# ---- block 1 ----
Figure 1. Signal wires on met1 (block 1).
(4 px per um)
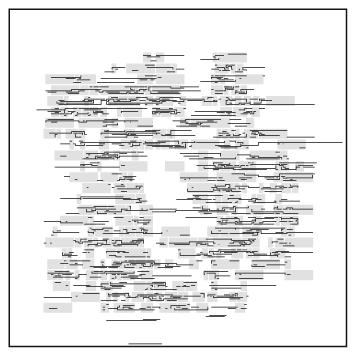

### src/rtl/cpu_ctrl_pkg.sv
// cpu_ctrl_pkg: shared control-path encodings for the 5-stage MIPS core.
package cpu_ctrl_pkg;

    typedef enum logic [1:0] {
        ST_RUN   = 2'd0,
        ST_DRAIN = 2'd1,
        ST_ENTER = 2'd2
    } state_t;

    localparam logic [31:0] EXC_VECTOR = 32'h8000_0180;

endpackage

### src/rtl/hazard_detect.sv
// hazard_detect: combinational load-use compare between the ID instruction and a load in EX.
module hazard_detect (
    input  logic       mem_read_i,
    input  logic [4:0] write_addr_i,
    input  logic [4:0] rs_addr_i,
    input  logic [4:0] rt_addr_i,
    input  logic       uses_rs_i,
    input  logic       uses_rt_i,
    output logic       load_use_o
);

    assign load_use_o = mem_read_i && write_addr_i != 5'd0 &&
                        ((uses_rs_i && rs_addr_i == write_addr_i) ||
                         (uses_rt_i && rt_addr_i == write_addr_i));

endmodule

### src/rtl/hazard_ctrl.sv
// hazard_ctrl: pipeline sequencer for stalls, squashes, memory freezes and interrupt entry.
module hazard_ctrl
    import cpu_ctrl_pkg::*;
#(
    parameter int DRAIN_CYCLES = 2,
    parameter int CNT_WIDTH    = 32
) (
    input  logic                 clk,
    input  logic                 reset,
    input  logic [4:0]           ID_rs_addr,
    input  logic [4:0]           ID_rt_addr,
    input  logic                 ID_uses_rs,
    input  logic                 ID_uses_rt,
    input  logic                 ID_jump,
    input  logic                 EX_MemRead,
    input  logic [4:0]           EX_write_addr,
    input  logic                 EX_branch_taken,
    input  logic                 mem_busy,
    input  logic                 irq,
    output logic                 PC_write,
    output logic                 IF_ID_write,
    output logic                 IF_ID_flush,
    output logic                 ID_EX_flush,
    output logic                 PC_sel_exc,
    output logic                 epc_capture,
    output logic                 irq_ack,
    output logic [CNT_WIDTH-1:0] stall_count
);

    localparam logic [2:0] DRAIN_LOAD = 3'(DRAIN_CYCLES - 1);

    state_t               state_q, state_d;
    logic [2:0]           drain_q, drain_d;
    logic                 irq_prev_q, irq_pending_q;
    logic [CNT_WIDTH-1:0] stall_count_q;
    logic                 load_use;

    hazard_detect u_detect (
        .mem_read_i  (EX_MemRead),
        .write_addr_i(EX_write_addr),
        .rs_addr_i   (ID_rs_addr),
        .rt_addr_i   (ID_rt_addr),
        .uses_rs_i   (ID_uses_rs),
        .uses_rt_i   (ID_uses_rt),
        .load_use_o  (load_use)
    );

    always_comb begin
        PC_write    = 1'b1;
        IF_ID_write = 1'b1;
        IF_ID_flush = 1'b0;
        ID_EX_flush = 1'b0;
        PC_sel_exc  = 1'b0;
        epc_capture = 1'b0;
        irq_ack     = 1'b0;
        state_d     = state_q;
        drain_d     = drain_q;
        if (reset) begin
            PC_write    = 1'b0;
            IF_ID_write = 1'b0;
            IF_ID_flush = 1'b1;
            ID_EX_flush = 1'b1;
        end else begin
            case (state_q)
                ST_RUN: begin
                    if (mem_busy) begin
                        PC_write    = 1'b0;
                        IF_ID_write = 1'b0;
                    end else if (EX_branch_taken) begin
                        IF_ID_flush = 1'b1;
                        ID_EX_flush = 1'b1;
                    end else if (load_use) begin
                        PC_write    = 1'b0;
                        IF_ID_write = 1'b0;
                        ID_EX_flush = 1'b1;
                    end else if (irq_pending_q) begin
                        PC_write    = 1'b0;
                        IF_ID_flush = 1'b1;
                        ID_EX_flush = 1'b1;
                        epc_capture = 1'b1;
                        drain_d     = DRAIN_LOAD;
                        state_d     = ST_DRAIN;
                    end else if (ID_jump) begin
                        IF_ID_flush = 1'b1;
                    end
                end
                ST_DRAIN: begin
                    // EX sees only bubbles here, so a taken branch cannot occur and is ignored
                    PC_write = 1'b0;
                    if (mem_busy) begin
                        IF_ID_write = 1'b0;
                    end else begin
                        IF_ID_flush = 1'b1;
                        ID_EX_flush = 1'b1;
                        state_d     = drain_q == 3'd0 ? ST_ENTER : ST_DRAIN;
                        drain_d     = drain_q == 3'd0 ? drain_q : drain_q - 3'd1;
                    end
                end
                ST_ENTER: begin
                    if (mem_busy) begin
                        PC_write = 1'b0;
                    end else begin
                        PC_sel_exc  = 1'b1;
                        IF_ID_flush = 1'b1;
                        irq_ack     = 1'b1;
                        state_d     = ST_RUN;
                    end
                end
                default: state_d = ST_RUN;
            endcase
        end
    end

    always_ff @(posedge clk) begin
        if (reset) begin
            state_q       <= ST_RUN;
            drain_q       <= 3'd0;
            irq_prev_q    <= 1'b0;
            irq_pending_q <= 1'b0;
            stall_count_q <= '0;
        end else begin
            state_q       <= state_d;
            drain_q       <= drain_d;
            irq_prev_q    <= irq;
            // a new edge in the ack cycle must survive the clear
            irq_pending_q <= (irq && !irq_prev_q) || (irq_pending_q && !irq_ack);
            stall_count_q <= (!PC_write && stall_count_q != '1) ? stall_count_q + CNT_WIDTH'(1) : stall_count_q;
        end
    end

    assign stall_count = stall_count_q;

endmodule
### config.mk
export PLATFORM = sky130hd
export DESIGN_NAME = hazard_ctrl
export DESIGN_NICKNAME = d
export VERILOG_FILES = /design/src/rtl/cpu_ctrl_pkg.sv /design/src/rtl/hazard_detect.sv /design/src/rtl/hazard_ctrl.sv
export SDC_FILE = /design/constraint.sdc
export NUM_CORES = 1
export LEC_CHECK = 0
export ABC_CLOCK_PERIOD_IN_PS = 4000
export CAP_MARGIN = 15
export CORE_MARGIN = 8
export CORE_UTILIZATION = 50
export DETAILED_ROUTE_END_ITERATION = 10
export DONT_BUFFER_PORTS = 1
export PLACE_DENSITY = 0.77
export SLEW_MARGIN = 20
export SYNTH_ARGS = -nofsm -noshare
export SYNTH_HDL_FRONTEND = slang
export SYNTH_HIERARCHICAL = 1
export SYNTH_SLANG_ARGS = --single-unit
### constraint.sdc
create_clock -name clk -period 4 [get_ports clk]
set_input_delay 1.2 -clock clk [delete_from_list [all_inputs] [get_ports clk]]
set_output_delay 1.2 -clock clk [all_outputs]
set_load 0.005 [all_outputs]
# ---- block 2 ----
### config.mk
export PLATFORM = sky130hd
export DESIGN_NAME = fsk_modulator
export DESIGN_NICKNAME = d
export VERILOG_FILES = /design/src/rtl/fsk_modulator.sv
export SDC_FILE = /design/constraint.sdc
export NUM_CORES = 1
export LEC_CHECK = 0
export CORE_MARGIN = 5
export CORE_UTILIZATION = 56
export CTS_CLUSTER_SIZE = 30
export DETAILED_ROUTE_END_ITERATION = 10
export GPL_TIMING_DRIVEN = 1
export PLACE_DENSITY = 0.78
export SLEW_MARGIN = 20
export SYNTH_ARGS = -nofsm -noshare
export SYNTH_HDL_FRONTEND = slang
export SYNTH_SLANG_ARGS = --single-unit
### constraint.sdc
create_clock -name clk -period 4.11 [get_ports clk]
set_input_delay 1.233 -clock clk [delete_from_list [all_inputs] [get_ports clk]]
set_output_delay 1.233 -clock clk [all_outputs]
set_load 0.01 [all_outputs]
### src/rtl/fsk_modulator.sv
// Continuous-phase binary FSK modulator: streams 8-bit sine samples, SAMPLES_PER_BIT per data bit.
// Latency: first sample of a bit appears one edge after the bit is accepted; back-to-back bits leave no gap.
// Backpressure: bit_ready is high in IDLE and on the last sample of a bit. Optional bit_start port via FSK_MOD_BIT_START_EN.
module fsk_modulator #(
    parameter int SAMPLES_PER_BIT = 1500,
    parameter int MARK_STEP       = 2,
    parameter int SPACE_STEP      = 1
) (
    input  logic       clk,
    input  logic       rst_n,
    input  logic       bit_in,
    input  logic       bit_valid,
    output logic       bit_ready,
    output logic [7:0] A,
    output logic       sample_valid
`ifdef FSK_MOD_BIT_START_EN
    ,
    output logic       bit_start
`endif
);

    localparam int CNT_W = (SAMPLES_PER_BIT > 1) ? $clog2(SAMPLES_PER_BIT) : 1;
    localparam logic [CNT_W-1:0] LAST_CNT  = CNT_W'(SAMPLES_PER_BIT - 1);
    localparam logic [8:0]       MARK_INC  = 9'(MARK_STEP);
    localparam logic [8:0]       SPACE_INC = 9'(SPACE_STEP);

    typedef enum logic {
        ST_IDLE,
        ST_SEND
    } state_t;

    state_t           state_q;
    logic [8:0]       phase_q;
    logic [CNT_W-1:0] samp_cnt_q;
    logic             cur_bit_q;
    logic [7:0]       a_q;
    logic             sample_valid_q;

    logic             xfer;
    logic             last_samp;
    logic [8:0]       step;
    logic [9:0]       phase_sum;
    logic [8:0]       phase_d;
    logic [6:0]       q_idx;
    logic             q_neg;
    logic [7:0]       q_val;
    logic [7:0]       sine_val;

    // First quadrant of 128 + round(127*sin(k deg)), k = 0..90, rounded half away from zero.
    function automatic logic [7:0] quarter_sine(input logic [6:0] k);
        logic [7:0] v;
        case (k)
            7'd0:  v = 8'd128;  7'd1:  v = 8'd130;  7'd2:  v = 8'd132;  7'd3:  v = 8'd135;
            7'd4:  v = 8'd137;  7'd5:  v = 8'd139;  7'd6:  v = 8'd141;  7'd7:  v = 8'd143;
            7'd8:  v = 8'd146;  7'd9:  v = 8'd148;  7'd10: v = 8'd150;  7'd11: v = 8'd152;
            7'd12: v = 8'd154;  7'd13: v = 8'd157;  7'd14: v = 8'd159;  7'd15: v = 8'd161;
            7'd16: v = 8'd163;  7'd17: v = 8'd165;  7'd18: v = 8'd167;  7'd19: v = 8'd169;
            7'd20: v = 8'd171;  7'd21: v = 8'd174;  7'd22: v = 8'd176;  7'd23: v = 8'd178;
            7'd24: v = 8'd180;  7'd25: v = 8'd182;  7'd26: v = 8'd184;  7'd27: v = 8'd186;
            7'd28: v = 8'd188;  7'd29: v = 8'd190;  7'd30: v = 8'd192;  7'd31: v = 8'd193;
            7'd32: v = 8'd195;  7'd33: v = 8'd197;  7'd34: v = 8'd199;  7'd35: v = 8'd201;
            7'd36: v = 8'd203;  7'd37: v = 8'd204;  7'd38: v = 8'd206;  7'd39: v = 8'd208;
            7'd40: v = 8'd210;  7'd41: v = 8'd211;  7'd42: v = 8'd213;  7'd43: v = 8'd215;
            7'd44: v = 8'd216;  7'd45: v = 8'd218;  7'd46: v = 8'd219;  7'd47: v = 8'd221;
            7'd48: v = 8'd222;  7'd49: v = 8'd224;  7'd50: v = 8'd225;  7'd51: v = 8'd227;
            7'd52: v = 8'd228;  7'd53: v = 8'd229;  7'd54: v = 8'd231;  7'd55: v = 8'd232;
            7'd56: v = 8'd233;  7'd57: v = 8'd235;  7'd58: v = 8'd236;  7'd59: v = 8'd237;
            7'd60: v = 8'd238;  7'd61: v = 8'd239;  7'd62: v = 8'd240;  7'd63: v = 8'd241;
            7'd64: v = 8'd242;  7'd65: v = 8'd243;  7'd66: v = 8'd244;  7'd67: v = 8'd245;
            7'd68: v = 8'd246;  7'd69: v = 8'd247;  7'd70: v = 8'd247;  7'd71: v = 8'd248;
            7'd72: v = 8'd249;  7'd73: v = 8'd249;  7'd74: v = 8'd250;  7'd75: v = 8'd251;
            7'd76: v = 8'd251;  7'd77: v = 8'd252;  7'd78: v = 8'd252;  7'd79: v = 8'd253;
            7'd80: v = 8'd253;  7'd81: v = 8'd253;  7'd82: v = 8'd254;  7'd83: v = 8'd254;
            7'd84: v = 8'd254;
            default: v = 8'd255;  // 85..90 all round to full scale
        endcase
        return v;
    endfunction

    // Ready only from registered state, so bit_valid never loops back into bit_ready.
    assign last_samp = (samp_cnt_q == LAST_CNT);
    assign bit_ready = (state_q == ST_IDLE) || ((state_q == ST_SEND) && last_samp);
    assign xfer      = bit_valid && bit_ready;

    // Phase accumulator: step sum is at most 718, so one conditional subtract wraps it.
    always_comb begin
        step      = cur_bit_q ? MARK_INC : SPACE_INC;
        phase_sum = {1'b0, phase_q} + {1'b0, step};
        phase_d   = phase_sum[8:0];
        if (phase_sum >= 10'd360) begin
            phase_d = 9'(phase_sum - 10'd360);
        end
    end

    // Fold the 360-entry cycle onto the quarter table; lower half is 256 minus the upper half.
    always_comb begin
        q_idx = 7'(phase_q);
        q_neg = 1'b0;
        if (phase_q <= 9'd90) begin
            q_idx = 7'(phase_q);
        end else if (phase_q <= 9'd179) begin
            q_idx = 7'(9'd180 - phase_q);
        end else if (phase_q <= 9'd270) begin
            q_idx = 7'(phase_q - 9'd180);
            q_neg = 1'b1;
        end else begin
            q_idx = 7'(9'd360 - phase_q);
            q_neg = 1'b1;
        end
        q_val    = quarter_sine(q_idx);
        // 256 - q fits in 8 bits because q >= 128; two's complement gives it directly.
        sine_val = q_neg ? (~q_val + 8'd1) : q_val;
    end

    // Control FSM with registered sample outputs.
    always_ff @(posedge clk or negedge rst_n) begin
        if (!rst_n) begin
            state_q        <= ST_IDLE;
            phase_q        <= 9'd0;
            samp_cnt_q     <= '0;
            cur_bit_q      <= 1'b0;
            a_q            <= 8'd128;
            sample_valid_q <= 1'b0;
        end else begin
            case (state_q)
                ST_IDLE: begin
                    a_q            <= 8'd128;
                    sample_valid_q <= 1'b0;
                    if (xfer) begin
                        state_q    <= ST_SEND;
                        cur_bit_q  <= bit_in;
                        samp_cnt_q <= '0;
                        phase_q    <= 9'd0;
                    end
                end
                ST_SEND: begin
                    a_q            <= sine_val;
                    sample_valid_q <= 1'b1;
                    phase_q        <= phase_d;
                    if (!last_samp) begin
                        samp_cnt_q <= samp_cnt_q + CNT_W'(1);
                    end else if (xfer) begin
                        // Back-to-back bit: phase carries on untouched for continuity.
                        cur_bit_q  <= bit_in;
                        samp_cnt_q <= '0;
                    end else begin
                        state_q    <= ST_IDLE;
                        samp_cnt_q <= '0;
                    end
                end
                default: begin
                    state_q <= ST_IDLE;
                end
            endcase
        end
    end

    assign A            = a_q;
    assign sample_valid = sample_valid_q;

`ifdef FSK_MOD_BIT_START_EN
    logic bit_start_q;

    // Mark the sample emitted while the counter sits at zero: the first sample of each bit.
    always_ff @(posedge clk or negedge rst_n) begin
        if (!rst_n) begin
            bit_start_q <= 1'b0;
        end else begin
            bit_start_q <= (state_q == ST_SEND) && (samp_cnt_q == '0);
        end
    end

    assign bit_start = bit_start_q;
`endif

endmodule
# ---- block 3 ----
`src/rtl/bru_pkg.sv`:
```
// Shared definitions for the branch resolve unit: MIPS branch codes and
// 2-bit saturating counter encodings.
package bru_pkg;

    // Condition codes carried on Br; 9..15 are "not a branch".
    localparam logic [3:0] BR_NONE   = 4'd0;
    localparam logic [3:0] BR_BEQ    = 4'd1;
    localparam logic [3:0] BR_BNE    = 4'd2;
    localparam logic [3:0] BR_BLEZ   = 4'd3;
    localparam logic [3:0] BR_BGTZ   = 4'd4;
    localparam logic [3:0] BR_BLTZ   = 4'd5;
    localparam logic [3:0] BR_BGEZ   = 4'd6;
    localparam logic [3:0] BR_BLTZAL = 4'd7;
    localparam logic [3:0] BR_BGEZAL = 4'd8;

    // Counter states; the MSB is the taken prediction.
    localparam logic [1:0] CNT_SNT   = 2'b00;
    localparam logic [1:0] CNT_WNT   = 2'b01;
    localparam logic [1:0] CNT_WT    = 2'b10;
    localparam logic [1:0] CNT_ST    = 2'b11;
    localparam logic [1:0] CNT_RESET = CNT_WNT;

    // True only for the eight real branch codes; X codes do not match.
    function automatic logic is_branch(input logic [3:0] br);
        return (br >= BR_BEQ) && (br <= BR_BGEZAL);
    endfunction

endpackage

```
`src/rtl/bht_sat_table.sv`:
```
// Table of 2-bit saturating counters: one combinational read port and one
// write port that trains the addressed counter toward the branch outcome.
module bht_sat_table
    import bru_pkg::*;
#(
    parameter  int DEPTH    = 16,
    localparam int IDX_BITS = $clog2(DEPTH)
) (
    input  logic                clk_i,
    input  logic                rst_ni,
    input  logic [IDX_BITS-1:0] rd_idx_i,
    output logic [1:0]          rd_cnt_o,
    input  logic                we_i,
    input  logic [IDX_BITS-1:0] wr_idx_i,
    input  logic                wr_taken_i
);

    logic [1:0] cnt_q [DEPTH];
    logic [1:0] cnt_d;

    // Read sees the pre-edge value, so a same-index write is read-before-write.
    assign rd_cnt_o = cnt_q[rd_idx_i];

    // Saturating step of the counter being written.
    always_comb begin
        cnt_d = cnt_q[wr_idx_i];
        if (wr_taken_i) begin
            if (cnt_d != CNT_ST) cnt_d = cnt_d + 2'd1;
        end else begin
            if (cnt_d != CNT_SNT) cnt_d = cnt_d - 2'd1;
        end
    end

    // Counter array; reset returns every entry to weakly-not-taken.
    always_ff @(posedge clk_i or negedge rst_ni) begin
        if (!rst_ni) begin
            for (int i = 0; i < DEPTH; i++) cnt_q[i] <= CNT_RESET;
        end else if (we_i) begin
            cnt_q[wr_idx_i] <= cnt_d;
        end
    end

endmodule

```
`src/rtl/branch_resolve_unit.sv`:
```
// ID-stage branch resolution: evaluates the MIPS branch condition, registers
// a one-cycle resolve result with mispredict/link flags, and trains the BHT
// that the IF stage reads for prediction.
//
// Handshake: a branch is taken in on a rising edge when en=1, flush=0,
// valid_in=1 and Br is a real branch code; the result appears on res_* for
// the following cycle. en=0 holds res_*, flush clears them and wins over en.
module branch_resolve_unit
    import bru_pkg::*;
#(
    parameter int WIDTH     = 32,
    parameter int BHT_DEPTH = 16,
    parameter int IDX_BITS  = $clog2(BHT_DEPTH)
) (
    input  logic             clk,
    input  logic             reset,
    input  logic             en,
    input  logic             flush,
    input  logic             valid_in,
    input  logic [3:0]       Br,
    input  logic [WIDTH-1:0] D1,
    input  logic [WIDTH-1:0] D2,
    input  logic [31:0]      pc_in,
    input  logic             pred_in,
    input  logic [31:0]      lookup_pc,
    output logic             lookup_taken,
    output logic             res_valid,
    output logic             res_taken,
    output logic             res_mispredict,
    output logic             res_link
);

    logic cond;
    logic accept;
    logic is_link;
    logic d1_neg;
    logic d1_zero;
    logic [1:0] lookup_cnt;
    logic res_valid_q, res_valid_d;
    logic res_taken_q, res_taken_d;
    logic res_mis_q,   res_mis_d;
    logic res_link_q,  res_link_d;

    // Bits outside the word-aligned table index play no part in prediction.
    logic unused_bits;
    assign unused_bits = ^{pc_in[31:IDX_BITS+2], pc_in[1:0],
                           lookup_pc[31:IDX_BITS+2], lookup_pc[1:0], lookup_cnt[0]};

    assign d1_neg  = D1[WIDTH-1];
    assign d1_zero = (D1 == '0);
    assign is_link = (Br == BR_BLTZAL) || (Br == BR_BGEZAL);
    assign accept  = en && !flush && valid_in && is_branch(Br);

    // Signed branch condition for the presented code.
    always_comb begin
        cond = 1'b0;
        case (Br)
            BR_BEQ:              cond = (D1 == D2);
            BR_BNE:              cond = (D1 != D2);
            BR_BLEZ:             cond = d1_neg || d1_zero;
            BR_BGTZ:             cond = !d1_neg && !d1_zero;
            BR_BLTZ, BR_BLTZAL:  cond = d1_neg;
            BR_BGEZ, BR_BGEZAL:  cond = !d1_neg;
            default:             cond = 1'b0;
        endcase
    end

    // Next resolve result: flush clears, stall holds, advance loads or clears.
    always_comb begin
        res_valid_d = res_valid_q;
        res_taken_d = res_taken_q;
        res_mis_d   = res_mis_q;
        res_link_d  = res_link_q;
        if (flush) begin
            res_valid_d = 1'b0;
            res_taken_d = 1'b0;
            res_mis_d   = 1'b0;
            res_link_d  = 1'b0;
        end else if (en) begin
            res_valid_d = accept;
            res_taken_d = accept && cond;
            res_mis_d   = accept && (cond != pred_in);
            res_link_d  = accept && is_link;
        end
    end

    // Resolve result registers.
    always_ff @(posedge clk or negedge reset) begin
        if (!reset) begin
            res_valid_q <= 1'b0;
            res_taken_q <= 1'b0;
            res_mis_q   <= 1'b0;
            res_link_q  <= 1'b0;
        end else begin
            res_valid_q <= res_valid_d;
            res_taken_q <= res_taken_d;
            res_mis_q   <= res_mis_d;
            res_link_q  <= res_link_d;
        end
    end

    assign res_valid      = res_valid_q;
    assign res_taken      = res_taken_q;
    assign res_mispredict = res_mis_q;
    assign res_link       = res_link_q;

    bht_sat_table #(
        .DEPTH (BHT_DEPTH)
    ) u_bht (
        .clk_i      (clk),
        .rst_ni     (reset),
        .rd_idx_i   (lookup_pc[IDX_BITS+1:2]),
        .rd_cnt_o   (lookup_cnt),
        .we_i       (accept),
        .wr_idx_i   (pc_in[IDX_BITS+1:2]),
        .wr_taken_i (cond)
    );

    assign lookup_taken = lookup_cnt[1];

endmodule

```
`config.mk`:
```
export PLATFORM = sky130hd
export DESIGN_NAME = branch_resolve_unit
export DESIGN_NICKNAME = d
export VERILOG_FILES = /design/src/rtl/bru_pkg.sv /design/src/rtl/bht_sat_table.sv /design/src/rtl/branch_resolve_unit.sv
export SDC_FILE = /design/constraint.sdc
export NUM_CORES = 1
export LEC_CHECK = 0
export CAP_MARGIN = 20
export CORE_UTILIZATION = 40
export CTS_CLUSTER_DIAMETER = 30
export DETAILED_ROUTE_END_ITERATION = 6
export GPL_TIMING_DRIVEN = 0
export PLACE_DENSITY = 0.93
export RECOVER_POWER = 50
export SYNTH_ARGS = -nofsm -noshare
export SYNTH_HDL_FRONTEND = slang
export SYNTH_HIERARCHICAL = 1
export SYNTH_SLANG_ARGS = --single-unit
```
`constraint.sdc`:
```
create_clock -name clk -period 2.6 [get_ports clk]
set_input_delay 0.52 -clock clk [delete_from_list [all_inputs] [get_ports clk]]
set_output_delay 0.52 -clock clk [all_outputs]
set_load 0.02 [all_outputs]
```
Figure 2. Signal wires on met1 (block 3).
(4 px per um)
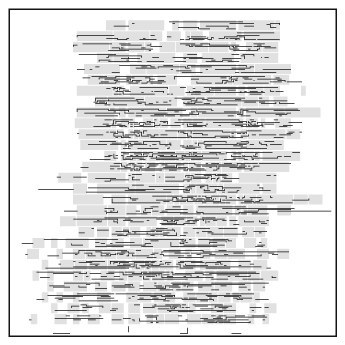
- longest straight run: 22.1 um
- wire length on this layer: 3150 um

Figure 3. M2 wires (block 3).
(6 px per um)
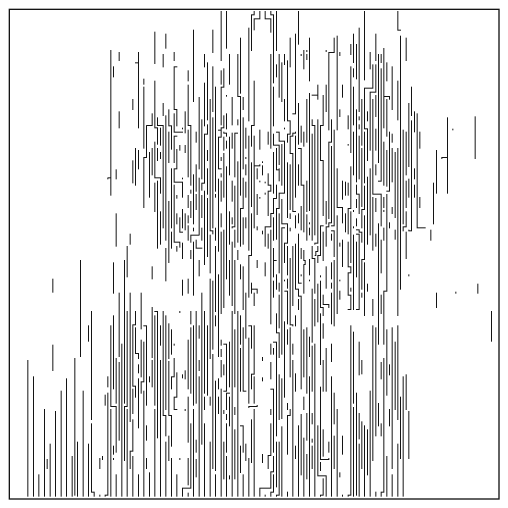
- share of all routed wire: 52%
- longest straight run: 42.2 um
- main direction: vertical
- nets with wire on the layer: 382

==> Changelog: implementation, block 3 <==
### Implementation results

- Worst Reg2Reg Path Length in Cells: 5
- Final Setup Violations: 24
- Worst min-delay path class: reg -> reg
- Post-Synthesis Cells: 232
- Setup ws final: -0.09572 ns
- CTS H-tree depth: 2
- Number of max-cap violations: 1
- Worst Max-Slew Pin Slew: between 1.5 and 2 ns
- Clk latency of the worst-skew pair: between 0.2 and 0.3 ns
- Non-Filler Instances: 410
- Fin nets: 472
- Critical path's slowest cell: nor4_1
- Met2 WL post-DR: 4536 um
- Status: finished with violations
- Post-route ant nets: 0
- Overall Power: 1.576 mW
- Setup bufs post-CTS: 14
- Violated checks: max-capacitance violations, max-slew violations, negative setup slack
- Largest Register: u_bht/cnt_q
- Syn Area/Cell: approximately 11 um2
- OpenROAD warnings: approximately 84
- Die Width: 81.37 um
- WL met1: between 3000 and 4000 um
- DIE HEIGHT: 81.37 um
- Final Max Slew Viols: 37
- Startpoint type of the worst setup path: primary input
- TNS Setup: -1.370 ns
- Vias per std cell: 6.085
- Cycle use final: 1.037
- First-pass GRT wire length: 12750 um
## block 3: area by class of cell
| type | instances | area (um2) |
|---|---|---|
| multi-input combinational | 186 | 1722 |
| clock buffer | 7 | 96.34 |
| tap | 75 | 93.84 |
| timing repair buffer | 96 | 768.2 |
| fill | 430 | 2300 |
| sequential | 36 | 920.9 |
| inverter | 1 | 3.754 |
| clock inverter | 1 | 30.03 |
| buffer | 8 | 56.30 |
## block 3: report_power, final
part / leakage (nW) / internal [mW] / switching [mW]
Clock: 0.0645 / 0.338 / 0.200
Sequential: 0.442 / 0.619 / 0.0274
Combinational: 1.12 / 0.199 / 0.193
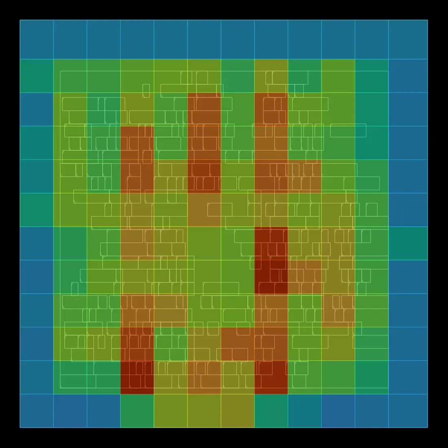
Figure 4: block 1, congestion heat map.
met3 Use GR: 0.04883
Global Route met1 Usage: 0.1686
Most Crowded Layer GR: met2
WL/cell: 16.22 um
total track usage: 0.1476

## Picture notes: Figure 1
- nets with wire on the layer: 291
- longest straight run: 20.9 um
- main direction: horizontal

==> Changelog: implementation, block 1 <==
### Implementation results

- Status: finished, final reports clean
- Overall Power: 0.9226 mW
- Post-synth EDFFs: 0
- Aoi share: 0.1901
- CTS H-tree depth: 2
- Startpoint type of the worst setup path: primary input
- Count leader, synth: dfxtp_1
- Clk latency of the worst-skew pair: 0.29 ns
- Internal power: roughly 0.63 mW
- Sequential share of power: 0.476
- Crit path DRT: ~2.8 ns
- Number of flip-flops in the largest register: 32
- Critical path's slowest cell: a221o_1
- OpenROAD warnings: 30
- Area Growth Syn to Fin: 5.850%
- Crit path time final: just under 4 ns
- Mux cell area share: 0.03304
- Skew final: 0.008859 ns
- Comb/total area: 0.5716
- CP delay by family, top: AND-OR/OR-AND gates
- RSZ-0062 raised after global routing: no
- Post-synth top flop: dfxtp_1
- Final Cell Area: 0.002445 mm2
- Synth logic family: simple AND/OR/NAND/NOR gates
- Dpl cells: between 300 and 400
- Post-Syn Area: 0.002310 mm2
- WL met1: 2362 um
- # hold bufs at CTS: 0
- Final Hold Viols: 0
- Pre-Place Util: 0.5232
- Seq pwr: roughly 0.44 mW
- Ys Warns: 6
- Vias per std cell: 6.205
- Final estimated routing congestion in global placement: roughly 0.82
- Max rail drop VDD: 0.0002498 V
- Adder share: 0.03792
- Simple-gate share of the synthesized area: 0.2839
- Chip area in the Yosys report: 0.002310 mm2
- Top cells by area: dfxtp_1 34%, a21oi_1 5.9%, nor2_1 4.1%
- CTS Buf Count: 5
- Met2 WL post-DR: 2648 um
- Clock network share of area: 0.03480
- Non-clk invs: 17
- Register area: 780.7 um2
- Fin nets: 314
- Remaining Overflow, GRT: 0
- Share of layout cells above drive strength 1: 0.08451
- Antenna Cells: 0
- Drt first pass iters: 4
- Xor/xnor share of the synthesized area: 0.05309
- NonClk Buf Share: 0.02149
- Crit path DAT: 2.72 ns
- Worst min-delay path class: reg -> reg
- Final core occ: 0.5539
- GR Layer Usage met2: 0.2512
- Post-cts repair resize count: 1
- Mi-comb count: 213
- Top cell type by total area after synthesis: dfxtp_1
- Most frequent logic cell in the layout: dfxtp_1
- Cycle use final: 0.9810
- Commonest cells post-synth: 39 x dfxtp_1, 27 x a21oi_1, 25 x nor2_1
[block 1: path summary, 6_finish.rpt]
check	startpoint	to	slack, ns	cells after the start
setup / recovery	EX_write_addr[1]	PC_write	0.08	7
hold / removal	drain_q[1]$_SDFFE_PP0P_	drain_q[1]$_SDFFE_PP0P_	0.50	2
setup reg to reg	state_q[0]$_SDFFE_PP0P_	stall_count[26]$_SDFFE_PP0P_	1.32	7
hold reg to reg	drain_q[1]$_SDFFE_PP0P_	drain_q[1]$_SDFFE_PP0P_	0.50	2
Figure 5. Signal wires on met1 (block 2).
(4 px per um)
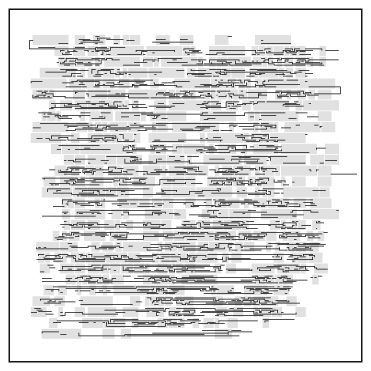
- nets with wire on the layer: 444
- main direction: horizontal

==> Changelog: implementation, block 2 <==
### Implementation results

- Net count after synthesis: 440
- Routed via count: 3524
- Power Combinational: 0.0103 mW
- Antenna Cells: 0
- TNS Setup: 0 ns
- Vias in the first global route: between 3000 and 4000
- Area Growth Syn to Fin: 23.69%
- Sw Ratio: 0.2020
- Xor/xnor share of the synthesized area: 0.03880
- Status: finished, final reports clean
- CTS tree: done
- Met3 Use GR: 0.04798
- Power Density: 150.9 mW/mm2
- R2R setup slack: 0.13 ns
- Cycle use final: 0.9684
- Final core occ: 0.7115
- Worst min-delay path class: reg -> reg
- Ys Warns: 0
- Chip area in the Yosys report: 0.003386 mm2
- Mi-comb count: between 300 and 400
- Post-cts repair resize count: 2
- DRC: 0
- Non-Filler Instances: 539
- Commonest cells post-synth: 44 x nand2_1, 38 x nor2_1, 34 x o21ai_0
- Synth logic family: AND-OR/OR-AND gates
- Largest type area fraction: 0.2217
- Simple-gate share of the synthesized area: 0.2450
- Highest Signal Layer: met4
- Sequential share of power: 0.483
- Final Setup Violations: 0
- First-pass GRT wire length: 16140 um
- Crit path time final: 3.980 ns
- CTS H-tree depth: 2
- Combinational Power Share: 0.016
- Met3 WL: 863 um
- Internal power: 0.5044 mW
- Leak: 1.765 nW
- CLK BUF: 6
- Final wirelength: 9970 um
- Rel. slew slack: 0.4740
- RR Startpoint: phase_q[0]$_DFFE_PN0P_
- Core Area: between 0.005 and 0.006 mm2
- Number of flip-flops in the largest register: 11
- Fmax achieved: 251.2 MHz
- Reg-to-Reg End: A[6]$_DFF_PN0_
- Crit path DRT: around 4.3 ns
- Crit path DAT: 4.19 ns
- Post-Syn Area: 0.003386 mm2
- Seq pwr: 0.305 mW
- Clk latency of the worst-skew pair: 0.28 ns
- Number of max-cap violations: 0
- CTS Buffer Depth: 2
- Hold Path End: samp_cnt_q[10]$_DFFE_PN0P_
- Post-Synthesis Cells: 414
- Worst Reg2Reg Path Length in Cells: 18
- Worst-path clk slew: 0.07 ns
- DP Area: 0.003771 mm2
- Crit path to: A[6]$_DFF_PN0_
==> block 2: critical path, cell delays in order, from the launching register on <==
cell       delay [ns]
dfrtp_2          0.44
inv_1            0.08
ha_1             0.21
o2bb2ai_1        0.13
o211a_4          0.23
a311o_1          0.34
mux2_4           0.26
buf_4            0.14
ha_2             0.25
a311oi_1         0.11
o311ai_1         0.34
o311ai_2         0.19
or2_4            0.26
ha_2             0.18
inv_1            0.06
nor2_1           0.04
and4b_1          0.21
or3_1            0.32
a21oi_2          0.12

==> gallery <==
Metal 3.
(3 px per um)
panel A
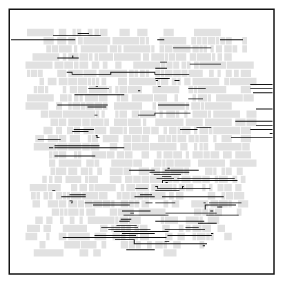
panel B
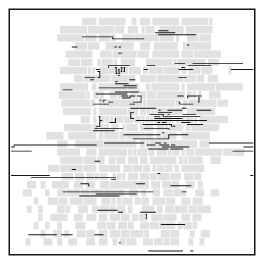
panel C
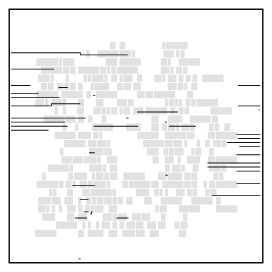
Panel A comes from block 2.
Panel B comes from block 3.
Panel C comes from block 1.


# ---- block 4 ----
Figure 6. I/O pins on the die edge (block 4).
(3 px per um) Pins as bars across the die edge, other pins in gray.
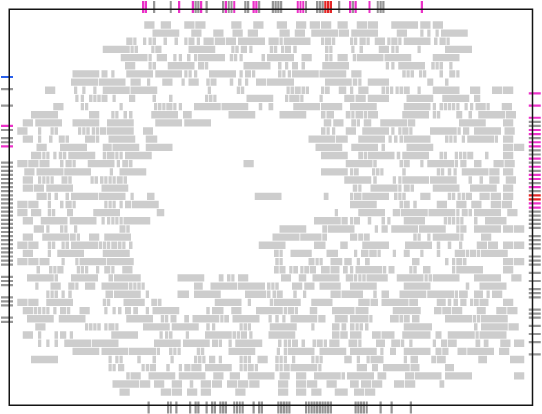

[src/rtl/alu_pkg.sv]
`default_nettype none
// +----------------------------------------------------------------------------+
// | Module   : alu_pkg                                                          |
// | Brief    : Shared opcode constants, default widths and bundle types for    |
// |            the ALU issue and writeback stages.                              |
// | Revision : 1.0 - initial release                                            |
// +----------------------------------------------------------------------------+
package alu_pkg;

  localparam int WIDTH_DEF   = 32;
  localparam int SHAMT_W_DEF = 5;
  localparam int OP_W_DEF    = 5;

  localparam logic [4:0] OP_ADD = 5'd0;
  localparam logic [4:0] OP_SUB = 5'd1;
  localparam logic [4:0] OP_AND = 5'd2;
  localparam logic [4:0] OP_OR  = 5'd3;
  localparam logic [4:0] OP_SLL = 5'd4;
  localparam logic [4:0] OP_SRA = 5'd5;

  typedef struct packed {
    logic add;
    logic sub;
    logic and_op;
    logic or_op;
    logic sll;
    logic sra;
  } alu_sel_t;

  typedef struct packed {
    logic [WIDTH_DEF-1:0]   operand_a;
    logic [WIDTH_DEF-1:0]   operand_b;
    logic [OP_W_DEF-1:0]    opcode;
    logic [SHAMT_W_DEF-1:0] shiftamt;
    alu_sel_t               sel;
  } alu_bundle_t;

endpackage
`default_nettype wire

[src/rtl/alu_skid_buffer.sv]
`default_nettype none
// +----------------------------------------------------------------------------+
// | Module   : alu_skid_buffer                                                  |
// | Brief    : Generic 2-entry valid/ready skid buffer with registered ready.  |
// | Revision : 1.0 - initial release                                            |
// +----------------------------------------------------------------------------+
module alu_skid_buffer #(
  parameter int DATA_W = 8
) (
  input  logic              clk,
  input  logic              rst_n,
  input  logic              i_valid,
  output logic              o_ready,
  input  logic [DATA_W-1:0] i_data,
  output logic              o_valid,
  input  logic              i_ready,
  output logic [DATA_W-1:0] o_data
);

  logic [1:0]        r_count;
  logic [1:0]        w_count_nxt;
  logic [DATA_W-1:0] r_main;
  logic [DATA_W-1:0] r_skid;
  logic              r_ready;
  logic              w_push;
  logic              w_pop;

  assign w_push  = i_valid & r_ready;
  assign w_pop   = (r_count != 2'd0) & i_ready;
  assign o_ready = r_ready;
  assign o_valid = (r_count != 2'd0);
  assign o_data  = r_main;

  always_comb begin
    w_count_nxt = r_count;
    case ({w_push, w_pop})
      2'b10:   w_count_nxt = r_count + 2'd1;
      2'b01:   w_count_nxt = r_count - 2'd1;
      default: w_count_nxt = r_count;
    endcase
  end

  // Main always holds the oldest entry; skid only ever holds the younger one.
  always_ff @(posedge clk or negedge rst_n) begin
    if (!rst_n) begin
      r_count <= 2'd0;
      r_ready <= 1'b1;
      r_main  <= '0;
      r_skid  <= '0;
    end else begin
      r_count <= w_count_nxt;
      r_ready <= (w_count_nxt != 2'd2);
      if (w_pop) begin
        if (r_count == 2'd2) begin
          r_main <= r_skid;
          if (w_push) r_skid <= i_data;
        end else if (w_push) begin
          r_main <= i_data;
        end
      end else if (w_push) begin
        if (r_count == 2'd0) r_main <= i_data;
        else                 r_skid <= i_data;
      end
    end
  end

endmodule
`default_nettype wire

[src/rtl/alu_operand_stage.sv]
`default_nettype none
// +----------------------------------------------------------------------------+
// | Module   : alu_operand_stage                                                |
// | Brief    : Registered ALU issue stage: decode, shift resolution, skid      |
// |            buffering and issue counting.                                    |
// | Revision : 1.0 - initial release                                            |
// +----------------------------------------------------------------------------+
module alu_operand_stage
  import alu_pkg::*;
#(
  parameter int WIDTH   = WIDTH_DEF,
  parameter int SHAMT_W = SHAMT_W_DEF,
  parameter int OP_W    = OP_W_DEF
) (
  input  logic               clock,
  input  logic               reset,
  input  logic               valid_in,
  output logic               ready_in,
  input  logic [WIDTH-1:0]   data_operandA_in,
  input  logic [WIDTH-1:0]   data_operandB_in,
  input  logic [OP_W-1:0]    ctrl_ALUopcode_in,
  input  logic [SHAMT_W-1:0] ctrl_shiftamt_in,
  input  logic               ctrl_regshift_in,
  output logic               valid_out,
  input  logic               ready_out,
  output logic [WIDTH-1:0]   data_operandA,
  output logic [WIDTH-1:0]   data_operandB,
  output logic [OP_W-1:0]    ctrl_ALUopcode,
  output logic [SHAMT_W-1:0] ctrl_shiftamt,
  output logic               sel_add,
  output logic               sel_sub,
  output logic               sel_and,
  output logic               sel_or,
  output logic               sel_sll,
  output logic               sel_sra,
  output logic [15:0]        issue_count
);

  typedef struct packed {
    logic [WIDTH-1:0]   operand_a;
    logic [WIDTH-1:0]   operand_b;
    logic [OP_W-1:0]    opcode;
    logic [SHAMT_W-1:0] shiftamt;
    alu_sel_t           sel;
  } stage_bundle_t;

  localparam int BUNDLE_W = $bits(stage_bundle_t);

  alu_sel_t           w_sel;
  logic [SHAMT_W-1:0] w_shiftamt;
  stage_bundle_t      w_in_bundle;
  stage_bundle_t      w_out_bundle;
  logic               w_valid_out;
  logic [15:0]        r_issue_count;

  always_comb begin
    w_sel = '0;
    case (ctrl_ALUopcode_in)
      OP_W'(OP_ADD): w_sel.add    = 1'b1;
      OP_W'(OP_SUB): w_sel.sub    = 1'b1;
      OP_W'(OP_AND): w_sel.and_op = 1'b1;
      OP_W'(OP_OR):  w_sel.or_op  = 1'b1;
      OP_W'(OP_SLL): w_sel.sll    = 1'b1;
      OP_W'(OP_SRA): w_sel.sra    = 1'b1;
      default:       w_sel        = '0;
    endcase
  end

  // Resolved amount is captured with the bundle so the shifters never see B.
  assign w_shiftamt = ctrl_regshift_in ? data_operandB_in[SHAMT_W-1:0] : ctrl_shiftamt_in;

  assign w_in_bundle.operand_a = data_operandA_in;
  assign w_in_bundle.operand_b = data_operandB_in;
  assign w_in_bundle.opcode    = ctrl_ALUopcode_in;
  assign w_in_bundle.shiftamt  = w_shiftamt;
  assign w_in_bundle.sel       = w_sel;

  alu_skid_buffer #(
    .DATA_W (BUNDLE_W)
  ) u_skid (
    .clk     (clock),
    .rst_n   (reset),
    .i_valid (valid_in),
    .o_ready (ready_in),
    .i_data  (w_in_bundle),
    .o_valid (w_valid_out),
    .i_ready (ready_out),
    .o_data  (w_out_bundle)
  );

  always_ff @(posedge clock or negedge reset) begin
    if (!reset) begin
      r_issue_count <= 16'd0;
    end else if (w_valid_out && ready_out) begin
      r_issue_count <= r_issue_count + 16'd1;
    end
  end

  assign valid_out      = w_valid_out;
  assign data_operandA  = w_out_bundle.operand_a;
  assign data_operandB  = w_out_bundle.operand_b;
  assign ctrl_ALUopcode = w_out_bundle.opcode;
  assign ctrl_shiftamt  = w_out_bundle.shiftamt;
  assign sel_add        = w_out_bundle.sel.add;
  assign sel_sub        = w_out_bundle.sel.sub;
  assign sel_and        = w_out_bundle.sel.and_op;
  assign sel_or         = w_out_bundle.sel.or_op;
  assign sel_sll        = w_out_bundle.sel.sll;
  assign sel_sra        = w_out_bundle.sel.sra;
  assign issue_count    = r_issue_count;

endmodule
`default_nettype wire

[config.mk]
export PLATFORM = sky130hd
export DESIGN_NAME = alu_operand_stage
export DESIGN_NICKNAME = d
export VERILOG_FILES = /design/src/rtl/alu_pkg.sv /design/src/rtl/alu_skid_buffer.sv /design/src/rtl/alu_operand_stage.sv
export SDC_FILE = /design/constraint.sdc
export NUM_CORES = 1
export LEC_CHECK = 0
export CAP_MARGIN = 25
export CORE_ASPECT_RATIO = 0.75
export CORE_MARGIN = 2
export CORE_UTILIZATION = 35
export CTS_CLUSTER_SIZE = 8
export DETAILED_ROUTE_END_ITERATION = 10
export PLACE_DENSITY = 0.66
export RECOVER_POWER = 100
export SYNTH_ARGS = -nofsm -noshare
export SYNTH_HDL_FRONTEND = slang
export SYNTH_SLANG_ARGS = --single-unit
[constraint.sdc]
create_clock -name clock -period 2.13 [get_ports clock]
set_clock_uncertainty 0.15 [all_clocks]
set_input_delay 0.426 -clock clock [delete_from_list [all_inputs] [get_ports clock]]
set_output_delay 0.426 -clock clock [all_outputs]
set_load 0.01 [all_outputs]
# ---- block 5 ----
## config.mk

```make
export PLATFORM = sky130hd
export DESIGN_NAME = datapath
export DESIGN_NICKNAME = d
export VERILOG_FILES = /design/src/rtl/datapath.sv
export SDC_FILE = /design/constraint.sdc
export NUM_CORES = 1
export LEC_CHECK = 0
export ABC_AREA = 1
export CORE_ASPECT_RATIO = 1.5
export CORE_MARGIN = 4
export CORE_UTILIZATION = 45
export DETAILED_ROUTE_END_ITERATION = 12
export GPL_TIMING_DRIVEN = 0
export MAX_ROUTING_LAYER = met4
export PLACE_DENSITY_LB_ADDON = 0.05
export SETUP_SLACK_MARGIN = 0.5
export SLEW_MARGIN = 25
export SYNTH_ARGS = -nofsm -noshare
export SYNTH_HDL_FRONTEND = slang
export SYNTH_SLANG_ARGS = --single-unit
```

## constraint.sdc

```tcl
create_clock -name clk -period 5.45 [get_ports clk]
set_clock_uncertainty 0.1 [all_clocks]
set_input_delay 1.09 -clock clk [delete_from_list [all_inputs] [get_ports clk]]
set_output_delay 1.09 -clock clk [all_outputs]
set_load 0.05 [all_outputs]
```

## src/rtl/datapath.sv

```systemverilog
// Multicycle MIPS-subset datapath: PC, byte-loaded instruction register, regfile, ALU and the
// operand/address/PC muxes. All control comes from an external controller.
module datapath #(
    parameter int unsigned WIDTH   = 8,
    parameter int unsigned REGBITS = 3
) (
    input  logic             clk,
    input  logic             reset,
    input  logic [2:0]       alucontrol,
    input  logic             alusrca,
    input  logic [1:0]       alusrcb,
    input  logic             iord,
    input  logic [3:0]       irwrite,
    input  logic [WIDTH-1:0] memdata,
    input  logic             memtoreg,
    input  logic             pcen,
    input  logic [1:0]       pcsource,
    input  logic             regdst,
    input  logic             regwrite,
    output logic [WIDTH-1:0] adr,
    output logic [31:0]      instr,
    output logic [WIDTH-1:0] writedata,
    output logic             zero
);

    localparam int unsigned NREGS = 1 << REGBITS;

    localparam logic [2:0] ALU_AND = 3'b000;
    localparam logic [2:0] ALU_OR  = 3'b001;
    localparam logic [2:0] ALU_ADD = 3'b010;
    localparam logic [2:0] ALU_SUB = 3'b110;
    localparam logic [2:0] ALU_SLT = 3'b111;

    logic [WIDTH-1:0]   pc, mdr, a, b, aluout;
    logic [WIDTH-1:0]   srca, srcb, aluresult, diff, nextpc, wd, rd1, rd2;
    logic [WIDTH-1:0]   jmptarget;
    logic [REGBITS-1:0] ra1, ra2, wa;
    logic [WIDTH-1:0]   rf [NREGS];

    // Register fields and write-back selection
    assign ra1       = instr[REGBITS+20:21];
    assign ra2       = instr[REGBITS+15:16];
    assign wa        = regdst ? instr[REGBITS+10:11] : instr[REGBITS+15:16];
    assign wd        = memtoreg ? mdr : aluout;
    assign jmptarget = WIDTH'({instr[WIDTH-3:0], 2'b00});

    // Register 0 is hardwired to zero on the read side as well
    assign rd1 = (ra1 == '0) ? '0 : rf[ra1];
    assign rd2 = (ra2 == '0) ? '0 : rf[ra2];

    // Operand muxes
    assign srca = alusrca ? a : pc;

    always_comb begin
        srcb = b;
        case (alusrcb)
            2'b00:   srcb = b;
            2'b01:   srcb = WIDTH'(1);
            2'b10:   srcb = instr[WIDTH-1:0];
            default: srcb = jmptarget;
        endcase
    end

    // ALU; SLT takes the sign of the raw difference, overflow is ignored
    assign diff = srca - srcb;

    always_comb begin
        aluresult = '0;
        case (alucontrol)
            ALU_AND: aluresult = srca & srcb;
            ALU_OR:  aluresult = srca | srcb;
            ALU_ADD: aluresult = srca + srcb;
            ALU_SUB: aluresult = diff;
            ALU_SLT: aluresult = {{(WIDTH-1){1'b0}}, diff[WIDTH-1]};
            default: aluresult = '0;
        endcase
    end

    assign zero = (aluresult == '0);

    // Next-PC selection
    always_comb begin
        nextpc = aluresult;
        case (pcsource)
            2'b00:   nextpc = aluresult;
            2'b01:   nextpc = aluout;
            2'b10:   nextpc = jmptarget;
            default: nextpc = '0;
        endcase
    end

    assign adr       = iord ? aluout : pc;
    assign writedata = b;

    // Program counter
    always_ff @(posedge clk or posedge reset) begin
        if (reset) begin
            pc <= '0;
        end else if (pcen) begin
            pc <= nextpc;
        end
    end

    // Instruction register, one byte lane per enable bit
    always_ff @(posedge clk or posedge reset) begin
        if (reset) begin
            instr <= '0;
        end else begin
            for (int unsigned i = 0; i < 4; i++) begin
                if (irwrite[i]) begin
                    instr[8*i +: 8] <= memdata[7:0];
                end
            end
        end
    end

    // Free-running pipeline registers between the combinational stages
    always_ff @(posedge clk or posedge reset) begin
        if (reset) begin
            mdr    <= '0;
            a      <= '0;
            b      <= '0;
            aluout <= '0;
        end else begin
            mdr    <= memdata;
            a      <= rd1;
            b      <= rd2;
            aluout <= aluresult;
        end
    end

    // Register file; writes to register 0 are dropped
    always_ff @(posedge clk or posedge reset) begin
        if (reset) begin
            for (int unsigned i = 0; i < NREGS; i++) begin
                rf[i] <= '0;
            end
        end else if (regwrite && (wa != '0)) begin
            rf[wa] <= wd;
        end
    end

endmodule

```

# ---- block 6 ----
--- src/rtl/count_ctrl_pkg.sv ---
// Shared definitions for the run/stop/clear display counter controller:
// FSM state encoding, count direction values and default limits.
package count_ctrl_pkg;

  typedef enum logic [1:0] {
    ST_STOP  = 2'd0,
    ST_RUN   = 2'd1,
    ST_CLEAR = 2'd2
  } state_t;

  localparam logic MODE_UP   = 1'b0;
  localparam logic MODE_DOWN = 1'b1;

  localparam int DEFAULT_COUNT_MAX = 9999;
  localparam int COUNT_W           = 14;

endpackage

--- src/rtl/tick_gen_en.sv ---
// Enable-gated prescaler: emits a one-cycle tick every F_DIV enabled cycles
// and restarts from zero whenever the enable drops.
module tick_gen_en #(
  parameter int F_DIV = 10_000_000
) (
  input  logic clk,
  input  logic reset,
  input  logic i_en,
  output logic o_tick
);

  localparam int            W    = (F_DIV > 1) ? $clog2(F_DIV) : 1;
  localparam logic [W-1:0]  LAST = W'(F_DIV - 1);

  logic [W-1:0] cnt_reg;
  logic [W-1:0] cnt_next;

  always_comb begin
    cnt_next = cnt_reg;
    if (!i_en || (cnt_reg == LAST)) begin
      cnt_next = '0;
    end else begin
      cnt_next = cnt_reg + W'(1);
    end
  end

  always_ff @(posedge clk) begin
    if (reset) begin
      cnt_reg <= '0;
    end else begin
      cnt_reg <= cnt_next;
    end
  end

  assign o_tick = i_en && (cnt_reg == LAST);

endmodule

--- src/rtl/count_run_ctrl.sv ---
// Run/stop/clear controller driving the 0..COUNT_MAX display counter from
// single-cycle button pulses, with a prescaled count-enable tick.
module count_run_ctrl
  import count_ctrl_pkg::*;
#(
  parameter int F_DIV     = 10_000_000,
  parameter int COUNT_MAX = DEFAULT_COUNT_MAX
) (
  input  logic               clk,
  input  logic               reset,
  input  logic               i_btn_run,
  input  logic               i_btn_clear,
  input  logic               i_btn_mode,
  output logic [COUNT_W-1:0] o_counter,
  output logic               o_run,
  output logic               o_mode,
  output logic               o_tick
);

  localparam logic [COUNT_W-1:0] CMAX = COUNT_W'(COUNT_MAX);

  state_t             state_reg, state_next;
  logic               mode_reg, mode_next;
  logic [COUNT_W-1:0] counter_reg, counter_next;
  logic               tick;

  tick_gen_en #(
    .F_DIV (F_DIV)
  ) u_tick (
    .clk    (clk),
    .reset  (reset),
    .i_en   (state_reg == ST_RUN),
    .o_tick (tick)
  );

  always_ff @(posedge clk) begin
    if (reset) begin
      state_reg   <= ST_STOP;
      mode_reg    <= MODE_UP;
      counter_reg <= '0;
    end else begin
      state_reg   <= state_next;
      mode_reg    <= mode_next;
      counter_reg <= counter_next;
    end
  end

  always_comb begin
    state_next   = state_reg;
    mode_next    = mode_reg;
    counter_next = counter_reg;

    // Clear outranks run; CLEAR is a single-cycle state that ignores run/clear.
    case (state_reg)
      ST_STOP:  if (i_btn_clear) state_next = ST_CLEAR;
                else if (i_btn_run) state_next = ST_RUN;
      ST_RUN:   if (i_btn_clear) state_next = ST_CLEAR;
                else if (i_btn_run) state_next = ST_STOP;
      ST_CLEAR: state_next = ST_STOP;
      default:  state_next = ST_STOP;
    endcase

    if (i_btn_mode) begin
      mode_next = ~mode_reg;
    end

    // The tick uses the registered direction, so a coincident mode pulse waits.
    if (state_reg == ST_CLEAR) begin
      counter_next = '0;
    end else if (tick) begin
      if (mode_reg == MODE_UP) begin
        counter_next = (counter_reg >= CMAX) ? '0 : counter_reg + COUNT_W'(1);
      end else begin
        counter_next = (counter_reg == '0 || counter_reg > CMAX) ? CMAX
                                                                : counter_reg - COUNT_W'(1);
      end
    end
  end

  assign o_counter = counter_reg;
  assign o_run     = (state_reg == ST_RUN);
  assign o_mode    = mode_reg;
  assign o_tick    = tick;

endmodule

--- config.mk ---
export PLATFORM = sky130hd
export DESIGN_NAME = count_run_ctrl
export DESIGN_NICKNAME = d
export VERILOG_FILES = /design/src/rtl/count_ctrl_pkg.sv /design/src/rtl/tick_gen_en.sv /design/src/rtl/count_run_ctrl.sv
export SDC_FILE = /design/constraint.sdc
export NUM_CORES = 1
export LEC_CHECK = 0
export CAP_MARGIN = 5
export CORE_ASPECT_RATIO = 0.8
export CORE_MARGIN = 5
export CORE_UTILIZATION = 62
export DETAILED_ROUTE_END_ITERATION = 6
export GPL_TIMING_DRIVEN = 0
export HOLD_SLACK_MARGIN = 0.03
export PLACE_DENSITY_LB_ADDON = 0.05
export SLEW_MARGIN = 5
export SYNTH_ARGS = -nofsm -noshare
export SYNTH_HDL_FRONTEND = slang
export SYNTH_SLANG_ARGS = --single-unit
--- constraint.sdc ---
create_clock -name clk -period 3.7 [get_ports clk]
set_clock_uncertainty 0.05 [all_clocks]
set_input_delay 0.37 -clock clk [delete_from_list [all_inputs] [get_ports clk]]
set_output_delay 0.37 -clock clk [all_outputs]
set_load 0.1 [all_outputs]
Figure 7. Signal wires on met1 (block 6).
(4 px per um)
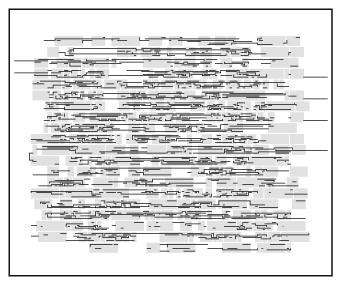
- wire length on this layer: 2910 um
- share of all routed wire: 49%
- longest straight run: 27.1 um

Figure 8. I/O pins on the die edge (block 6).
(6 px per um) Pins as bars across the die edge, other pins in gray.
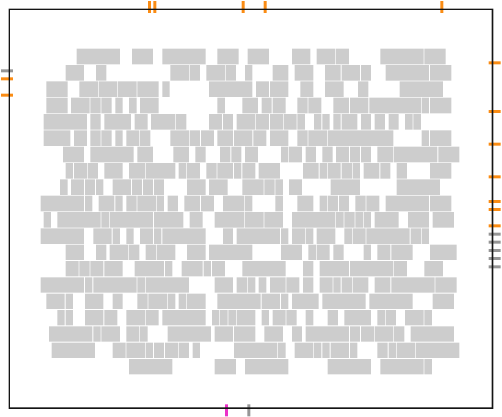
- i_btn_mode: magenta (pins 1; direction input; edge bottom)
- o_counter: orange (pins 14; direction output; edge 7 right, 5 top, 2 left)
- all pins by edge: 12 right, 5 top, 3 left, 2 bottom

==> Changelog: implementation, block 6 <==
### Implementation results

- Post-Syn Area: 0.002451 mm2
- CP delay by family, top: simple AND/OR/NAND/NOR gates
- Worst Max-Slew Pin Slew: roughly 0.97 ns
- Count leader, synth: dfxtp_1
- Pre-Place Util: 0.6444
- Ports: 22
- CTS Sinks: 41
- Top cell type by total area after synthesis: dfxtp_1
- Fmax achieved: 300.2 MHz
- WP depth: 6
- Most Crowded Layer GR: met1
- Met3 Use GR: 0.03406
- Worst min-delay path class: reg -> reg
- Worst-path clk slew: 0.08 ns
- # port buffers: 21
- Post-synth top flop: dfxtp_1
- Met3 WL: 549 um
- DIE HEIGHT: 66.24 um
- Total track usage: 0.2399
- Clock root buffer: clkbuf_8
- Largest type area fraction: 0.3349
- Vias in the first global route: 2077
- Final Setup Violations: 0
- Aoi share: 0.1690
- Rel. slew slack: 0.3504
- Non-Filler Instances: 391
- Dpl cells: 383
- Final wirelength: 5950 um
- RR Startpoint: o_counter[0]$_SDFFE_PP0P_
- WL met1: 2914 um
- Power Density: 314.4 mW/mm2
- Min Hold Slack: 0.4145 ns
- DP Wirelength: ~4300 um
- Max rail drop VDD: between 0.0002 and 0.0003 V
- Initial DRC count: 257
- Net count after synthesis: 315
- Critical-path cell list: ha_1 -> nand3_1 -> nor4_1 -> nand4_1 -> inv_1 -> dlymetal6s2s_1
- Post-Synthesis Cells: 307
- Cycle use final: 0.9002
- Clk latency of the worst-skew pair: 0.29 ns
- OpenROAD warnings: 27
- Final Max Slew Viols: 0
- Drt first pass iters: 5
- First-pass GRT wire length: 10050 um
- Number of max-cap violations: 0
- Leak: 0.9897 nW
- Status: finished, final reports clean
- Kind of critical path: reg -> out
- Synth Seq Share: 0.3349
- Startpoint type of the worst setup path: register
- Area Growth Syn to Fin: 16.39%
- Crit path time final: 3.331 ns
- Fin nets: between 300 and 400
- Crit path DRT: 3.28 ns
- Met2 WL post-DR: between 2000 and 2500 um
- Fillers: between 300 and 400
- Antenna violations before repair: 0
- CTS Buf Count: 5
- Routed via count: about 2400
- # hold bufs at CTS: 0
- Setup ws final: around 0.37 ns
- Simple-gate share of the synthesized area: 0.3180
- DRC: 0
- Global Route met1 Usage: 0.3810
-- block 6: cell type report --
cell class,count,area (um2),share of cell area
buffer,20,96.34,0.03377
clock buffer,6,82.58,0.02895
clock inverter,2,37.54,0.01316
inverter,6,22.52,0.007895
multi-input combinational,240,1511,0.5298
sequential,41,820.8,0.2877
tap,55,68.82,0.02412
timing repair buffer,21,212.7,0.07456
-- block 6: where the power goes --
group / internal, mW / total, mW / switching, mW
registers: 0.443 / 0.446 / 0.00258
logic: 0.0234 / 0.0728 / 0.0494
clock network: 0.219 / 0.378 / 0.159
total: 0.686 / 0.897 / 0.211
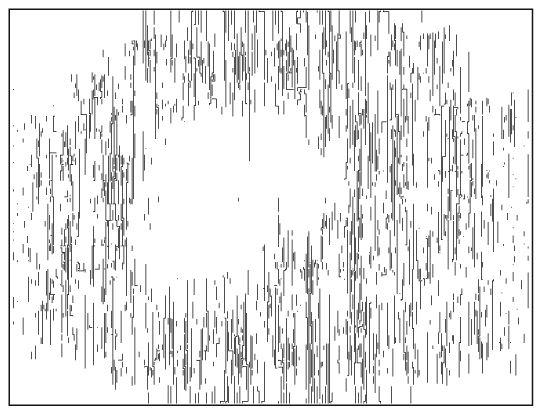
Figure 9: block 4, M2 wires.
(3 px per um)
- nets with wire on the layer: 864
- wire length on this layer: 8400 um

Figure 10. Signal wires on met1 (block 4).
(2 px per um)
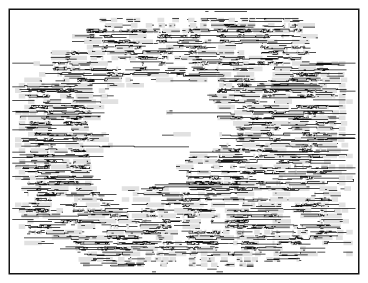
- wire length on this layer: 9460 um
- main direction: horizontal
- share of all routed wire: 49%

About Figure 6:
- ctrl_shiftamt_in: red (pins 5; direction input; edge 3 top, 2 right)
- clock: blue (pins 1; direction input; edge left)
- data_operandB: magenta (pins 32; direction output; edge 16 top, 14 right, 2 left)

==> Changelog: implementation, block 4 <==
### Implementation results

- Multi-input gate area: about 0.0028 mm2
- NonClk Buf Share: 0.2138
- Remaining Overflow, GRT: 0
- WL met1: 9464 um
- # hold bufs at CTS: 1
- GR Layer Usage met2: 0.2581
- Clock root buffer: clkbuf_16
- Most numerous logic cells after layout: 377 x nand2_1, 176 x dfrtp_1, 90 x dlygate4sd3_1
- DIE HEIGHT: between 100 and 150 um
- Mi-comb count: 615
- P_sw: 5.369 mW
- Sw Ratio: 0.3676
- Top cells by area: dfrtp_1 59%, nand2_1 19%, a31oi_1 6.1%
- Ys Warns: 0
- Fin nets: about 1100
- Final Hold Viols: 0
- Antenna Cells: 0
- Vias in the first global route: 6023
- Pre-Place Util: 0.3580
- CP delay by family, top: buffers and inverters
- Routed via count: 6384
- Comb/total area: 0.2686
- Slowest stage delay, CP: 0.62 ns
- Setup bufs post-CTS: 2
- Internal power: 9.236 mW
- CTS Buffer Depth: 2
- Rel. slew slack: 0.5884
- Count leader, synth: nand2_1
- Hold Path Cell Cnt: 1
- # port buffers: 176
- Min Hold Slack: between 0.3 and 0.4 ns
- Global Route met1 Usage: 0.2512
- Status: finished, final reports clean
- Simple-gate share of the synthesized area: 0.2518
- Non-clk invs: 12
- Core Area: about 0.021 mm2
- Worst min-delay path class: reg -> reg
- RR Startpoint: u_skid.r_count[0]$_DFF_PN0_
- Aoi share: 0.08317
- Reg-to-Reg End: u_skid.o_data[10]$_DFFE_PN0P_
- Seq pwr: 5.82 mW
- Post-synth ARST share: 1.000
- CLK BUF: 18
- Seq/total area: 0.4265
- Die ar.: between 0.02 and 0.025 mm2
- Synth Seq Share: 0.5909
- Syn Area/Cell: between 8 and 9 um2
- Met2 WL post-DR: 8402 um
- Most Crowded Layer GR: met2
- Crit path to: issue_count[1]
- OpenROAD warnings: 27
- WP buf/inv: 1
- Met3 WL: 1220 um
- Kind of critical path: reg -> out
- WL/cell: 14.29 um
- Crit-path max FO: 5
- Startpoint type of the worst setup path: register
- Sequential share of power: 0.398
- Commonest cells post-synth: 377 x nand2_1, 178 x dfrtp_1, 82 x nor2_1
- Yosys Instances: 860
- Largest type area fraction: 0.5875
- Cycle use final: 0.9567
- CTS tree: done
- Met3 Use GR: 0.04630
- Final wirelength: roughly 19000 um
- Chip area in the Yosys report: ~0.0076 mm2
- Highest Signal Layer: met4
block 4: stage by stage:
step	instance area [um2]	std cells	power, mW	setup slack (ns)
2_1_floorplan	7582	860	8.900	0.2974
3_3_place_gp	10030	1312	12.01	-0.1413
3_5_place_dp	10030	1312	12.18	-0.1740
4_1_cts	10620	1347	15.24	0.008449
5_1_grt	10510	1348	15.70	0.02869
6_report	10510	1348	14.60	0.09227
block 4: registers in the layout, summed over array words and instances, names as in the netlist:
name            count
issue_count        16
u_skid.o_data      80
u_skid.o_ready      1
u_skid.r_count      2
u_skid.r_skid      80
Figure 11. M4 wires (block 5).
(1.5 px per um)
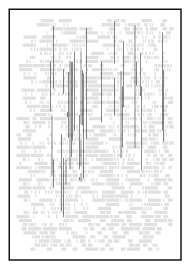
- main direction: vertical
- longest straight run: 81.6 um
- nets with wire on the layer: 33
- wire length on this layer: 1360 um

Figure 12. Signal wires on met1 (block 5).
(2 px per um)
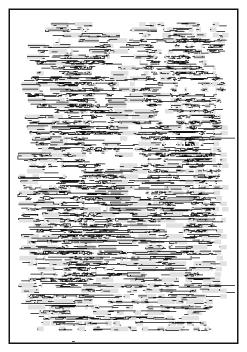
- wire length on this layer: 8990 um
- longest straight run: 38.6 um
- nets with wire on the layer: 987
- main direction: horizontal

==> Changelog: implementation, block 5 <==
### Implementation results

- Hold Path Cell Cnt: 2
- Largest type area fraction: 0.4530
- Crit path DRT: 4.26 ns
- Chip area in the Yosys report: 0.007512 mm2
- GR Layer Usage met2: 0.4340
- Post-synth EDFFs: 0
- Power Density: about 400 mW/mm2
- Worst min-delay path class: reg -> reg
- Rel. slew slack: 0.5570
- Met3 WL: about 980 um
- Combinational Power Share: 0.308
- Post-route ant nets: 0
- Final estimated routing congestion in global placement: around 1
- Cycle use final: 0.8673
- Crit-path max FO: 10
- Slowest stage delay, CP: ~0.55 ns
- DIE HEIGHT: around 170 um
- R2R setup slack: 2.75 ns
- P_sw: 1.397 mW
- Largest Register: rf
- Clock power share: 0.321
- Number of flip-flops in the largest register: 64
- Top cells by area: dfrtp_1 45%, o21ai_0 9.1%, nand2_1 8.0%
- Commonest cells post-synth: 160 x nand2_1, 136 x dfrtp_1, 136 x o21ai_0
- Final core occ: 0.5648
- CP delay by family, top: simple AND/OR/NAND/NOR gates
- Critical path's slowest cell: o21ai_0
- Fin nets: 1074
- Fillers: 1549
- Pre-Place Util: 0.4600
- Yosys Instances: 927
- Leak: 4.212 nW
- Most frequent CP cell: nand2_1
- # hold bufs at CTS: 0
- Drt first pass iters: 8
- Syn Area/Cell: 8.104 um2
- Setup bufs post-CTS: 0
- Most Crowded Layer GR: met2
- Sw Ratio: 0.3823
- Setup crit start: alusrca
- Synth Seq Share: 0.4530
- Top cell type by total area after synthesis: dfrtp_1
- Clock group: 1.17 mW
- RR Startpoint: instr[0]$_DFFE_PP0P_
- RSZ-0062 raised after global routing: no
- Met3 Use GR: 0.03026
- Sequential share of power: 0.371
- Worst Reg2Reg Path Length in Cells: 18
- Largest registers: rf: 64 flops, instr: 32 flops
- Die Width: 113.5 um
- Top pwr grp: sequential cells
- Internal power: 2.257 mW
- Global Route met1 Usage: 0.2963
- Mux cell area share: 0.02848
- Placement Setup Slack: -0.7268 ns
- Post-synth top flop: dfrtp_1
- Dpl cells: 1206
- Status: finished, final reports clean
- Crit. End Element: output pin
## block 5: layout make-up
| cell class | instances | area (um2) | area share |
|---|---|---|---|
| Multi-Input combinational cell | 624 | 3488 | 0.3782 |
| Tap cell | 206 | 257.7 | 0.02794 |
| Clock inverter | 15 | 172.7 | 0.01872 |
| Sequential cell | 136 | 3403 | 0.3690 |
| Timing Repair Buffer | 76 | 759.5 | 0.08234 |
| Inverter | 121 | 464.2 | 0.05033 |
| Clock buffer | 17 | 425.4 | 0.04612 |
| Buffer | 46 | 252.7 | 0.02740 |

==> layout pictures side by side <==
Congestion heat map.
Plate I
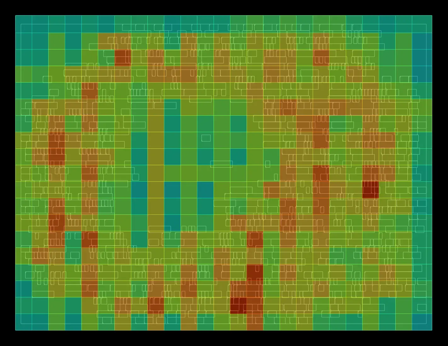
Plate II
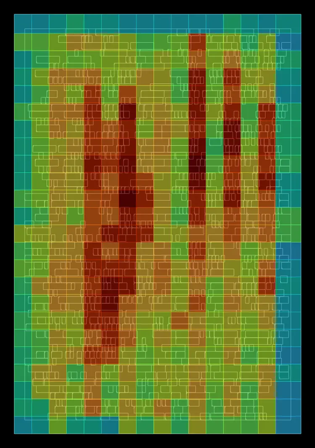
Plate III
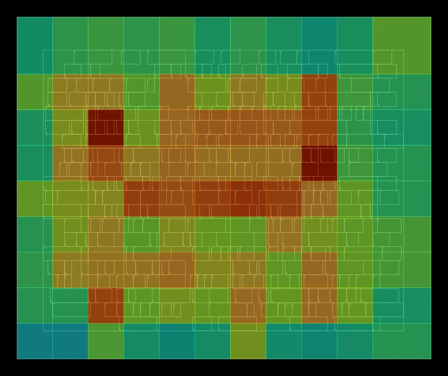
The one with the most wire per cell is Plate II.
The one with the lowest track usage is Plate I.
Plate II -> block 5
Plate I -> block 4
Plate III -> block 6


# ---- block 7 ----
Figure 13. Congestion heat map (block 7).
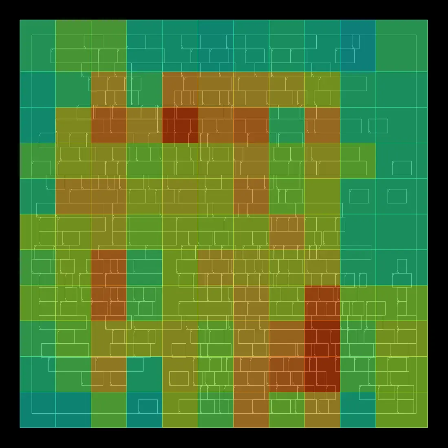

## src/rtl/riscv_control_unit.sv

```systemverilog
// Multicycle control FSM for the RV64 datapath with a retired-instruction counter.
// Optional macro RISCV_CU_ILLEGAL_TRAP_EN: unsupported instructions halt instead of acting as NOPs.
module riscv_control_unit #(
    parameter int CNT_W = 32
) (
    input  logic             clk,
    input  logic             rst_n,
    input  logic [6:0]       opcode,
    input  logic [2:0]       func3,
    input  logic             flag_beq,
    input  logic             flag_bnq,
    input  logic             flag_blt,
    input  logic             flag_bge,
    input  logic             flag_bltu,
    input  logic             flag_bgeu,
    output logic             load_IR,
    output logic             load_PC,
    output logic             we_RF,
    output logic             we_DM,
    output logic             sel_ALU_A,
    output logic             sel_ALU_B,
    output logic             sel_PC_A,
    output logic             sel_PC_B,
    output logic             sel_PC_RF,
    output logic [2:0]       sel_imme,
    output logic [1:0]       sel_RF_in,
    output logic [CNT_W-1:0] instret,
    output logic             illegal
);

    localparam logic [6:0] OP_R     = 7'b0110011;
    localparam logic [6:0] OP_I     = 7'b0010011;
    localparam logic [6:0] OP_LOAD  = 7'b0000011;
    localparam logic [6:0] OP_STORE = 7'b0100011;
    localparam logic [6:0] OP_BR    = 7'b1100011;
    localparam logic [6:0] OP_JAL   = 7'b1101111;
    localparam logic [6:0] OP_JALR  = 7'b1100111;
    localparam logic [6:0] OP_AUIPC = 7'b0010111;

    localparam logic [2:0] S_FETCH  = 3'd0;
    localparam logic [2:0] S_DECODE = 3'd1;
    localparam logic [2:0] S_EXEC   = 3'd2;
    localparam logic [2:0] S_MEM    = 3'd3;
    localparam logic [2:0] S_WB     = 3'd4;
    localparam logic [2:0] S_HALT   = 3'd5;

    logic [2:0]       state_q, state_d;
    logic [CNT_W-1:0] instret_q;
    logic             retire;

    logic is_r, is_i, is_ld, is_st, is_br;
    logic is_jal, is_jalr, is_auipc;
    logic taken;
    logic pc4;
    logic [2:0] imm_op;

    assign is_r     = (opcode == OP_R);
    assign is_i     = (opcode == OP_I);
    assign is_ld    = (opcode == OP_LOAD);
    assign is_st    = (opcode == OP_STORE);
    assign is_jal   = (opcode == OP_JAL);
    assign is_jalr  = (opcode == OP_JALR);
    assign is_auipc = (opcode == OP_AUIPC);
    assign is_br    = (opcode == OP_BR) &&
                      (func3 != 3'b010) && (func3 != 3'b011);

    always_comb begin
        taken = 1'b0;
        case (func3)
            3'b000:  taken = flag_beq;
            3'b001:  taken = flag_bnq;
            3'b100:  taken = flag_blt;
            3'b101:  taken = flag_bge;
            3'b110:  taken = flag_bltu;
            3'b111:  taken = flag_bgeu;
            default: taken = 1'b0;
        endcase
    end

    always_comb begin
        imm_op = 3'b000;
        if (is_st)                   imm_op = 3'b001;
        else if (opcode == OP_BR)    imm_op = 3'b010;
        else if (is_jal)             imm_op = 3'b011;
        else if (is_auipc)           imm_op = 3'b100;
    end

`ifdef RISCV_CU_ILLEGAL_TRAP_EN
    logic supported;
    logic illegal_q, illegal_d;

    assign supported = is_r | is_i | is_ld | is_st | is_br |
                       is_jal | is_jalr | is_auipc;
`endif

    always_comb begin
        state_d = state_q;
`ifdef RISCV_CU_ILLEGAL_TRAP_EN
        illegal_d = illegal_q;
`endif
        case (state_q)
            S_FETCH:  state_d = S_DECODE;
`ifdef RISCV_CU_ILLEGAL_TRAP_EN
            S_DECODE: begin
                if (supported) begin
                    state_d = S_EXEC;
                end else begin
                    state_d   = S_HALT;
                    illegal_d = 1'b1;
                end
            end
            S_HALT:   state_d = S_HALT;
`else
            S_DECODE: state_d = S_EXEC;
            S_HALT:   state_d = S_FETCH;
`endif
            S_EXEC:   state_d = (is_ld || is_st) ? S_MEM : S_FETCH;
            S_MEM:    state_d = is_ld ? S_WB : S_FETCH;
            S_WB:     state_d = S_FETCH;
            default:  state_d = S_FETCH;
        endcase
    end

    assign retire = (state_d == S_FETCH) &&
                    ((state_q == S_EXEC) || (state_q == S_MEM) ||
                     (state_q == S_WB));

    always_ff @(posedge clk or negedge rst_n) begin
        if (!rst_n) begin
            state_q   <= S_FETCH;
            instret_q <= '0;
        end else begin
            state_q <= state_d;
            if (retire) instret_q <= instret_q + CNT_W'(1);
        end
    end

`ifdef RISCV_CU_ILLEGAL_TRAP_EN
    always_ff @(posedge clk or negedge rst_n) begin
        if (!rst_n) illegal_q <= 1'b0;
        else        illegal_q <= illegal_d;
    end

    assign illegal = illegal_q;
`else
    assign illegal = 1'b0;
`endif

    assign instret = instret_q;

    // Outputs are gated by rst_n so a reset mid-instruction kills every write at once.
    always_comb begin
        load_IR   = 1'b0;
        load_PC   = 1'b0;
        we_RF     = 1'b0;
        we_DM     = 1'b0;
        sel_ALU_A = 1'b0;
        sel_ALU_B = 1'b0;
        sel_PC_A  = 1'b0;
        sel_PC_B  = 1'b0;
        sel_PC_RF = 1'b0;
        sel_imme  = 3'b000;
        sel_RF_in = 2'b00;
        pc4       = 1'b0;
        if (rst_n) begin
            case (state_q)
                S_FETCH:  load_IR  = 1'b1;
                S_DECODE: sel_imme = imm_op;
                S_EXEC: begin
                    unique case (1'b1)
                        is_r: begin
                            sel_ALU_A = 1'b1;
                            sel_ALU_B = 1'b1;
                            we_RF     = 1'b1;
                            pc4       = 1'b1;
                        end
                        is_i: begin
                            sel_ALU_A = 1'b1;
                            we_RF     = 1'b1;
                            pc4       = 1'b1;
                        end
                        is_ld, is_st: begin
                            sel_ALU_A = 1'b1;
                            sel_imme  = imm_op;
                        end
                        is_br: begin
                            if (taken) begin
                                load_PC  = 1'b1;
                                sel_PC_A = 1'b1;
                                sel_imme = imm_op;
                            end else begin
                                pc4 = 1'b1;
                            end
                        end
                        is_jal, is_jalr: begin
                            we_RF     = 1'b1;
                            sel_RF_in = 2'b11;
                            sel_PC_RF = 1'b1;
                            sel_imme  = imm_op;
                            load_PC   = 1'b1;
                            sel_PC_A  = is_jal;
                        end
                        is_auipc: begin
                            we_RF     = 1'b1;
                            sel_RF_in = 2'b11;
                            sel_imme  = imm_op;
                            pc4       = 1'b1;
                        end
                        default: pc4 = 1'b1;
                    endcase
                end
                S_MEM: begin
                    sel_ALU_A = 1'b1;
                    sel_imme  = imm_op;
                    if (is_st) begin
                        we_DM = 1'b1;
                        pc4   = 1'b1;
                    end
                end
                S_WB: begin
                    sel_ALU_A = 1'b1;
                    sel_imme  = imm_op;
                    we_RF     = 1'b1;
                    sel_RF_in = 2'b01;
                    pc4       = 1'b1;
                end
                default: ;
            endcase
            if (pc4) begin
                load_PC  = 1'b1;
                sel_PC_A = 1'b1;
                sel_PC_B = 1'b1;
            end
        end
    end

endmodule

```

## config.mk

```make
export PLATFORM = sky130hd
export DESIGN_NAME = riscv_control_unit
export DESIGN_NICKNAME = d
export VERILOG_FILES = /design/src/rtl/riscv_control_unit.sv
export SDC_FILE = /design/constraint.sdc
export NUM_CORES = 1
export LEC_CHECK = 0
export CORE_MARGIN = 2
export CORE_UTILIZATION = 40
export DETAILED_ROUTE_END_ITERATION = 6
export GPL_ROUTABILITY_DRIVEN = 0
export PLACE_DENSITY = 0.69
export SYNTH_ARGS = -nofsm -noshare
export SYNTH_HDL_FRONTEND = slang
export SYNTH_SLANG_ARGS = --single-unit
export TNS_END_PERCENT = 30
```

## constraint.sdc

```tcl
create_clock -name clk -period 2.8 [get_ports clk]
set_input_delay 0.7 -clock clk [delete_from_list [all_inputs] [get_ports clk]]
set_output_delay 0.7 -clock clk [all_outputs]
set_load 0.02 [all_outputs]
```

# ---- block 8 ----
## src/rtl/pkt_tx_drain.sv

```systemverilog
// Egress reader for the shared packet buffer: issues reads at the head pointer, classifies
// returned words, and forwards whole packets through a 2-entry skid to the output queue.
//
// state    | meaning
// ---------+-------------------------------------------------------------
// WAIT_SOP | between packets; only an SOP word starts a packet
// FWD      | forwarding the current packet into the skid until its EOP
// DROP     | discarding the current packet until its EOP
module pkt_tx_drain #(
  parameter int DWIDTH = 72,
  parameter int PTR_W  = 8
) (
  input  logic              clk_i,
  input  logic              reset_n_i,
  input  logic              en_i,
  input  logic [PTR_W-1:0]  tail_addr_i,
  input  logic              stop_tx_i,
  input  logic              drop_packet_i,
  output logic [PTR_W-1:0]  head_addr_o,
  output logic [PTR_W-1:0]  rd_addr_o,
  output logic              rd_en_o,
  input  logic [DWIDTH-1:0] rd_data_i,
  output logic [63:0]       out_data_o,
  output logic [7:0]        out_ctrl_o,
  output logic              out_wr_o,
  input  logic              out_rdy_i,
  output logic              pkt_sent_o,
  output logic              pkt_dropped_o,
  output logic              proto_err_o
);

  typedef enum logic [1:0] {
    WAIT_SOP = 2'd0,
    FWD      = 2'd1,
    DROP     = 2'd2
  } state_t;

  localparam int EW = 73;  // {eop flag, ctrl, data}

  state_t           state_q;
  logic             drop_req_q;
  logic             prev_zero_q;
  logic             pkt_sent_q;
  logic             pkt_dropped_q;
  logic             proto_err_q;

  logic [PTR_W-1:0] head_q, head_d;
  logic             run_q;
  logic             inflight_q;
  logic [1:0]       occ_q, occ_d;
  logic [EW-1:0]    ent0_q, ent0_d;
  logic [EW-1:0]    ent1_q, ent1_d;

  logic             empty;
  logic             out_wr;
  logic [2:0]       credit_sum;
  logic             credit;
  logic             rd_en;
  logic [7:0]       ret_ctrl;
  logic [63:0]      ret_data;
  logic             is_sop;
  logic             is_eop;
  logic             push;
  logic             push_eop;
  logic             drop_clr;
  logic [EW-1:0]    push_word;

  assign empty      = (head_q == tail_addr_i);
  assign out_wr     = (occ_q != 2'd0) & out_rdy_i;
  // In-flight words are counted against the skid even if they end up discarded.
  assign credit_sum = {1'b0, occ_q} + {2'b00, inflight_q} - {2'b00, out_wr};
  assign credit     = (credit_sum < 3'd2);
  assign rd_en      = run_q & en_i & ~stop_tx_i & ~empty & credit;

  assign ret_ctrl = rd_data_i[DWIDTH-1 -: 8];
  assign ret_data = rd_data_i[63:0];
  assign is_sop   = (ret_ctrl == 8'hFF);
  assign is_eop   = (ret_ctrl != 8'h00) & prev_zero_q;

  assign push      = inflight_q &
                     ((state_q == FWD) | ((state_q == WAIT_SOP) & is_sop & ~drop_req_q));
  assign push_eop  = (state_q == FWD) & is_eop;
  assign push_word = {push_eop, ret_ctrl, ret_data};
  assign drop_clr  = inflight_q & (state_q == DROP) & is_eop;

  assign head_d = rd_en ? head_q + PTR_W'(1) : head_q;

  always_comb begin
    occ_d  = occ_q;
    ent0_d = ent0_q;
    ent1_d = ent1_q;
    case ({push, out_wr})
      2'b01: begin
        occ_d  = occ_q - 2'd1;
        ent0_d = ent1_q;
      end
      2'b10: begin
        occ_d = occ_q + 2'd1;
        if (occ_q == 2'd0) ent0_d = push_word;
        else               ent1_d = push_word;
      end
      2'b11: begin
        if (occ_q == 2'd1) begin
          ent0_d = push_word;
        end else begin
          ent0_d = ent1_q;
          ent1_d = push_word;
        end
      end
      default: ;
    endcase
  end

  always_ff @(posedge clk_i or negedge reset_n_i) begin
    if (!reset_n_i) begin
      head_q     <= '0;
      run_q      <= 1'b0;
      inflight_q <= 1'b0;
      occ_q      <= 2'd0;
      ent0_q     <= '0;
      ent1_q     <= '0;
    end else begin
      head_q     <= head_d;
      run_q      <= 1'b1;
      inflight_q <= rd_en;
      occ_q      <= occ_d;
      ent0_q     <= ent0_d;
      ent1_q     <= ent1_d;
    end
  end

  always_ff @(posedge clk_i or negedge reset_n_i) begin
    if (!reset_n_i) begin
      state_q       <= WAIT_SOP;
      drop_req_q    <= 1'b0;
      prev_zero_q   <= 1'b0;
      pkt_sent_q    <= 1'b0;
      pkt_dropped_q <= 1'b0;
      proto_err_q   <= 1'b0;
    end else begin
      pkt_sent_q    <= out_wr & ent0_q[EW-1];
      pkt_dropped_q <= 1'b0;
      proto_err_q   <= 1'b0;
      drop_req_q    <= drop_packet_i | (drop_req_q & ~drop_clr);
      if (inflight_q) begin
        prev_zero_q <= (ret_ctrl == 8'h00);
        case (state_q)
          WAIT_SOP: begin
            if (is_sop) state_q <= drop_req_q ? DROP : FWD;
            else        proto_err_q <= 1'b1;
          end
          FWD: begin
            if (is_eop) state_q <= WAIT_SOP;
          end
          DROP: begin
            if (is_eop) begin
              state_q       <= WAIT_SOP;
              pkt_dropped_q <= 1'b1;
            end
          end
          default: state_q <= WAIT_SOP;
        endcase
      end
    end
  end

  assign head_addr_o   = head_q;
  assign rd_addr_o     = head_q;
  assign rd_en_o       = rd_en;
  assign out_wr_o      = out_wr;
  assign out_ctrl_o    = ent0_q[71:64];
  assign out_data_o    = ent0_q[63:0];
  assign pkt_sent_o    = pkt_sent_q;
  assign pkt_dropped_o = pkt_dropped_q;
  assign proto_err_o   = proto_err_q;

endmodule
```

## config.mk

```make
export PLATFORM = sky130hd
export DESIGN_NAME = pkt_tx_drain
export DESIGN_NICKNAME = d
export VERILOG_FILES = /design/src/rtl/pkt_tx_drain.sv
export SDC_FILE = /design/constraint.sdc
export NUM_CORES = 1
export LEC_CHECK = 0
export CAP_MARGIN = 20
export CORE_MARGIN = 5
export CORE_UTILIZATION = 50
export CTS_BUF_LIST = sky130_fd_sc_hd__clkbuf_4 sky130_fd_sc_hd__clkbuf_8
export CTS_CLUSTER_SIZE = 16
export DETAILED_ROUTE_END_ITERATION = 10
export MAX_ROUTING_LAYER = met4
export PLACE_DENSITY = 0.84
export SLEW_MARGIN = 20
export SYNTH_ARGS = -nofsm -noshare
export SYNTH_HDL_FRONTEND = slang
export SYNTH_SLANG_ARGS = --single-unit
```

## constraint.sdc

```tcl
create_clock -name clk_i -period 3.7 [get_ports clk_i]
set_clock_uncertainty 0.15 [all_clocks]
set_input_delay 0.37 -clock clk_i [delete_from_list [all_inputs] [get_ports clk_i]]
set_output_delay 0.37 -clock clk_i [all_outputs]
set_load 0.05 [all_outputs]
```

# ---- block 9 ----
## src/rtl/branch_predictor.sv

```systemverilog
// ---------------------------------------------------------------------------
// branch_predictor
//
// Branch target buffer with per-entry saturating direction counters for the
// pipelined RV32I core. Fetch looks it up every cycle (combinational, zero
// latency) to choose the next PC; execute trains it with resolved outcomes
// and receives a mispredict flag plus the redirect PC. Four performance
// counters track lookups, hits, updates and mispredicts.
//
// Ports
//   clk              rising-edge clock
//   reset            asynchronous, active-low reset
//   lookup_en        fetch lookup valid (affects the perf counters only)
//   lookup_pc        fetch PC
//   pred_hit         valid entry with matching tag at lookup_pc
//   pred_taken       predicted taken
//   pred_target      predicted next PC (entry target or lookup_pc + 4)
//   upd_valid        resolved control-transfer instruction this cycle
//   upd_pc           PC of the resolved instruction
//   upd_is_jump      instruction is jal/jalr
//   upd_taken        actual outcome
//   upd_target       actual taken target
//   upd_pred_taken   prediction made at fetch for this instruction
//   upd_pred_target  target predicted at fetch for this instruction
//   mispredict       redirect required
//   redirect_pc      correct next PC (meaningful only with mispredict)
//   clear            synchronous invalidate of every entry
//   cnt_lookup, cnt_hit, cnt_update, cnt_mispredict   wrapping counters
//
// Handshake: there is no back-pressure. lookup_en and upd_valid are
// single-cycle qualifiers; every cycle they are high is consumed.
// ---------------------------------------------------------------------------
module branch_predictor #(
    parameter int ENTRIES = 16,
    parameter int ADDR_W  = 32,
    parameter int CTR_W   = 2,
    parameter int CNT_W   = 32
) (
    input  logic              clk,
    input  logic              reset,
    input  logic              lookup_en,
    input  logic [ADDR_W-1:0] lookup_pc,
    output logic              pred_hit,
    output logic              pred_taken,
    output logic [ADDR_W-1:0] pred_target,
    input  logic              upd_valid,
    input  logic [ADDR_W-1:0] upd_pc,
    input  logic              upd_is_jump,
    input  logic              upd_taken,
    input  logic [ADDR_W-1:0] upd_target,
    input  logic              upd_pred_taken,
    input  logic [ADDR_W-1:0] upd_pred_target,
    output logic              mispredict,
    output logic [ADDR_W-1:0] redirect_pc,
    input  logic              clear,
    output logic [CNT_W-1:0]  cnt_lookup,
    output logic [CNT_W-1:0]  cnt_hit,
    output logic [CNT_W-1:0]  cnt_update,
    output logic [CNT_W-1:0]  cnt_mispredict
);

    localparam int IDX_W = $clog2(ENTRIES);
    localparam int TAG_W = ADDR_W - IDX_W - 2;

    localparam logic [CTR_W-1:0] CTR_MAX  = {CTR_W{1'b1}};
    localparam logic [CTR_W-1:0] CTR_ZERO = '0;
    // Allocation value for a conditional branch: weakly taken (MSB only).
    localparam logic [CTR_W-1:0] CTR_WEAK = CTR_W'(1 << (CTR_W - 1));

    // Table state, all flops so reset and clear act in a single cycle.
    logic              valid_q  [ENTRIES];
    logic [TAG_W-1:0]  tag_q    [ENTRIES];
    logic [ADDR_W-1:0] target_q [ENTRIES];
    logic              jump_q   [ENTRIES];
    logic [CTR_W-1:0]  ctr_q    [ENTRIES];

    // PC bits [1:0] are always zero for RV32I without compressed instructions.
    logic unused_pc_bits;
    assign unused_pc_bits = ^{lookup_pc[1:0], upd_pc[1:0]};

    // -----------------------------------------------------------------------
    // Lookup: reads the registered table only; a same-cycle update is not
    // visible until the following cycle.
    // -----------------------------------------------------------------------
    logic [IDX_W-1:0] l_idx;
    logic [TAG_W-1:0] l_tag;

    assign l_idx = lookup_pc[IDX_W+1:2];
    assign l_tag = lookup_pc[ADDR_W-1:IDX_W+2];

    always_comb begin
        pred_hit    = valid_q[l_idx] && (tag_q[l_idx] == l_tag);
        pred_taken  = pred_hit && (jump_q[l_idx] || ctr_q[l_idx][CTR_W-1]);
        pred_target = pred_taken ? target_q[l_idx] : lookup_pc + ADDR_W'(4);
    end

    // -----------------------------------------------------------------------
    // Resolution: compare the fetch-time prediction with the real outcome.
    // -----------------------------------------------------------------------
    logic [IDX_W-1:0] u_idx;
    logic [TAG_W-1:0] u_tag;
    logic             u_hit;

    assign u_idx = upd_pc[IDX_W+1:2];
    assign u_tag = upd_pc[ADDR_W-1:IDX_W+2];
    assign u_hit = valid_q[u_idx] && (tag_q[u_idx] == u_tag);

    always_comb begin
        mispredict  = upd_valid &&
                      ((upd_taken != upd_pred_taken) ||
                       (upd_taken && (upd_target != upd_pred_target)));
        redirect_pc = upd_taken ? upd_target : upd_pc + ADDR_W'(4);
    end

    // -----------------------------------------------------------------------
    // Training. clear has priority and discards a same-cycle update.
    // -----------------------------------------------------------------------
    always_ff @(posedge clk or negedge reset) begin
        if (!reset) begin
            for (int i = 0; i < ENTRIES; i++) begin
                valid_q[i]  <= 1'b0;
                tag_q[i]    <= '0;
                target_q[i] <= '0;
                jump_q[i]   <= 1'b0;
                ctr_q[i]    <= '0;
            end
        end else if (clear) begin
            for (int i = 0; i < ENTRIES; i++) begin
                valid_q[i] <= 1'b0;
            end
        end else if (upd_valid) begin
            if (u_hit) begin
                if (upd_is_jump) begin
                    ctr_q[u_idx]    <= CTR_MAX;
                    target_q[u_idx] <= upd_target;
                    jump_q[u_idx]   <= 1'b1;
                end else if (upd_taken) begin
                    if (ctr_q[u_idx] != CTR_MAX) begin
                        ctr_q[u_idx] <= ctr_q[u_idx] + CTR_W'(1);
                    end
                    target_q[u_idx] <= upd_target;
                end else if (ctr_q[u_idx] != CTR_ZERO) begin
                    ctr_q[u_idx] <= ctr_q[u_idx] - CTR_W'(1);
                end
            end else if (upd_taken) begin
                // Miss on a taken transfer: allocate, replacing any alias.
                valid_q[u_idx]  <= 1'b1;
                tag_q[u_idx]    <= u_tag;
                target_q[u_idx] <= upd_target;
                jump_q[u_idx]   <= upd_is_jump;
                ctr_q[u_idx]    <= upd_is_jump ? CTR_MAX : CTR_WEAK;
            end
        end
    end

    // -----------------------------------------------------------------------
    // Performance counters: wrap naturally, unaffected by clear.
    // -----------------------------------------------------------------------
    always_ff @(posedge clk or negedge reset) begin
        if (!reset) begin
            cnt_lookup     <= '0;
            cnt_hit        <= '0;
            cnt_update     <= '0;
            cnt_mispredict <= '0;
        end else begin
            if (lookup_en) begin
                cnt_lookup <= cnt_lookup + CNT_W'(1);
            end
            if (lookup_en && pred_hit) begin
                cnt_hit <= cnt_hit + CNT_W'(1);
            end
            if (upd_valid) begin
                cnt_update <= cnt_update + CNT_W'(1);
            end
            if (mispredict) begin
                cnt_mispredict <= cnt_mispredict + CNT_W'(1);
            end
        end
    end

endmodule

```

## config.mk

```make
export PLATFORM = sky130hd
export DESIGN_NAME = branch_predictor
export DESIGN_NICKNAME = d
export VERILOG_FILES = /design/src/rtl/branch_predictor.sv
export SDC_FILE = /design/constraint.sdc
export NUM_CORES = 2
export LEC_CHECK = 0
export CAP_MARGIN = 20
export CORE_MARGIN = 3
export CORE_UTILIZATION = 60
export CTS_BUF_LIST = sky130_fd_sc_hd__clkbuf_16
export DETAILED_ROUTE_END_ITERATION = 7
export PLACE_DENSITY_LB_ADDON = 0.25
export SYNTH_ARGS = -nofsm -noshare
export SYNTH_HDL_FRONTEND = slang
export SYNTH_SLANG_ARGS = --single-unit
export TNS_END_PERCENT = 50
```

## constraint.sdc

```tcl
create_clock -name clk -period 12.5 [get_ports clk]
set_input_delay 2.5 -clock clk [delete_from_list [all_inputs] [get_ports clk]]
set_output_delay 2.5 -clock clk [all_outputs]
set_load 0.05 [all_outputs]
```


==> layout pictures side by side <==
Signal wires on met1.
(a)
(3 px per um)
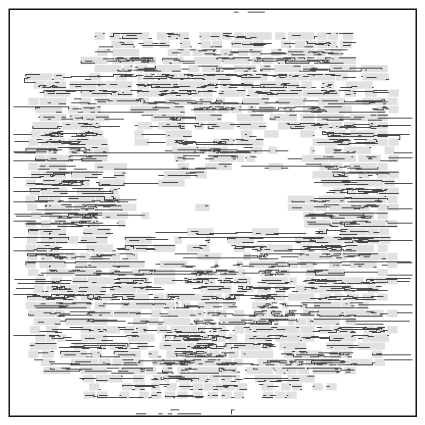
(b)
(1 px per um)
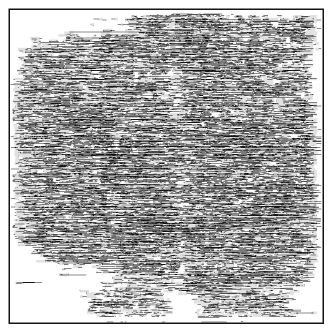
(c)
(4 px per um)
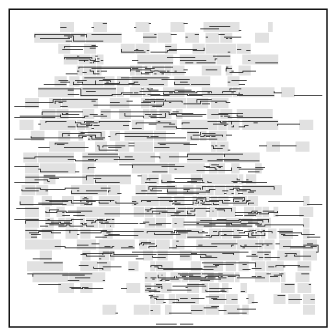
(a): block 8
(b): block 9
(c): block 7

Key to (c):
- share of all routed wire: 45%
- main direction: horizontal
- longest straight run: 29.0 um

Figure 14. Metal 3 (block 7).
(3 px per um)
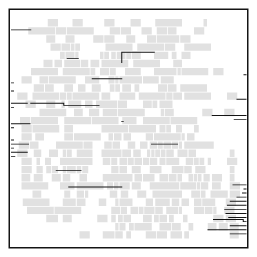
- share of all routed wire: 3.9%
- wire length on this layer: 214 um
- main direction: horizontal

Notes on Figure 13 above:
total track usage: 0.1908
Global Route met1 Usage: 0.2538
final core occ: 0.6043

==> Changelog: implementation, block 7 <==
### Implementation results

- Worst Reg2Reg Path Length in Cells: 5
- Syn Area/Cell: 10.52 um2
- Combinational Power Share: 0.363
- Slowest stage delay, CP: around 0.38 ns
- Violated checks: negative setup slack
- WP buf/inv: 3
- Ys Warns: 0
- Clock root buffer: clkbuf_8
- Setup ws final: -0.01941 ns
- Non-clk bufs: 97
- CTS Sinks: 35
- Clock power share: 0.246
- Initial DRC count: 96
- Final Setup Violations: 1
- Most frequent logic cell in the layout: clkdlybuf4s50_1
- Row count: 27
- Register area: 875.8 um2
- Post-synth EDFFs: 0
- Setup crit start: opcode[6]
- Status: finished with violations
- Rel. slew slack: 0.5356
- RSZ-0062 raised after global routing: yes
- Overall Power: 1.883 mW
- WL/cell: 14.62 um
- Startpoint type of the worst setup path: primary input
- Skew final: 0.009373 ns
- Final wirelength: roughly 5500 um
- Net count after synthesis: 233
- Max rail drop VDD: roughly 0.00047 V
- Internal power: 1.212 mW
- Post-synth top flop: dfrtp_1
block 7: Yosys cell counts, types with 2 or more instances:
master,number
dfrtp_1,35
xor2_1,29
nand2_1,16
nor3_1,14
and4_1,7
nand3_1,7
nor2_1,7
nor3b_1,6
o21ai_0,6
a21oi_1,5
buf_6,5
nor4_1,5
and3_1,4
buf_2,4
buf_4,4
nor4b_2,4
mux2i_1,3
nand2b_1,3
nand3b_1,3
nand4_1,3
nor2b_1,3
nor4_2,3
o21a_1,3
or2_2,3
xnor2_1,3
a2111oi_0,2
inv_1,2
nor4_4,2
nor4b_1,2
o211ai_1,2
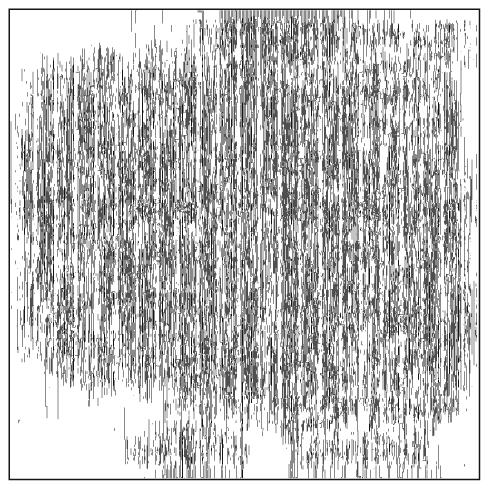
Figure 15: block 9, M2 wires.
(1.5 px per um)
- longest straight run: 113 um
- wire length on this layer: 80.0 mm
- nets with wire on the layer: 4069
- main direction: vertical
- share of all routed wire: 44%

==> Changelog: implementation, block 9 <==
### Implementation results

- Status: finished, final reports clean
- Largest net degree at the start of global routing: about 170
- Power Combinational: 1.74 mW
- # port buffers: about 330
- Top pwr grp: sequential cells
- RR Startpoint: tag_q[57]$_DFFE_PN0P_
- Biggest Area Class: registers
- Non-clk bufs: 431
- Cell variety after synth: ~73
- CTS Buffer Depth: 3
- GR Layer Usage met2: 0.5435
- Critical path's slowest cell: clkdlybuf4s50_1
- Reg-to-Reg End: target_q[138]$_DFFE_PN0P_
- Number of max-cap violations: 0
- Area Growth Syn to Fin: 13.87%
- Worst min-delay path class: reg -> reg
- Fin nets: 4437
- Sequential share of power: 0.467
- WL/cell: roughly 32 um
- Mi-comb count: ~2600
- Adder share: 0.002443
- RSZ-0062 raised after global routing: no
- Seq pwr: 4.41 mW
- Crit path DRT: 10.00 ns
- Ports: 331
- Multi-input gate area: 0.02665 mm2
- NonClk Buf Share: 0.06573
- WP buf/inv: 4
- Startpoint type of the worst setup path: primary input
- Sw Ratio: 0.2833
- Initial DRC count: 5266
- Most Crowded Layer GR: met2
- Top cells by area: dfrtp_1 50%, mux4_2 15%, o2bb2ai_1 7.0%
-- block 9: sequential cells by signal, indices dropped and copies added, names as in the netlist, 32 cells and up --
| register | cells |
|---|---|
| tag_q | 416 |
| target_q | 512 |
| ctr_q | 32 |
| cnt_update | 32 |
| cnt_hit | 32 |
| cnt_lookup | 32 |
| cnt_mispredict | 32 |
Figure 16. Metal 3 (block 8).
(2 px per um)
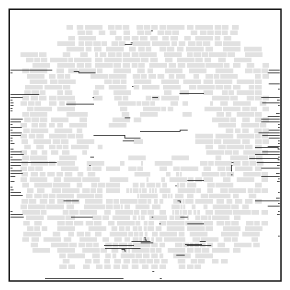
- main direction: horizontal
- longest straight run: 38.9 um
- share of all routed wire: 3.8%

==> Changelog: implementation, block 8 <==
### Implementation results

- Status: finished, final reports clean
- CTS Buffer Depth: 2
- Row count: around 45
- Initial DRC count: 134
- Post-Synthesis Cells: 590
- Sequential share of power: 0.450
- Non-Filler Instances: 920
- Power Density: 428.7 mW/mm2
- Mi-comb count: about 310
- Comb/total area: 0.3027
- Most frequent logic cell in the layout: clkdlybuf4s50_1
- Met3 WL: roughly 640 um
- Met3 Use GR: 0.03306
- Vias per std cell: roughly 5.4
- P_sw: 1.194 mW
- Clock root buffer: clkbuf_8
- Core Area: 0.01526 mm2
- Post-Syn Area: 0.007833 mm2
- Largest net degree at the start of global routing: between 80 and 90
- Final wirelength: 16580 um
- Leak: 4.662 nW
- Share of layout cells above drive strength 1: 0.2976
- Highest Signal Layer: met4
- Internal power: 3.024 mW
- Clock network share of area: 0.04604
- Most numerous logic cells after layout: 176 x clkdlybuf4s50_1, 164 x dfrtp_1, 146 x mux2_2
- Flops after synth: 165
- Post-synth EDFFs: 0
- Clock group: 1.44 mW
- Final Setup Violations: 0
- Crit-path max FO: 4
- Post-cts repair resize count: 2
- RR Startpoint: occ_q[0]$_DFFE_PN0P_
- Global Route met1 Usage: 0.2311
- Overall Power: roughly 4.2 mW
- Final estimated routing congestion in global placement: 0.8952
- Crit path DAT: between 2 and 3 ns
- Routed via count: 4963
- Seq/total area: 0.4198
- Fin nets: 792
- Post-synth ARST share: 1.000
- WL met1: between 7000 and 8000 um
- Slowest stage delay, CP: 0.48 ns
- WP depth: 12
- Fillers: around 1100
- GR Layer Usage met2: 0.3205
- CTS H-tree depth: 4
- Vias in the first global route: 5332
- Register area: 0.004130 mm2
- Top pwr grp: sequential cells
- Remaining Overflow, GRT: 0
- Drt first pass iters: 4
[block 8: registers in the layout (all words and copies together) (netlist names)]
register	flops
pkt_dropped_o	1
prev_zero_q	1
drop_req_q	1
head_addr_o	8
ent1_q	73
run_q	1
inflight_q	1
ent0_q	73
occ_q	2
pkt_sent_o	1
state_q	2
proto_err_o	1
[block 8: logic make-up after synthesis]
kind of cell,Yosys count,synth area share
multiplexers,147,0.2112
buffers and inverters,120,0.09792
XOR/XNOR,18,0.02013
other,1,0.0004788
adder cells (fa/ha/maj),10,0.01693
AND-OR/OR-AND,92,0.09904
AND/OR/NAND/NOR,37,0.02716
flip-flops,165,0.5272

# ---- block 10 ----
Figure 17. Congestion heat map (block 10).
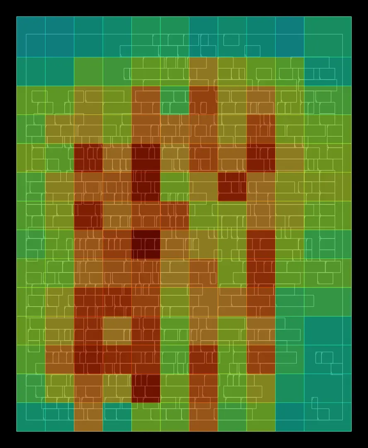

`src/rtl/fetch_stage_pkg.sv`:
```
// Shared definitions for the instruction fetch stage: state encoding,
// HLT opcode, reset PC, bubble word and opcode-field helper.
package fetch_stage_pkg;

  typedef enum logic [1:0] {
    ST_FETCH = 2'b00,
    ST_HOLD  = 2'b01,
    ST_HALT  = 2'b10
  } fetch_state_e;

  localparam logic [15:0] RESET_PC_DEF    = 16'h0000;
  localparam logic [3:0]  HALT_OPCODE_DEF = 4'hF;
  localparam logic [15:0] NOP_INSTR       = 16'h0000;
  localparam logic [15:0] PC_STEP         = 16'h0002;
  localparam logic [15:0] PC_ALIGN_MASK   = 16'hFFFE;

  // Opcode field of an instruction word.
  function automatic logic [3:0] opcode_of(input logic [15:0] instr);
    return instr[15:12];
  endfunction

endpackage

```
`src/rtl/fetch_stage_add_sub.sv`:
```
// 16-bit adder/subtractor with signed-overflow flag; used as the PC+2
// incrementer in the fetch stage.
module Add_Sub_16bit (
  input  logic [15:0] A,
  input  logic [15:0] B,
  input  logic        sub,
  output logic [15:0] Sum,
  output logic        Ovfl
);

  logic [15:0] b_eff;

  // Two's-complement add, or subtract by adding ~B + 1.
  always_comb begin
    b_eff = sub ? ~B : B;
    Sum   = A + b_eff + {15'd0, sub};
    Ovfl  = (A[15] == b_eff[15]) && (Sum[15] != A[15]);
  end

endmodule

```
`src/rtl/fetch_stage.sv`:
```
// Instruction fetch stage: owns the PC, drives the instruction memory port,
// absorbs misses and hazard stalls, and loads the IF/ID pipeline register.
module fetch_stage
  import fetch_stage_pkg::*;
#(
  parameter logic [15:0] RESET_PC    = RESET_PC_DEF,
  parameter logic [3:0]  HALT_OPCODE = HALT_OPCODE_DEF
) (
  input  logic        clk,
  input  logic        rst_n,
  input  logic        stall,
  input  logic        branch_taken,
  input  logic [15:0] branch_target,
  output logic        imem_req,
  output logic [15:0] imem_addr,
  input  logic [15:0] imem_data,
  input  logic        imem_ack,
  output logic [15:0] if_id_instr,
  output logic [15:0] if_id_pc_plus2,
  output logic        if_id_valid,
  output logic [15:0] pc,
  output logic        halted
);

  fetch_state_e state_q, state_d;
  logic [15:0]  pc_d;
  logic [15:0]  hold_q, hold_d;
  logic [15:0]  instr_d, pc_plus2_d;
  logic         valid_d;
  logic [15:0]  pc_plus2;
  logic         unused_ovfl;

  Add_Sub_16bit u_pc_inc (
    .A    (pc),
    .B    (PC_STEP),
    .sub  (1'b0),
    .Sum  (pc_plus2),
    .Ovfl (unused_ovfl)
  );

  // Memory request and halt indication follow directly from the state.
  always_comb begin
    imem_req  = (state_q == ST_FETCH);
    imem_addr = pc;
    halted    = (state_q == ST_HALT);
  end

  // Next-state logic: a taken branch wins over everything, otherwise the
  // state decides whether memory data, the hold buffer or nothing is issued.
  always_comb begin
    state_d    = state_q;
    pc_d       = pc;
    hold_d     = hold_q;
    instr_d    = if_id_instr;
    pc_plus2_d = if_id_pc_plus2;
    valid_d    = if_id_valid;

    if (branch_taken) begin
      pc_d    = branch_target & PC_ALIGN_MASK;
      valid_d = 1'b0;
      hold_d  = NOP_INSTR;
      state_d = ST_FETCH;
    end else begin
      unique case (state_q)
        ST_FETCH: begin
          if (imem_ack && stall) begin
            hold_d  = imem_data;
            state_d = ST_HOLD;
          end else if (imem_ack) begin
            instr_d    = imem_data;
            pc_plus2_d = pc_plus2;
            valid_d    = 1'b1;
            if (opcode_of(imem_data) == HALT_OPCODE) state_d = ST_HALT;
            else                                     pc_d    = pc_plus2;
          end else if (!stall) begin
            valid_d = 1'b0;
          end
        end
        ST_HOLD: begin
          if (!stall) begin
            instr_d    = hold_q;
            pc_plus2_d = pc_plus2;
            valid_d    = 1'b1;
            if (opcode_of(hold_q) == HALT_OPCODE) begin
              state_d = ST_HALT;
            end else begin
              pc_d    = pc_plus2;
              state_d = ST_FETCH;
            end
          end
        end
        ST_HALT: begin
          if (!stall) valid_d = 1'b0;
        end
        default: begin
          state_d = ST_FETCH;
        end
      endcase
    end
  end

  // State, PC, hold buffer and IF/ID register.
  always_ff @(posedge clk or negedge rst_n) begin
    if (!rst_n) begin
      state_q        <= ST_FETCH;
      pc             <= RESET_PC;
      hold_q         <= NOP_INSTR;
      if_id_instr    <= NOP_INSTR;
      if_id_pc_plus2 <= 16'h0000;
      if_id_valid    <= 1'b0;
    end else begin
      state_q        <= state_d;
      pc             <= pc_d;
      hold_q         <= hold_d;
      if_id_instr    <= instr_d;
      if_id_pc_plus2 <= pc_plus2_d;
      if_id_valid    <= valid_d;
    end
  end

endmodule
```
`config.mk`:
```
export PLATFORM = sky130hd
export DESIGN_NAME = fetch_stage
export DESIGN_NICKNAME = d
export VERILOG_FILES = /design/src/rtl/fetch_stage_pkg.sv /design/src/rtl/fetch_stage_add_sub.sv /design/src/rtl/fetch_stage.sv
export SDC_FILE = /design/constraint.sdc
export NUM_CORES = 1
export LEC_CHECK = 0
export ABC_CLOCK_PERIOD_IN_PS = 2470
export CORE_ASPECT_RATIO = 1.25
export CORE_MARGIN = 2
export CORE_UTILIZATION = 47
export CTS_CLUSTER_DIAMETER = 120
export CTS_CLUSTER_SIZE = 12
export DETAILED_ROUTE_END_ITERATION = 8
export GPL_TIMING_DRIVEN = 0
export PLACE_DENSITY = 0.89
export SLEW_MARGIN = 20
export SYNTH_ARGS = -nofsm -noshare
export SYNTH_HDL_FRONTEND = slang
export SYNTH_SLANG_ARGS = --single-unit
```
`constraint.sdc`:
```
create_clock -name clk -period 2.47 [get_ports clk]
set_input_delay 0.494 -clock clk [delete_from_list [all_inputs] [get_ports clk]]
set_output_delay 0.494 -clock clk [all_outputs]
set_load 0.005 [all_outputs]
```
# ---- block 11 ----
===== config.mk =====
export PLATFORM = sky130hd
export DESIGN_NAME = qrs_peak_detector
export DESIGN_NICKNAME = d
export VERILOG_FILES = /design/src/rtl/qrs_peak_detector.sv
export SDC_FILE = /design/constraint.sdc
export NUM_CORES = 1
export LEC_CHECK = 0
export CAP_MARGIN = 20
export CORE_MARGIN = 4
export CORE_UTILIZATION = 55
export CTS_BUF_LIST = sky130_fd_sc_hd__clkbuf_4 sky130_fd_sc_hd__clkbuf_8 sky130_fd_sc_hd__clkbuf_16
export DETAILED_ROUTE_END_ITERATION = 12
export PLACE_DENSITY = 0.79
export SLEW_MARGIN = 40
export SYNTH_ARGS = -nofsm -noshare
export SYNTH_HDL_FRONTEND = slang
export SYNTH_SLANG_ARGS = --single-unit

===== constraint.sdc =====
create_clock -name clk -period 7.39 [get_ports clk]
set_input_delay 1.8475 -clock clk [delete_from_list [all_inputs] [get_ports clk]]
set_output_delay 1.8475 -clock clk [all_outputs]
set_load 0.02 [all_outputs]

===== src/rtl/qrs_peak_detector.sv =====
// ---------------------------------------------------------------------------
// qrs_peak_detector
//
// Decision stage that sits behind the ECG low-pass FIR. Each strobed sample
// is rectified and run through a compare-and-track state machine:
//   SEARCH  - wait for the rectified sample to rise above the threshold
//   TRACK   - follow the peak while the signal stays above the threshold
//   REFRACT - ignore samples for a fixed number of strobes after a beat
// Every detected QRS complex produces a one-clock pulse. The peak magnitude
// and the R-R interval (in samples) are reported for that beat.
//
// Optional feature macro: QRS_ADAPTIVE_THR_EN
//   defined   - the threshold tracks a running signal-peak estimate (spk) and
//               is floored at THRESH_MIN
//   undefined - the threshold is the constant THRESH_INIT (no spk register)
//
// Parameters:
//   THRESH_INIT  initial (or fixed) detection threshold
//   THRESH_MIN   floor for the adaptive threshold
//   REFRACT      refractory length in strobes after each detection (>= 1)
//   MAX_QRS      TRACK length in strobes that forces a detection (>= 1)
//   RR_W         width of the R-R interval counter
//
// Ports:
//   clk           single clock, all logic on the rising edge
//   reset         synchronous, active-high
//   enable        sample strobe, one filtered_ecg sample per high cycle
//   filtered_ecg  signed 32-bit filtered sample
//   qrs_detect    one-clock pulse per detected QRS
//   peak_value    peak magnitude of the last detected QRS
//   rr_interval   samples between the last two detections
//   threshold     current detection threshold
// ---------------------------------------------------------------------------
module qrs_peak_detector #(
  parameter logic [31:0] THRESH_INIT = 32'd2000,
  parameter logic [31:0] THRESH_MIN  = 32'd500,
  parameter int          REFRACT     = 50,
  parameter int          MAX_QRS     = 40,
  parameter int          RR_W        = 16
) (
  input  logic               clk,
  input  logic               reset,
  input  logic               enable,
  input  logic signed [31:0] filtered_ecg,
  output logic               qrs_detect,
  output logic [31:0]        peak_value,
  output logic [RR_W-1:0]    rr_interval,
  output logic [31:0]        threshold
);

  localparam int REFR_W = $clog2(REFRACT + 1);
  localparam int WID_W  = $clog2(MAX_QRS + 1);

  localparam logic [REFR_W-1:0] REFR_LOAD = REFR_W'(REFRACT);
  localparam logic [REFR_W-1:0] REFR_ONE  = REFR_W'(1);
  localparam logic [WID_W-1:0]  WID_LIMIT = WID_W'(MAX_QRS);
  localparam logic [WID_W-1:0]  WID_ONE   = WID_W'(1);
  localparam logic [RR_W-1:0]   RR_SAT    = '1;
  localparam logic [RR_W-1:0]   RR_ONE    = RR_W'(1);
  localparam logic [31:0]       MAG_SAT   = 32'h7FFF_FFFF;

  typedef enum logic [1:0] {
    ST_SEARCH  = 2'd0,
    ST_TRACK   = 2'd1,
    ST_REFRACT = 2'd2
  } state_t;

  state_t              state_q, state_d;
  logic [31:0]         cur_max_q, cur_max_d;
  logic [WID_W-1:0]    width_q, width_d;
  logic [REFR_W-1:0]   refr_q, refr_d;
  logic [RR_W-1:0]     rr_cnt_q, rr_cnt_d;
  logic [31:0]         peak_q, peak_d;
  logic [RR_W-1:0]     rr_int_q, rr_int_d;
  logic                detect_q, detect_d;

  logic [31:0]         mag;
  logic [31:0]         thr_cur;
  logic [31:0]         track_peak;
  logic [WID_W-1:0]    width_inc;
  logic [RR_W-1:0]     rr_inc;

  // Rectifier. The most negative input has no positive twin in 32 bits, so it
  // is pinned to the largest positive magnitude instead of wrapping to itself.
  always_comb begin
    mag = 32'd0;
    if (filtered_ecg == 32'sh8000_0000) begin
      mag = MAG_SAT;
    end else if (filtered_ecg[31]) begin
      mag = $unsigned(-filtered_ecg);
    end else begin
      mag = $unsigned(filtered_ecg);
    end
  end

  // Helper values shared by the state machine and the threshold adaptation.
  // track_peak is the beat peak if this sample were to end the beat, so the
  // sample that closes a forced detection still contributes its magnitude.
  always_comb begin
    track_peak = (mag > cur_max_q) ? mag : cur_max_q;
    width_inc  = width_q + WID_ONE;
    rr_inc     = (rr_cnt_q == RR_SAT) ? RR_SAT : (rr_cnt_q + RR_ONE);
  end

  // Next-state and next-output logic. Nothing moves unless enable is high,
  // except that the detect pulse always falls back to zero so it lasts exactly
  // one clock even with back-to-back strobes.
  always_comb begin
    state_d   = state_q;
    cur_max_d = cur_max_q;
    width_d   = width_q;
    refr_d    = refr_q;
    rr_cnt_d  = rr_cnt_q;
    peak_d    = peak_q;
    rr_int_d  = rr_int_q;
    detect_d  = 1'b0;

    if (enable) begin
      rr_cnt_d = rr_inc;

      case (state_q)
        ST_SEARCH: begin
          if (mag > thr_cur) begin
            state_d   = ST_TRACK;
            cur_max_d = mag;
            width_d   = WID_ONE;
          end
        end

        ST_TRACK: begin
          // The beat ends when the signal drops back to the threshold or when
          // this sample would make the complex MAX_QRS samples wide.
          if ((mag <= thr_cur) || (width_inc >= WID_LIMIT)) begin
            detect_d  = 1'b1;
            peak_d    = track_peak;
            cur_max_d = track_peak;
            rr_int_d  = rr_inc;
            rr_cnt_d  = '0;
            width_d   = '0;
            refr_d    = REFR_LOAD;
            state_d   = ST_REFRACT;
          end else begin
            cur_max_d = track_peak;
            width_d   = width_inc;
          end
        end

        ST_REFRACT: begin
          // The strobe that brings the count to zero is the last ignored one;
          // the following strobe is compared in SEARCH.
          if (refr_q <= REFR_ONE) begin
            refr_d  = '0;
            state_d = ST_SEARCH;
          end else begin
            refr_d = refr_q - REFR_ONE;
          end
        end

        default: begin
          state_d = ST_SEARCH;
        end
      endcase
    end
  end

  // State and datapath registers. Reset wins over enable in the same cycle,
  // which also discards any beat that was being tracked.
  always_ff @(posedge clk) begin
    if (reset) begin
      state_q   <= ST_SEARCH;
      cur_max_q <= 32'd0;
      width_q   <= '0;
      refr_q    <= '0;
      rr_cnt_q  <= '0;
      peak_q    <= 32'd0;
      rr_int_q  <= '0;
      detect_q  <= 1'b0;
    end else begin
      state_q   <= state_d;
      cur_max_q <= cur_max_d;
      width_q   <= width_d;
      refr_q    <= refr_d;
      rr_cnt_q  <= rr_cnt_d;
      peak_q    <= peak_d;
      rr_int_q  <= rr_int_d;
      detect_q  <= detect_d;
    end
  end

`ifdef QRS_ADAPTIVE_THR_EN
  logic [31:0] spk_q, spk_upd;
  logic [31:0] thr_q, thr_upd;

  // Running signal-peak estimate: spk moves one eighth of the way toward each
  // new beat peak, and the threshold sits at half of it but never below the
  // floor. Peaks are at most 2^31-1, so spk stays well inside 32 bits.
  always_comb begin
    spk_upd = spk_q - (spk_q >> 3) + (track_peak >> 3);
    thr_upd = ((spk_upd >> 1) > THRESH_MIN) ? (spk_upd >> 1) : THRESH_MIN;
  end

  // The adapted threshold is registered with the detect pulse, so the first
  // sample to see it is the strobe after the detection.
  always_ff @(posedge clk) begin
    if (reset) begin
      spk_q <= THRESH_INIT << 1;
      thr_q <= THRESH_INIT;
    end else if (detect_d) begin
      spk_q <= spk_upd;
      thr_q <= thr_upd;
    end
  end

  assign thr_cur = thr_q;
`else
  assign thr_cur = THRESH_INIT;
`endif

  assign qrs_detect  = detect_q;
  assign peak_value  = peak_q;
  assign rr_interval = rr_int_q;
  assign threshold   = thr_cur;

endmodule


# ---- block 12 ----
==> config.mk <==
export PLATFORM = sky130hd
export DESIGN_NAME = fetch_sequencer
export DESIGN_NICKNAME = d
export VERILOG_FILES = /design/src/rtl/cpu_pkg.sv /design/src/rtl/fetch_sequencer.sv
export SDC_FILE = /design/constraint.sdc
export NUM_CORES = 1
export LEC_CHECK = 0
export ABC_AREA = 1
export CAP_MARGIN = 30
export CORE_UTILIZATION = 35
export CTS_CLUSTER_DIAMETER = 150
export CTS_CLUSTER_SIZE = 10
export DETAILED_ROUTE_END_ITERATION = 10
export GPL_ROUTABILITY_DRIVEN = 0
export GPL_TIMING_DRIVEN = 0
export PLACE_DENSITY = 0.75
export SYNTH_ARGS = -nofsm -noshare
export SYNTH_HDL_FRONTEND = slang
export SYNTH_SLANG_ARGS = --single-unit
==> constraint.sdc <==
create_clock -name clk -period 3.8 [get_ports clk]
set_input_delay 0.57 -clock clk [delete_from_list [all_inputs] [get_ports clk]]
set_output_delay 0.57 -clock clk [all_outputs]
set_load 0.1 [all_outputs]
==> src/rtl/cpu_pkg.sv <==
// cpu_pkg: opcodes, fetch state encoding and address legality shared by the fetch and data-memory controllers
package cpu_pkg;
  localparam int DEF_ADDR_W = 32;
  localparam int DEF_IMEM_WORDS = 16;
  localparam logic [5:0] OP_ADD = 6'h00;
  localparam logic [5:0] OP_ADDI = 6'h01;
  localparam logic [5:0] OP_ORI = 6'h0D;
  localparam logic [5:0] OP_BEQ = 6'h30;
  localparam logic [5:0] OP_HALT = 6'h3F;
  typedef enum logic [2:0] {IDLE, REQ, HOLD, HALT, FAULT} fetch_state_t;
  // word aligned and inside the first `words` words; callers zero-extend to 64 bits
  function automatic logic addr_legal(input logic [63:0] a, input int words);
    return (a[1:0] == 2'b00) && ((a >> 2) < 64'(words));
  endfunction
endpackage

==> src/rtl/fetch_sequencer.sv <==
// fetch_sequencer: owns the pc, fetches one word at a time from instruction memory
// and hands it to decode over valid/ready, applying redirects, halt and address traps
module fetch_sequencer #(
  parameter int ADDR_W = cpu_pkg::DEF_ADDR_W,
  parameter logic [ADDR_W-1:0] RESET_PC = '0,
  parameter int IMEM_WORDS = cpu_pkg::DEF_IMEM_WORDS,
  parameter logic [5:0] HALT_OP = cpu_pkg::OP_HALT
) (
  input  logic clk,
  input  logic rst_n,
  input  logic start,
  output logic imem_req,
  output logic [ADDR_W-1:0] imem_addr,
  input  logic imem_ack,
  input  logic [31:0] imem_rdata,
  output logic inst_valid,
  output logic [31:0] inst,
  output logic [ADDR_W-1:0] inst_pc,
  input  logic inst_ready,
  input  logic redirect,
  input  logic [ADDR_W-1:0] redirect_pc,
  output logic halted,
  output logic fault
);
  import cpu_pkg::*;
  fetch_state_t state, state_nx;
  logic [ADDR_W-1:0] pc, next_pc;
  logic accept, is_halt, start_ok, next_ok;
  assign accept = (state == HOLD) && inst_ready;
  assign is_halt = inst[31:26] == HALT_OP;
  assign next_pc = redirect ? redirect_pc : pc + ADDR_W'(4);
  assign start_ok = addr_legal(64'(RESET_PC), IMEM_WORDS);
  assign next_ok = addr_legal(64'(next_pc), IMEM_WORDS);
  assign imem_addr = pc;
  always_ff @(posedge clk or negedge rst_n) begin
    if (!rst_n) state <= IDLE;
    else state <= state_nx;
  end
  // halt beats redirect; an illegal target is trapped before it is ever requested
  always_comb begin
    state_nx = state;
    if (state == IDLE && start) state_nx = start_ok ? REQ : FAULT;
    if (state == REQ && imem_ack) state_nx = HOLD;
    if (accept) state_nx = is_halt ? HALT : next_ok ? REQ : FAULT;
  end
  always_comb begin
    imem_req = state == REQ;
    inst_valid = state == HOLD;
    halted = state == HALT;
    fault = state == FAULT;
  end
  always_ff @(posedge clk or negedge rst_n) begin
    if (!rst_n) begin
      pc <= RESET_PC;
      inst <= '0;
      inst_pc <= '0;
    end else begin
      if (state == IDLE && start) pc <= RESET_PC;
      if (state == REQ && imem_ack) begin
        inst <= imem_rdata;
        inst_pc <= pc;
      end
      if (accept && !is_halt) pc <= next_pc;
    end
  end
endmodule

# ---- block 13 ----
**src/rtl/led_seq_pkg.sv**
```systemverilog
// Shared types and helpers for the LED pattern sequencer: FSM states, mode
// identifiers and the rotation-order lookup used by auto mode.
package led_seq_pkg;

  typedef enum logic [2:0] {
    IDLE     = 3'd0,
    SWITCH   = 3'd1,
    RUN_MAN  = 3'd2,
    RUN_AUTO = 3'd3,
    PAUSE    = 3'd4
  } seq_state_e;

  typedef enum logic [1:0] {
    MODE_COUNT = 2'd0,
    MODE_SCAN  = 2'd1,
    MODE_LFSR  = 2'd2,
    MODE_ALT   = 2'd3
  } mode_e;

  localparam logic [3:0] MASK_FALLBACK = 4'b0001;

  // Nearest enabled mode strictly above current, wrapping 3 -> 0; returns
  // current when it is the only enabled mode. An empty mask means mode 0 only.
  function automatic logic [1:0] next_enabled_mode(input logic [1:0] current,
                                                   input logic [3:0] mask);
    logic [3:0] eff;
    logic [1:0] cand;
    logic [1:0] pick;
    eff  = (mask == 4'b0000) ? MASK_FALLBACK : mask;
    pick = current;
    for (int i = 3; i >= 1; i--) begin
      cand = current + 2'(i);
      if (eff[cand]) pick = cand;
    end
    return pick;
  endfunction

endpackage

```
**src/rtl/led_step_prescaler.sv**
```systemverilog
// Step-rate prescaler: free-running counter that emits a one-cycle tick every
// 2^(BASE_SHIFT + 2*speed_sel) cycles while run is high.
module led_step_prescaler #(
  parameter int BASE_SHIFT = 4
) (
  input  logic       clk,
  input  logic       reset,
  input  logic [1:0] speed_sel,
  input  logic       run,
  input  logic       clear,
  output logic       step_tick
);

  localparam int CW = BASE_SHIFT + 7;

  logic [CW-1:0] cnt_q;
  logic [CW-1:0] cnt_d;
  logic [CW-1:0] period_m1;

  // The >= compare lets a rate increase take effect at once instead of
  // running the old, longer period out to its wrap point.
  always_comb begin
    period_m1 = (CW'(1) << (BASE_SHIFT + 2 * int'(speed_sel))) - CW'(1);
    step_tick = run && !clear && (cnt_q >= period_m1);
    cnt_d     = cnt_q;
    if (clear) begin
      cnt_d = '0;
    end else if (step_tick) begin
      cnt_d = '0;
    end else if (run) begin
      cnt_d = cnt_q + CW'(1);
    end
  end

  always_ff @(posedge clk or posedge reset) begin
    if (reset) begin
      cnt_q <= '0;
    end else begin
      cnt_q <= cnt_d;
    end
  end

endmodule

```
**src/rtl/led_pattern_sequencer.sv**
```systemverilog
// Mode and timing controller for the LED pattern generator: manual mode or
// auto rotation with per-mode dwell, step strobe and restart (clear) strobe.
module led_pattern_sequencer
  import led_seq_pkg::*;
#(
  parameter int         BASE_SHIFT  = 4,
  parameter int         DWELL_STEPS = 32,
  parameter logic [3:0] MODE_MASK   = 4'b1111
) (
  input  logic       clk,
  input  logic       reset,
  input  logic       ena,
  input  logic       auto_en,
  input  logic [1:0] manual_mode,
  input  logic [1:0] speed_sel,
  input  logic       next_req,
  output logic [1:0] pattern_mode,
  output logic       step_tick,
  output logic       pattern_clear,
  output logic       auto_active
);

  seq_state_e state_q, state_d;
  seq_state_e resume_q, resume_d;
  logic [1:0] mode_q, mode_d;
  logic [7:0] dwell_q, dwell_d;
  logic       pre_run;
  logic       pre_clear;
  logic       tick;
  logic       dwell_done;

  led_step_prescaler #(
    .BASE_SHIFT(BASE_SHIFT)
  ) u_prescaler (
    .clk      (clk),
    .reset    (reset),
    .speed_sel(speed_sel),
    .run      (pre_run),
    .clear    (pre_clear),
    .step_tick(tick)
  );

  assign dwell_done = tick && (dwell_q == 8'(DWELL_STEPS - 1));

  always_ff @(posedge clk or posedge reset) begin
    if (reset) begin
      state_q  <= IDLE;
      resume_q <= RUN_MAN;
      mode_q   <= '0;
      dwell_q  <= '0;
    end else begin
      state_q  <= state_d;
      resume_q <= resume_d;
      mode_q   <= mode_d;
      dwell_q  <= dwell_d;
    end
  end

  // The target mode is loaded on entry to SWITCH, so the clear pulse and the
  // new mode reach the generator in the same cycle.
  always_comb begin
    state_d  = state_q;
    resume_d = resume_q;
    mode_d   = mode_q;
    dwell_d  = dwell_q;

    if (state_q == SWITCH) begin
      dwell_d = '0;
    end else if ((state_q == RUN_AUTO) && tick) begin
      dwell_d = dwell_q + 8'd1;
    end

    unique case (state_q)
      IDLE: begin
        if (ena) begin
          state_d = SWITCH;
          mode_d  = auto_en ? MODE_COUNT : manual_mode;
        end
      end
      SWITCH: begin
        if (!ena) begin
          state_d  = PAUSE;
          resume_d = auto_en ? RUN_AUTO : RUN_MAN;
        end else begin
          state_d = auto_en ? RUN_AUTO : RUN_MAN;
        end
      end
      RUN_MAN: begin
        if (!ena) begin
          state_d  = PAUSE;
          resume_d = RUN_MAN;
        end else if (auto_en) begin
          state_d = SWITCH;
          mode_d  = next_enabled_mode(mode_q - 2'd1, MODE_MASK);
        end else if (manual_mode != mode_q) begin
          state_d = SWITCH;
          mode_d  = manual_mode;
        end
      end
      RUN_AUTO: begin
        if (!ena) begin
          state_d  = PAUSE;
          resume_d = RUN_AUTO;
        end else if (!auto_en) begin
          state_d = SWITCH;
          mode_d  = manual_mode;
        end else if (next_req || dwell_done) begin
          state_d = SWITCH;
          mode_d  = next_enabled_mode(mode_q, MODE_MASK);
        end
      end
      PAUSE: begin
        if (ena) begin
          state_d = resume_q;
        end
      end
      default: begin
        state_d = IDLE;
      end
    endcase
  end

  // A skip request in auto mode consumes its cycle without emitting a step.
  always_comb begin
    pre_clear     = (state_q == SWITCH);
    pre_run       = ena && ((state_q == RUN_MAN) ||
                            ((state_q == RUN_AUTO) && !(auto_en && next_req)));
    pattern_clear = (state_q == SWITCH) && ena;
    auto_active   = (state_q == RUN_AUTO) || ((state_q == SWITCH) && auto_en);
    step_tick     = tick;
  end

  assign pattern_mode = mode_q;

endmodule

```
**config.mk**
```make
export PLATFORM = sky130hd
export DESIGN_NAME = led_pattern_sequencer
export DESIGN_NICKNAME = d
export VERILOG_FILES = /design/src/rtl/led_seq_pkg.sv /design/src/rtl/led_step_prescaler.sv /design/src/rtl/led_pattern_sequencer.sv
export SDC_FILE = /design/constraint.sdc
export NUM_CORES = 1
export LEC_CHECK = 0
export CORE_ASPECT_RATIO = 0.9
export CORE_MARGIN = 3
export CORE_UTILIZATION = 45
export DETAILED_ROUTE_END_ITERATION = 7
export SLEW_MARGIN = 10
export SYNTH_ARGS = -nofsm -noshare
export SYNTH_HDL_FRONTEND = slang
export SYNTH_SLANG_ARGS = --single-unit
```
**constraint.sdc**
```tcl
create_clock -name clk -period 2.65 [get_ports clk]
set_input_delay 0.265 -clock clk [delete_from_list [all_inputs] [get_ports clk]]
set_output_delay 0.265 -clock clk [all_outputs]
set_load 0.01 [all_outputs]
```

==> screenshots <==
Congestion heat map.
image #1
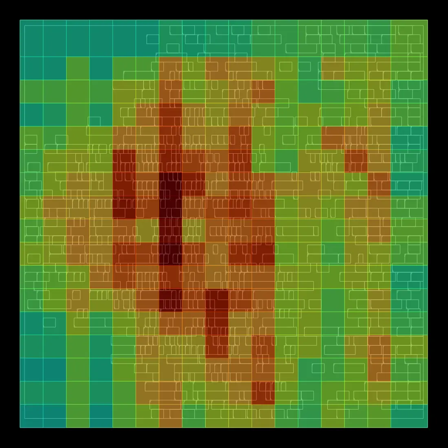
image #2
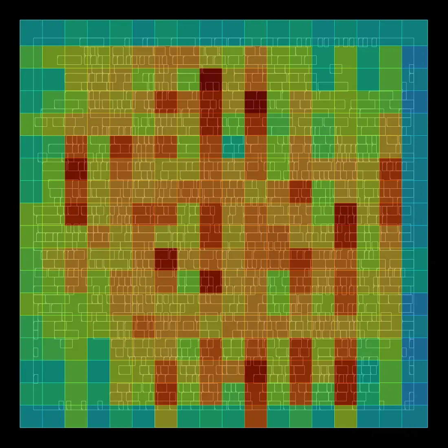
image #3
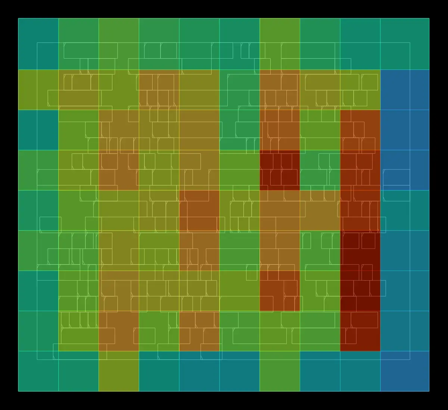
The one with the lowest track usage is image #3.
The one with the least wire per cell is image #3.
For block 11, see image #2.
For block 12, see image #1.
For block 13, see image #3.

Figure 18. M2 wires (block 11).
(4 px per um)
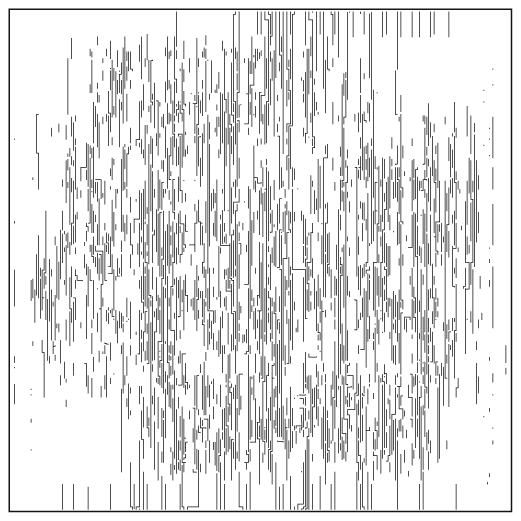
- wire length on this layer: 9510 um
- longest straight run: 49.3 um
- main direction: vertical

==> Changelog: implementation, block 11 <==
### Implementation results

- Final Setup Violations: 0
- Status: finished, final reports clean
- Mi-comb count: 758
- Tap Cells: 176
- Vias in the first global route: 6499
- Critical-path cell list: clkdlybuf4s50_1 -> nor4_1 -> nand2_1 -> nand4b_1 -> o31ai_1 -> xor2_1 -> nand2_1 -> ha_1 -> nand4_1 -> nor2_1 -> and3_1 -> nor4bb_1 -> a311oi_1 -> a21oi_4 -> buf_4 -> mux2i_1 -> a22oi_1 -> a21oi_1
- Top cell type by total area after synthesis: dfxtp_1
- Dpl cells: between 1000 and 1500
- Clk latency of the worst-skew pair: 0.35 ns
- Internal power: around 1 mW
- CTS Buf Count: 9
- Number of max-cap violations: 0
- Area Growth Syn to Fin: 14.29%
- Seq pwr: ~0.63 mW
- Crit path DRT: around 7.7 ns
- Worst min-delay path class: reg -> reg
- Ys Warns: 0
- Multi-input gate area: 0.004777 mm2
- Kind of critical path: in -> reg
- Cycle use final: 0.8899
- Fin nets: around 1100
- Critical path's slowest cell: clkdlybuf4s50_1
- Leak: 3.276 nW
- Setup bufs post-CTS: 0
- Non-Filler Instances: about 1200
- DP Wirelength: 14480 um
- Post-synth top flop: dfxtp_1
- WL/cell: roughly 17 um
- Post-cts repair resize count: 0
- CTS H-tree depth: 3
- Hold_sp: cur_max_q[8]$_SDFFE_PP0P_
- Top cells by area: dfxtp_1 29%, ha_1 6.3%, a21oi_1 6.0%
- Fmax achieved: 152.1 MHz
- Adder share: 0.06292
- Crit path DAT: between 6 and 7 ns
- First-pass GRT wire length: 32230 um
- Combinational Power Share: 0.252
- Crit path to: cur_max_q[4]$_SDFFE_PP0P_
==> block 11: state kept, by name (all words and copies together) (netlist names) <==
name         count
cur_max_q       32
peak_value      32
rr_cnt_q        16
rr_interval     16
refr_q           6
width_q          6
state_q          2
qrs_detect       1
==> block 11: routing by layer <==
metal	global-route usage	vias up
met3	0.03838	35
met2	0.3958	226
met1	0.3307	3321
met5	0	-
li1	-	3574
met4	0.07207	0
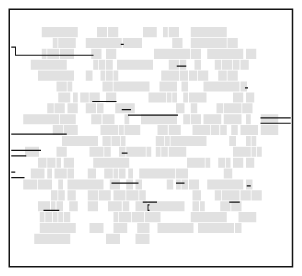
Figure 19: block 13, metal 3.
(4 px per um)
- share of all routed wire: 3.0%
- wire length on this layer: 108 um
- main direction: horizontal
- nets with wire on the layer: 16
- longest straight run: 19.3 um

==> Changelog: implementation, block 13 <==
### Implementation results

- Status: finished, final reports clean
- Rel. slew slack: 0.6184
- Pre-Place Util: 0.4838
- Remaining Overflow, GRT: 0
- Die Width: 70.46 um
- Largest registers: u_prescaler.cnt_q: 11 flops, dwell_q: 8 flops, state_q: 3 flops
- Most frequent logic cell in the layout: dfrtp_1
- Fmax achieved: approximately 400 MHz
- Worst Reg2Reg Path Length in Cells: 8
- Routed via count: 1463
- Setup crit start: state_q[2]$_DFFE_PP0P_
- Adder share: 0.09665
- Final Max Slew Viols: 0
- Flops after synth: 25
- Worst min-delay path class: in -> async
- Worst-path clk slew: 0.08 ns
- Clock power share: 0.190
- First-pass GRT wire length: between 6000 and 7000 um
- Non-clk bufs: 20
- Core Area: between 0.003 and 0.004 mm2
- Crit-path max FO: 13
- Post-synth ARST share: 1.000
- Xor/xnor share of the synthesized area: 0.03123
- Largest net degree at the start of global routing: 26
- Met2 WL post-DR: about 1800 um
- Simple-gate share of the synthesized area: 0.2639
- Antenna Cells: 0
- Mux cell area share: 0.01264
- WL/cell: around 14 um
- Largest type area fraction: 0.3717
- Post-cts repair resize count: 0
- Max rail drop VDD: roughly 0.00039 V
- Critical-path cell list: nand2b_1 -> nor2_1 -> and2_1 -> clkdlybuf4s50_1
- Critical path's slowest cell: clkdlybuf4s50_1
- Top cell type by total area after synthesis: dfrtp_1
- Final estimated routing congestion in global placement: 0.7637
-- block 13: layer usage --
layer | vias up | global-route usage
li1 | 735 | -
met1 | 692 | 0.2012
met2 | 27 | 0.3072
met3 | 9 | 0.02201
met4 | 0 | 0.06459
met5 | - | 0
-- block 13: power groups by stage --
| stage | clock network, mW | registers [mW] | logic (mW) |
|---|---|---|---|
| after floorplan | 0 | 0.483 | 0.329 |
| after global placement | 0 | 0.529 | 0.408 |
| after detailed placement | 0 | 0.531 | 0.419 |
| after CTS | 0.233 | 0.525 | 0.422 |
| after global routing | 0.257 | 0.541 | 0.472 |
| final | 0.222 | 0.529 | 0.420 |
Figure 20. Signal wires on met1 (block 10).
(4 px per um)
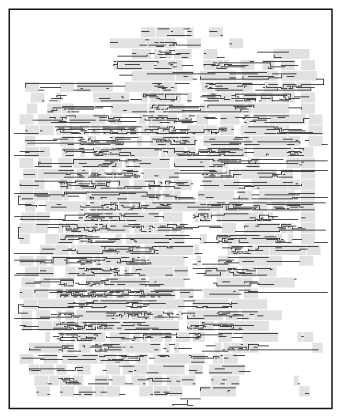
- share of all routed wire: 41%
- main direction: horizontal
- nets with wire on the layer: 436

## Picture notes: Figure 17
WL/cell: 17.71 um
final core occ: 0.6799

==> Changelog: implementation, block 10 <==
### Implementation results

- Status: finished, final reports clean
- Most Crowded Layer GR: met2
- Crit. End Element: register
- First-pass GRT wire length: 15670 um
- Clock network share of area: 0.04851
- Internal power: 2.906 mW
- Skew final: approximately 0.0084 ns
- Synth Seq Share: 0.4751
- Vias in the first global route: 3218
- Dpl cells: 533
- Met3 Use GR: 0.04265
- Sequential share of power: 0.373
- Routed via count: 3192
- Vias per std cell: 5.825
- Chip area in the Yosys report: 0.003423 mm2
- Slowest stage delay, CP: 0.54 ns
- DP Wirelength: 6969 um
- Most frequent logic cell in the layout: clkdlybuf4s50_1
- Syn Area/Cell: 9.980 um2
- Antenna Cells: 0
- Worst Reg2Reg Path Length in Cells: 7
- Overall Power: 4.246 mW
- Largest type area fraction: 0.4751
- Share of layout cells above drive strength 1: 0.1201
- Non-clk invs: 9
- Kind of critical path: in -> reg
- # hold bufs at CTS: 0
- Mi-comb count: around 230
- Placement Setup Slack: -0.2208 ns
- Comb/total area: 0.3235
- Tap Cells: 90
- Post-Syn Area: roughly 0.0034 mm2
- Setup crit start: imem_data[13]
- CLK BUF: 9
- WL met1: around 4000 um
- CTS Buf Count: 9
- Most numerous logic cells after layout: 96 x clkdlybuf4s50_1, 65 x dfrtp_1, 50 x nor2_1
- Number of max-cap violations: 0
- Power Combinational: 1.59 mW
- # port buffers: 97
- Final Hold Viols: 0
- Worst Max-Slew Pin Slew: 0.7483 ns
- Crit path to: imem_addr[1]$_DFFE_PN0P_
- Post-Synthesis Cells: about 340
- Drt first pass iters: 5
- Fmax achieved: 420.2 MHz
- Die ar.: approximately 0.0080 mm2
- Global Route met1 Usage: 0.3260
- Biggest Area Class: registers
- Final wirelength: 9707 um
- Commonest cells post-synth: 65 x dfrtp_1, 50 x nor2_1, 33 x a21oi_1
- Fillers: 550
- Die Width: approximately 80 um
- Total track usage: 0.2514
- CTS tree: done
- RSZ-0062 raised after global routing: no
- Clk latency of the worst-skew pair: 0.35 ns
- Crit path DRT: 2.70 ns
- Fin nets: 496
- Setup ws final: 0.09008 ns
- Max rail drop VDD: roughly 0.00048 V
- OpenROAD warnings: 30
- Multi-input gate area: about 0.0015 mm2
- Worst-path clk slew: 0.07 ns
- Met2 WL post-DR: 4727 um
- Combinational Power Share: 0.375
- Top cell type by total area after synthesis: dfrtp_1
- Top cells by area: dfrtp_1 48%, mux2i_1 5.6%, nor2_1 5.5%
## block 10: kinds of logic after synthesis
| logic type | count (synthesis) | synth area share |
|---|---|---|
| buffers and inverters | 48 | 0.07785 |
| xor gates and xnor gates | 13 | 0.03326 |
| AOI/OAI and AO/OA | 95 | 0.1897 |
| DFF | 65 | 0.4751 |
| and+or+nand+nor | 96 | 0.1458 |
| muxes | 20 | 0.05884 |
| adders and majority gates | 5 | 0.01827 |
| other | 1 | 0.001095 |
Figure 21. M2 wires (block 12).
(4 px per um)
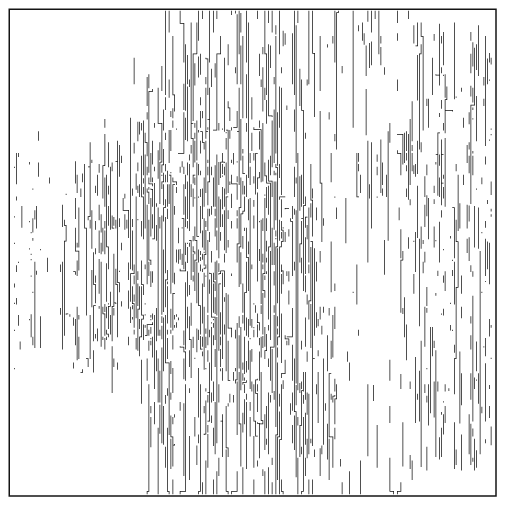
- nets with wire on the layer: 721
- main direction: vertical

Figure 22. Metal 3 (block 12).
(2 px per um)
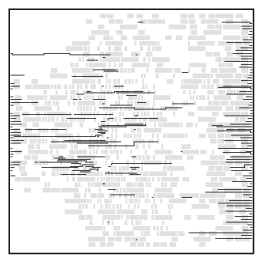
- nets with wire on the layer: 165
- share of all routed wire: 9.4%
- wire length on this layer: 1510 um
- longest straight run: 40.7 um
- main direction: horizontal

==> Changelog: implementation, block 12 <==
### Implementation results

- Adder share: 0.002510
- Pre-Place Util: 0.3591
- Yosys Instances: 616
- Post-Syn Area: around 0.0050 mm2
- NonClk Buf Share: 0.2563
- Worst Reg2Reg Path Length in Cells: 15
- Area Growth Syn to Fin: 45.91%
- Non-clk invs: a little under 50
- Multi-input gate area: 0.002226 mm2
- Most frequent logic cell in the layout: nand2_1
- Max rail drop VDD: 0.0002067 V
- Post-Synthesis Cells: 616
- Setup bufs post-CTS: 0
- Status: finished, final reports clean
- Crit. End Element: output pin
- Top cell type by total area after synthesis: dfrtp_1
- Register area: 0.002477 mm2
- Setup crit start: state[1]$_DFFE_PN0P_
- Crit path to: inst_valid
- Critical-path cell list: inv_1 -> nor3_1 -> clkdlybuf4s50_1
- DRC: 0
- Clk latency of the worst-skew pair: 0.35 ns
- Synth Seq Share: 0.4970
- Die ar.: roughly 0.015 mm2
- TNS Setup: 0 ns
- Leak: 3.768 nW
- Ys Warns: 0
- Fmax achieved: around 350 MHz
- CTS H-tree depth: 3
- Non-clk bufs: 194
- CTS Sinks: just under 100
- Post-route ant nets: 0
- Cycle use final: 0.7532
- Kind of critical path: reg -> out
- Power Density: 295.0 mW/mm2
- Met2 WL post-DR: between 7000 and 8000 um
- Min Hold Slack: 0.2685 ns
- Count leader, synth: nand2_1
- DP Area: 0.006977 mm2
- Final wirelength: 16080 um
- Total track usage: 0.2276
- Most numerous logic cells after layout: 204 x nand2_1, 167 x clkdlybuf4s50_1, 99 x dfrtp_1
## block 12: kinds of logic (layout without fill, tap and decap cells)
group | after synthesis | in the layout
and+or+nand+nor | 331 | 331
DFF | 99 | 99
AOI/OAI and AO/OA | 78 | 78
buffers and inverters | 72 | 259
muxes | 32 | 32
xor gates and xnor gates | 3 | 3
adders and majority gates | 1 | 1
## block 12: registers in the layout, summed over array words and instances, names as in the netlist
register	cells
inst	32
state	3
imem_addr	32
inst_pc	32
## block 12: report_power, final
group,internal (mW),total [mW],switching [mW]
Combinational,0.0843,0.153,0.0689
Sequential,1.05,1.05,0
Clock,0.529,0.939,0.411

# ---- block 14 ----
Figure 23. Signal wires on met1 (block 14).
(4 px per um)
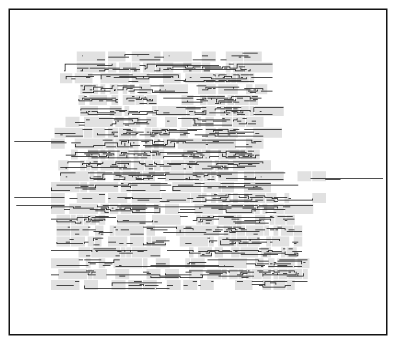

## config.mk

```make
export PLATFORM = sky130hd
export DESIGN_NAME = hld_multi_flat
export DESIGN_NICKNAME = d
export VERILOG_FILES = /design/src/rtl/hld_pkg.sv /design/src/rtl/hld_multi_if.sv /design/src/rtl/hld_edge_cnt.sv /design/src/rtl/hld_multi.sv /design/src/flat_wrapper.sv
export SDC_FILE = /design/constraint.sdc
export NUM_CORES = 1
export LEC_CHECK = 0
export CORE_AREA = 10 10 84 71
export CTS_CLUSTER_SIZE = 16
export DETAILED_ROUTE_END_ITERATION = 7
export DIE_AREA = 0 0 94 81
export HOLD_SLACK_MARGIN = 0.02
export PLACE_DENSITY = 0.84
export SETUP_SLACK_MARGIN = 0.3
export SLEW_MARGIN = 15
export SYNTH_ARGS = -nofsm -noshare
export SYNTH_HDL_FRONTEND = slang
export SYNTH_SLANG_ARGS = --single-unit
export TNS_END_PERCENT = 20
```

## constraint.sdc

```tcl
create_clock -name clk -period 7.2 [get_ports clk]
set_input_delay 1.44 -clock clk [delete_from_list [all_inputs] [get_ports clk]]
set_output_delay 1.44 -clock clk [all_outputs]
set_load 0.1 [all_outputs]
```

## src/rtl/hld_pkg.sv

```systemverilog
// Shared types for the multi-tap harmonic/false-lock detector.
package hld_pkg;

  typedef enum logic [2:0] {
    IDLE    = 3'd0,
    HOLDOFF = 3'd1,
    ACQ     = 3'd2,
    LOCKED  = 3'd3,
    RST_PD  = 3'd4
  } hld_state_e;

  localparam logic [1:0] FAULT_NONE  = 2'b00;
  localparam logic [1:0] FAULT_STUCK = 2'b01;
  localparam logic [1:0] FAULT_HARM  = 2'b10;

endpackage

```

## src/rtl/hld_multi_if.sv

```systemverilog
// Detector control/status bundle: master drives enable and taps, slave reports status.
interface hld_multi_if #(
  parameter int NTAP    = 8,
  parameter int RETRY_W = 4
);
  localparam int CW = $clog2(NTAP);

  logic                en;
  logic                sample_vld;
  logic [NTAP-1:0]     taps;
  logic                reset_pd_n;
  logic                locked;
  logic [1:0]          last_fault;
  logic [CW-1:0]       edge_cnt;
  logic [RETRY_W-1:0]  retry_cnt;

  modport master (
    output en, sample_vld, taps,
    input  reset_pd_n, locked, last_fault, edge_cnt, retry_cnt
  );

  modport slave (
    input  en, sample_vld, taps,
    output reset_pd_n, locked, last_fault, edge_cnt, retry_cnt
  );
endinterface

```

## src/rtl/hld_edge_cnt.sv

```systemverilog
// Counts rising transitions (tap i low, tap i+1 high) across adjacent taps.
module hld_edge_cnt #(
  parameter int NTAP = 8,
  parameter int CW   = $clog2(NTAP)
) (
  input  logic [NTAP-1:0] taps_i,
  output logic [CW-1:0]   cnt_o
);
  always_comb begin
    cnt_o = '0;
    for (int i = 0; i < NTAP-1; i++)
      if (!taps_i[i] && taps_i[i+1]) cnt_o = cnt_o + CW'(1);
  end
endmodule

```

## src/rtl/hld_multi.sv

```systemverilog
// Harmonic/false-lock detector: two-stage tap pipeline feeding a lock/fault FSM
// that pulses the phase-detector reset on a confirmed stuck or harmonic condition.
module hld_multi
  import hld_pkg::*;
#(
  parameter int NTAP     = 8,
  parameter int CONFIRM  = 4,
  parameter int LOCK_CNT = 16,
  parameter int RST_LEN  = 4,
  parameter int HOLD     = 64,
  parameter int RETRY_W  = 4
) (
  input  logic         clk,
  input  logic         rst,
  hld_multi_if.slave   bus
);
  localparam int CW   = $clog2(NTAP);
  localparam int GW   = $clog2(LOCK_CNT + 1);
  localparam int BW   = $clog2(CONFIRM + 1);
  localparam int TMAX = (HOLD > RST_LEN) ? HOLD : RST_LEN;
  localparam int TW   = $clog2(TMAX + 1);

  localparam logic [GW-1:0] GOOD_MAX  = GW'(LOCK_CNT);
  localparam logic [BW-1:0] BAD_MAX   = BW'(CONFIRM);
  localparam logic [TW-1:0] HOLD_LAST = TW'(HOLD - 1);
  localparam logic [TW-1:0] RST_LAST  = TW'(RST_LEN - 1);

  logic [NTAP-1:0]    taps_q;
  logic               v1_q, v2_q;
  logic [CW-1:0]      edge_cnt_q, cnt_w;

  hld_state_e         state_q, state_d;
  logic [GW-1:0]      good_q, good_d;
  logic [BW-1:0]      bad_q, bad_d;
  logic [TW-1:0]      tmr_q, tmr_d;
  logic               pd_n_q, pd_n_d;
  logic               locked_q, locked_d;
  logic [1:0]         fault_q, fault_d;
  logic [RETRY_W-1:0] retry_q, retry_d;
  logic               good;

  hld_edge_cnt #(.NTAP(NTAP), .CW(CW)) u_edge_cnt (
    .taps_i (taps_q),
    .cnt_o  (cnt_w)
  );

  // edge_cnt holds the count of the last valid sample, so it only loads behind v1
  always_ff @(posedge clk) begin
    if (rst) begin
      taps_q     <= '0;
      v1_q       <= 1'b0;
      v2_q       <= 1'b0;
      edge_cnt_q <= '0;
    end else begin
      v1_q <= bus.sample_vld;
      v2_q <= v1_q;
      if (bus.sample_vld) taps_q     <= bus.taps;
      if (v1_q)           edge_cnt_q <= cnt_w;
    end
  end

  assign good = (edge_cnt_q == CW'(1));

  always_comb begin
    state_d = state_q;
    good_d  = good_q;
    bad_d   = bad_q;
    tmr_d   = tmr_q;
    fault_d = fault_q;
    retry_d = retry_q;
    if (!bus.en) begin
      state_d = IDLE;
    end else begin
      case (state_q)
        IDLE:    state_d = HOLDOFF;
        HOLDOFF: begin
          tmr_d = tmr_q + 1'b1;
          if (tmr_q == HOLD_LAST) state_d = ACQ;
        end
        ACQ: if (v2_q) begin
          if (good) begin
            bad_d = '0;
            if (good_q != GOOD_MAX) good_d = good_q + 1'b1;
            if (good_d == GOOD_MAX) state_d = LOCKED;
          end else begin
            good_d = '0;
            if (bad_q != BAD_MAX) bad_d = bad_q + 1'b1;
            if (bad_d == BAD_MAX) state_d = RST_PD;
          end
        end
        LOCKED: if (v2_q) begin
          if (good) begin
            bad_d = '0;
          end else begin
            if (bad_q != BAD_MAX) bad_d = bad_q + 1'b1;
            if (bad_d == BAD_MAX) state_d = RST_PD;
          end
        end
        RST_PD: begin
          tmr_d = tmr_q + 1'b1;
          if (tmr_q == RST_LAST) state_d = HOLDOFF;
        end
        default: state_d = IDLE;
      endcase
    end
    // fault classification uses the sample that confirmed the fault
    if (state_d == RST_PD && state_q != RST_PD) begin
      fault_d = (edge_cnt_q == '0) ? FAULT_STUCK : FAULT_HARM;
      if (retry_q != '1) retry_d = retry_q + 1'b1;
    end
    if (state_d == LOCKED && state_q != LOCKED) fault_d = FAULT_NONE;
    if (state_d != state_q) begin
      good_d = '0;
      bad_d  = '0;
      tmr_d  = '0;
    end
    pd_n_d   = (state_d != RST_PD);
    locked_d = (state_d == LOCKED);
  end

  always_ff @(posedge clk) begin
    if (rst) begin
      state_q  <= IDLE;
      good_q   <= '0;
      bad_q    <= '0;
      tmr_q    <= '0;
      pd_n_q   <= 1'b1;
      locked_q <= 1'b0;
      fault_q  <= FAULT_NONE;
      retry_q  <= '0;
    end else begin
      state_q  <= state_d;
      good_q   <= good_d;
      bad_q    <= bad_d;
      tmr_q    <= tmr_d;
      pd_n_q   <= pd_n_d;
      locked_q <= locked_d;
      fault_q  <= fault_d;
      retry_q  <= retry_d;
    end
  end

  assign bus.reset_pd_n = pd_n_q;
  assign bus.locked     = locked_q;
  assign bus.last_fault = fault_q;
  assign bus.edge_cnt   = edge_cnt_q;
  assign bus.retry_cnt  = retry_q;

endmodule

```

## src/flat_wrapper.sv

```systemverilog
// flat-port wrapper written by rule: the top's interface ports become plain ports
module hld_multi_flat import hld_pkg::*;
#(
  parameter int NTAP     = 8,
  parameter int CONFIRM  = 4,
  parameter int LOCK_CNT = 16,
  parameter int RST_LEN  = 4,
  parameter int HOLD     = 64,
  parameter int RETRY_W  = 4
)
  (clk, rst, bus_en, bus_sample_vld, bus_taps, bus_reset_pd_n, bus_locked, bus_last_fault, bus_edge_cnt, bus_retry_cnt);
  hld_multi_if #(.NTAP(NTAP), .RETRY_W(RETRY_W)) bus_i ();
  input  logic clk;
  input  logic rst;
  input wire logic [$bits(bus_i.en)-1:0] bus_en;
  input wire logic [$bits(bus_i.sample_vld)-1:0] bus_sample_vld;
  input wire logic [$bits(bus_i.taps)-1:0] bus_taps;
  output wire logic [$bits(bus_i.reset_pd_n)-1:0] bus_reset_pd_n;
  output wire logic [$bits(bus_i.locked)-1:0] bus_locked;
  output wire logic [$bits(bus_i.last_fault)-1:0] bus_last_fault;
  output wire logic [$bits(bus_i.edge_cnt)-1:0] bus_edge_cnt;
  output wire logic [$bits(bus_i.retry_cnt)-1:0] bus_retry_cnt;
  assign bus_i.en = bus_en;
  assign bus_i.sample_vld = bus_sample_vld;
  assign bus_i.taps = bus_taps;
  assign bus_reset_pd_n = bus_i.reset_pd_n;
  assign bus_locked = bus_i.locked;
  assign bus_last_fault = bus_i.last_fault;
  assign bus_edge_cnt = bus_i.edge_cnt;
  assign bus_retry_cnt = bus_i.retry_cnt;
  hld_multi #(.NTAP(NTAP), .CONFIRM(CONFIRM), .LOCK_CNT(LOCK_CNT), .RST_LEN(RST_LEN), .HOLD(HOLD), .RETRY_W(RETRY_W)) u_core (.clk(clk), .rst(rst), .bus(bus_i));
endmodule
```

# ---- block 15 ----
**src/rtl/if_id_skid_stage.sv**
```systemverilog
// IF/ID pipeline register with valid/ready handshake, two-entry skid buffer,
// synchronous flush and a saturating count of instructions squashed by flush.
module if_id_skid_stage #(
  parameter int INSTR_W    = 8,
  parameter int PC_W       = 8,
  parameter int CLEAR_DATA = 1,
  parameter int CNT_W      = 8
) (
  input  logic               clk,
  input  logic               rst,
  input  logic               flush,
  input  logic               in_valid,
  output logic               in_ready,
  input  logic [INSTR_W-1:0] in_instr,
  input  logic [PC_W-1:0]    in_pc,
  output logic               out_valid,
  input  logic               out_ready,
  output logic [INSTR_W-1:0] out_instr,
  output logic [PC_W-1:0]    out_pc,
  output logic [CNT_W-1:0]   flush_drop_cnt
);

  typedef enum logic [1:0] {EMPTY, FULL, SKID} state_t;

  state_t             state;
  logic [INSTR_W-1:0] skid_instr;
  logic [PC_W-1:0]    skid_pc;
  logic               acc;
  logic               take;
  logic [1:0]         drop;

  function automatic logic [CNT_W-1:0] sat_add(input logic [CNT_W-1:0] c,
                                               input logic [1:0]       d);
    logic [CNT_W+1:0] s;
    logic [CNT_W-1:0] max;
    max = '1;
    s   = (CNT_W+2)'(c) + (CNT_W+2)'(d);
    if (s > (CNT_W+2)'(max)) return max;
    else return s[CNT_W-1:0];
  endfunction

  // ready depends only on registered state and reset, never on out_ready
  assign in_ready  = rst & (state != SKID);
  assign out_valid = (state != EMPTY);
  assign acc       = in_valid & in_ready;
  assign take      = out_valid & out_ready;
  assign drop      = 2'(out_valid & ~take) + 2'(state == SKID) + 2'(acc);

  always_ff @(posedge clk) begin
    if (!rst) begin
      state          <= EMPTY;
      out_instr      <= '0;
      out_pc         <= '0;
      skid_instr     <= '0;
      skid_pc        <= '0;
      flush_drop_cnt <= '0;
    end else if (flush) begin
      state          <= EMPTY;
      flush_drop_cnt <= sat_add(flush_drop_cnt, drop);
      if (CLEAR_DATA != 0) begin
        out_instr  <= '0;
        out_pc     <= '0;
        skid_instr <= '0;
        skid_pc    <= '0;
      end
    end else begin
      case (state)
        EMPTY: begin
          if (acc) begin
            out_instr <= in_instr;
            out_pc    <= in_pc;
            state     <= FULL;
          end
        end
        FULL: begin
          if (acc && take) begin
            out_instr <= in_instr;
            out_pc    <= in_pc;
          end else if (acc) begin
            skid_instr <= in_instr;
            skid_pc    <= in_pc;
            state      <= SKID;
          end else if (take) begin
            state <= EMPTY;
          end
        end
        SKID: begin
          if (take) begin
            out_instr <= skid_instr;
            out_pc    <= skid_pc;
            state     <= FULL;
          end
        end
        default: state <= EMPTY;
      endcase
    end
  end

endmodule

```
**config.mk**
```make
export PLATFORM = sky130hd
export DESIGN_NAME = if_id_skid_stage
export DESIGN_NICKNAME = d
export VERILOG_FILES = /design/src/rtl/if_id_skid_stage.sv
export SDC_FILE = /design/constraint.sdc
export NUM_CORES = 1
export LEC_CHECK = 0
export CORE_MARGIN = 1.5
export CORE_UTILIZATION = 45
export CTS_CLUSTER_DIAMETER = 30
export DETAILED_ROUTE_END_ITERATION = 10
export PLACE_DENSITY = 0.73
export SETUP_SLACK_MARGIN = 0.4
export SLEW_MARGIN = 20
export SYNTH_ARGS = -nofsm -noshare
export SYNTH_HDL_FRONTEND = slang
export SYNTH_SLANG_ARGS = --single-unit
```
**constraint.sdc**
```tcl
create_clock -name clk -period 3.1 [get_ports clk]
set_input_delay 0.775 -clock clk [delete_from_list [all_inputs] [get_ports clk]]
set_output_delay 0.775 -clock clk [all_outputs]
set_load 0.05 [all_outputs]
```
# ---- block 16 ----
$ cat src/rtl/particle_stream_gen.sv
// Particle stimulus source: NUM_CH particles per beat on a ready/valid stream,
// framed with m_last every FRAME_LEN beats, in constant, LFSR or ramp data mode.
module particle_stream_gen #(
  parameter int          NUM_CH    = 2,
  parameter int          POS_W     = 18,
  parameter int          VEL_W     = 14,
  parameter int          FRAME_LEN = 501,
  parameter logic [31:0] SEED      = 32'hACE1_0001,
  localparam int         PW        = 2*POS_W + VEL_W
) (
  input  logic                 clk,
  input  logic                 rst,
  input  logic                 en,
  input  logic [1:0]           mode,
  input  logic [15:0]          num_frames,
  input  logic [NUM_CH*PW-1:0] init_data,
  output logic                 m_valid,
  input  logic                 m_ready,
  output logic                 m_last,
  output logic [NUM_CH*PW-1:0] m_data,
  output logic [15:0]          frame_cnt,
  output logic                 done
);

  localparam int            BW        = (FRAME_LEN > 1) ? $clog2(FRAME_LEN) : 1;
  localparam logic [BW-1:0] LAST_BEAT = BW'(FRAME_LEN - 1);

  typedef enum logic [1:0] {
    ST_IDLE = 2'd0,
    ST_RUN  = 2'd1,
    ST_DONE = 2'd2
  } state_t;

  function automatic logic [31:0] lfsr_step(input logic [31:0] l);
    return (l >> 1) ^ (l[0] ? 32'h8020_0003 : 32'h0000_0000);
  endfunction

  // A seed that collapses to zero would lock the LFSR, so it is forced to 1.
  function automatic logic [31:0] seed_of(input int c);
    logic [31:0] s;
    s = SEED ^ (32'(c) * 32'h9E37_79B9);
    return (s == 32'd0) ? 32'd1 : s;
  endfunction

  function automatic logic [PW-1:0] build_ch(input logic [1:0]    md,
                                             input logic [BW-1:0] beat,
                                             input logic [15:0]   frm,
                                             input logic [31:0]   l,
                                             input int            c,
                                             input logic [PW-1:0] cst);
    case (md)
      2'd1:    return {l[POS_W-1:0], l[31 -: POS_W], l[VEL_W-1:0] ^ l[31 -: VEL_W]};
      2'd2:    return {POS_W'(beat) * POS_W'(NUM_CH) + POS_W'(c), POS_W'(frm), VEL_W'(c)};
      default: return cst;
    endcase
  endfunction

  state_t                r_state;
  logic                  r_valid;
  logic                  r_last;
  logic                  r_done;
  logic [NUM_CH*PW-1:0]  r_data;
  logic [BW-1:0]         r_beat_cnt;
  logic [15:0]           r_frame_cnt;
  logic [15:0]           r_num_frames;
  logic [1:0]            r_mode;
  logic [31:0]           r_lfsr [NUM_CH];

  logic                  w_accept;
  logic                  w_last_beat;
  logic                  w_finish;
  logic                  w_first;
  logic [BW-1:0]         w_beat_nxt;
  logic [BW-1:0]         w_src_beat;
  logic [15:0]           w_frame_nxt;
  logic [15:0]           w_src_frame;
  logic [1:0]            w_mode_sel;
  logic [31:0]           w_lfsr_nxt [NUM_CH];
  logic [31:0]           w_src_lfsr [NUM_CH];
  logic [NUM_CH*PW-1:0]  w_data;

  // r_valid is only ever high in ST_RUN, so an accept implies the running state.
  assign w_accept    = r_valid & m_ready;
  assign w_last_beat = (r_beat_cnt == LAST_BEAT);
  assign w_beat_nxt  = w_last_beat ? '0 : r_beat_cnt + BW'(1);
  assign w_frame_nxt = w_last_beat ? r_frame_cnt + 16'd1 : r_frame_cnt;
  assign w_finish    = w_last_beat && (r_num_frames != 16'd0) && (w_frame_nxt == r_num_frames);

  // The beat being loaded comes from the post-accept counters, or the current ones on resume.
  assign w_src_beat  = w_accept ? w_beat_nxt : r_beat_cnt;
  assign w_src_frame = w_accept ? w_frame_nxt : r_frame_cnt;
  assign w_first     = (w_src_beat == '0);
  assign w_mode_sel  = w_first ? mode : r_mode;

  for (genvar g = 0; g < NUM_CH; g++) begin : g_lfsr
    assign w_lfsr_nxt[g] = lfsr_step(r_lfsr[g]);
    assign w_src_lfsr[g] = w_accept ? w_lfsr_nxt[g] : r_lfsr[g];
  end

  // Assemble the next beat's particles for every channel.
  always_comb begin
    w_data = '0;
    for (int c = 0; c < NUM_CH; c++) begin
      w_data[c*PW +: PW] = build_ch(w_mode_sel, w_src_beat, w_src_frame, w_src_lfsr[c], c,
                                    init_data[c*PW +: PW]);
    end
  end

  // Stream control FSM with registered outputs.
  always_ff @(posedge clk) begin
    if (rst) begin
      r_state      <= ST_IDLE;
      r_valid      <= 1'b0;
      r_last       <= 1'b0;
      r_done       <= 1'b0;
      r_data       <= '0;
      r_beat_cnt   <= '0;
      r_frame_cnt  <= 16'd0;
      r_num_frames <= 16'd0;
      r_mode       <= 2'd0;
      for (int c = 0; c < NUM_CH; c++) begin
        r_lfsr[c] <= seed_of(c);
      end
    end else begin
      case (r_state)
        ST_IDLE: begin
          if (en) begin
            r_state <= ST_RUN;
            r_valid <= 1'b1;
            r_last  <= (w_src_beat == LAST_BEAT);
            r_data  <= w_data;
            if (w_first) begin
              r_mode       <= mode;
              r_num_frames <= num_frames;
            end
          end
        end
        ST_RUN: begin
          if (w_accept) begin
            r_beat_cnt  <= w_beat_nxt;
            r_frame_cnt <= w_frame_nxt;
            for (int c = 0; c < NUM_CH; c++) begin
              r_lfsr[c] <= w_lfsr_nxt[c];
            end
            if (w_finish) begin
              r_state <= ST_DONE;
              r_valid <= 1'b0;
              r_last  <= 1'b0;
              r_done  <= 1'b1;
            end else if (en) begin
              r_last <= (w_src_beat == LAST_BEAT);
              r_data <= w_data;
              if (w_first) begin
                r_mode       <= mode;
                r_num_frames <= num_frames;
              end
            end else begin
              r_state <= ST_IDLE;
              r_valid <= 1'b0;
              r_last  <= 1'b0;
            end
          end
        end
        ST_DONE: begin
          r_valid <= 1'b0;
          r_done  <= 1'b1;
        end
        default: begin
          r_state <= ST_IDLE;
          r_valid <= 1'b0;
          r_last  <= 1'b0;
        end
      endcase
    end
  end

  assign m_valid   = r_valid;
  assign m_last    = r_last;
  assign m_data    = r_data;
  assign frame_cnt = r_frame_cnt;
  assign done      = r_done;

endmodule

$ cat config.mk
export PLATFORM = sky130hd
export DESIGN_NAME = particle_stream_gen
export DESIGN_NICKNAME = d
export VERILOG_FILES = /design/src/rtl/particle_stream_gen.sv
export SDC_FILE = /design/constraint.sdc
export NUM_CORES = 1
export LEC_CHECK = 0
export CELL_PAD_IN_SITES_DETAIL_PLACEMENT = 0
export CELL_PAD_IN_SITES_GLOBAL_PLACEMENT = 1
export CORE_UTILIZATION = 35
export CTS_CLUSTER_DIAMETER = 100
export CTS_CLUSTER_SIZE = 20
export DETAILED_ROUTE_END_ITERATION = 12
export PLACE_DENSITY_LB_ADDON = 0.1
export SYNTH_ARGS = -nofsm -noshare
export SYNTH_HDL_FRONTEND = slang
export SYNTH_SLANG_ARGS = --single-unit
$ cat constraint.sdc
create_clock -name clk -period 3.45 [get_ports clk]
set_input_delay 0.69 -clock clk [delete_from_list [all_inputs] [get_ports clk]]
set_output_delay 0.69 -clock clk [all_outputs]
set_load 0.05 [all_outputs]

==> screenshots <==
Congestion heat map.
shot_01.png
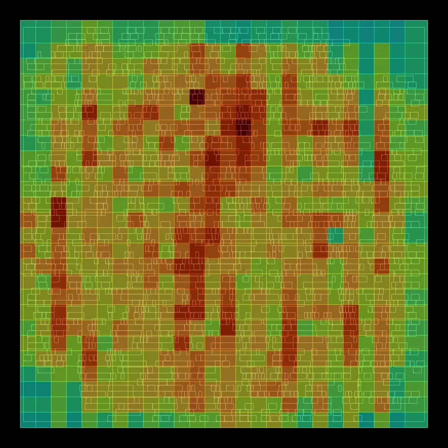
shot_02.png
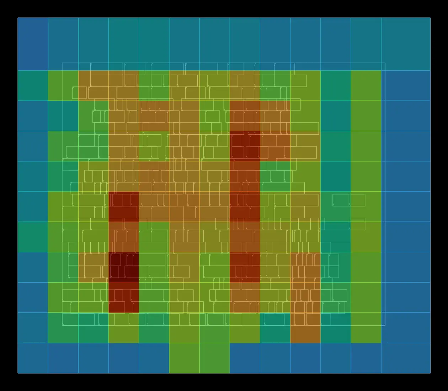
shot_03.png
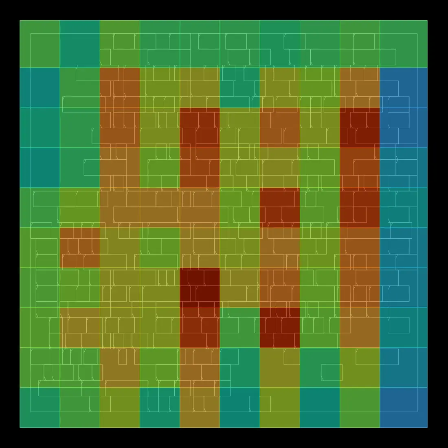
- lowest track usage: shot_02.png
- highest track usage: shot_01.png
- block 15 = shot_03.png
- block 16 = shot_01.png
- block 14 = shot_02.png

Figure 24. Metal 3 (block 14).
(3 px per um)
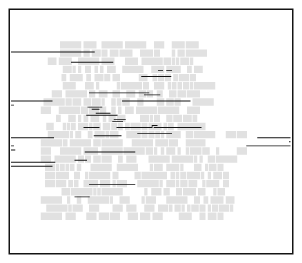
- main direction: horizontal
- longest straight run: 27.6 um
- share of all routed wire: 5.7%

Figure 25. I/O pins on the die edge (block 14).
(4 px per um) Pins as bars across the die edge, other pins in gray.
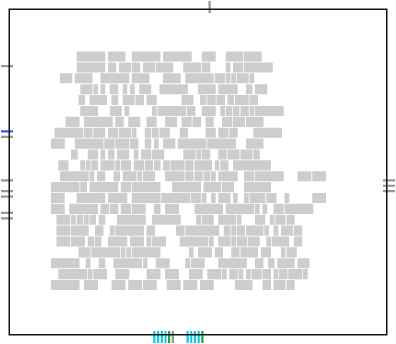
- bus_last_fault: green (pins 2; direction output; edge bottom)
- bus_en: blue (pins 1; direction input; edge left)
- bus_taps: cyan (pins 8; direction input; edge bottom)
- all pins by edge: 11 bottom, 8 left, 3 right, 1 top

Notes on Figure 23 above:
- main direction: horizontal
- wire length on this layer: 2580 um
- share of all routed wire: 48%
- nets with wire on the layer: 297
- longest straight run: 34.0 um

==> Changelog: implementation, block 14 <==
### Implementation results

- Min Hold Slack: 0.4945 ns
- Sequential share of power: 0.503
- Antenna Cells: 0
- Initial DRC count: 224
- RR Startpoint: u_core.taps_q[2]$_SDFFE_PP0P_
- Commonest cells post-synth: 39 x dfxtp_1, 28 x nor2_1, 19 x nand2_1
- Status: finished, final reports clean
- Cell variety after synth: roughly 60
- Share of layout cells above drive strength 1: 0.09797
- CTS H-tree depth: 2
- Clk latency of the worst-skew pair: 0.30 ns
- Crit path DRT: 7.44 ns
- Worst Reg2Reg Path Length in Cells: 18
- Largest registers: u_core.taps_q: 8 flops, u_core.tmr_q: 7 flops, u_core.good_q: 5 flops
- P_sw: 0.1336 mW
- Top cell type by total area after synthesis: dfxtp_1
- Internal power: 0.3194 mW
- Leak: 0.9915 nW
- Hold_sp: u_core.bad_q[1]$_SDFFE_PP0P_
- Count leader, synth: dfxtp_1
- Critical-path cell list: nor2b_1 -> inv_1 -> ha_1 -> xnor2_1 -> ha_1 -> a211oi_1 -> nor2_1 -> ha_1 -> nand2_1 -> o31ai_1 -> ha_1 -> nor2b_1 -> nor2_1 -> ha_1 -> a22oi_1 -> nor2_1 -> a211oi_1 -> nand3b_1
- Seq_cells: 39
- Row count: 22
- WP depth: 18
- CTS Sinks: 39
- Most numerous logic cells after layout: 39 x dfxtp_1, 28 x nor2_1, 22 x clkdlybuf4s50_1
- Number of flip-flops in the largest register: 8
- Area Growth Syn to Fin: 13.78%
- Flops after synth: 39
## block 14: per-layer routing
metal	vias to the layer above	track usage	routed length, um
met4	0	0.04545	61
met2	55	0.2269	2457
met5	-	0	0
met1	1001	0.1902	2584
met3	6	0.03410	309
li1	1051	-	-
## block 14: cells by family after synthesis
family / Yosys count / synth area share
AND-OR/OR-AND: 64 / 0.2200
XOR/XNOR: 15 / 0.05972
flip-flops: 39 / 0.3185
multiplexers: 12 / 0.04901
adder cells (fa/ha/maj): 12 / 0.06125
buffers and inverters: 20 / 0.03573
AND/OR/NAND/NOR: 114 / 0.2558
Figure 26. Signal wires on met1 (block 15).
(6 px per um)
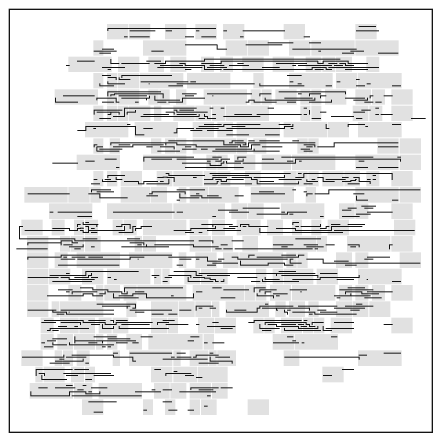
- longest straight run: 22.5 um
- wire length on this layer: 2210 um
- share of all routed wire: 46%
- nets with wire on the layer: 270

==> Changelog: implementation, block 15 <==
### Implementation results

- CTS Sinks: 42
- First-pass GRT wire length: 7928 um
- Post-synth top flop: dfxtp_1
- Fillers: roughly 380
- Setup bufs post-CTS: 2
- Status: finished, final reports clean
- Clk latency of the worst-skew pair: 0.29 ns
- Seq/total area: 0.3130
- Net count after synthesis: 251
- Multi-input gate area: 0.001089 mm2
- Simple-gate share of the synthesized area: 0.1961
- Startpoint type of the worst setup path: primary input
- Non-clk invs: 8
- # port buffers: ~46
- OpenROAD warnings: 27
- Routed via count: ~1900
- Top cells by area: dfxtp_1 41%, mux2i_1 8.9%, a211oi_1 6.3%
- Post-Syn Area: slightly above 0.002 mm2
- Total track usage: 0.1987
- Non-clk bufs: 61
- Area Growth Syn to Fin: 33.13%
- RSZ-0062 raised after global routing: no
- Die Width: 70.26 um
- Post-Synthesis Cells: 226
- Final core occ: 0.6224
- Setup ws final: 0.5017 ns
- Synth Seq Share: 0.4130
- DP Wirelength: 3242 um
- Post-route ant nets: 0
- Chip area in the Yosys report: around 0.002 mm2
- Crit path to: flush_drop_cnt[4]$_SDFFE_PN0P_
- Hold Path End: skid_instr[7]$_SDFFE_PP0P_
- Die ar.: a little under 0.005 mm2
- Setup crit start: out_ready
- Vias in the first global route: 1724
- WP buf/inv: 3
- Seq_cells: 42
- Crit path DRT: 3.31 ns
- Flops after synth: 42
- Final Max Slew Viols: 0
- Core Area: around 0.0044 mm2
- CTS Buffer Depth: 2
- Dpl cells: 313
- Vias per std cell: between 5 and 6
- Top cell type by total area after synthesis: dfxtp_1
- Comb/total area: 0.4017
- Ys Warns: 0
- Final wirelength: between 4000 and 5000 um
- Overall Power: 1.190 mW
==> block 15: routing by layer <==
metal	global-route usage	share of wire	routed length, um	vias to the layer above
li1	-	-	-	941
met1	0.2552	0.46	2209	860
met2	0.3291	0.48	2308	55
met3	0.04473	0.057	275	4
met4	0.06624	0.0083	40	0
met5	0	0	0	-
==> block 15: power by group <==
| part | switching (mW) | internal (mW) |
|---|---|---|
| Sequential | 0.0101 | 0.551 |
| Combinational | 0.119 | 0.0839 |
| Clock | 0.185 | 0.240 |
Figure 27. M4 wires (block 16).
(1.5 px per um)
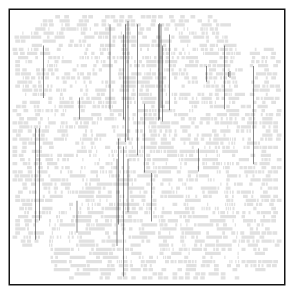
- main direction: vertical
- share of all routed wire: 2.7%

==> Changelog: implementation, block 16 <==
### Implementation results

- Power Density: 431.6 mW/mm2
- Worst min-delay path class: reg -> reg
- Net count after synthesis: 1476
- First-pass GRT wire length: about 71000 um
- Top cells by area: dfxtp_1 26%, edfxtp_1 17%, a21oi_1 10%
- Placement Setup Slack: -0.7858 ns
- Sequential share of power: 0.421
- Adder share: 0.005476
- Final estimated routing congestion in global placement: 0.9095
- Final Max Slew Viols: 0
- Post-cts repair resize count: 22
- Simple-gate share of the synthesized area: 0.1895
- Critical-path cell list: inv_2 -> ha_4 -> nand4b_4 -> nor3_4 -> o2111ai_2 -> a22oi_2 -> o2111ai_4 -> mux2_2 -> ha_4 -> buf_4 -> nor2b_1 -> buf_4 -> buf_4 -> a221oi_2 -> buf_4 -> a211oi_1
- Die ar.: between 0.03 and 0.04 mm2
- Mux cell area share: 0.02147
- Status: finished, final reports clean
- WP depth: 16
- Number of flip-flops in the largest register: roughly 100
- Rel. slew slack: 0.2985
- Leak: 5.610 nW
- Post-synth EDFFs: 64
- Hold Path Cell Cnt: 2
- Die Width: 182.7 um
- Synth Seq Share: 0.4276
- Antenna violations before repair: 0
- Setup crit start: r_beat_cnt[0]$_SDFFE_PP0N_
- Pre-Place Util: 0.3592
- CTS H-tree depth: 1
- OpenROAD warnings: 32
- Fillers: 3086
- Internal power: between 4 and 5 mW
- DP Wirelength: 34040 um
- Share of layout cells above drive strength 1: 0.1480
- Ports: 241
- CP delay by family, top: AND-OR/OR-AND gates
- Skew final: 0.01669 ns
- Vias in the first global route: ~11000
- GR Layer Usage met2: 0.4334
- Final core occ: 0.4988
- Initial DRC count: 1254
- Worst Max-Slew Pin Slew: 1.052 ns
- Crit-path max FO: 5
- Row count: between 60 and 70
- Sw Ratio: 0.3562
- Total track usage: 0.2792
- Top cell type by total area after synthesis: dfxtp_1
- Setup ws final: 0.08015 ns
- Commonest cells post-synth: 230 x a21oi_1, 213 x nand2_1, 148 x dfxtp_1
- Startpoint type of the worst setup path: register
- WP buf/inv: 5
block 16: cell type report:
cell class                      count  area, um2  area share
Timing Repair Buffer              375       3620      0.2282
Tap cell                          435      544.3     0.03432
Clock inverter                      1      8.758   0.0005522
Inverter                           11      43.79    0.002761
Sequential cell                   212       4900      0.3089
Multi-Input combinational cell   1002       6346      0.4001
Clock buffer                       21      397.9     0.02509
block 16: layer usage:
metal  up-vias  share of wire
li1       5434              -
met3        58          0.066
met5         -              0
met1      5633           0.46
met4         0          0.027
met2       498           0.44

# ---- block 17 ----
Figure 28. I/O pins on the die edge (block 17).
(6 px per um) Pins as bars across the die edge, other pins in gray.
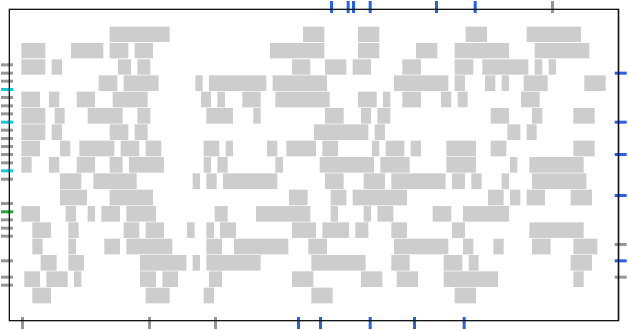

File: src/rtl/pipe_pkg.sv
// -----------------------------------------------------------------------------
// pipe_pkg
// Shared definitions for the five-stage core's pipeline sequencing logic:
//   - state_t          : sequencing FSM states (INIT, RUN, MEM_WAIT)
//   - INIT_FLUSH_CYCLES: default number of forced-flush cycles after reset
//   - STALL_CNT_W      : default width of the stall statistics counter
//   - REG_ADDR_W       : register-file address width
//   - ctrl_word_t / BUBBLE_CTRL : control word carried by the pipeline
//     buffers and the all-zero bubble they load on a flush
// -----------------------------------------------------------------------------
package pipe_pkg;

    typedef enum logic [1:0] {
        INIT     = 2'd0,
        RUN      = 2'd1,
        MEM_WAIT = 2'd2
    } state_t;

    localparam int INIT_FLUSH_CYCLES = 3;
    localparam int STALL_CNT_W       = 16;
    localparam int REG_ADDR_W        = 3;

    // Control bits carried alongside each instruction through the buffers.
    typedef struct packed {
        logic reg_wr;
        logic mem_to_reg;
        logic mem_write;
        logic branch;
    } ctrl_word_t;

    // A bubble is an instruction whose control bits are all zero: it writes
    // nothing, reads no memory and never branches.
    localparam ctrl_word_t BUBBLE_CTRL = '0;

endpackage

File: src/rtl/hazard_detect.sv
// -----------------------------------------------------------------------------
// hazard_detect
// Purely combinational RAW / load-use compare between the instruction in
// decode and the writers further down the pipe.
//
// Build option: HAZARD_FORWARD_EN
//   defined   : forwarding unit present, only a load in execute whose
//               destination is read by decode causes a stall.
//   undefined : no forwarding, any register match against the execute or
//               memory-stage writer causes a stall.
//
// Ports:
//   id_rs1, id_rs2         decode source register addresses
//   id_use_rs1, id_use_rs2 decode instruction actually reads rs1 / rs2
//   ex_wr_en, ex_mem_read  execute-stage Regwr / MemtoReg
//   ex_wr_addr             execute-stage destination register
//   mem_wr_en, mem_wr_addr memory-stage Regwr / destination register
//   hazard                 decode must stall this cycle
// -----------------------------------------------------------------------------
module hazard_detect
    import pipe_pkg::*;
(
    input  logic [REG_ADDR_W-1:0] id_rs1,
    input  logic [REG_ADDR_W-1:0] id_rs2,
    input  logic                  id_use_rs1,
    input  logic                  id_use_rs2,
    input  logic                  ex_wr_en,
    input  logic                  ex_mem_read,
    input  logic [REG_ADDR_W-1:0] ex_wr_addr,
    input  logic                  mem_wr_en,
    input  logic [REG_ADDR_W-1:0] mem_wr_addr,
    output logic                  hazard
);

    // Register 0 is an ordinary register, so no zero-address masking.
    logic ex_match;
    assign ex_match = (id_use_rs1 && (id_rs1 == ex_wr_addr)) ||
                      (id_use_rs2 && (id_rs2 == ex_wr_addr));

`ifdef HAZARD_FORWARD_EN
    // Forwarding covers every ALU result; only load data arrives too late.
    assign hazard = ex_wr_en && ex_mem_read && ex_match;

    logic unused_mem_writer;
    assign unused_mem_writer = ^{mem_wr_en, mem_wr_addr};
`else
    logic mem_match;
    assign mem_match = (id_use_rs1 && (id_rs1 == mem_wr_addr)) ||
                       (id_use_rs2 && (id_rs2 == mem_wr_addr));

    assign hazard = (ex_wr_en && ex_match) || (mem_wr_en && mem_match);

    logic unused_mem_read;
    assign unused_mem_read = ex_mem_read;
`endif

endmodule

File: src/rtl/pipe_hazard_ctrl.sv
// -----------------------------------------------------------------------------
// pipe_hazard_ctrl
// Pipeline sequencing controller for the five-stage core. Drives the PC
// enable and the enable/flush inputs of the F/D, D/E and E/M buffers.
// Handles post-reset clearing, RAW / load-use stalls, taken-branch squash and
// data-memory wait states. The buffers have no reset, so the INIT flush is
// what fills them with bubbles.
//
// Build option: HAZARD_FORWARD_EN (see hazard_detect).
//
// Parameters:
//   INIT_FLUSH_CYCLES  forced-flush cycles after reset release (1..15)
//   STALL_CNT_W        width of stall_cycles
// Ports:
//   clk, rst_n                 clock / async active-low reset
//   id_*                       decode-stage source operands
//   ex_wr_en, ex_mem_read,
//   ex_wr_addr                 execute-stage writer
//   mem_wr_en, mem_wr_addr     memory-stage writer
//   ex_branch_taken            branch resolved taken in execute
//   dmem_req, dmem_ready       data-memory handshake
//   pc_en, fd_en, de_en, em_en register enables (1 = load)
//   fd_flush, de_flush, em_flush load a bubble instead of the input
//   stall_cycles               saturating count of stalled cycles
// -----------------------------------------------------------------------------
module pipe_hazard_ctrl
    import pipe_pkg::*;
#(
    parameter int INIT_FLUSH_CYCLES = pipe_pkg::INIT_FLUSH_CYCLES,
    parameter int STALL_CNT_W       = pipe_pkg::STALL_CNT_W
)(
    input  logic                   clk,
    input  logic                   rst_n,
    input  logic [REG_ADDR_W-1:0]  id_rs1,
    input  logic [REG_ADDR_W-1:0]  id_rs2,
    input  logic                   id_use_rs1,
    input  logic                   id_use_rs2,
    input  logic                   ex_wr_en,
    input  logic                   ex_mem_read,
    input  logic [REG_ADDR_W-1:0]  ex_wr_addr,
    input  logic                   mem_wr_en,
    input  logic [REG_ADDR_W-1:0]  mem_wr_addr,
    input  logic                   ex_branch_taken,
    input  logic                   dmem_req,
    input  logic                   dmem_ready,
    output logic                   pc_en,
    output logic                   fd_en,
    output logic                   de_en,
    output logic                   em_en,
    output logic                   fd_flush,
    output logic                   de_flush,
    output logic                   em_flush,
    output logic [STALL_CNT_W-1:0] stall_cycles
);

    localparam logic [3:0] INIT_CNT_RST = 4'(INIT_FLUSH_CYCLES - 1);

    state_t     state;
    logic [3:0] init_cnt;
    logic       hazard;
    logic       mem_freeze;

    hazard_detect u_hazard_detect (
        .id_rs1      (id_rs1),
        .id_rs2      (id_rs2),
        .id_use_rs1  (id_use_rs1),
        .id_use_rs2  (id_use_rs2),
        .ex_wr_en    (ex_wr_en),
        .ex_mem_read (ex_mem_read),
        .ex_wr_addr  (ex_wr_addr),
        .mem_wr_en   (mem_wr_en),
        .mem_wr_addr (mem_wr_addr),
        .hazard      (hazard)
    );

    // The freeze starts in the very cycle an unanswered request is seen, and
    // MEM_WAIT stays frozen even in the cycle dmem_ready arrives.
    assign mem_freeze = (state == MEM_WAIT) ||
                        ((state == RUN) && dmem_req && !dmem_ready);

    // NOTE: state registers use non-blocking assignments so every flop samples
    // pre-edge values, independent of always-block evaluation order.
    always_ff @(posedge clk or negedge rst_n) begin
        if (!rst_n) begin
            state    <= INIT;
            init_cnt <= INIT_CNT_RST;
        end else begin
            case (state)
                INIT: begin
                    if (init_cnt == 4'd0) begin
                        state <= RUN;
                    end else begin
                        init_cnt <= init_cnt - 4'd1;
                    end
                end
                RUN: begin
                    if (dmem_req && !dmem_ready) begin
                        state <= MEM_WAIT;
                    end
                end
                MEM_WAIT: begin
                    if (dmem_ready) begin
                        state <= RUN;
                    end
                end
                default: state <= INIT;
            endcase
        end
    end

    // Output priority: INIT flush > memory freeze > branch squash > hazard
    // stall > normal flow. A branch squashes the stalled instruction, so the
    // stall request is simply not honoured in that cycle.
    always_comb begin
        // NOTE: every output gets a default first so no path leaves one
        // unassigned, which would otherwise infer a latch.
        pc_en    = 1'b1;
        fd_en    = 1'b1;
        de_en    = 1'b1;
        em_en    = 1'b1;
        fd_flush = 1'b0;
        de_flush = 1'b0;
        em_flush = 1'b0;
        if (state == INIT) begin
            pc_en    = 1'b0;
            fd_flush = 1'b1;
            de_flush = 1'b1;
            em_flush = 1'b1;
        end else if (mem_freeze) begin
            pc_en = 1'b0;
            fd_en = 1'b0;
            de_en = 1'b0;
            em_en = 1'b0;
        end else if (ex_branch_taken) begin
            fd_flush = 1'b1;
            de_flush = 1'b1;
        end else if (hazard) begin
            // Hold PC and F/D; push one bubble into D/E while E/M drains.
            pc_en    = 1'b0;
            fd_en    = 1'b0;
            de_flush = 1'b1;
        end
    end

    always_ff @(posedge clk or negedge rst_n) begin
        if (!rst_n) begin
            stall_cycles <= '0;
        end else if (!pc_en && (state != INIT) && (stall_cycles != '1)) begin
            stall_cycles <= stall_cycles + 1'b1;
        end
    end

endmodule

File: config.mk
export PLATFORM = sky130hd
export DESIGN_NAME = pipe_hazard_ctrl
export DESIGN_NICKNAME = d
export VERILOG_FILES = /design/src/rtl/pipe_pkg.sv /design/src/rtl/hazard_detect.sv /design/src/rtl/pipe_hazard_ctrl.sv
export SDC_FILE = /design/constraint.sdc
export NUM_CORES = 1
export LEC_CHECK = 0
export CAP_MARGIN = 10
export CELL_PAD_IN_SITES_DETAIL_PLACEMENT = 1
export CELL_PAD_IN_SITES_GLOBAL_PLACEMENT = 2
export CORE_ASPECT_RATIO = 0.5
export CORE_UTILIZATION = 27
export DETAILED_ROUTE_END_ITERATION = 8
export GPL_ROUTABILITY_DRIVEN = 0
export GPL_TIMING_DRIVEN = 0
export PLACE_DENSITY_LB_ADDON = 0.1
export SLEW_MARGIN = 20
export SYNTH_ARGS = -nofsm -noshare
export SYNTH_HDL_FRONTEND = slang
export SYNTH_SLANG_ARGS = --single-unit
File: constraint.sdc
create_clock -name clk -period 2.9 [get_ports clk]
set_input_delay 0.87 -clock clk [delete_from_list [all_inputs] [get_ports clk]]
set_output_delay 0.87 -clock clk [all_outputs]
set_load 0.02 [all_outputs]
# ---- block 18 ----
$ cat config.mk
export PLATFORM = sky130hd
export DESIGN_NAME = operand_seq
export DESIGN_NICKNAME = d
export VERILOG_FILES = /design/src/rtl/calc_pkg.sv /design/src/rtl/sum_to_bcd.sv /design/src/rtl/operand_seq.sv
export SDC_FILE = /design/constraint.sdc
export NUM_CORES = 1
export LEC_CHECK = 0
export CAP_MARGIN = 30
export CORE_MARGIN = 8
export CORE_UTILIZATION = 40
export DETAILED_ROUTE_END_ITERATION = 16
export HOLD_SLACK_MARGIN = 0.03
export PLACE_DENSITY_LB_ADDON = 0.1
export SYNTH_ARGS = -nofsm -noshare
export SYNTH_HDL_FRONTEND = slang
export SYNTH_SLANG_ARGS = --single-unit
$ cat constraint.sdc
create_clock -name clk -period 4.13 [get_ports clk]
set_input_delay 1.239 -clock clk [delete_from_list [all_inputs] [get_ports clk]]
set_output_delay 1.239 -clock clk [all_outputs]
set_load 0.1 [all_outputs]
$ cat src/rtl/calc_pkg.sv
// Shared constants for the single-digit add/subtract key sequencer:
// key codes, FSM state encoding and datapath widths.
package calc_pkg;

    localparam int DIGIT_W   = 4;
    localparam int OPERAND_W = 6;

    localparam logic [3:0] KEY_PLUS   = 4'hA;
    localparam logic [3:0] KEY_MINUS  = 4'hB;
    localparam logic [3:0] KEY_EQUALS = 4'hC;
    localparam logic [3:0] KEY_CLEAR  = 4'hF;
    localparam logic [3:0] KEY_MAX_DIGIT = 4'd9;

    typedef enum logic [2:0] {
        IDLE   = 3'd0,
        GOT_A  = 3'd1,
        GOT_OP = 3'd2,
        GOT_B  = 3'd3,
        CALC   = 3'd4,
        SHOW   = 3'd5
    } state_t;

    function automatic logic is_digit(input logic [3:0] code);
        return (code <= KEY_MAX_DIGIT);
    endfunction

endpackage

$ cat src/rtl/sum_to_bcd.sv
// Combinational conversion of the adder's 6-bit two's-complement sum into
// a sign flag plus a two-digit BCD magnitude (tens is 0 or 1).
module sum_to_bcd
    import calc_pkg::*;
(
    input  logic [OPERAND_W-1:0] sum,
    output logic                 sign,
    output logic [3:0]           tens,
    output logic [3:0]           ones
);

    logic [OPERAND_W-1:0] mag_s;

    // Sign/magnitude split and decimal digit extraction.
    always_comb begin
        sign  = sum[OPERAND_W-1];
        mag_s = sum;
        tens  = 4'd0;
        ones  = 4'd0;
        if (sign) begin
            mag_s = ~sum + 6'd1;
        end else begin
            mag_s = sum;
        end
        // Magnitude never exceeds 18, so a single subtract-ten suffices;
        // the low nibble of (mag - 10) only depends on the low nibble of mag.
        if (mag_s >= 6'd10) begin
            tens = 4'd1;
            ones = mag_s[3:0] - 4'd10;
        end else begin
            tens = 4'd0;
            ones = mag_s[3:0];
        end
    end

endmodule

$ cat src/rtl/operand_seq.sv
// Key-entry sequencer: collects A, operator and B from a keypad, presents
// the operands to an external adder and holds its result as sign + BCD.
module operand_seq
    import calc_pkg::*;
(
    input  logic                 clk,
    input  logic                 rst,
    input  logic                 key_valid,
    input  logic [3:0]           key_code,
    input  logic [OPERAND_W-1:0] sum_data,
    output logic [OPERAND_W-1:0] a_data,
    output logic [OPERAND_W-1:0] b_data,
    output logic                 sub_sel,
    output logic                 result_valid,
    output logic                 result_sign,
    output logic [3:0]           result_tens,
    output logic [3:0]           result_ones
);

    state_t               state_r, state_next_s;
    logic [DIGIT_W-1:0]   a_r, a_next_s;
    logic [DIGIT_W-1:0]   b_r, b_next_s;
    logic                 op_r, op_next_s;
    logic [OPERAND_W-1:0] b_data_r, b_data_next_s;
    logic                 valid_r, valid_next_s;
    logic                 sign_r, sign_next_s;
    logic [3:0]           tens_r, tens_next_s;
    logic [3:0]           ones_r, ones_next_s;

    logic                 key_digit_s;
    logic                 key_op_s;
    logic                 key_eq_s;
    logic                 key_clr_s;
    logic                 conv_sign_s;
    logic [3:0]           conv_tens_s;
    logic [3:0]           conv_ones_s;

    assign key_digit_s = key_valid && is_digit(key_code);
    assign key_op_s    = key_valid && ((key_code == KEY_PLUS) || (key_code == KEY_MINUS));
    assign key_eq_s    = key_valid && (key_code == KEY_EQUALS);
    assign key_clr_s   = key_valid && (key_code == KEY_CLEAR);

    sum_to_bcd u_sum_to_bcd (
        .sum  (sum_data),
        .sign (conv_sign_s),
        .tens (conv_tens_s),
        .ones (conv_ones_s)
    );

    // Next-state and next-data decode for the entry sequence.
    always_comb begin
        state_next_s = state_r;
        a_next_s     = a_r;
        b_next_s     = b_r;
        op_next_s    = op_r;
        valid_next_s = valid_r;
        sign_next_s  = sign_r;
        tens_next_s  = tens_r;
        ones_next_s  = ones_r;

        if (key_clr_s) begin
            state_next_s = IDLE;
            a_next_s     = 4'd0;
            b_next_s     = 4'd0;
            op_next_s    = 1'b0;
            valid_next_s = 1'b0;
            sign_next_s  = 1'b0;
            tens_next_s  = 4'd0;
            ones_next_s  = 4'd0;
        end else begin
            case (state_r)
                IDLE: begin
                    if (key_digit_s) begin
                        a_next_s     = key_code;
                        state_next_s = GOT_A;
                    end else begin
                        state_next_s = IDLE;
                    end
                end
                GOT_A: begin
                    if (key_digit_s) begin
                        a_next_s = key_code;
                    end else if (key_op_s) begin
                        op_next_s    = (key_code == KEY_MINUS);
                        state_next_s = GOT_OP;
                    end else begin
                        state_next_s = GOT_A;
                    end
                end
                GOT_OP: begin
                    if (key_op_s) begin
                        op_next_s = (key_code == KEY_MINUS);
                    end else if (key_digit_s) begin
                        b_next_s     = key_code;
                        state_next_s = GOT_B;
                    end else begin
                        state_next_s = GOT_OP;
                    end
                end
                GOT_B: begin
                    if (key_digit_s) begin
                        b_next_s = key_code;
                    end else if (key_eq_s) begin
                        state_next_s = CALC;
                    end else begin
                        state_next_s = GOT_B;
                    end
                end
                CALC: begin
                    valid_next_s = 1'b1;
                    sign_next_s  = conv_sign_s;
                    tens_next_s  = conv_tens_s;
                    ones_next_s  = conv_ones_s;
                    state_next_s = SHOW;
                end
                SHOW: begin
                    if (key_digit_s) begin
                        valid_next_s = 1'b0;
                        a_next_s     = key_code;
                        state_next_s = GOT_A;
                    end else begin
                        state_next_s = SHOW;
                    end
                end
                default: begin
                    state_next_s = IDLE;
                end
            endcase
        end

        // B is pre-inverted in its register so the adder sees a stable operand.
        if (op_next_s) begin
            b_data_next_s = ~{2'b00, b_next_s};
        end else begin
            b_data_next_s = {2'b00, b_next_s};
        end
    end

    // State and datapath registers with synchronous reset.
    always_ff @(posedge clk) begin
        if (rst) begin
            state_r  <= IDLE;
            a_r      <= 4'd0;
            b_r      <= 4'd0;
            op_r     <= 1'b0;
            b_data_r <= 6'd0;
            valid_r  <= 1'b0;
            sign_r   <= 1'b0;
            tens_r   <= 4'd0;
            ones_r   <= 4'd0;
        end else begin
            state_r  <= state_next_s;
            a_r      <= a_next_s;
            b_r      <= b_next_s;
            op_r     <= op_next_s;
            b_data_r <= b_data_next_s;
            valid_r  <= valid_next_s;
            sign_r   <= sign_next_s;
            tens_r   <= tens_next_s;
            ones_r   <= ones_next_s;
        end
    end

    assign a_data       = {2'b00, a_r};
    assign b_data       = b_data_r;
    assign sub_sel      = op_r;
    assign result_valid = valid_r;
    assign result_sign  = sign_r;
    assign result_tens  = tens_r;
    assign result_ones  = ones_r;

endmodule

==> screenshots <==
M2 wires.
(6 px per um)
picture 1
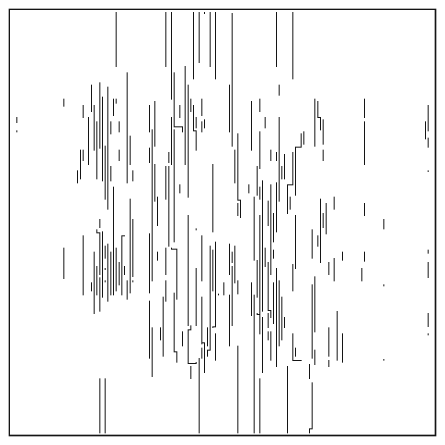
picture 2
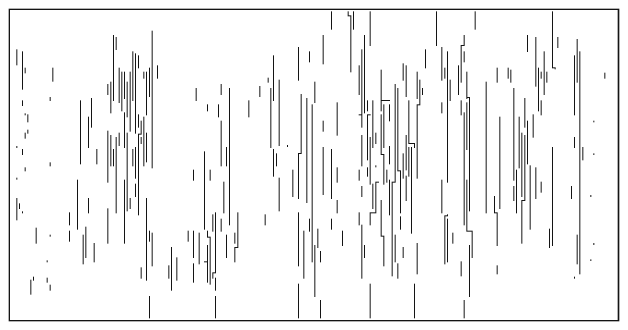
picture 2: block 17
picture 1: block 18

Figure 29. Metal 3 (block 17).
(4 px per um)
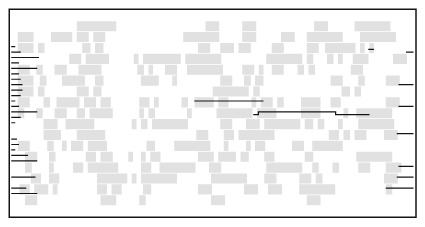
- share of all routed wire: 4.4%
- longest straight run: 19.3 um
- main direction: horizontal

Notes on Figure 28 above:
- ex_wr_en: green (pins 1; direction input; edge left)
- stall_cycles: blue (pins 16; direction output; edge 6 top, 5 bottom, 5 right)
- ex_wr_addr: cyan (pins 3; direction input; edge left)
- all pins by edge: 23 left, 8 bottom, 7 top, 7 right

==> Changelog: implementation, block 17 <==
### Implementation results

- Critical-path cell list: buf_8 -> xnor2_4 -> nand4_1 -> buf_4 -> a21oi_2 -> a21oi_2 -> nor2_1 -> nor3_1 -> buf_2
- Synth Seq Share: 0.4145
- Internal power: 0.7690 mW
- CTS Buf Count: 3
- Worst Max-Slew Pin Slew: 0.6564 ns
- Clock group: 0.217 mW
- CTS Buffer Depth: 2
- First-pass GRT wire length: 5761 um
- Clock power share: 0.180
- Area Growth Syn to Fin: 49.81%
- Max rail drop VDD: 0.0002080 V
- Sw Ratio: 0.3624
- Crit path DRT: 2.03 ns
- Setup bufs post-CTS: 6
- Largest net degree at the start of global routing: 23
- Xor/xnor share of the synthesized area: 0.1776
- Core Area: 0.004573 mm2
- Placement Setup Slack: -1.177 ns
- Largest Register: stall_cycles
- Reg-to-Reg End: stall_cycles[12]$_DFFE_PN0P_
- Leak: 0.7977 nW
- Combinational Power Share: 0.438
- Rel. slew slack: 0.5584
- Yosys Instances: between 100 and 150
- Most frequent logic cell in the layout: dfrtp_1
- Crit-path max FO: 2
- Clk latency of the worst-skew pair: 0.26 ns
- DRC: 0
- Post-Syn Area: about 0.0013 mm2
- Number of flip-flops in the largest register: 16
- Kind of critical path: in -> out
- # hold bufs at CTS: 0
- Chip area in the Yosys report: 0.001331 mm2
- TNS Setup: 0 ns
- CP delay by family, top: buffers and inverters
- Status: finished, final reports clean
- Most numerous logic cells after layout: 21 x dfrtp_1, 18 x clkdlybuf4s50_1, 13 x xor2_1
- Vias per std cell: ~4.6
- Cycle use final: 0.9825
- CTS H-tree depth: 1
- Net count after synthesis: around 160
- WL/cell: 12.95 um
- Synth logic family: simple AND/OR/NAND/NOR gates
- Hold_sp: stall_cycles[9]$_DFFE_PN0P_
- Commonest cells post-synth: 21 x dfrtp_1, 14 x xnor2_1, 13 x xor2_1
- P_sw: ~0.44 mW
- Seq pwr: 0.461 mW
- Top pwr grp: combinational logic
- # port buffers: 43
- CTS Sinks: 22
- Setup crit start: id_rs1[1]
- Worst min-delay path class: reg -> reg
- R2R setup slack: ~0.67 ns
==> block 17: routing by layer <==
| layer | up-vias | global-route usage | routed length (um) |
|---|---|---|---|
| li1 | 559 | - | - |
| met1 | 549 | 0.1915 | 1648 |
| met2 | 34 | 0.2358 | 1429 |
| met3 | 2 | 0.03763 | 143 |
| met4 | 0 | 0.02899 | 16 |
| met5 | - | 0 | 0 |
==> block 17: final cells by class <==
class                           instances  area share
Timing Repair Buffer                   50      0.2177
Inverter                                5    0.009410
Tap cell                               66     0.04141
Sequential cell                        22      0.2767
Multi-Input combinational cell        100      0.4172
Clock buffer                            4     0.02760
Buffer                                  3     0.01004
Figure 30. Congestion heat map (block 18).
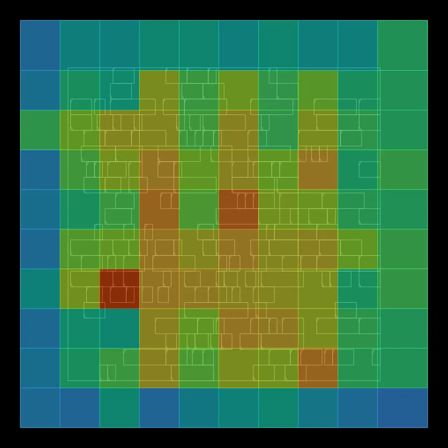
Most Crowded Layer GR: met2
GR Layer Usage met2: 0.1854
WL/cell: 13.43 um
met3 Use GR: 0.03107

Figure 31. Signal wires on met1 (block 18).
(6 px per um)
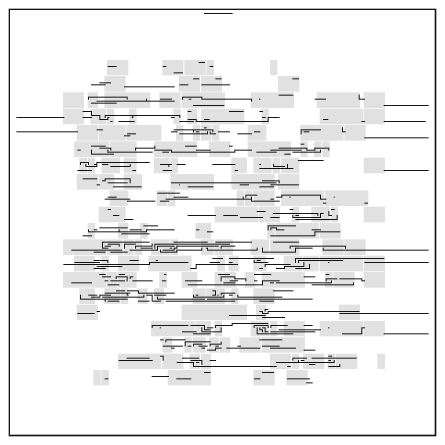
- longest straight run: 17.5 um
- wire length on this layer: 1170 um
- share of all routed wire: 45%

==> Changelog: implementation, block 18 <==
### Implementation results

- Fmax achieved: ~330 MHz
- Min Hold Slack: 0.4713 ns
- Crit. End Element: output pin
- DP Area: 0.001496 mm2
- Met3 WL: roughly 120 um
- DIE HEIGHT: 70.80 um
- # port buffers: 30
- Most frequent logic cell in the layout: clkdlybuf4s50_1
- Initial DRC count: 62
- Yosys Instances: between 100 and 150
- Clock group: 0.169 mW
- Status: finished, final reports clean
- Multi-input gate area: 651.9 um2
- Ys Warns: 0
- Critical-path cell list: clkdlybuf4s50_1
- Final estimated routing congestion in global placement: 0.8413
- RR Startpoint: state_r[2]$_SDFFE_PP0P_
- Highest Signal Layer: met4
- P_sw: 0.1476 mW
- Leak: roughly 0.61 nW
- Die ar.: ~0.005 mm2
- Global Route met1 Usage: 0.1168
- Count leader, synth: dfxtp_1
- Antenna Cells: 0
- First-pass GRT wire length: 4381 um
- Number of flip-flops in the largest register: 5
-- block 18: layout make-up --
type / instances / area share
Clock buffer: 3 / 0.01454
Clock inverter: 1 / 0.01939
Inverter: 4 / 0.009693
Multi-Input combinational cell: 99 / 0.4208
Sequential cell: 24 / 0.3102
Tap cell: 33 / 0.02666
Timing Repair Buffer: 31 / 0.1987
-- block 18: final timing paths --
path                                 end  slack [ns]  depth (start not counted)
max reg2reg  result_ones[2]$_SDFFE_PP0P_        2.48                          4
min             result_sign$_SDFFE_PP0P_        0.47                          2
min reg2reg     result_sign$_SDFFE_PP0P_        0.47                          2
max                              sub_sel        1.07                          1

# ---- block 19 ----
Figure 32. M2 wires (block 19).
(6 px per um)
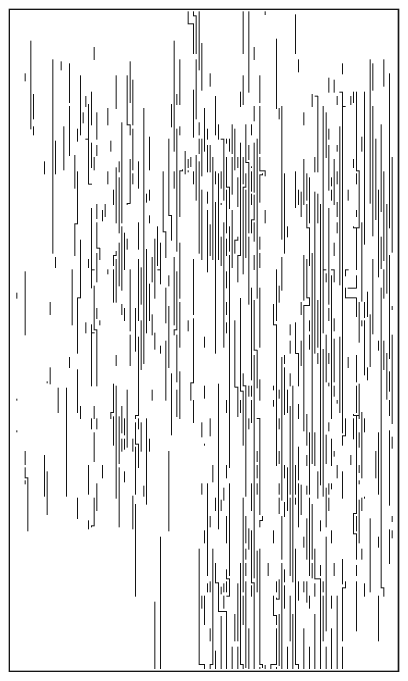

**config.mk**
```make
export PLATFORM = sky130hd
export DESIGN_NAME = seven_seg_scroller_flat
export DESIGN_NICKNAME = d
export VERILOG_FILES = /design/src/rtl/seven_seg_scroller_if.sv /design/src/rtl/seven_seg_scroller.sv /design/src/flat_wrapper.sv
export SDC_FILE = /design/constraint.sdc
export NUM_CORES = 1
export LEC_CHECK = 0
export ABC_AREA = 1
export CAP_MARGIN = 20
export CORE_ASPECT_RATIO = 1.75
export CORE_MARGIN = 2
export CORE_UTILIZATION = 39
export CTS_CLUSTER_DIAMETER = 100
export DETAILED_ROUTE_END_ITERATION = 8
export GPL_TIMING_DRIVEN = 0
export PLACE_DENSITY_LB_ADDON = 0.3
export SKIP_LAST_GASP = 1
export SLEW_MARGIN = 25
export SYNTH_ARGS = -nofsm -noshare
export SYNTH_HDL_FRONTEND = slang
export SYNTH_SLANG_ARGS = --single-unit
```
**constraint.sdc**
```tcl
create_clock -name clk -period 2.4 [get_ports clk]
set_input_delay 0.48 -clock clk [delete_from_list [all_inputs] [get_ports clk]]
set_output_delay 0.48 -clock clk [all_outputs]
set_load 0.02 [all_outputs]
```
**src/rtl/seven_seg_scroller_if.sv**
```systemverilog
// ----------------------------------------------------------------------------
// seven_seg_scroller_if
// Groups the scroller's control inputs and display outputs into one bundle.
//   master : drives step_clk, run, restart, msg (and dir); observes an, seg, pos
//   slave  : the scroller itself
// Optional feature macro: SCROLL_REVERSE_EN adds the 1-bit dir signal.
// ----------------------------------------------------------------------------
interface seven_seg_scroller_if #(
  parameter int MSG_LEN = 16
);
  localparam int PW = $clog2(MSG_LEN);

  logic                   step_clk;  // slow step clock level from the divider
  logic                   run;       // 1 = scroll on step edges
  logic                   restart;   // synchronous return to position 0
  logic [4*MSG_LEN-1:0]   msg;       // hex characters, char i = msg[4*i+3:4*i]
`ifdef SCROLL_REVERSE_EN
  logic                   dir;       // 1 = step backwards
`endif
  logic [3:0]             an;        // anode enables, active-low
  logic [6:0]             seg;       // {g,f,e,d,c,b,a}, active-low
  logic [PW-1:0]          pos;       // character index on the leftmost digit

`ifdef SCROLL_REVERSE_EN
  modport master (output step_clk, run, restart, msg, dir, input an, seg, pos);
  modport slave  (input step_clk, run, restart, msg, dir, output an, seg, pos);
`else
  modport master (output step_clk, run, restart, msg, input an, seg, pos);
  modport slave  (input step_clk, run, restart, msg, output an, seg, pos);
`endif
endinterface

```
**src/rtl/seven_seg_scroller.sv**
```systemverilog
// ----------------------------------------------------------------------------
// seven_seg_scroller
// Scrolls a hex message across a 4-digit active-low seven-segment display.
// Each rising edge of the slow step clock advances the window by one
// character while a free-running refresh counter multiplexes the anodes.
// Ports:
//   clk    : system clock
//   rst_n  : asynchronous active-low reset
//   bus    : seven_seg_scroller_if.slave (step_clk, run, restart, msg, [dir],
//            an, seg, pos)
// Optional feature macro: SCROLL_REVERSE_EN (adds bus.dir for backward steps).
// ----------------------------------------------------------------------------
module seven_seg_scroller #(
  parameter int MSG_LEN      = 16,
  parameter int REFRESH_BITS = 17
) (
  input  logic                  clk,
  input  logic                  rst_n,
  seven_seg_scroller_if.slave   bus
);
  localparam int PW = $clog2(MSG_LEN);

  typedef enum logic {
    ST_STOP = 1'b0,
    ST_RUN  = 1'b1
  } state_t;

  state_t                  r_state;
  state_t                  w_state_next;
  logic                    r_sync1;
  logic                    r_sync2;
  logic                    r_sync3;
  logic                    w_step_pulse;
  logic [PW-1:0]           r_pos;
  logic [PW-1:0]           w_pos_step;
  logic [PW-1:0]           w_pos_next;
  logic [REFRESH_BITS-1:0] r_refresh;
  logic [1:0]              w_digit;
  logic [PW-1:0]           w_char_idx;
  logic [3:0]              w_char;
  logic [3:0]              r_an;
  logic [6:0]              r_seg;

  // Hex to active-low {g,f,e,d,c,b,a}; unknown codes blank the digit.
  function automatic logic [6:0] seg_decode(input logic [3:0] hex);
    logic [6:0] segs;
    case (hex)
      4'h0:    segs = 7'h40;
      4'h1:    segs = 7'h79;
      4'h2:    segs = 7'h24;
      4'h3:    segs = 7'h30;
      4'h4:    segs = 7'h19;
      4'h5:    segs = 7'h12;
      4'h6:    segs = 7'h02;
      4'h7:    segs = 7'h78;
      4'h8:    segs = 7'h00;
      4'h9:    segs = 7'h10;
      4'hA:    segs = 7'h08;
      4'hB:    segs = 7'h03;
      4'hC:    segs = 7'h46;
      4'hD:    segs = 7'h21;
      4'hE:    segs = 7'h06;
      4'hF:    segs = 7'h0E;
      default: segs = 7'h7F;
    endcase
    return segs;
  endfunction

  // Rising edge of the synchronised step clock, one clk wide.
  assign w_step_pulse = r_sync2 & ~r_sync3;

  // Digit 0 is the rightmost; the leftmost (digit 3) shows pos, so the
  // message reads left-to-right.
  assign w_digit    = r_refresh[REFRESH_BITS-1 -: 2];
  assign w_char_idx = r_pos + PW'(3) - PW'(w_digit);
  assign w_char     = bus.msg[4*w_char_idx +: 4];

  // Synchroniser for step_clk plus the previous-sample flop for edge detect.
  always_ff @(posedge clk or negedge rst_n) begin
    if (!rst_n) begin
      r_sync1 <= 1'b0;
      r_sync2 <= 1'b0;
      r_sync3 <= 1'b0;
    end else begin
      r_sync1 <= bus.step_clk;
      r_sync2 <= r_sync1;
      r_sync3 <= r_sync2;
    end
  end

  // FSM state and scroll position registers.
  always_ff @(posedge clk or negedge rst_n) begin
    if (!rst_n) begin
      r_state <= ST_STOP;
      r_pos   <= '0;
    end else begin
      r_state <= w_state_next;
      r_pos   <= w_pos_next;
    end
  end

  // Next state and next position; a pulse arriving while still in STOP
  // (including the STOP->RUN cycle) is dropped.
  always_comb begin
    w_state_next = r_state;
    w_pos_step   = r_pos;
    case (r_state)
      ST_STOP: begin
        w_pos_step = r_pos;
        if (bus.run) begin
          w_state_next = ST_RUN;
        end else begin
          w_state_next = ST_STOP;
        end
      end
      ST_RUN: begin
        if (w_step_pulse) begin
`ifdef SCROLL_REVERSE_EN
          if (bus.dir) begin
            w_pos_step = r_pos - PW'(1);
          end else begin
            w_pos_step = r_pos + PW'(1);
          end
`else
          w_pos_step = r_pos + PW'(1);
`endif
        end else begin
          w_pos_step = r_pos;
        end
        if (bus.run) begin
          w_state_next = ST_RUN;
        end else begin
          w_state_next = ST_STOP;
        end
      end
      default: begin
        w_state_next = ST_STOP;
        w_pos_step   = r_pos;
      end
    endcase
    // restart wins over any step but leaves the state alone.
    w_pos_next = bus.restart ? '0 : w_pos_step;
  end

  // Free-running refresh counter; wraps naturally.
  always_ff @(posedge clk or negedge rst_n) begin
    if (!rst_n) begin
      r_refresh <= '0;
    end else begin
      r_refresh <= r_refresh + REFRESH_BITS'(1);
    end
  end

  // Registered anode/segment drive, one cycle behind digit select and pos.
  always_ff @(posedge clk or negedge rst_n) begin
    if (!rst_n) begin
      r_an  <= 4'hF;
      r_seg <= 7'h7F;
    end else begin
      r_an  <= ~(4'b0001 << w_digit);
      r_seg <= seg_decode(w_char);
    end
  end

  assign bus.an  = r_an;
  assign bus.seg = r_seg;
  assign bus.pos = r_pos;

endmodule

```
**src/flat_wrapper.sv**
```systemverilog
// flat-port wrapper written by rule: the top's interface ports become plain ports
module seven_seg_scroller_flat 
#(
  parameter int MSG_LEN      = 16,
  parameter int REFRESH_BITS = 17
)
  (clk, rst_n, bus_step_clk, bus_run, bus_restart, bus_msg, bus_an, bus_seg, bus_pos);
  seven_seg_scroller_if #(.MSG_LEN(MSG_LEN)) bus_i ();
  input  logic clk;
  input  logic rst_n;
  input wire logic [$bits(bus_i.step_clk)-1:0] bus_step_clk;
  input wire logic [$bits(bus_i.run)-1:0] bus_run;
  input wire logic [$bits(bus_i.restart)-1:0] bus_restart;
  input wire logic [$bits(bus_i.msg)-1:0] bus_msg;
  output wire logic [$bits(bus_i.an)-1:0] bus_an;
  output wire logic [$bits(bus_i.seg)-1:0] bus_seg;
  output wire logic [$bits(bus_i.pos)-1:0] bus_pos;
  assign bus_i.step_clk = bus_step_clk;
  assign bus_i.run = bus_run;
  assign bus_i.restart = bus_restart;
  assign bus_i.msg = bus_msg;
  assign bus_an = bus_i.an;
  assign bus_seg = bus_i.seg;
  assign bus_pos = bus_i.pos;
  seven_seg_scroller #(.MSG_LEN(MSG_LEN), .REFRESH_BITS(REFRESH_BITS)) u_core (.clk(clk), .rst_n(rst_n), .bus(bus_i));
endmodule
```
# ---- block 20 ----
**src/rtl/ppgen_pkg.sv**
```systemverilog
// Shared types, widths and the Baugh-Wooley matrix function for the partial-product generator.
package ppgen_pkg;

  localparam int unsigned W          = 8;
  localparam int unsigned PP_W       = W * W;
  localparam bit          SIGNED_DEF = 1'b1;

  typedef logic [PP_W-1:0] pp_t;

  typedef enum logic [1:0] {
    IDLE  = 2'd0,
    SWEEP = 2'd1,
    DONE  = 2'd2
  } sweep_state_t;

  // Row i, column j lands on bit W*i+j; the sign row/column are inverted, the corner bit is not.
  function automatic pp_t bw_matrix(input logic [W-1:0] a, input logic [W-1:0] b,
                                    input logic signed_en);
    pp_t pp;
    pp = '0;
    for (int unsigned i = 0; i < W; i++) begin
      for (int unsigned j = 0; j < W; j++) begin
        pp[W*i+j] = (a[j] & b[i]) ^ (signed_en & ((i == W-1) ^ (j == W-1)));
      end
    end
    return pp;
  endfunction

endpackage

```
**src/rtl/pp_bw_array.sv**
```systemverilog
// Combinational operand pair to partial-product matrix.
module pp_bw_array
  import ppgen_pkg::*;
#(
  parameter bit SIGNED = SIGNED_DEF
) (
  input  logic [W-1:0] a,
  input  logic [W-1:0] b,
  output pp_t          pp
);

  // Matrix generation, no state.
  assign pp = bw_matrix(a, b, SIGNED);

endmodule

```
**src/rtl/ppgen_bw_pipe.sv**
```systemverilog
// Two-stage elastic pipeline producing the 8x8 Baugh-Wooley partial-product bus.
// Optional exhaustive operand sweep generator enabled by macro PPGEN_SWEEP_EN.
module ppgen_bw_pipe
  import ppgen_pkg::*;
#(
  parameter bit SIGNED = SIGNED_DEF
) (
  input  logic         clk,
  input  logic         rst,
  input  logic         s_valid,
  output logic         s_ready,
  input  logic [W-1:0] s_a,
  input  logic [W-1:0] s_b,
  output logic         m_valid,
  input  logic         m_ready,
  output pp_t          m_pp,
  output logic [W-1:0] m_a,
  output logic [W-1:0] m_b
`ifdef PPGEN_SWEEP_EN
  ,
  input  logic         sweep_start,
  output logic         sweep_busy,
  output logic         sweep_done
`endif
);

  localparam int unsigned CNT_W = 2 * W;

  logic         v1;
  logic [W-1:0] a1;
  logic [W-1:0] b1;
  pp_t          pp1;
  logic         s2_take;
  logic         s1_open;
  logic         in_valid;
  logic [W-1:0] in_a;
  logic [W-1:0] in_b;

  // Stage 2 loads when it is empty or being drained; stage 1 opens when empty or moving on.
  assign s2_take = v1 & (~m_valid | m_ready);
  assign s1_open = ~v1 | s2_take;

`ifdef PPGEN_SWEEP_EN
  sweep_state_t     state;
  logic [CNT_W-1:0] cnt;

  // Sweep owns stage 1 while active; the external port is shut off.
  assign in_valid   = (state == SWEEP) ? 1'b1 : s_valid;
  assign in_a       = (state == SWEEP) ? cnt[CNT_W-1:W] : s_a;
  assign in_b       = (state == SWEEP) ? cnt[W-1:0] : s_b;
  assign s_ready    = ~rst & s1_open & (state != SWEEP);
  assign sweep_busy = (state == SWEEP);
  assign sweep_done = (state == DONE);

  // Sweep FSM and operand counter; counter advances only on a stage-1 accept.
  always_ff @(posedge clk or posedge rst) begin
    if (rst) begin
      state <= IDLE;
      cnt   <= '0;
    end else begin
      case (state)
        IDLE: begin
          if (sweep_start) state <= SWEEP;
        end
        SWEEP: begin
          if (s1_open) begin
            if (cnt == {CNT_W{1'b1}}) begin
              state <= DONE;
              cnt   <= '0;
            end else begin
              cnt <= cnt + CNT_W'(1);
            end
          end
        end
        DONE:    state <= IDLE;
        default: state <= IDLE;
      endcase
    end
  end
`else
  assign in_valid = s_valid;
  assign in_a     = s_a;
  assign in_b     = s_b;
  assign s_ready  = ~rst & s1_open;
`endif

  // Stage 1: operand register.
  always_ff @(posedge clk or posedge rst) begin
    if (rst) begin
      v1 <= 1'b0;
      a1 <= '0;
      b1 <= '0;
    end else if (s1_open) begin
      v1 <= in_valid;
      if (in_valid) begin
        a1 <= in_a;
        b1 <= in_b;
      end
    end
  end

  pp_bw_array #(
    .SIGNED(SIGNED)
  ) u_array (
    .a (a1),
    .b (b1),
    .pp(pp1)
  );

  // Stage 2: matrix plus operands, held while downstream stalls.
  always_ff @(posedge clk or posedge rst) begin
    if (rst) begin
      m_valid <= 1'b0;
      m_pp    <= '0;
      m_a     <= '0;
      m_b     <= '0;
    end else if (~m_valid | m_ready) begin
      m_valid <= v1;
      if (s2_take) begin
        m_pp <= pp1;
        m_a  <= a1;
        m_b  <= b1;
      end
    end
  end

endmodule

```
**config.mk**
```make
export PLATFORM = sky130hd
export DESIGN_NAME = ppgen_bw_pipe
export DESIGN_NICKNAME = d
export VERILOG_FILES = /design/src/rtl/ppgen_pkg.sv /design/src/rtl/pp_bw_array.sv /design/src/rtl/ppgen_bw_pipe.sv
export SDC_FILE = /design/constraint.sdc
export NUM_CORES = 1
export LEC_CHECK = 0
export CAP_MARGIN = 10
export CELL_PAD_IN_SITES_DETAIL_PLACEMENT = 0
export CELL_PAD_IN_SITES_GLOBAL_PLACEMENT = 1
export CORE_UTILIZATION = 41
export CTS_CLUSTER_SIZE = 28
export DETAILED_ROUTE_END_ITERATION = 10
export GPL_TIMING_DRIVEN = 1
export PLACE_DENSITY = 0.83
export RECOVER_POWER = 50
export SLEW_MARGIN = 10
export SYNTH_ARGS = -nofsm -noshare
export SYNTH_HDL_FRONTEND = slang
export SYNTH_HIERARCHICAL = 1
export SYNTH_SLANG_ARGS = --single-unit
```
**constraint.sdc**
```tcl
create_clock -name clk -period 7.2 [get_ports clk]
set_clock_uncertainty 0.1 [all_clocks]
set_input_delay 2.16 -clock clk [delete_from_list [all_inputs] [get_ports clk]]
set_output_delay 2.16 -clock clk [all_outputs]
set_load 0.02 [all_outputs]
```
# ---- block 21 ----
$ cat config.mk
export PLATFORM = sky130hd
export DESIGN_NAME = abc_sample_framer
export DESIGN_NICKNAME = d
export VERILOG_FILES = /design/src/rtl/abc_sample_framer.sv
export SDC_FILE = /design/constraint.sdc
export NUM_CORES = 1
export LEC_CHECK = 0
export ABC_AREA = 1
export CAP_MARGIN = 40
export CORE_ASPECT_RATIO = 0.75
export CORE_MARGIN = 1.5
export CORE_UTILIZATION = 40
export CTS_BUF_LIST = sky130_fd_sc_hd__clkbuf_16
export DETAILED_ROUTE_END_ITERATION = 10
export PLACE_DENSITY = 0.75
export SYNTH_ARGS = -nofsm -noshare
export SYNTH_HDL_FRONTEND = slang
export SYNTH_SLANG_ARGS = --single-unit
$ cat constraint.sdc
create_clock -name clk -period 2 [get_ports clk]
set_clock_uncertainty 0.15 [all_clocks]
set_input_delay 0.4 -clock clk [delete_from_list [all_inputs] [get_ports clk]]
set_output_delay 0.4 -clock clk [all_outputs]
set_load 0.01 [all_outputs]
$ cat src/rtl/abc_sample_framer.sv
// rtl/abc_sample_framer.sv - three-phase ADC sample to IEEE-754 single frame assembler
module abc_sample_framer #(
    parameter int WIDTH     = 16,
    parameter int SCALE_EXP = -15,
    parameter int MIN_GAP   = 128
) (
    input  logic             clk,
    input  logic             rst,
    input  logic             rst_user,
    input  logic             adc_valid,
    input  logic [1:0]       adc_ch,
    input  logic [WIDTH-1:0] adc_data,
    output logic [31:0]      Va,
    output logic [31:0]      Vb,
    output logic [31:0]      Vc,
    output logic             sta,
    output logic             overrun,
    output logic             dup_err,
    output logic [15:0]      frame_cnt
);
    localparam int           EXP_BASE   = 127 + SCALE_EXP;
    localparam int           GW         = $clog2(MIN_GAP);
    localparam logic [GW-1:0] GAP_RELOAD = GW'(MIN_GAP - 1);

    typedef enum logic {COLLECT, READY} state_t;

    state_t          state_q, state_d;
    logic            s1_valid_q, s1_valid_d;
    logic            s1_sign_q, s1_sign_d;
    logic [WIDTH:0]  s1_mag_q, s1_mag_d;
    logic [1:0]      s1_ch_q, s1_ch_d;
    logic [31:0]     sh_a_q, sh_a_d, sh_b_q, sh_b_d, sh_c_q, sh_c_d;
    logic [31:0]     va_q, va_d, vb_q, vb_d, vc_q, vc_d;
    logic            sta_q, sta_d, overrun_q, overrun_d, dup_q, dup_d;
    logic [15:0]     frame_q, frame_d;
    logic [2:0]      mask_q, mask_d;
    logic [GW-1:0]   gap_q, gap_d;

    logic [WIDTH:0]  sx;
    logic [4:0]      lead;
    int              exp_i;
    logic [22:0]     mant;
    logic [31:0]     flt;
    logic            commit, store;
    logic [2:0]      onehot, mask_base;

    assign sx = {adc_data[WIDTH-1], adc_data};

    // S2 datapath: the magnitude is one bit wider than the sample, so -2^(WIDTH-1) is exact
    always_comb begin
        lead = '0;
        for (int i = 0; i <= WIDTH; i++) begin
            if (s1_mag_q[i]) lead = 5'(i);
        end
        exp_i = EXP_BASE + int'(lead);
        mant  = 23'((48'(s1_mag_q) << (6'd47 - 6'(lead))) >> 24);
        if (s1_mag_q == '0)    flt = '0;
        else if (exp_i <= 0)   flt = {s1_sign_q, 31'b0};
        else if (exp_i >= 255) flt = {s1_sign_q, 8'hFF, 23'b0};
        else                   flt = {s1_sign_q, 8'(exp_i), mant};
    end

    always_comb begin
        s1_valid_d = adc_valid && (adc_ch != 2'd3);
        s1_sign_d  = adc_data[WIDTH-1];
        s1_mag_d   = s1_sign_d ? -sx : sx;
        s1_ch_d    = adc_ch;

        commit    = (state_q == READY) && (gap_q == '0);
        store     = s1_valid_q;
        onehot    = 3'b001 << s1_ch_q;
        mask_base = commit ? 3'b000 : mask_q;
        mask_d    = store ? (mask_base | onehot) : mask_base;

        overrun_d = overrun_q | (store && (mask_q == 3'b111) && !commit);
        dup_d     = dup_q | (store && (mask_q != 3'b111) && ((mask_q & onehot) != 3'b000));

        sh_a_d = (store && s1_ch_q == 2'd0) ? flt : sh_a_q;
        sh_b_d = (store && s1_ch_q == 2'd1) ? flt : sh_b_q;
        sh_c_d = (store && s1_ch_q == 2'd2) ? flt : sh_c_q;

        // Commit publishes the shadows as they stood before any same-edge store
        va_d    = commit ? sh_a_q : va_q;
        vb_d    = commit ? sh_b_q : vb_q;
        vc_d    = commit ? sh_c_q : vc_q;
        sta_d   = commit;
        frame_d = commit ? frame_q + 16'd1 : frame_q;
        gap_d   = commit ? GAP_RELOAD : ((gap_q != '0) ? gap_q - GW'(1) : gap_q);
        state_d = (mask_d == 3'b111) ? READY : COLLECT;

        if (rst_user) begin
            s1_valid_d = 1'b0;
            s1_sign_d  = 1'b0;
            s1_mag_d   = '0;
            s1_ch_d    = '0;
            sh_a_d     = '0;
            sh_b_d     = '0;
            sh_c_d     = '0;
            va_d       = '0;
            vb_d       = '0;
            vc_d       = '0;
            sta_d      = 1'b0;
            overrun_d  = 1'b0;
            dup_d      = 1'b0;
            frame_d    = '0;
            mask_d     = '0;
            gap_d      = '0;
            state_d    = COLLECT;
        end
    end

    always_ff @(posedge clk or negedge rst) begin
        if (!rst) begin
            state_q    <= COLLECT;
            s1_valid_q <= 1'b0;
            s1_sign_q  <= 1'b0;
            s1_mag_q   <= '0;
            s1_ch_q    <= '0;
            sh_a_q     <= '0;
            sh_b_q     <= '0;
            sh_c_q     <= '0;
            va_q       <= '0;
            vb_q       <= '0;
            vc_q       <= '0;
            sta_q      <= 1'b0;
            overrun_q  <= 1'b0;
            dup_q      <= 1'b0;
            frame_q    <= '0;
            mask_q     <= '0;
            gap_q      <= '0;
        end else begin
            state_q    <= state_d;
            s1_valid_q <= s1_valid_d;
            s1_sign_q  <= s1_sign_d;
            s1_mag_q   <= s1_mag_d;
            s1_ch_q    <= s1_ch_d;
            sh_a_q     <= sh_a_d;
            sh_b_q     <= sh_b_d;
            sh_c_q     <= sh_c_d;
            va_q       <= va_d;
            vb_q       <= vb_d;
            vc_q       <= vc_d;
            sta_q      <= sta_d;
            overrun_q  <= overrun_d;
            dup_q      <= dup_d;
            frame_q    <= frame_d;
            mask_q     <= mask_d;
            gap_q      <= gap_d;
        end
    end

    assign Va        = va_q;
    assign Vb        = vb_q;
    assign Vc        = vc_q;
    assign sta       = sta_q;
    assign overrun   = overrun_q;
    assign dup_err   = dup_q;
    assign frame_cnt = frame_q;
endmodule

Figure 33. Congestion heat map (block 20).
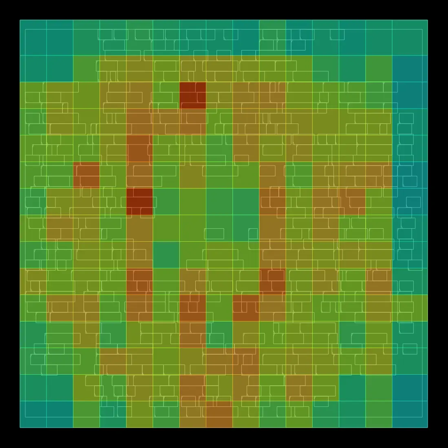
Global Route met1 Usage: 0.2312
total track usage: 0.1721

Figure 34. Signal wires on met1 (block 20).
(4 px per um)
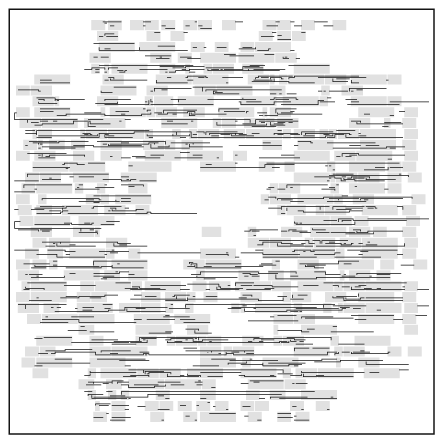
- share of all routed wire: 47%
- nets with wire on the layer: 333

==> Changelog: implementation, block 20 <==
### Implementation results

- Crit path to: s_ready
- Met3 WL: 420 um
- Seq/total area: 0.4330
- Critical-path cell list: dlygate4sd3_1 -> clkinvlp_2 -> and2_1 -> clkdlybuf4s50_1
- Area Growth Syn to Fin: 28.24%
- Status: finished with violations
- Antenna violations before repair: 0
- Combinational Power Share: 0.345
- Largest net degree at the start of global routing: 60
- Setup bufs post-CTS: 0
- Fmax achieved: 168.3 MHz
- Crit path DAT: 3.68 ns
- Number of max-cap violations: 1
- Flops after synth: just under 100
- Simple-gate share of the synthesized area: 0.09773
- Top cells by area: dfrtp_1 56%, mux2_4 31%, and2_1 7.2%
- Sw Ratio: 0.3174
- Post-cts repair resize count: 0
- Hold_sp: m_b[0]$_DFFE_PP0P_
- Ys Warns: 6
- DRC: 0
- WP buf/inv: 3
- Reg-to-Reg End: m_pp[52]$_DFFE_PP0P_
- Non-clk bufs: 104
- Routed via count: 2447
- Mux cell area share: 0.3212
- Cell variety after synth: 12
- Final Max Slew Viols: roughly 45
- WL met1: 4269 um
- First-pass GRT wire length: 14310 um
- Pre-Place Util: 0.4259
- Violated checks: max-capacitance violations, max-slew violations
- # port buffers: 101
- Commonest cells post-synth: 98 x dfrtp_1, 90 x mux2_4, 51 x and2_1
-- block 20: flip-flops by register name, indices dropped and copies added, names as in the netlist --
register  count
a1            8
m_b           8
m_pp         64
m_valid       1
v1            1
m_a           8
b1            8
-- block 20: metrics by stage --
step                      std cells  hold WS, ns  utilization  setup WS, ns
final                           522       0.4110       0.5462         1.258
after CTS                       522       0.4227       0.5514         1.375
after detailed placement        506       0.3927       0.5316         1.391
after global placement          506       0.3965       0.5316         1.407
after global routing            522       0.4269       0.5462         1.191
after floorplan                 275       0.4316            -        0.2955
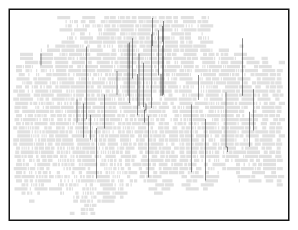
Figure 35: block 21, M4 wires.
(1.5 px per um)
- wire length on this layer: 862 um
- share of all routed wire: 2.5%
- main direction: vertical

Figure 36. M2 wires (block 21).
(2 px per um)
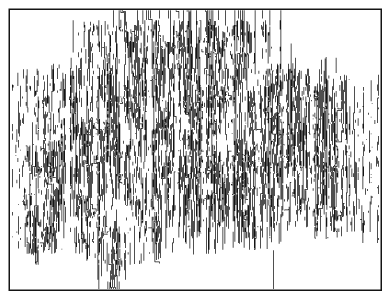
- main direction: vertical
- share of all routed wire: 47%
- wire length on this layer: 16300 um
- longest straight run: 46.2 um

==> Changelog: implementation, block 21 <==
### Implementation results

- Status: finished with violations
- Violated checks: negative setup slack
- Top cells by area: dfrtp_1 58%, nand2_1 10%, o21ai_0 5.0%
- Setup ws final: -0.4179 ns
- Fillers: 1665
- Overall Power: 12.08 mW
- Highest Signal Layer: met4
- CTS Buffer Depth: 3
- WL/cell: 19.76 um
- Post-synth EDFFs: 0
- Leak: 8.874 nW
- Flops after synth: 231
- Final Setup Violations: 162
- CTS tree: done
- Placement Setup Slack: -0.4976 ns
block 21: area by class of cell:
| cell class | count | area (um2) | share of cell area |
|---|---|---|---|
| clock buffer | 25 | 625.6 | 0.03880 |
| sequential | 231 | 5782 | 0.3586 |
| timing repair inverter | 1 | 8.758 | 0.0005431 |
| timing repair buffer | 326 | 3741 | 0.2320 |
| multi-input combinational | 707 | 4949 | 0.3069 |
| clock inverter | 17 | 126.4 | 0.007837 |
| tap | 331 | 414.1 | 0.02568 |
| inverter | 116 | 479.2 | 0.02972 |
Figure 37. Congestion heat map (block 19).
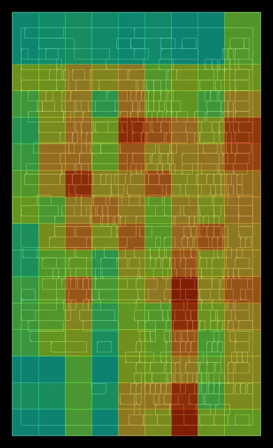
total track usage: 0.1988
final core occ: 0.6191
GR Layer Usage met2: 0.4010

## Picture notes: Figure 32
- longest straight run: 56.8 um
- share of all routed wire: 56%
- main direction: vertical
- nets with wire on the layer: 436
- wire length on this layer: 3800 um

==> Changelog: implementation, block 19 <==
### Implementation results

- Flops after synth: 36
- Number of max-cap violations: 0
- Highest Signal Layer: met4
- Sw Ratio: 0.3222
- Crit path DAT: 2.67 ns
- Setup ws final: -0.03673 ns
- Die Width: 64.63 um
- Largest type area fraction: 0.2494
- Die ar.: a little over 0.007 mm2
- Crit path to: u_core.bus.seg[0]$_DFF_PN1_
- Simple-gate share of the synthesized area: 0.3805
- Post-cts repair resize count: 17
- Final estimated routing congestion in global placement: between 0.8 and 0.9
- Clock power share: 0.251
- Tap Cells: ~80
- Reg-to-Reg End: u_core.bus.seg[0]$_DFF_PN1_
- Final Setup Violations: 5
- Top cell type by total area after synthesis: dfrtp_1
- P_sw: about 0.6 mW
- Drt first pass iters: 4
- Critical-path cell list: inv_2 -> ha_4 -> ha_4 -> fa_2 -> buf_8 -> nand3_1 -> nand3_2 -> nand2_4 -> buf_4 -> ha_4 -> nand3_1 -> nand2_1 -> nand2_1 -> nand2_1
- Final Hold Viols: 0
- Crit path DRT: approximately 2.6 ns
- Overall Power: 1.840 mW
- Cell variety after synth: 27
- CTS tree: done
- Fmax achieved: 410.4 MHz
- CP delay by family, top: adder cells
- RR Startpoint: u_core.r_refresh[16]$_DFF_PN0_
- Placement Setup Slack: -0.2310 ns
- Status: finished with violations
- Area Growth Syn to Fin: 53.72%
- Top cells by area: dfrtp_1 25%, nand2_1 19%, dfstp_2 12%
- Sequential share of power: 0.372
- Min Hold Slack: 0.1285 ns
- Count leader, synth: nand2_1
- WP depth: 14
- CTS Buffer Depth: 2
- WL/cell: 12.61 um
- Clk latency of the worst-skew pair: slightly below 0.3 ns
- Worst-path clk slew: about 0.090 ns
- Chip area in the Yosys report: about 0.0025 mm2
- Routed via count: 2496
- Post-Synthesis Cells: around 350
- Kind of critical path: reg -> reg
- Crit-path max FO: 7
- Non-clk bufs: 113
- Final Cell Area: 0.003856 mm2
- Violated checks: negative setup slack
- Antenna violations before repair: 0
- Most Crowded Layer GR: met2
- Met3 Use GR: 0.03350
- Cycle use final: 1.015
- Final Max Slew Viols: 0
- Xor/xnor share of the synthesized area: 0.06584
- Worst Reg2Reg Path Length in Cells: 14
- Internal power: roughly 1.2 mW
block 19: state kept, by name, indices dropped and copies added (netlist names):
register and flops:
u_core.r_refresh 17, u_core.r_sync1 1, u_core.bus.seg 7, u_core.r_sync2 1
u_core.bus.an 4, u_core.r_state 1, u_core.r_sync3 1, u_core.bus.pos 4
block 19: power groups by stage:
stage	registers, mW	logic, mW	clock network [mW]
finish	0.685	0.694	0.461
global route	0.688	0.766	0.499
CTS	0.686	0.674	0.475
detailed placement	0.699	0.625	0
global placement	0.698	0.613	0
floorplan	0.754	0.297	0

==> gallery <==
Metal 3.
(a)
(2 px per um)
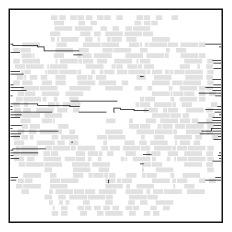
(b)
(3 px per um)
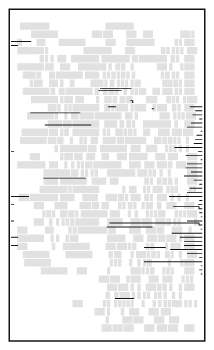
(c)
(1.5 px per um)
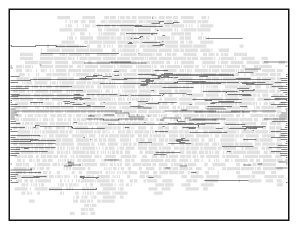
- block 19 = (b)
- block 20 = (a)
- block 21 = (c)

Key to (b):
- nets with wire on the layer: 58
- wire length on this layer: 311 um



==> layout pictures side by side <==
M2 wires.
(a)
(6 px per um)
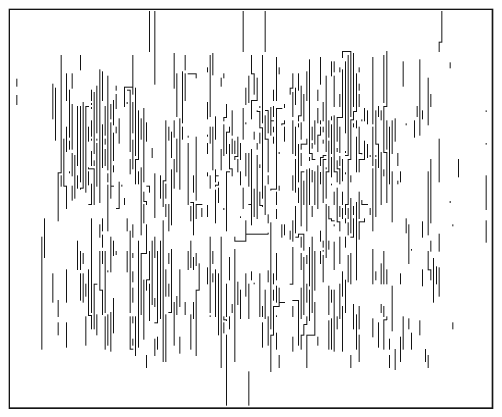
(b)
(2 px per um)
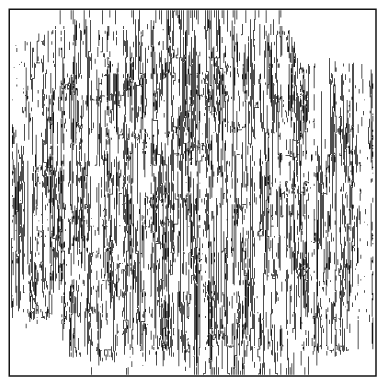
(c)
(6 px per um)
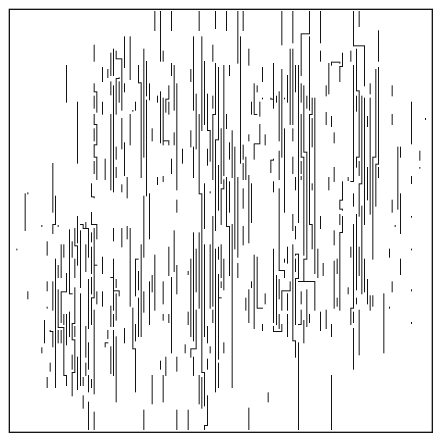
(d)
(3 px per um)
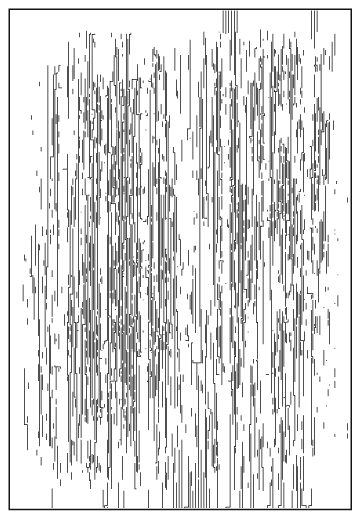
(e)
(4 px per um)
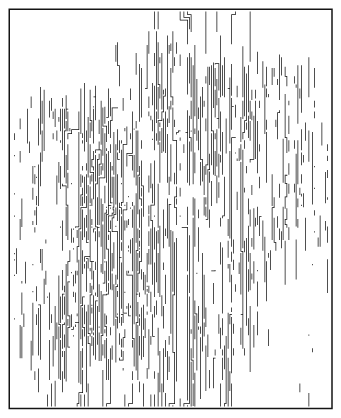
(f)
(4 px per um)
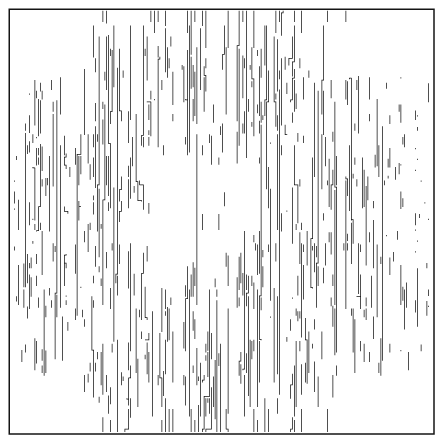
(c) -> block 15
(a) -> block 6
(e) -> block 10
(b) -> block 16
(d) -> block 5
(f) -> block 20
The one with the largest die is (b).

Key to (e):
- nets with wire on the layer: 433
- main direction: vertical
- wire length on this layer: 4730 um


==> notes/layouts.md <==
Pictures saved along the way, in no particular order.

M4 wires.
picture 1
(3 px per um)
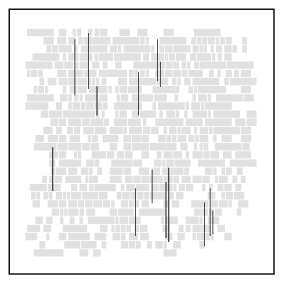
picture 2
(3 px per um)
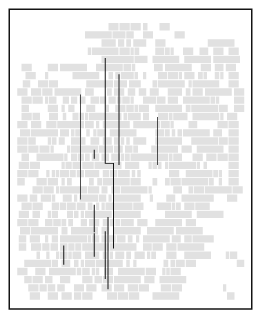
picture 3
(2 px per um)
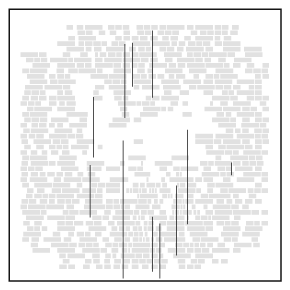
picture 4
(2 px per um)
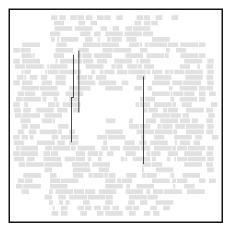
picture 5
(2 px per um)
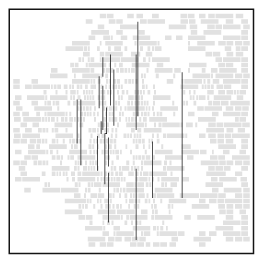
picture 6
(3 px per um)
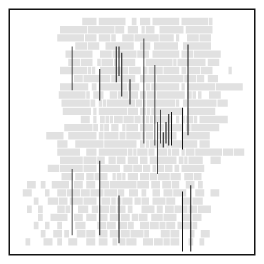
- largest die: picture 3
| picture | from |
|---|---|
| picture 4 | block 20 |
| picture 2 | block 10 |
| picture 6 | block 3 |
| picture 5 | block 12 |
| picture 1 | block 2 |
| picture 3 | block 8 |

Key to picture 4:
- share of all routed wire: 1.3%
- wire length on this layer: 119 um
- longest straight run: 43.5 um
- nets with wire on the layer: 2
- main direction: vertical

Power and IR drop assume default switching activity.
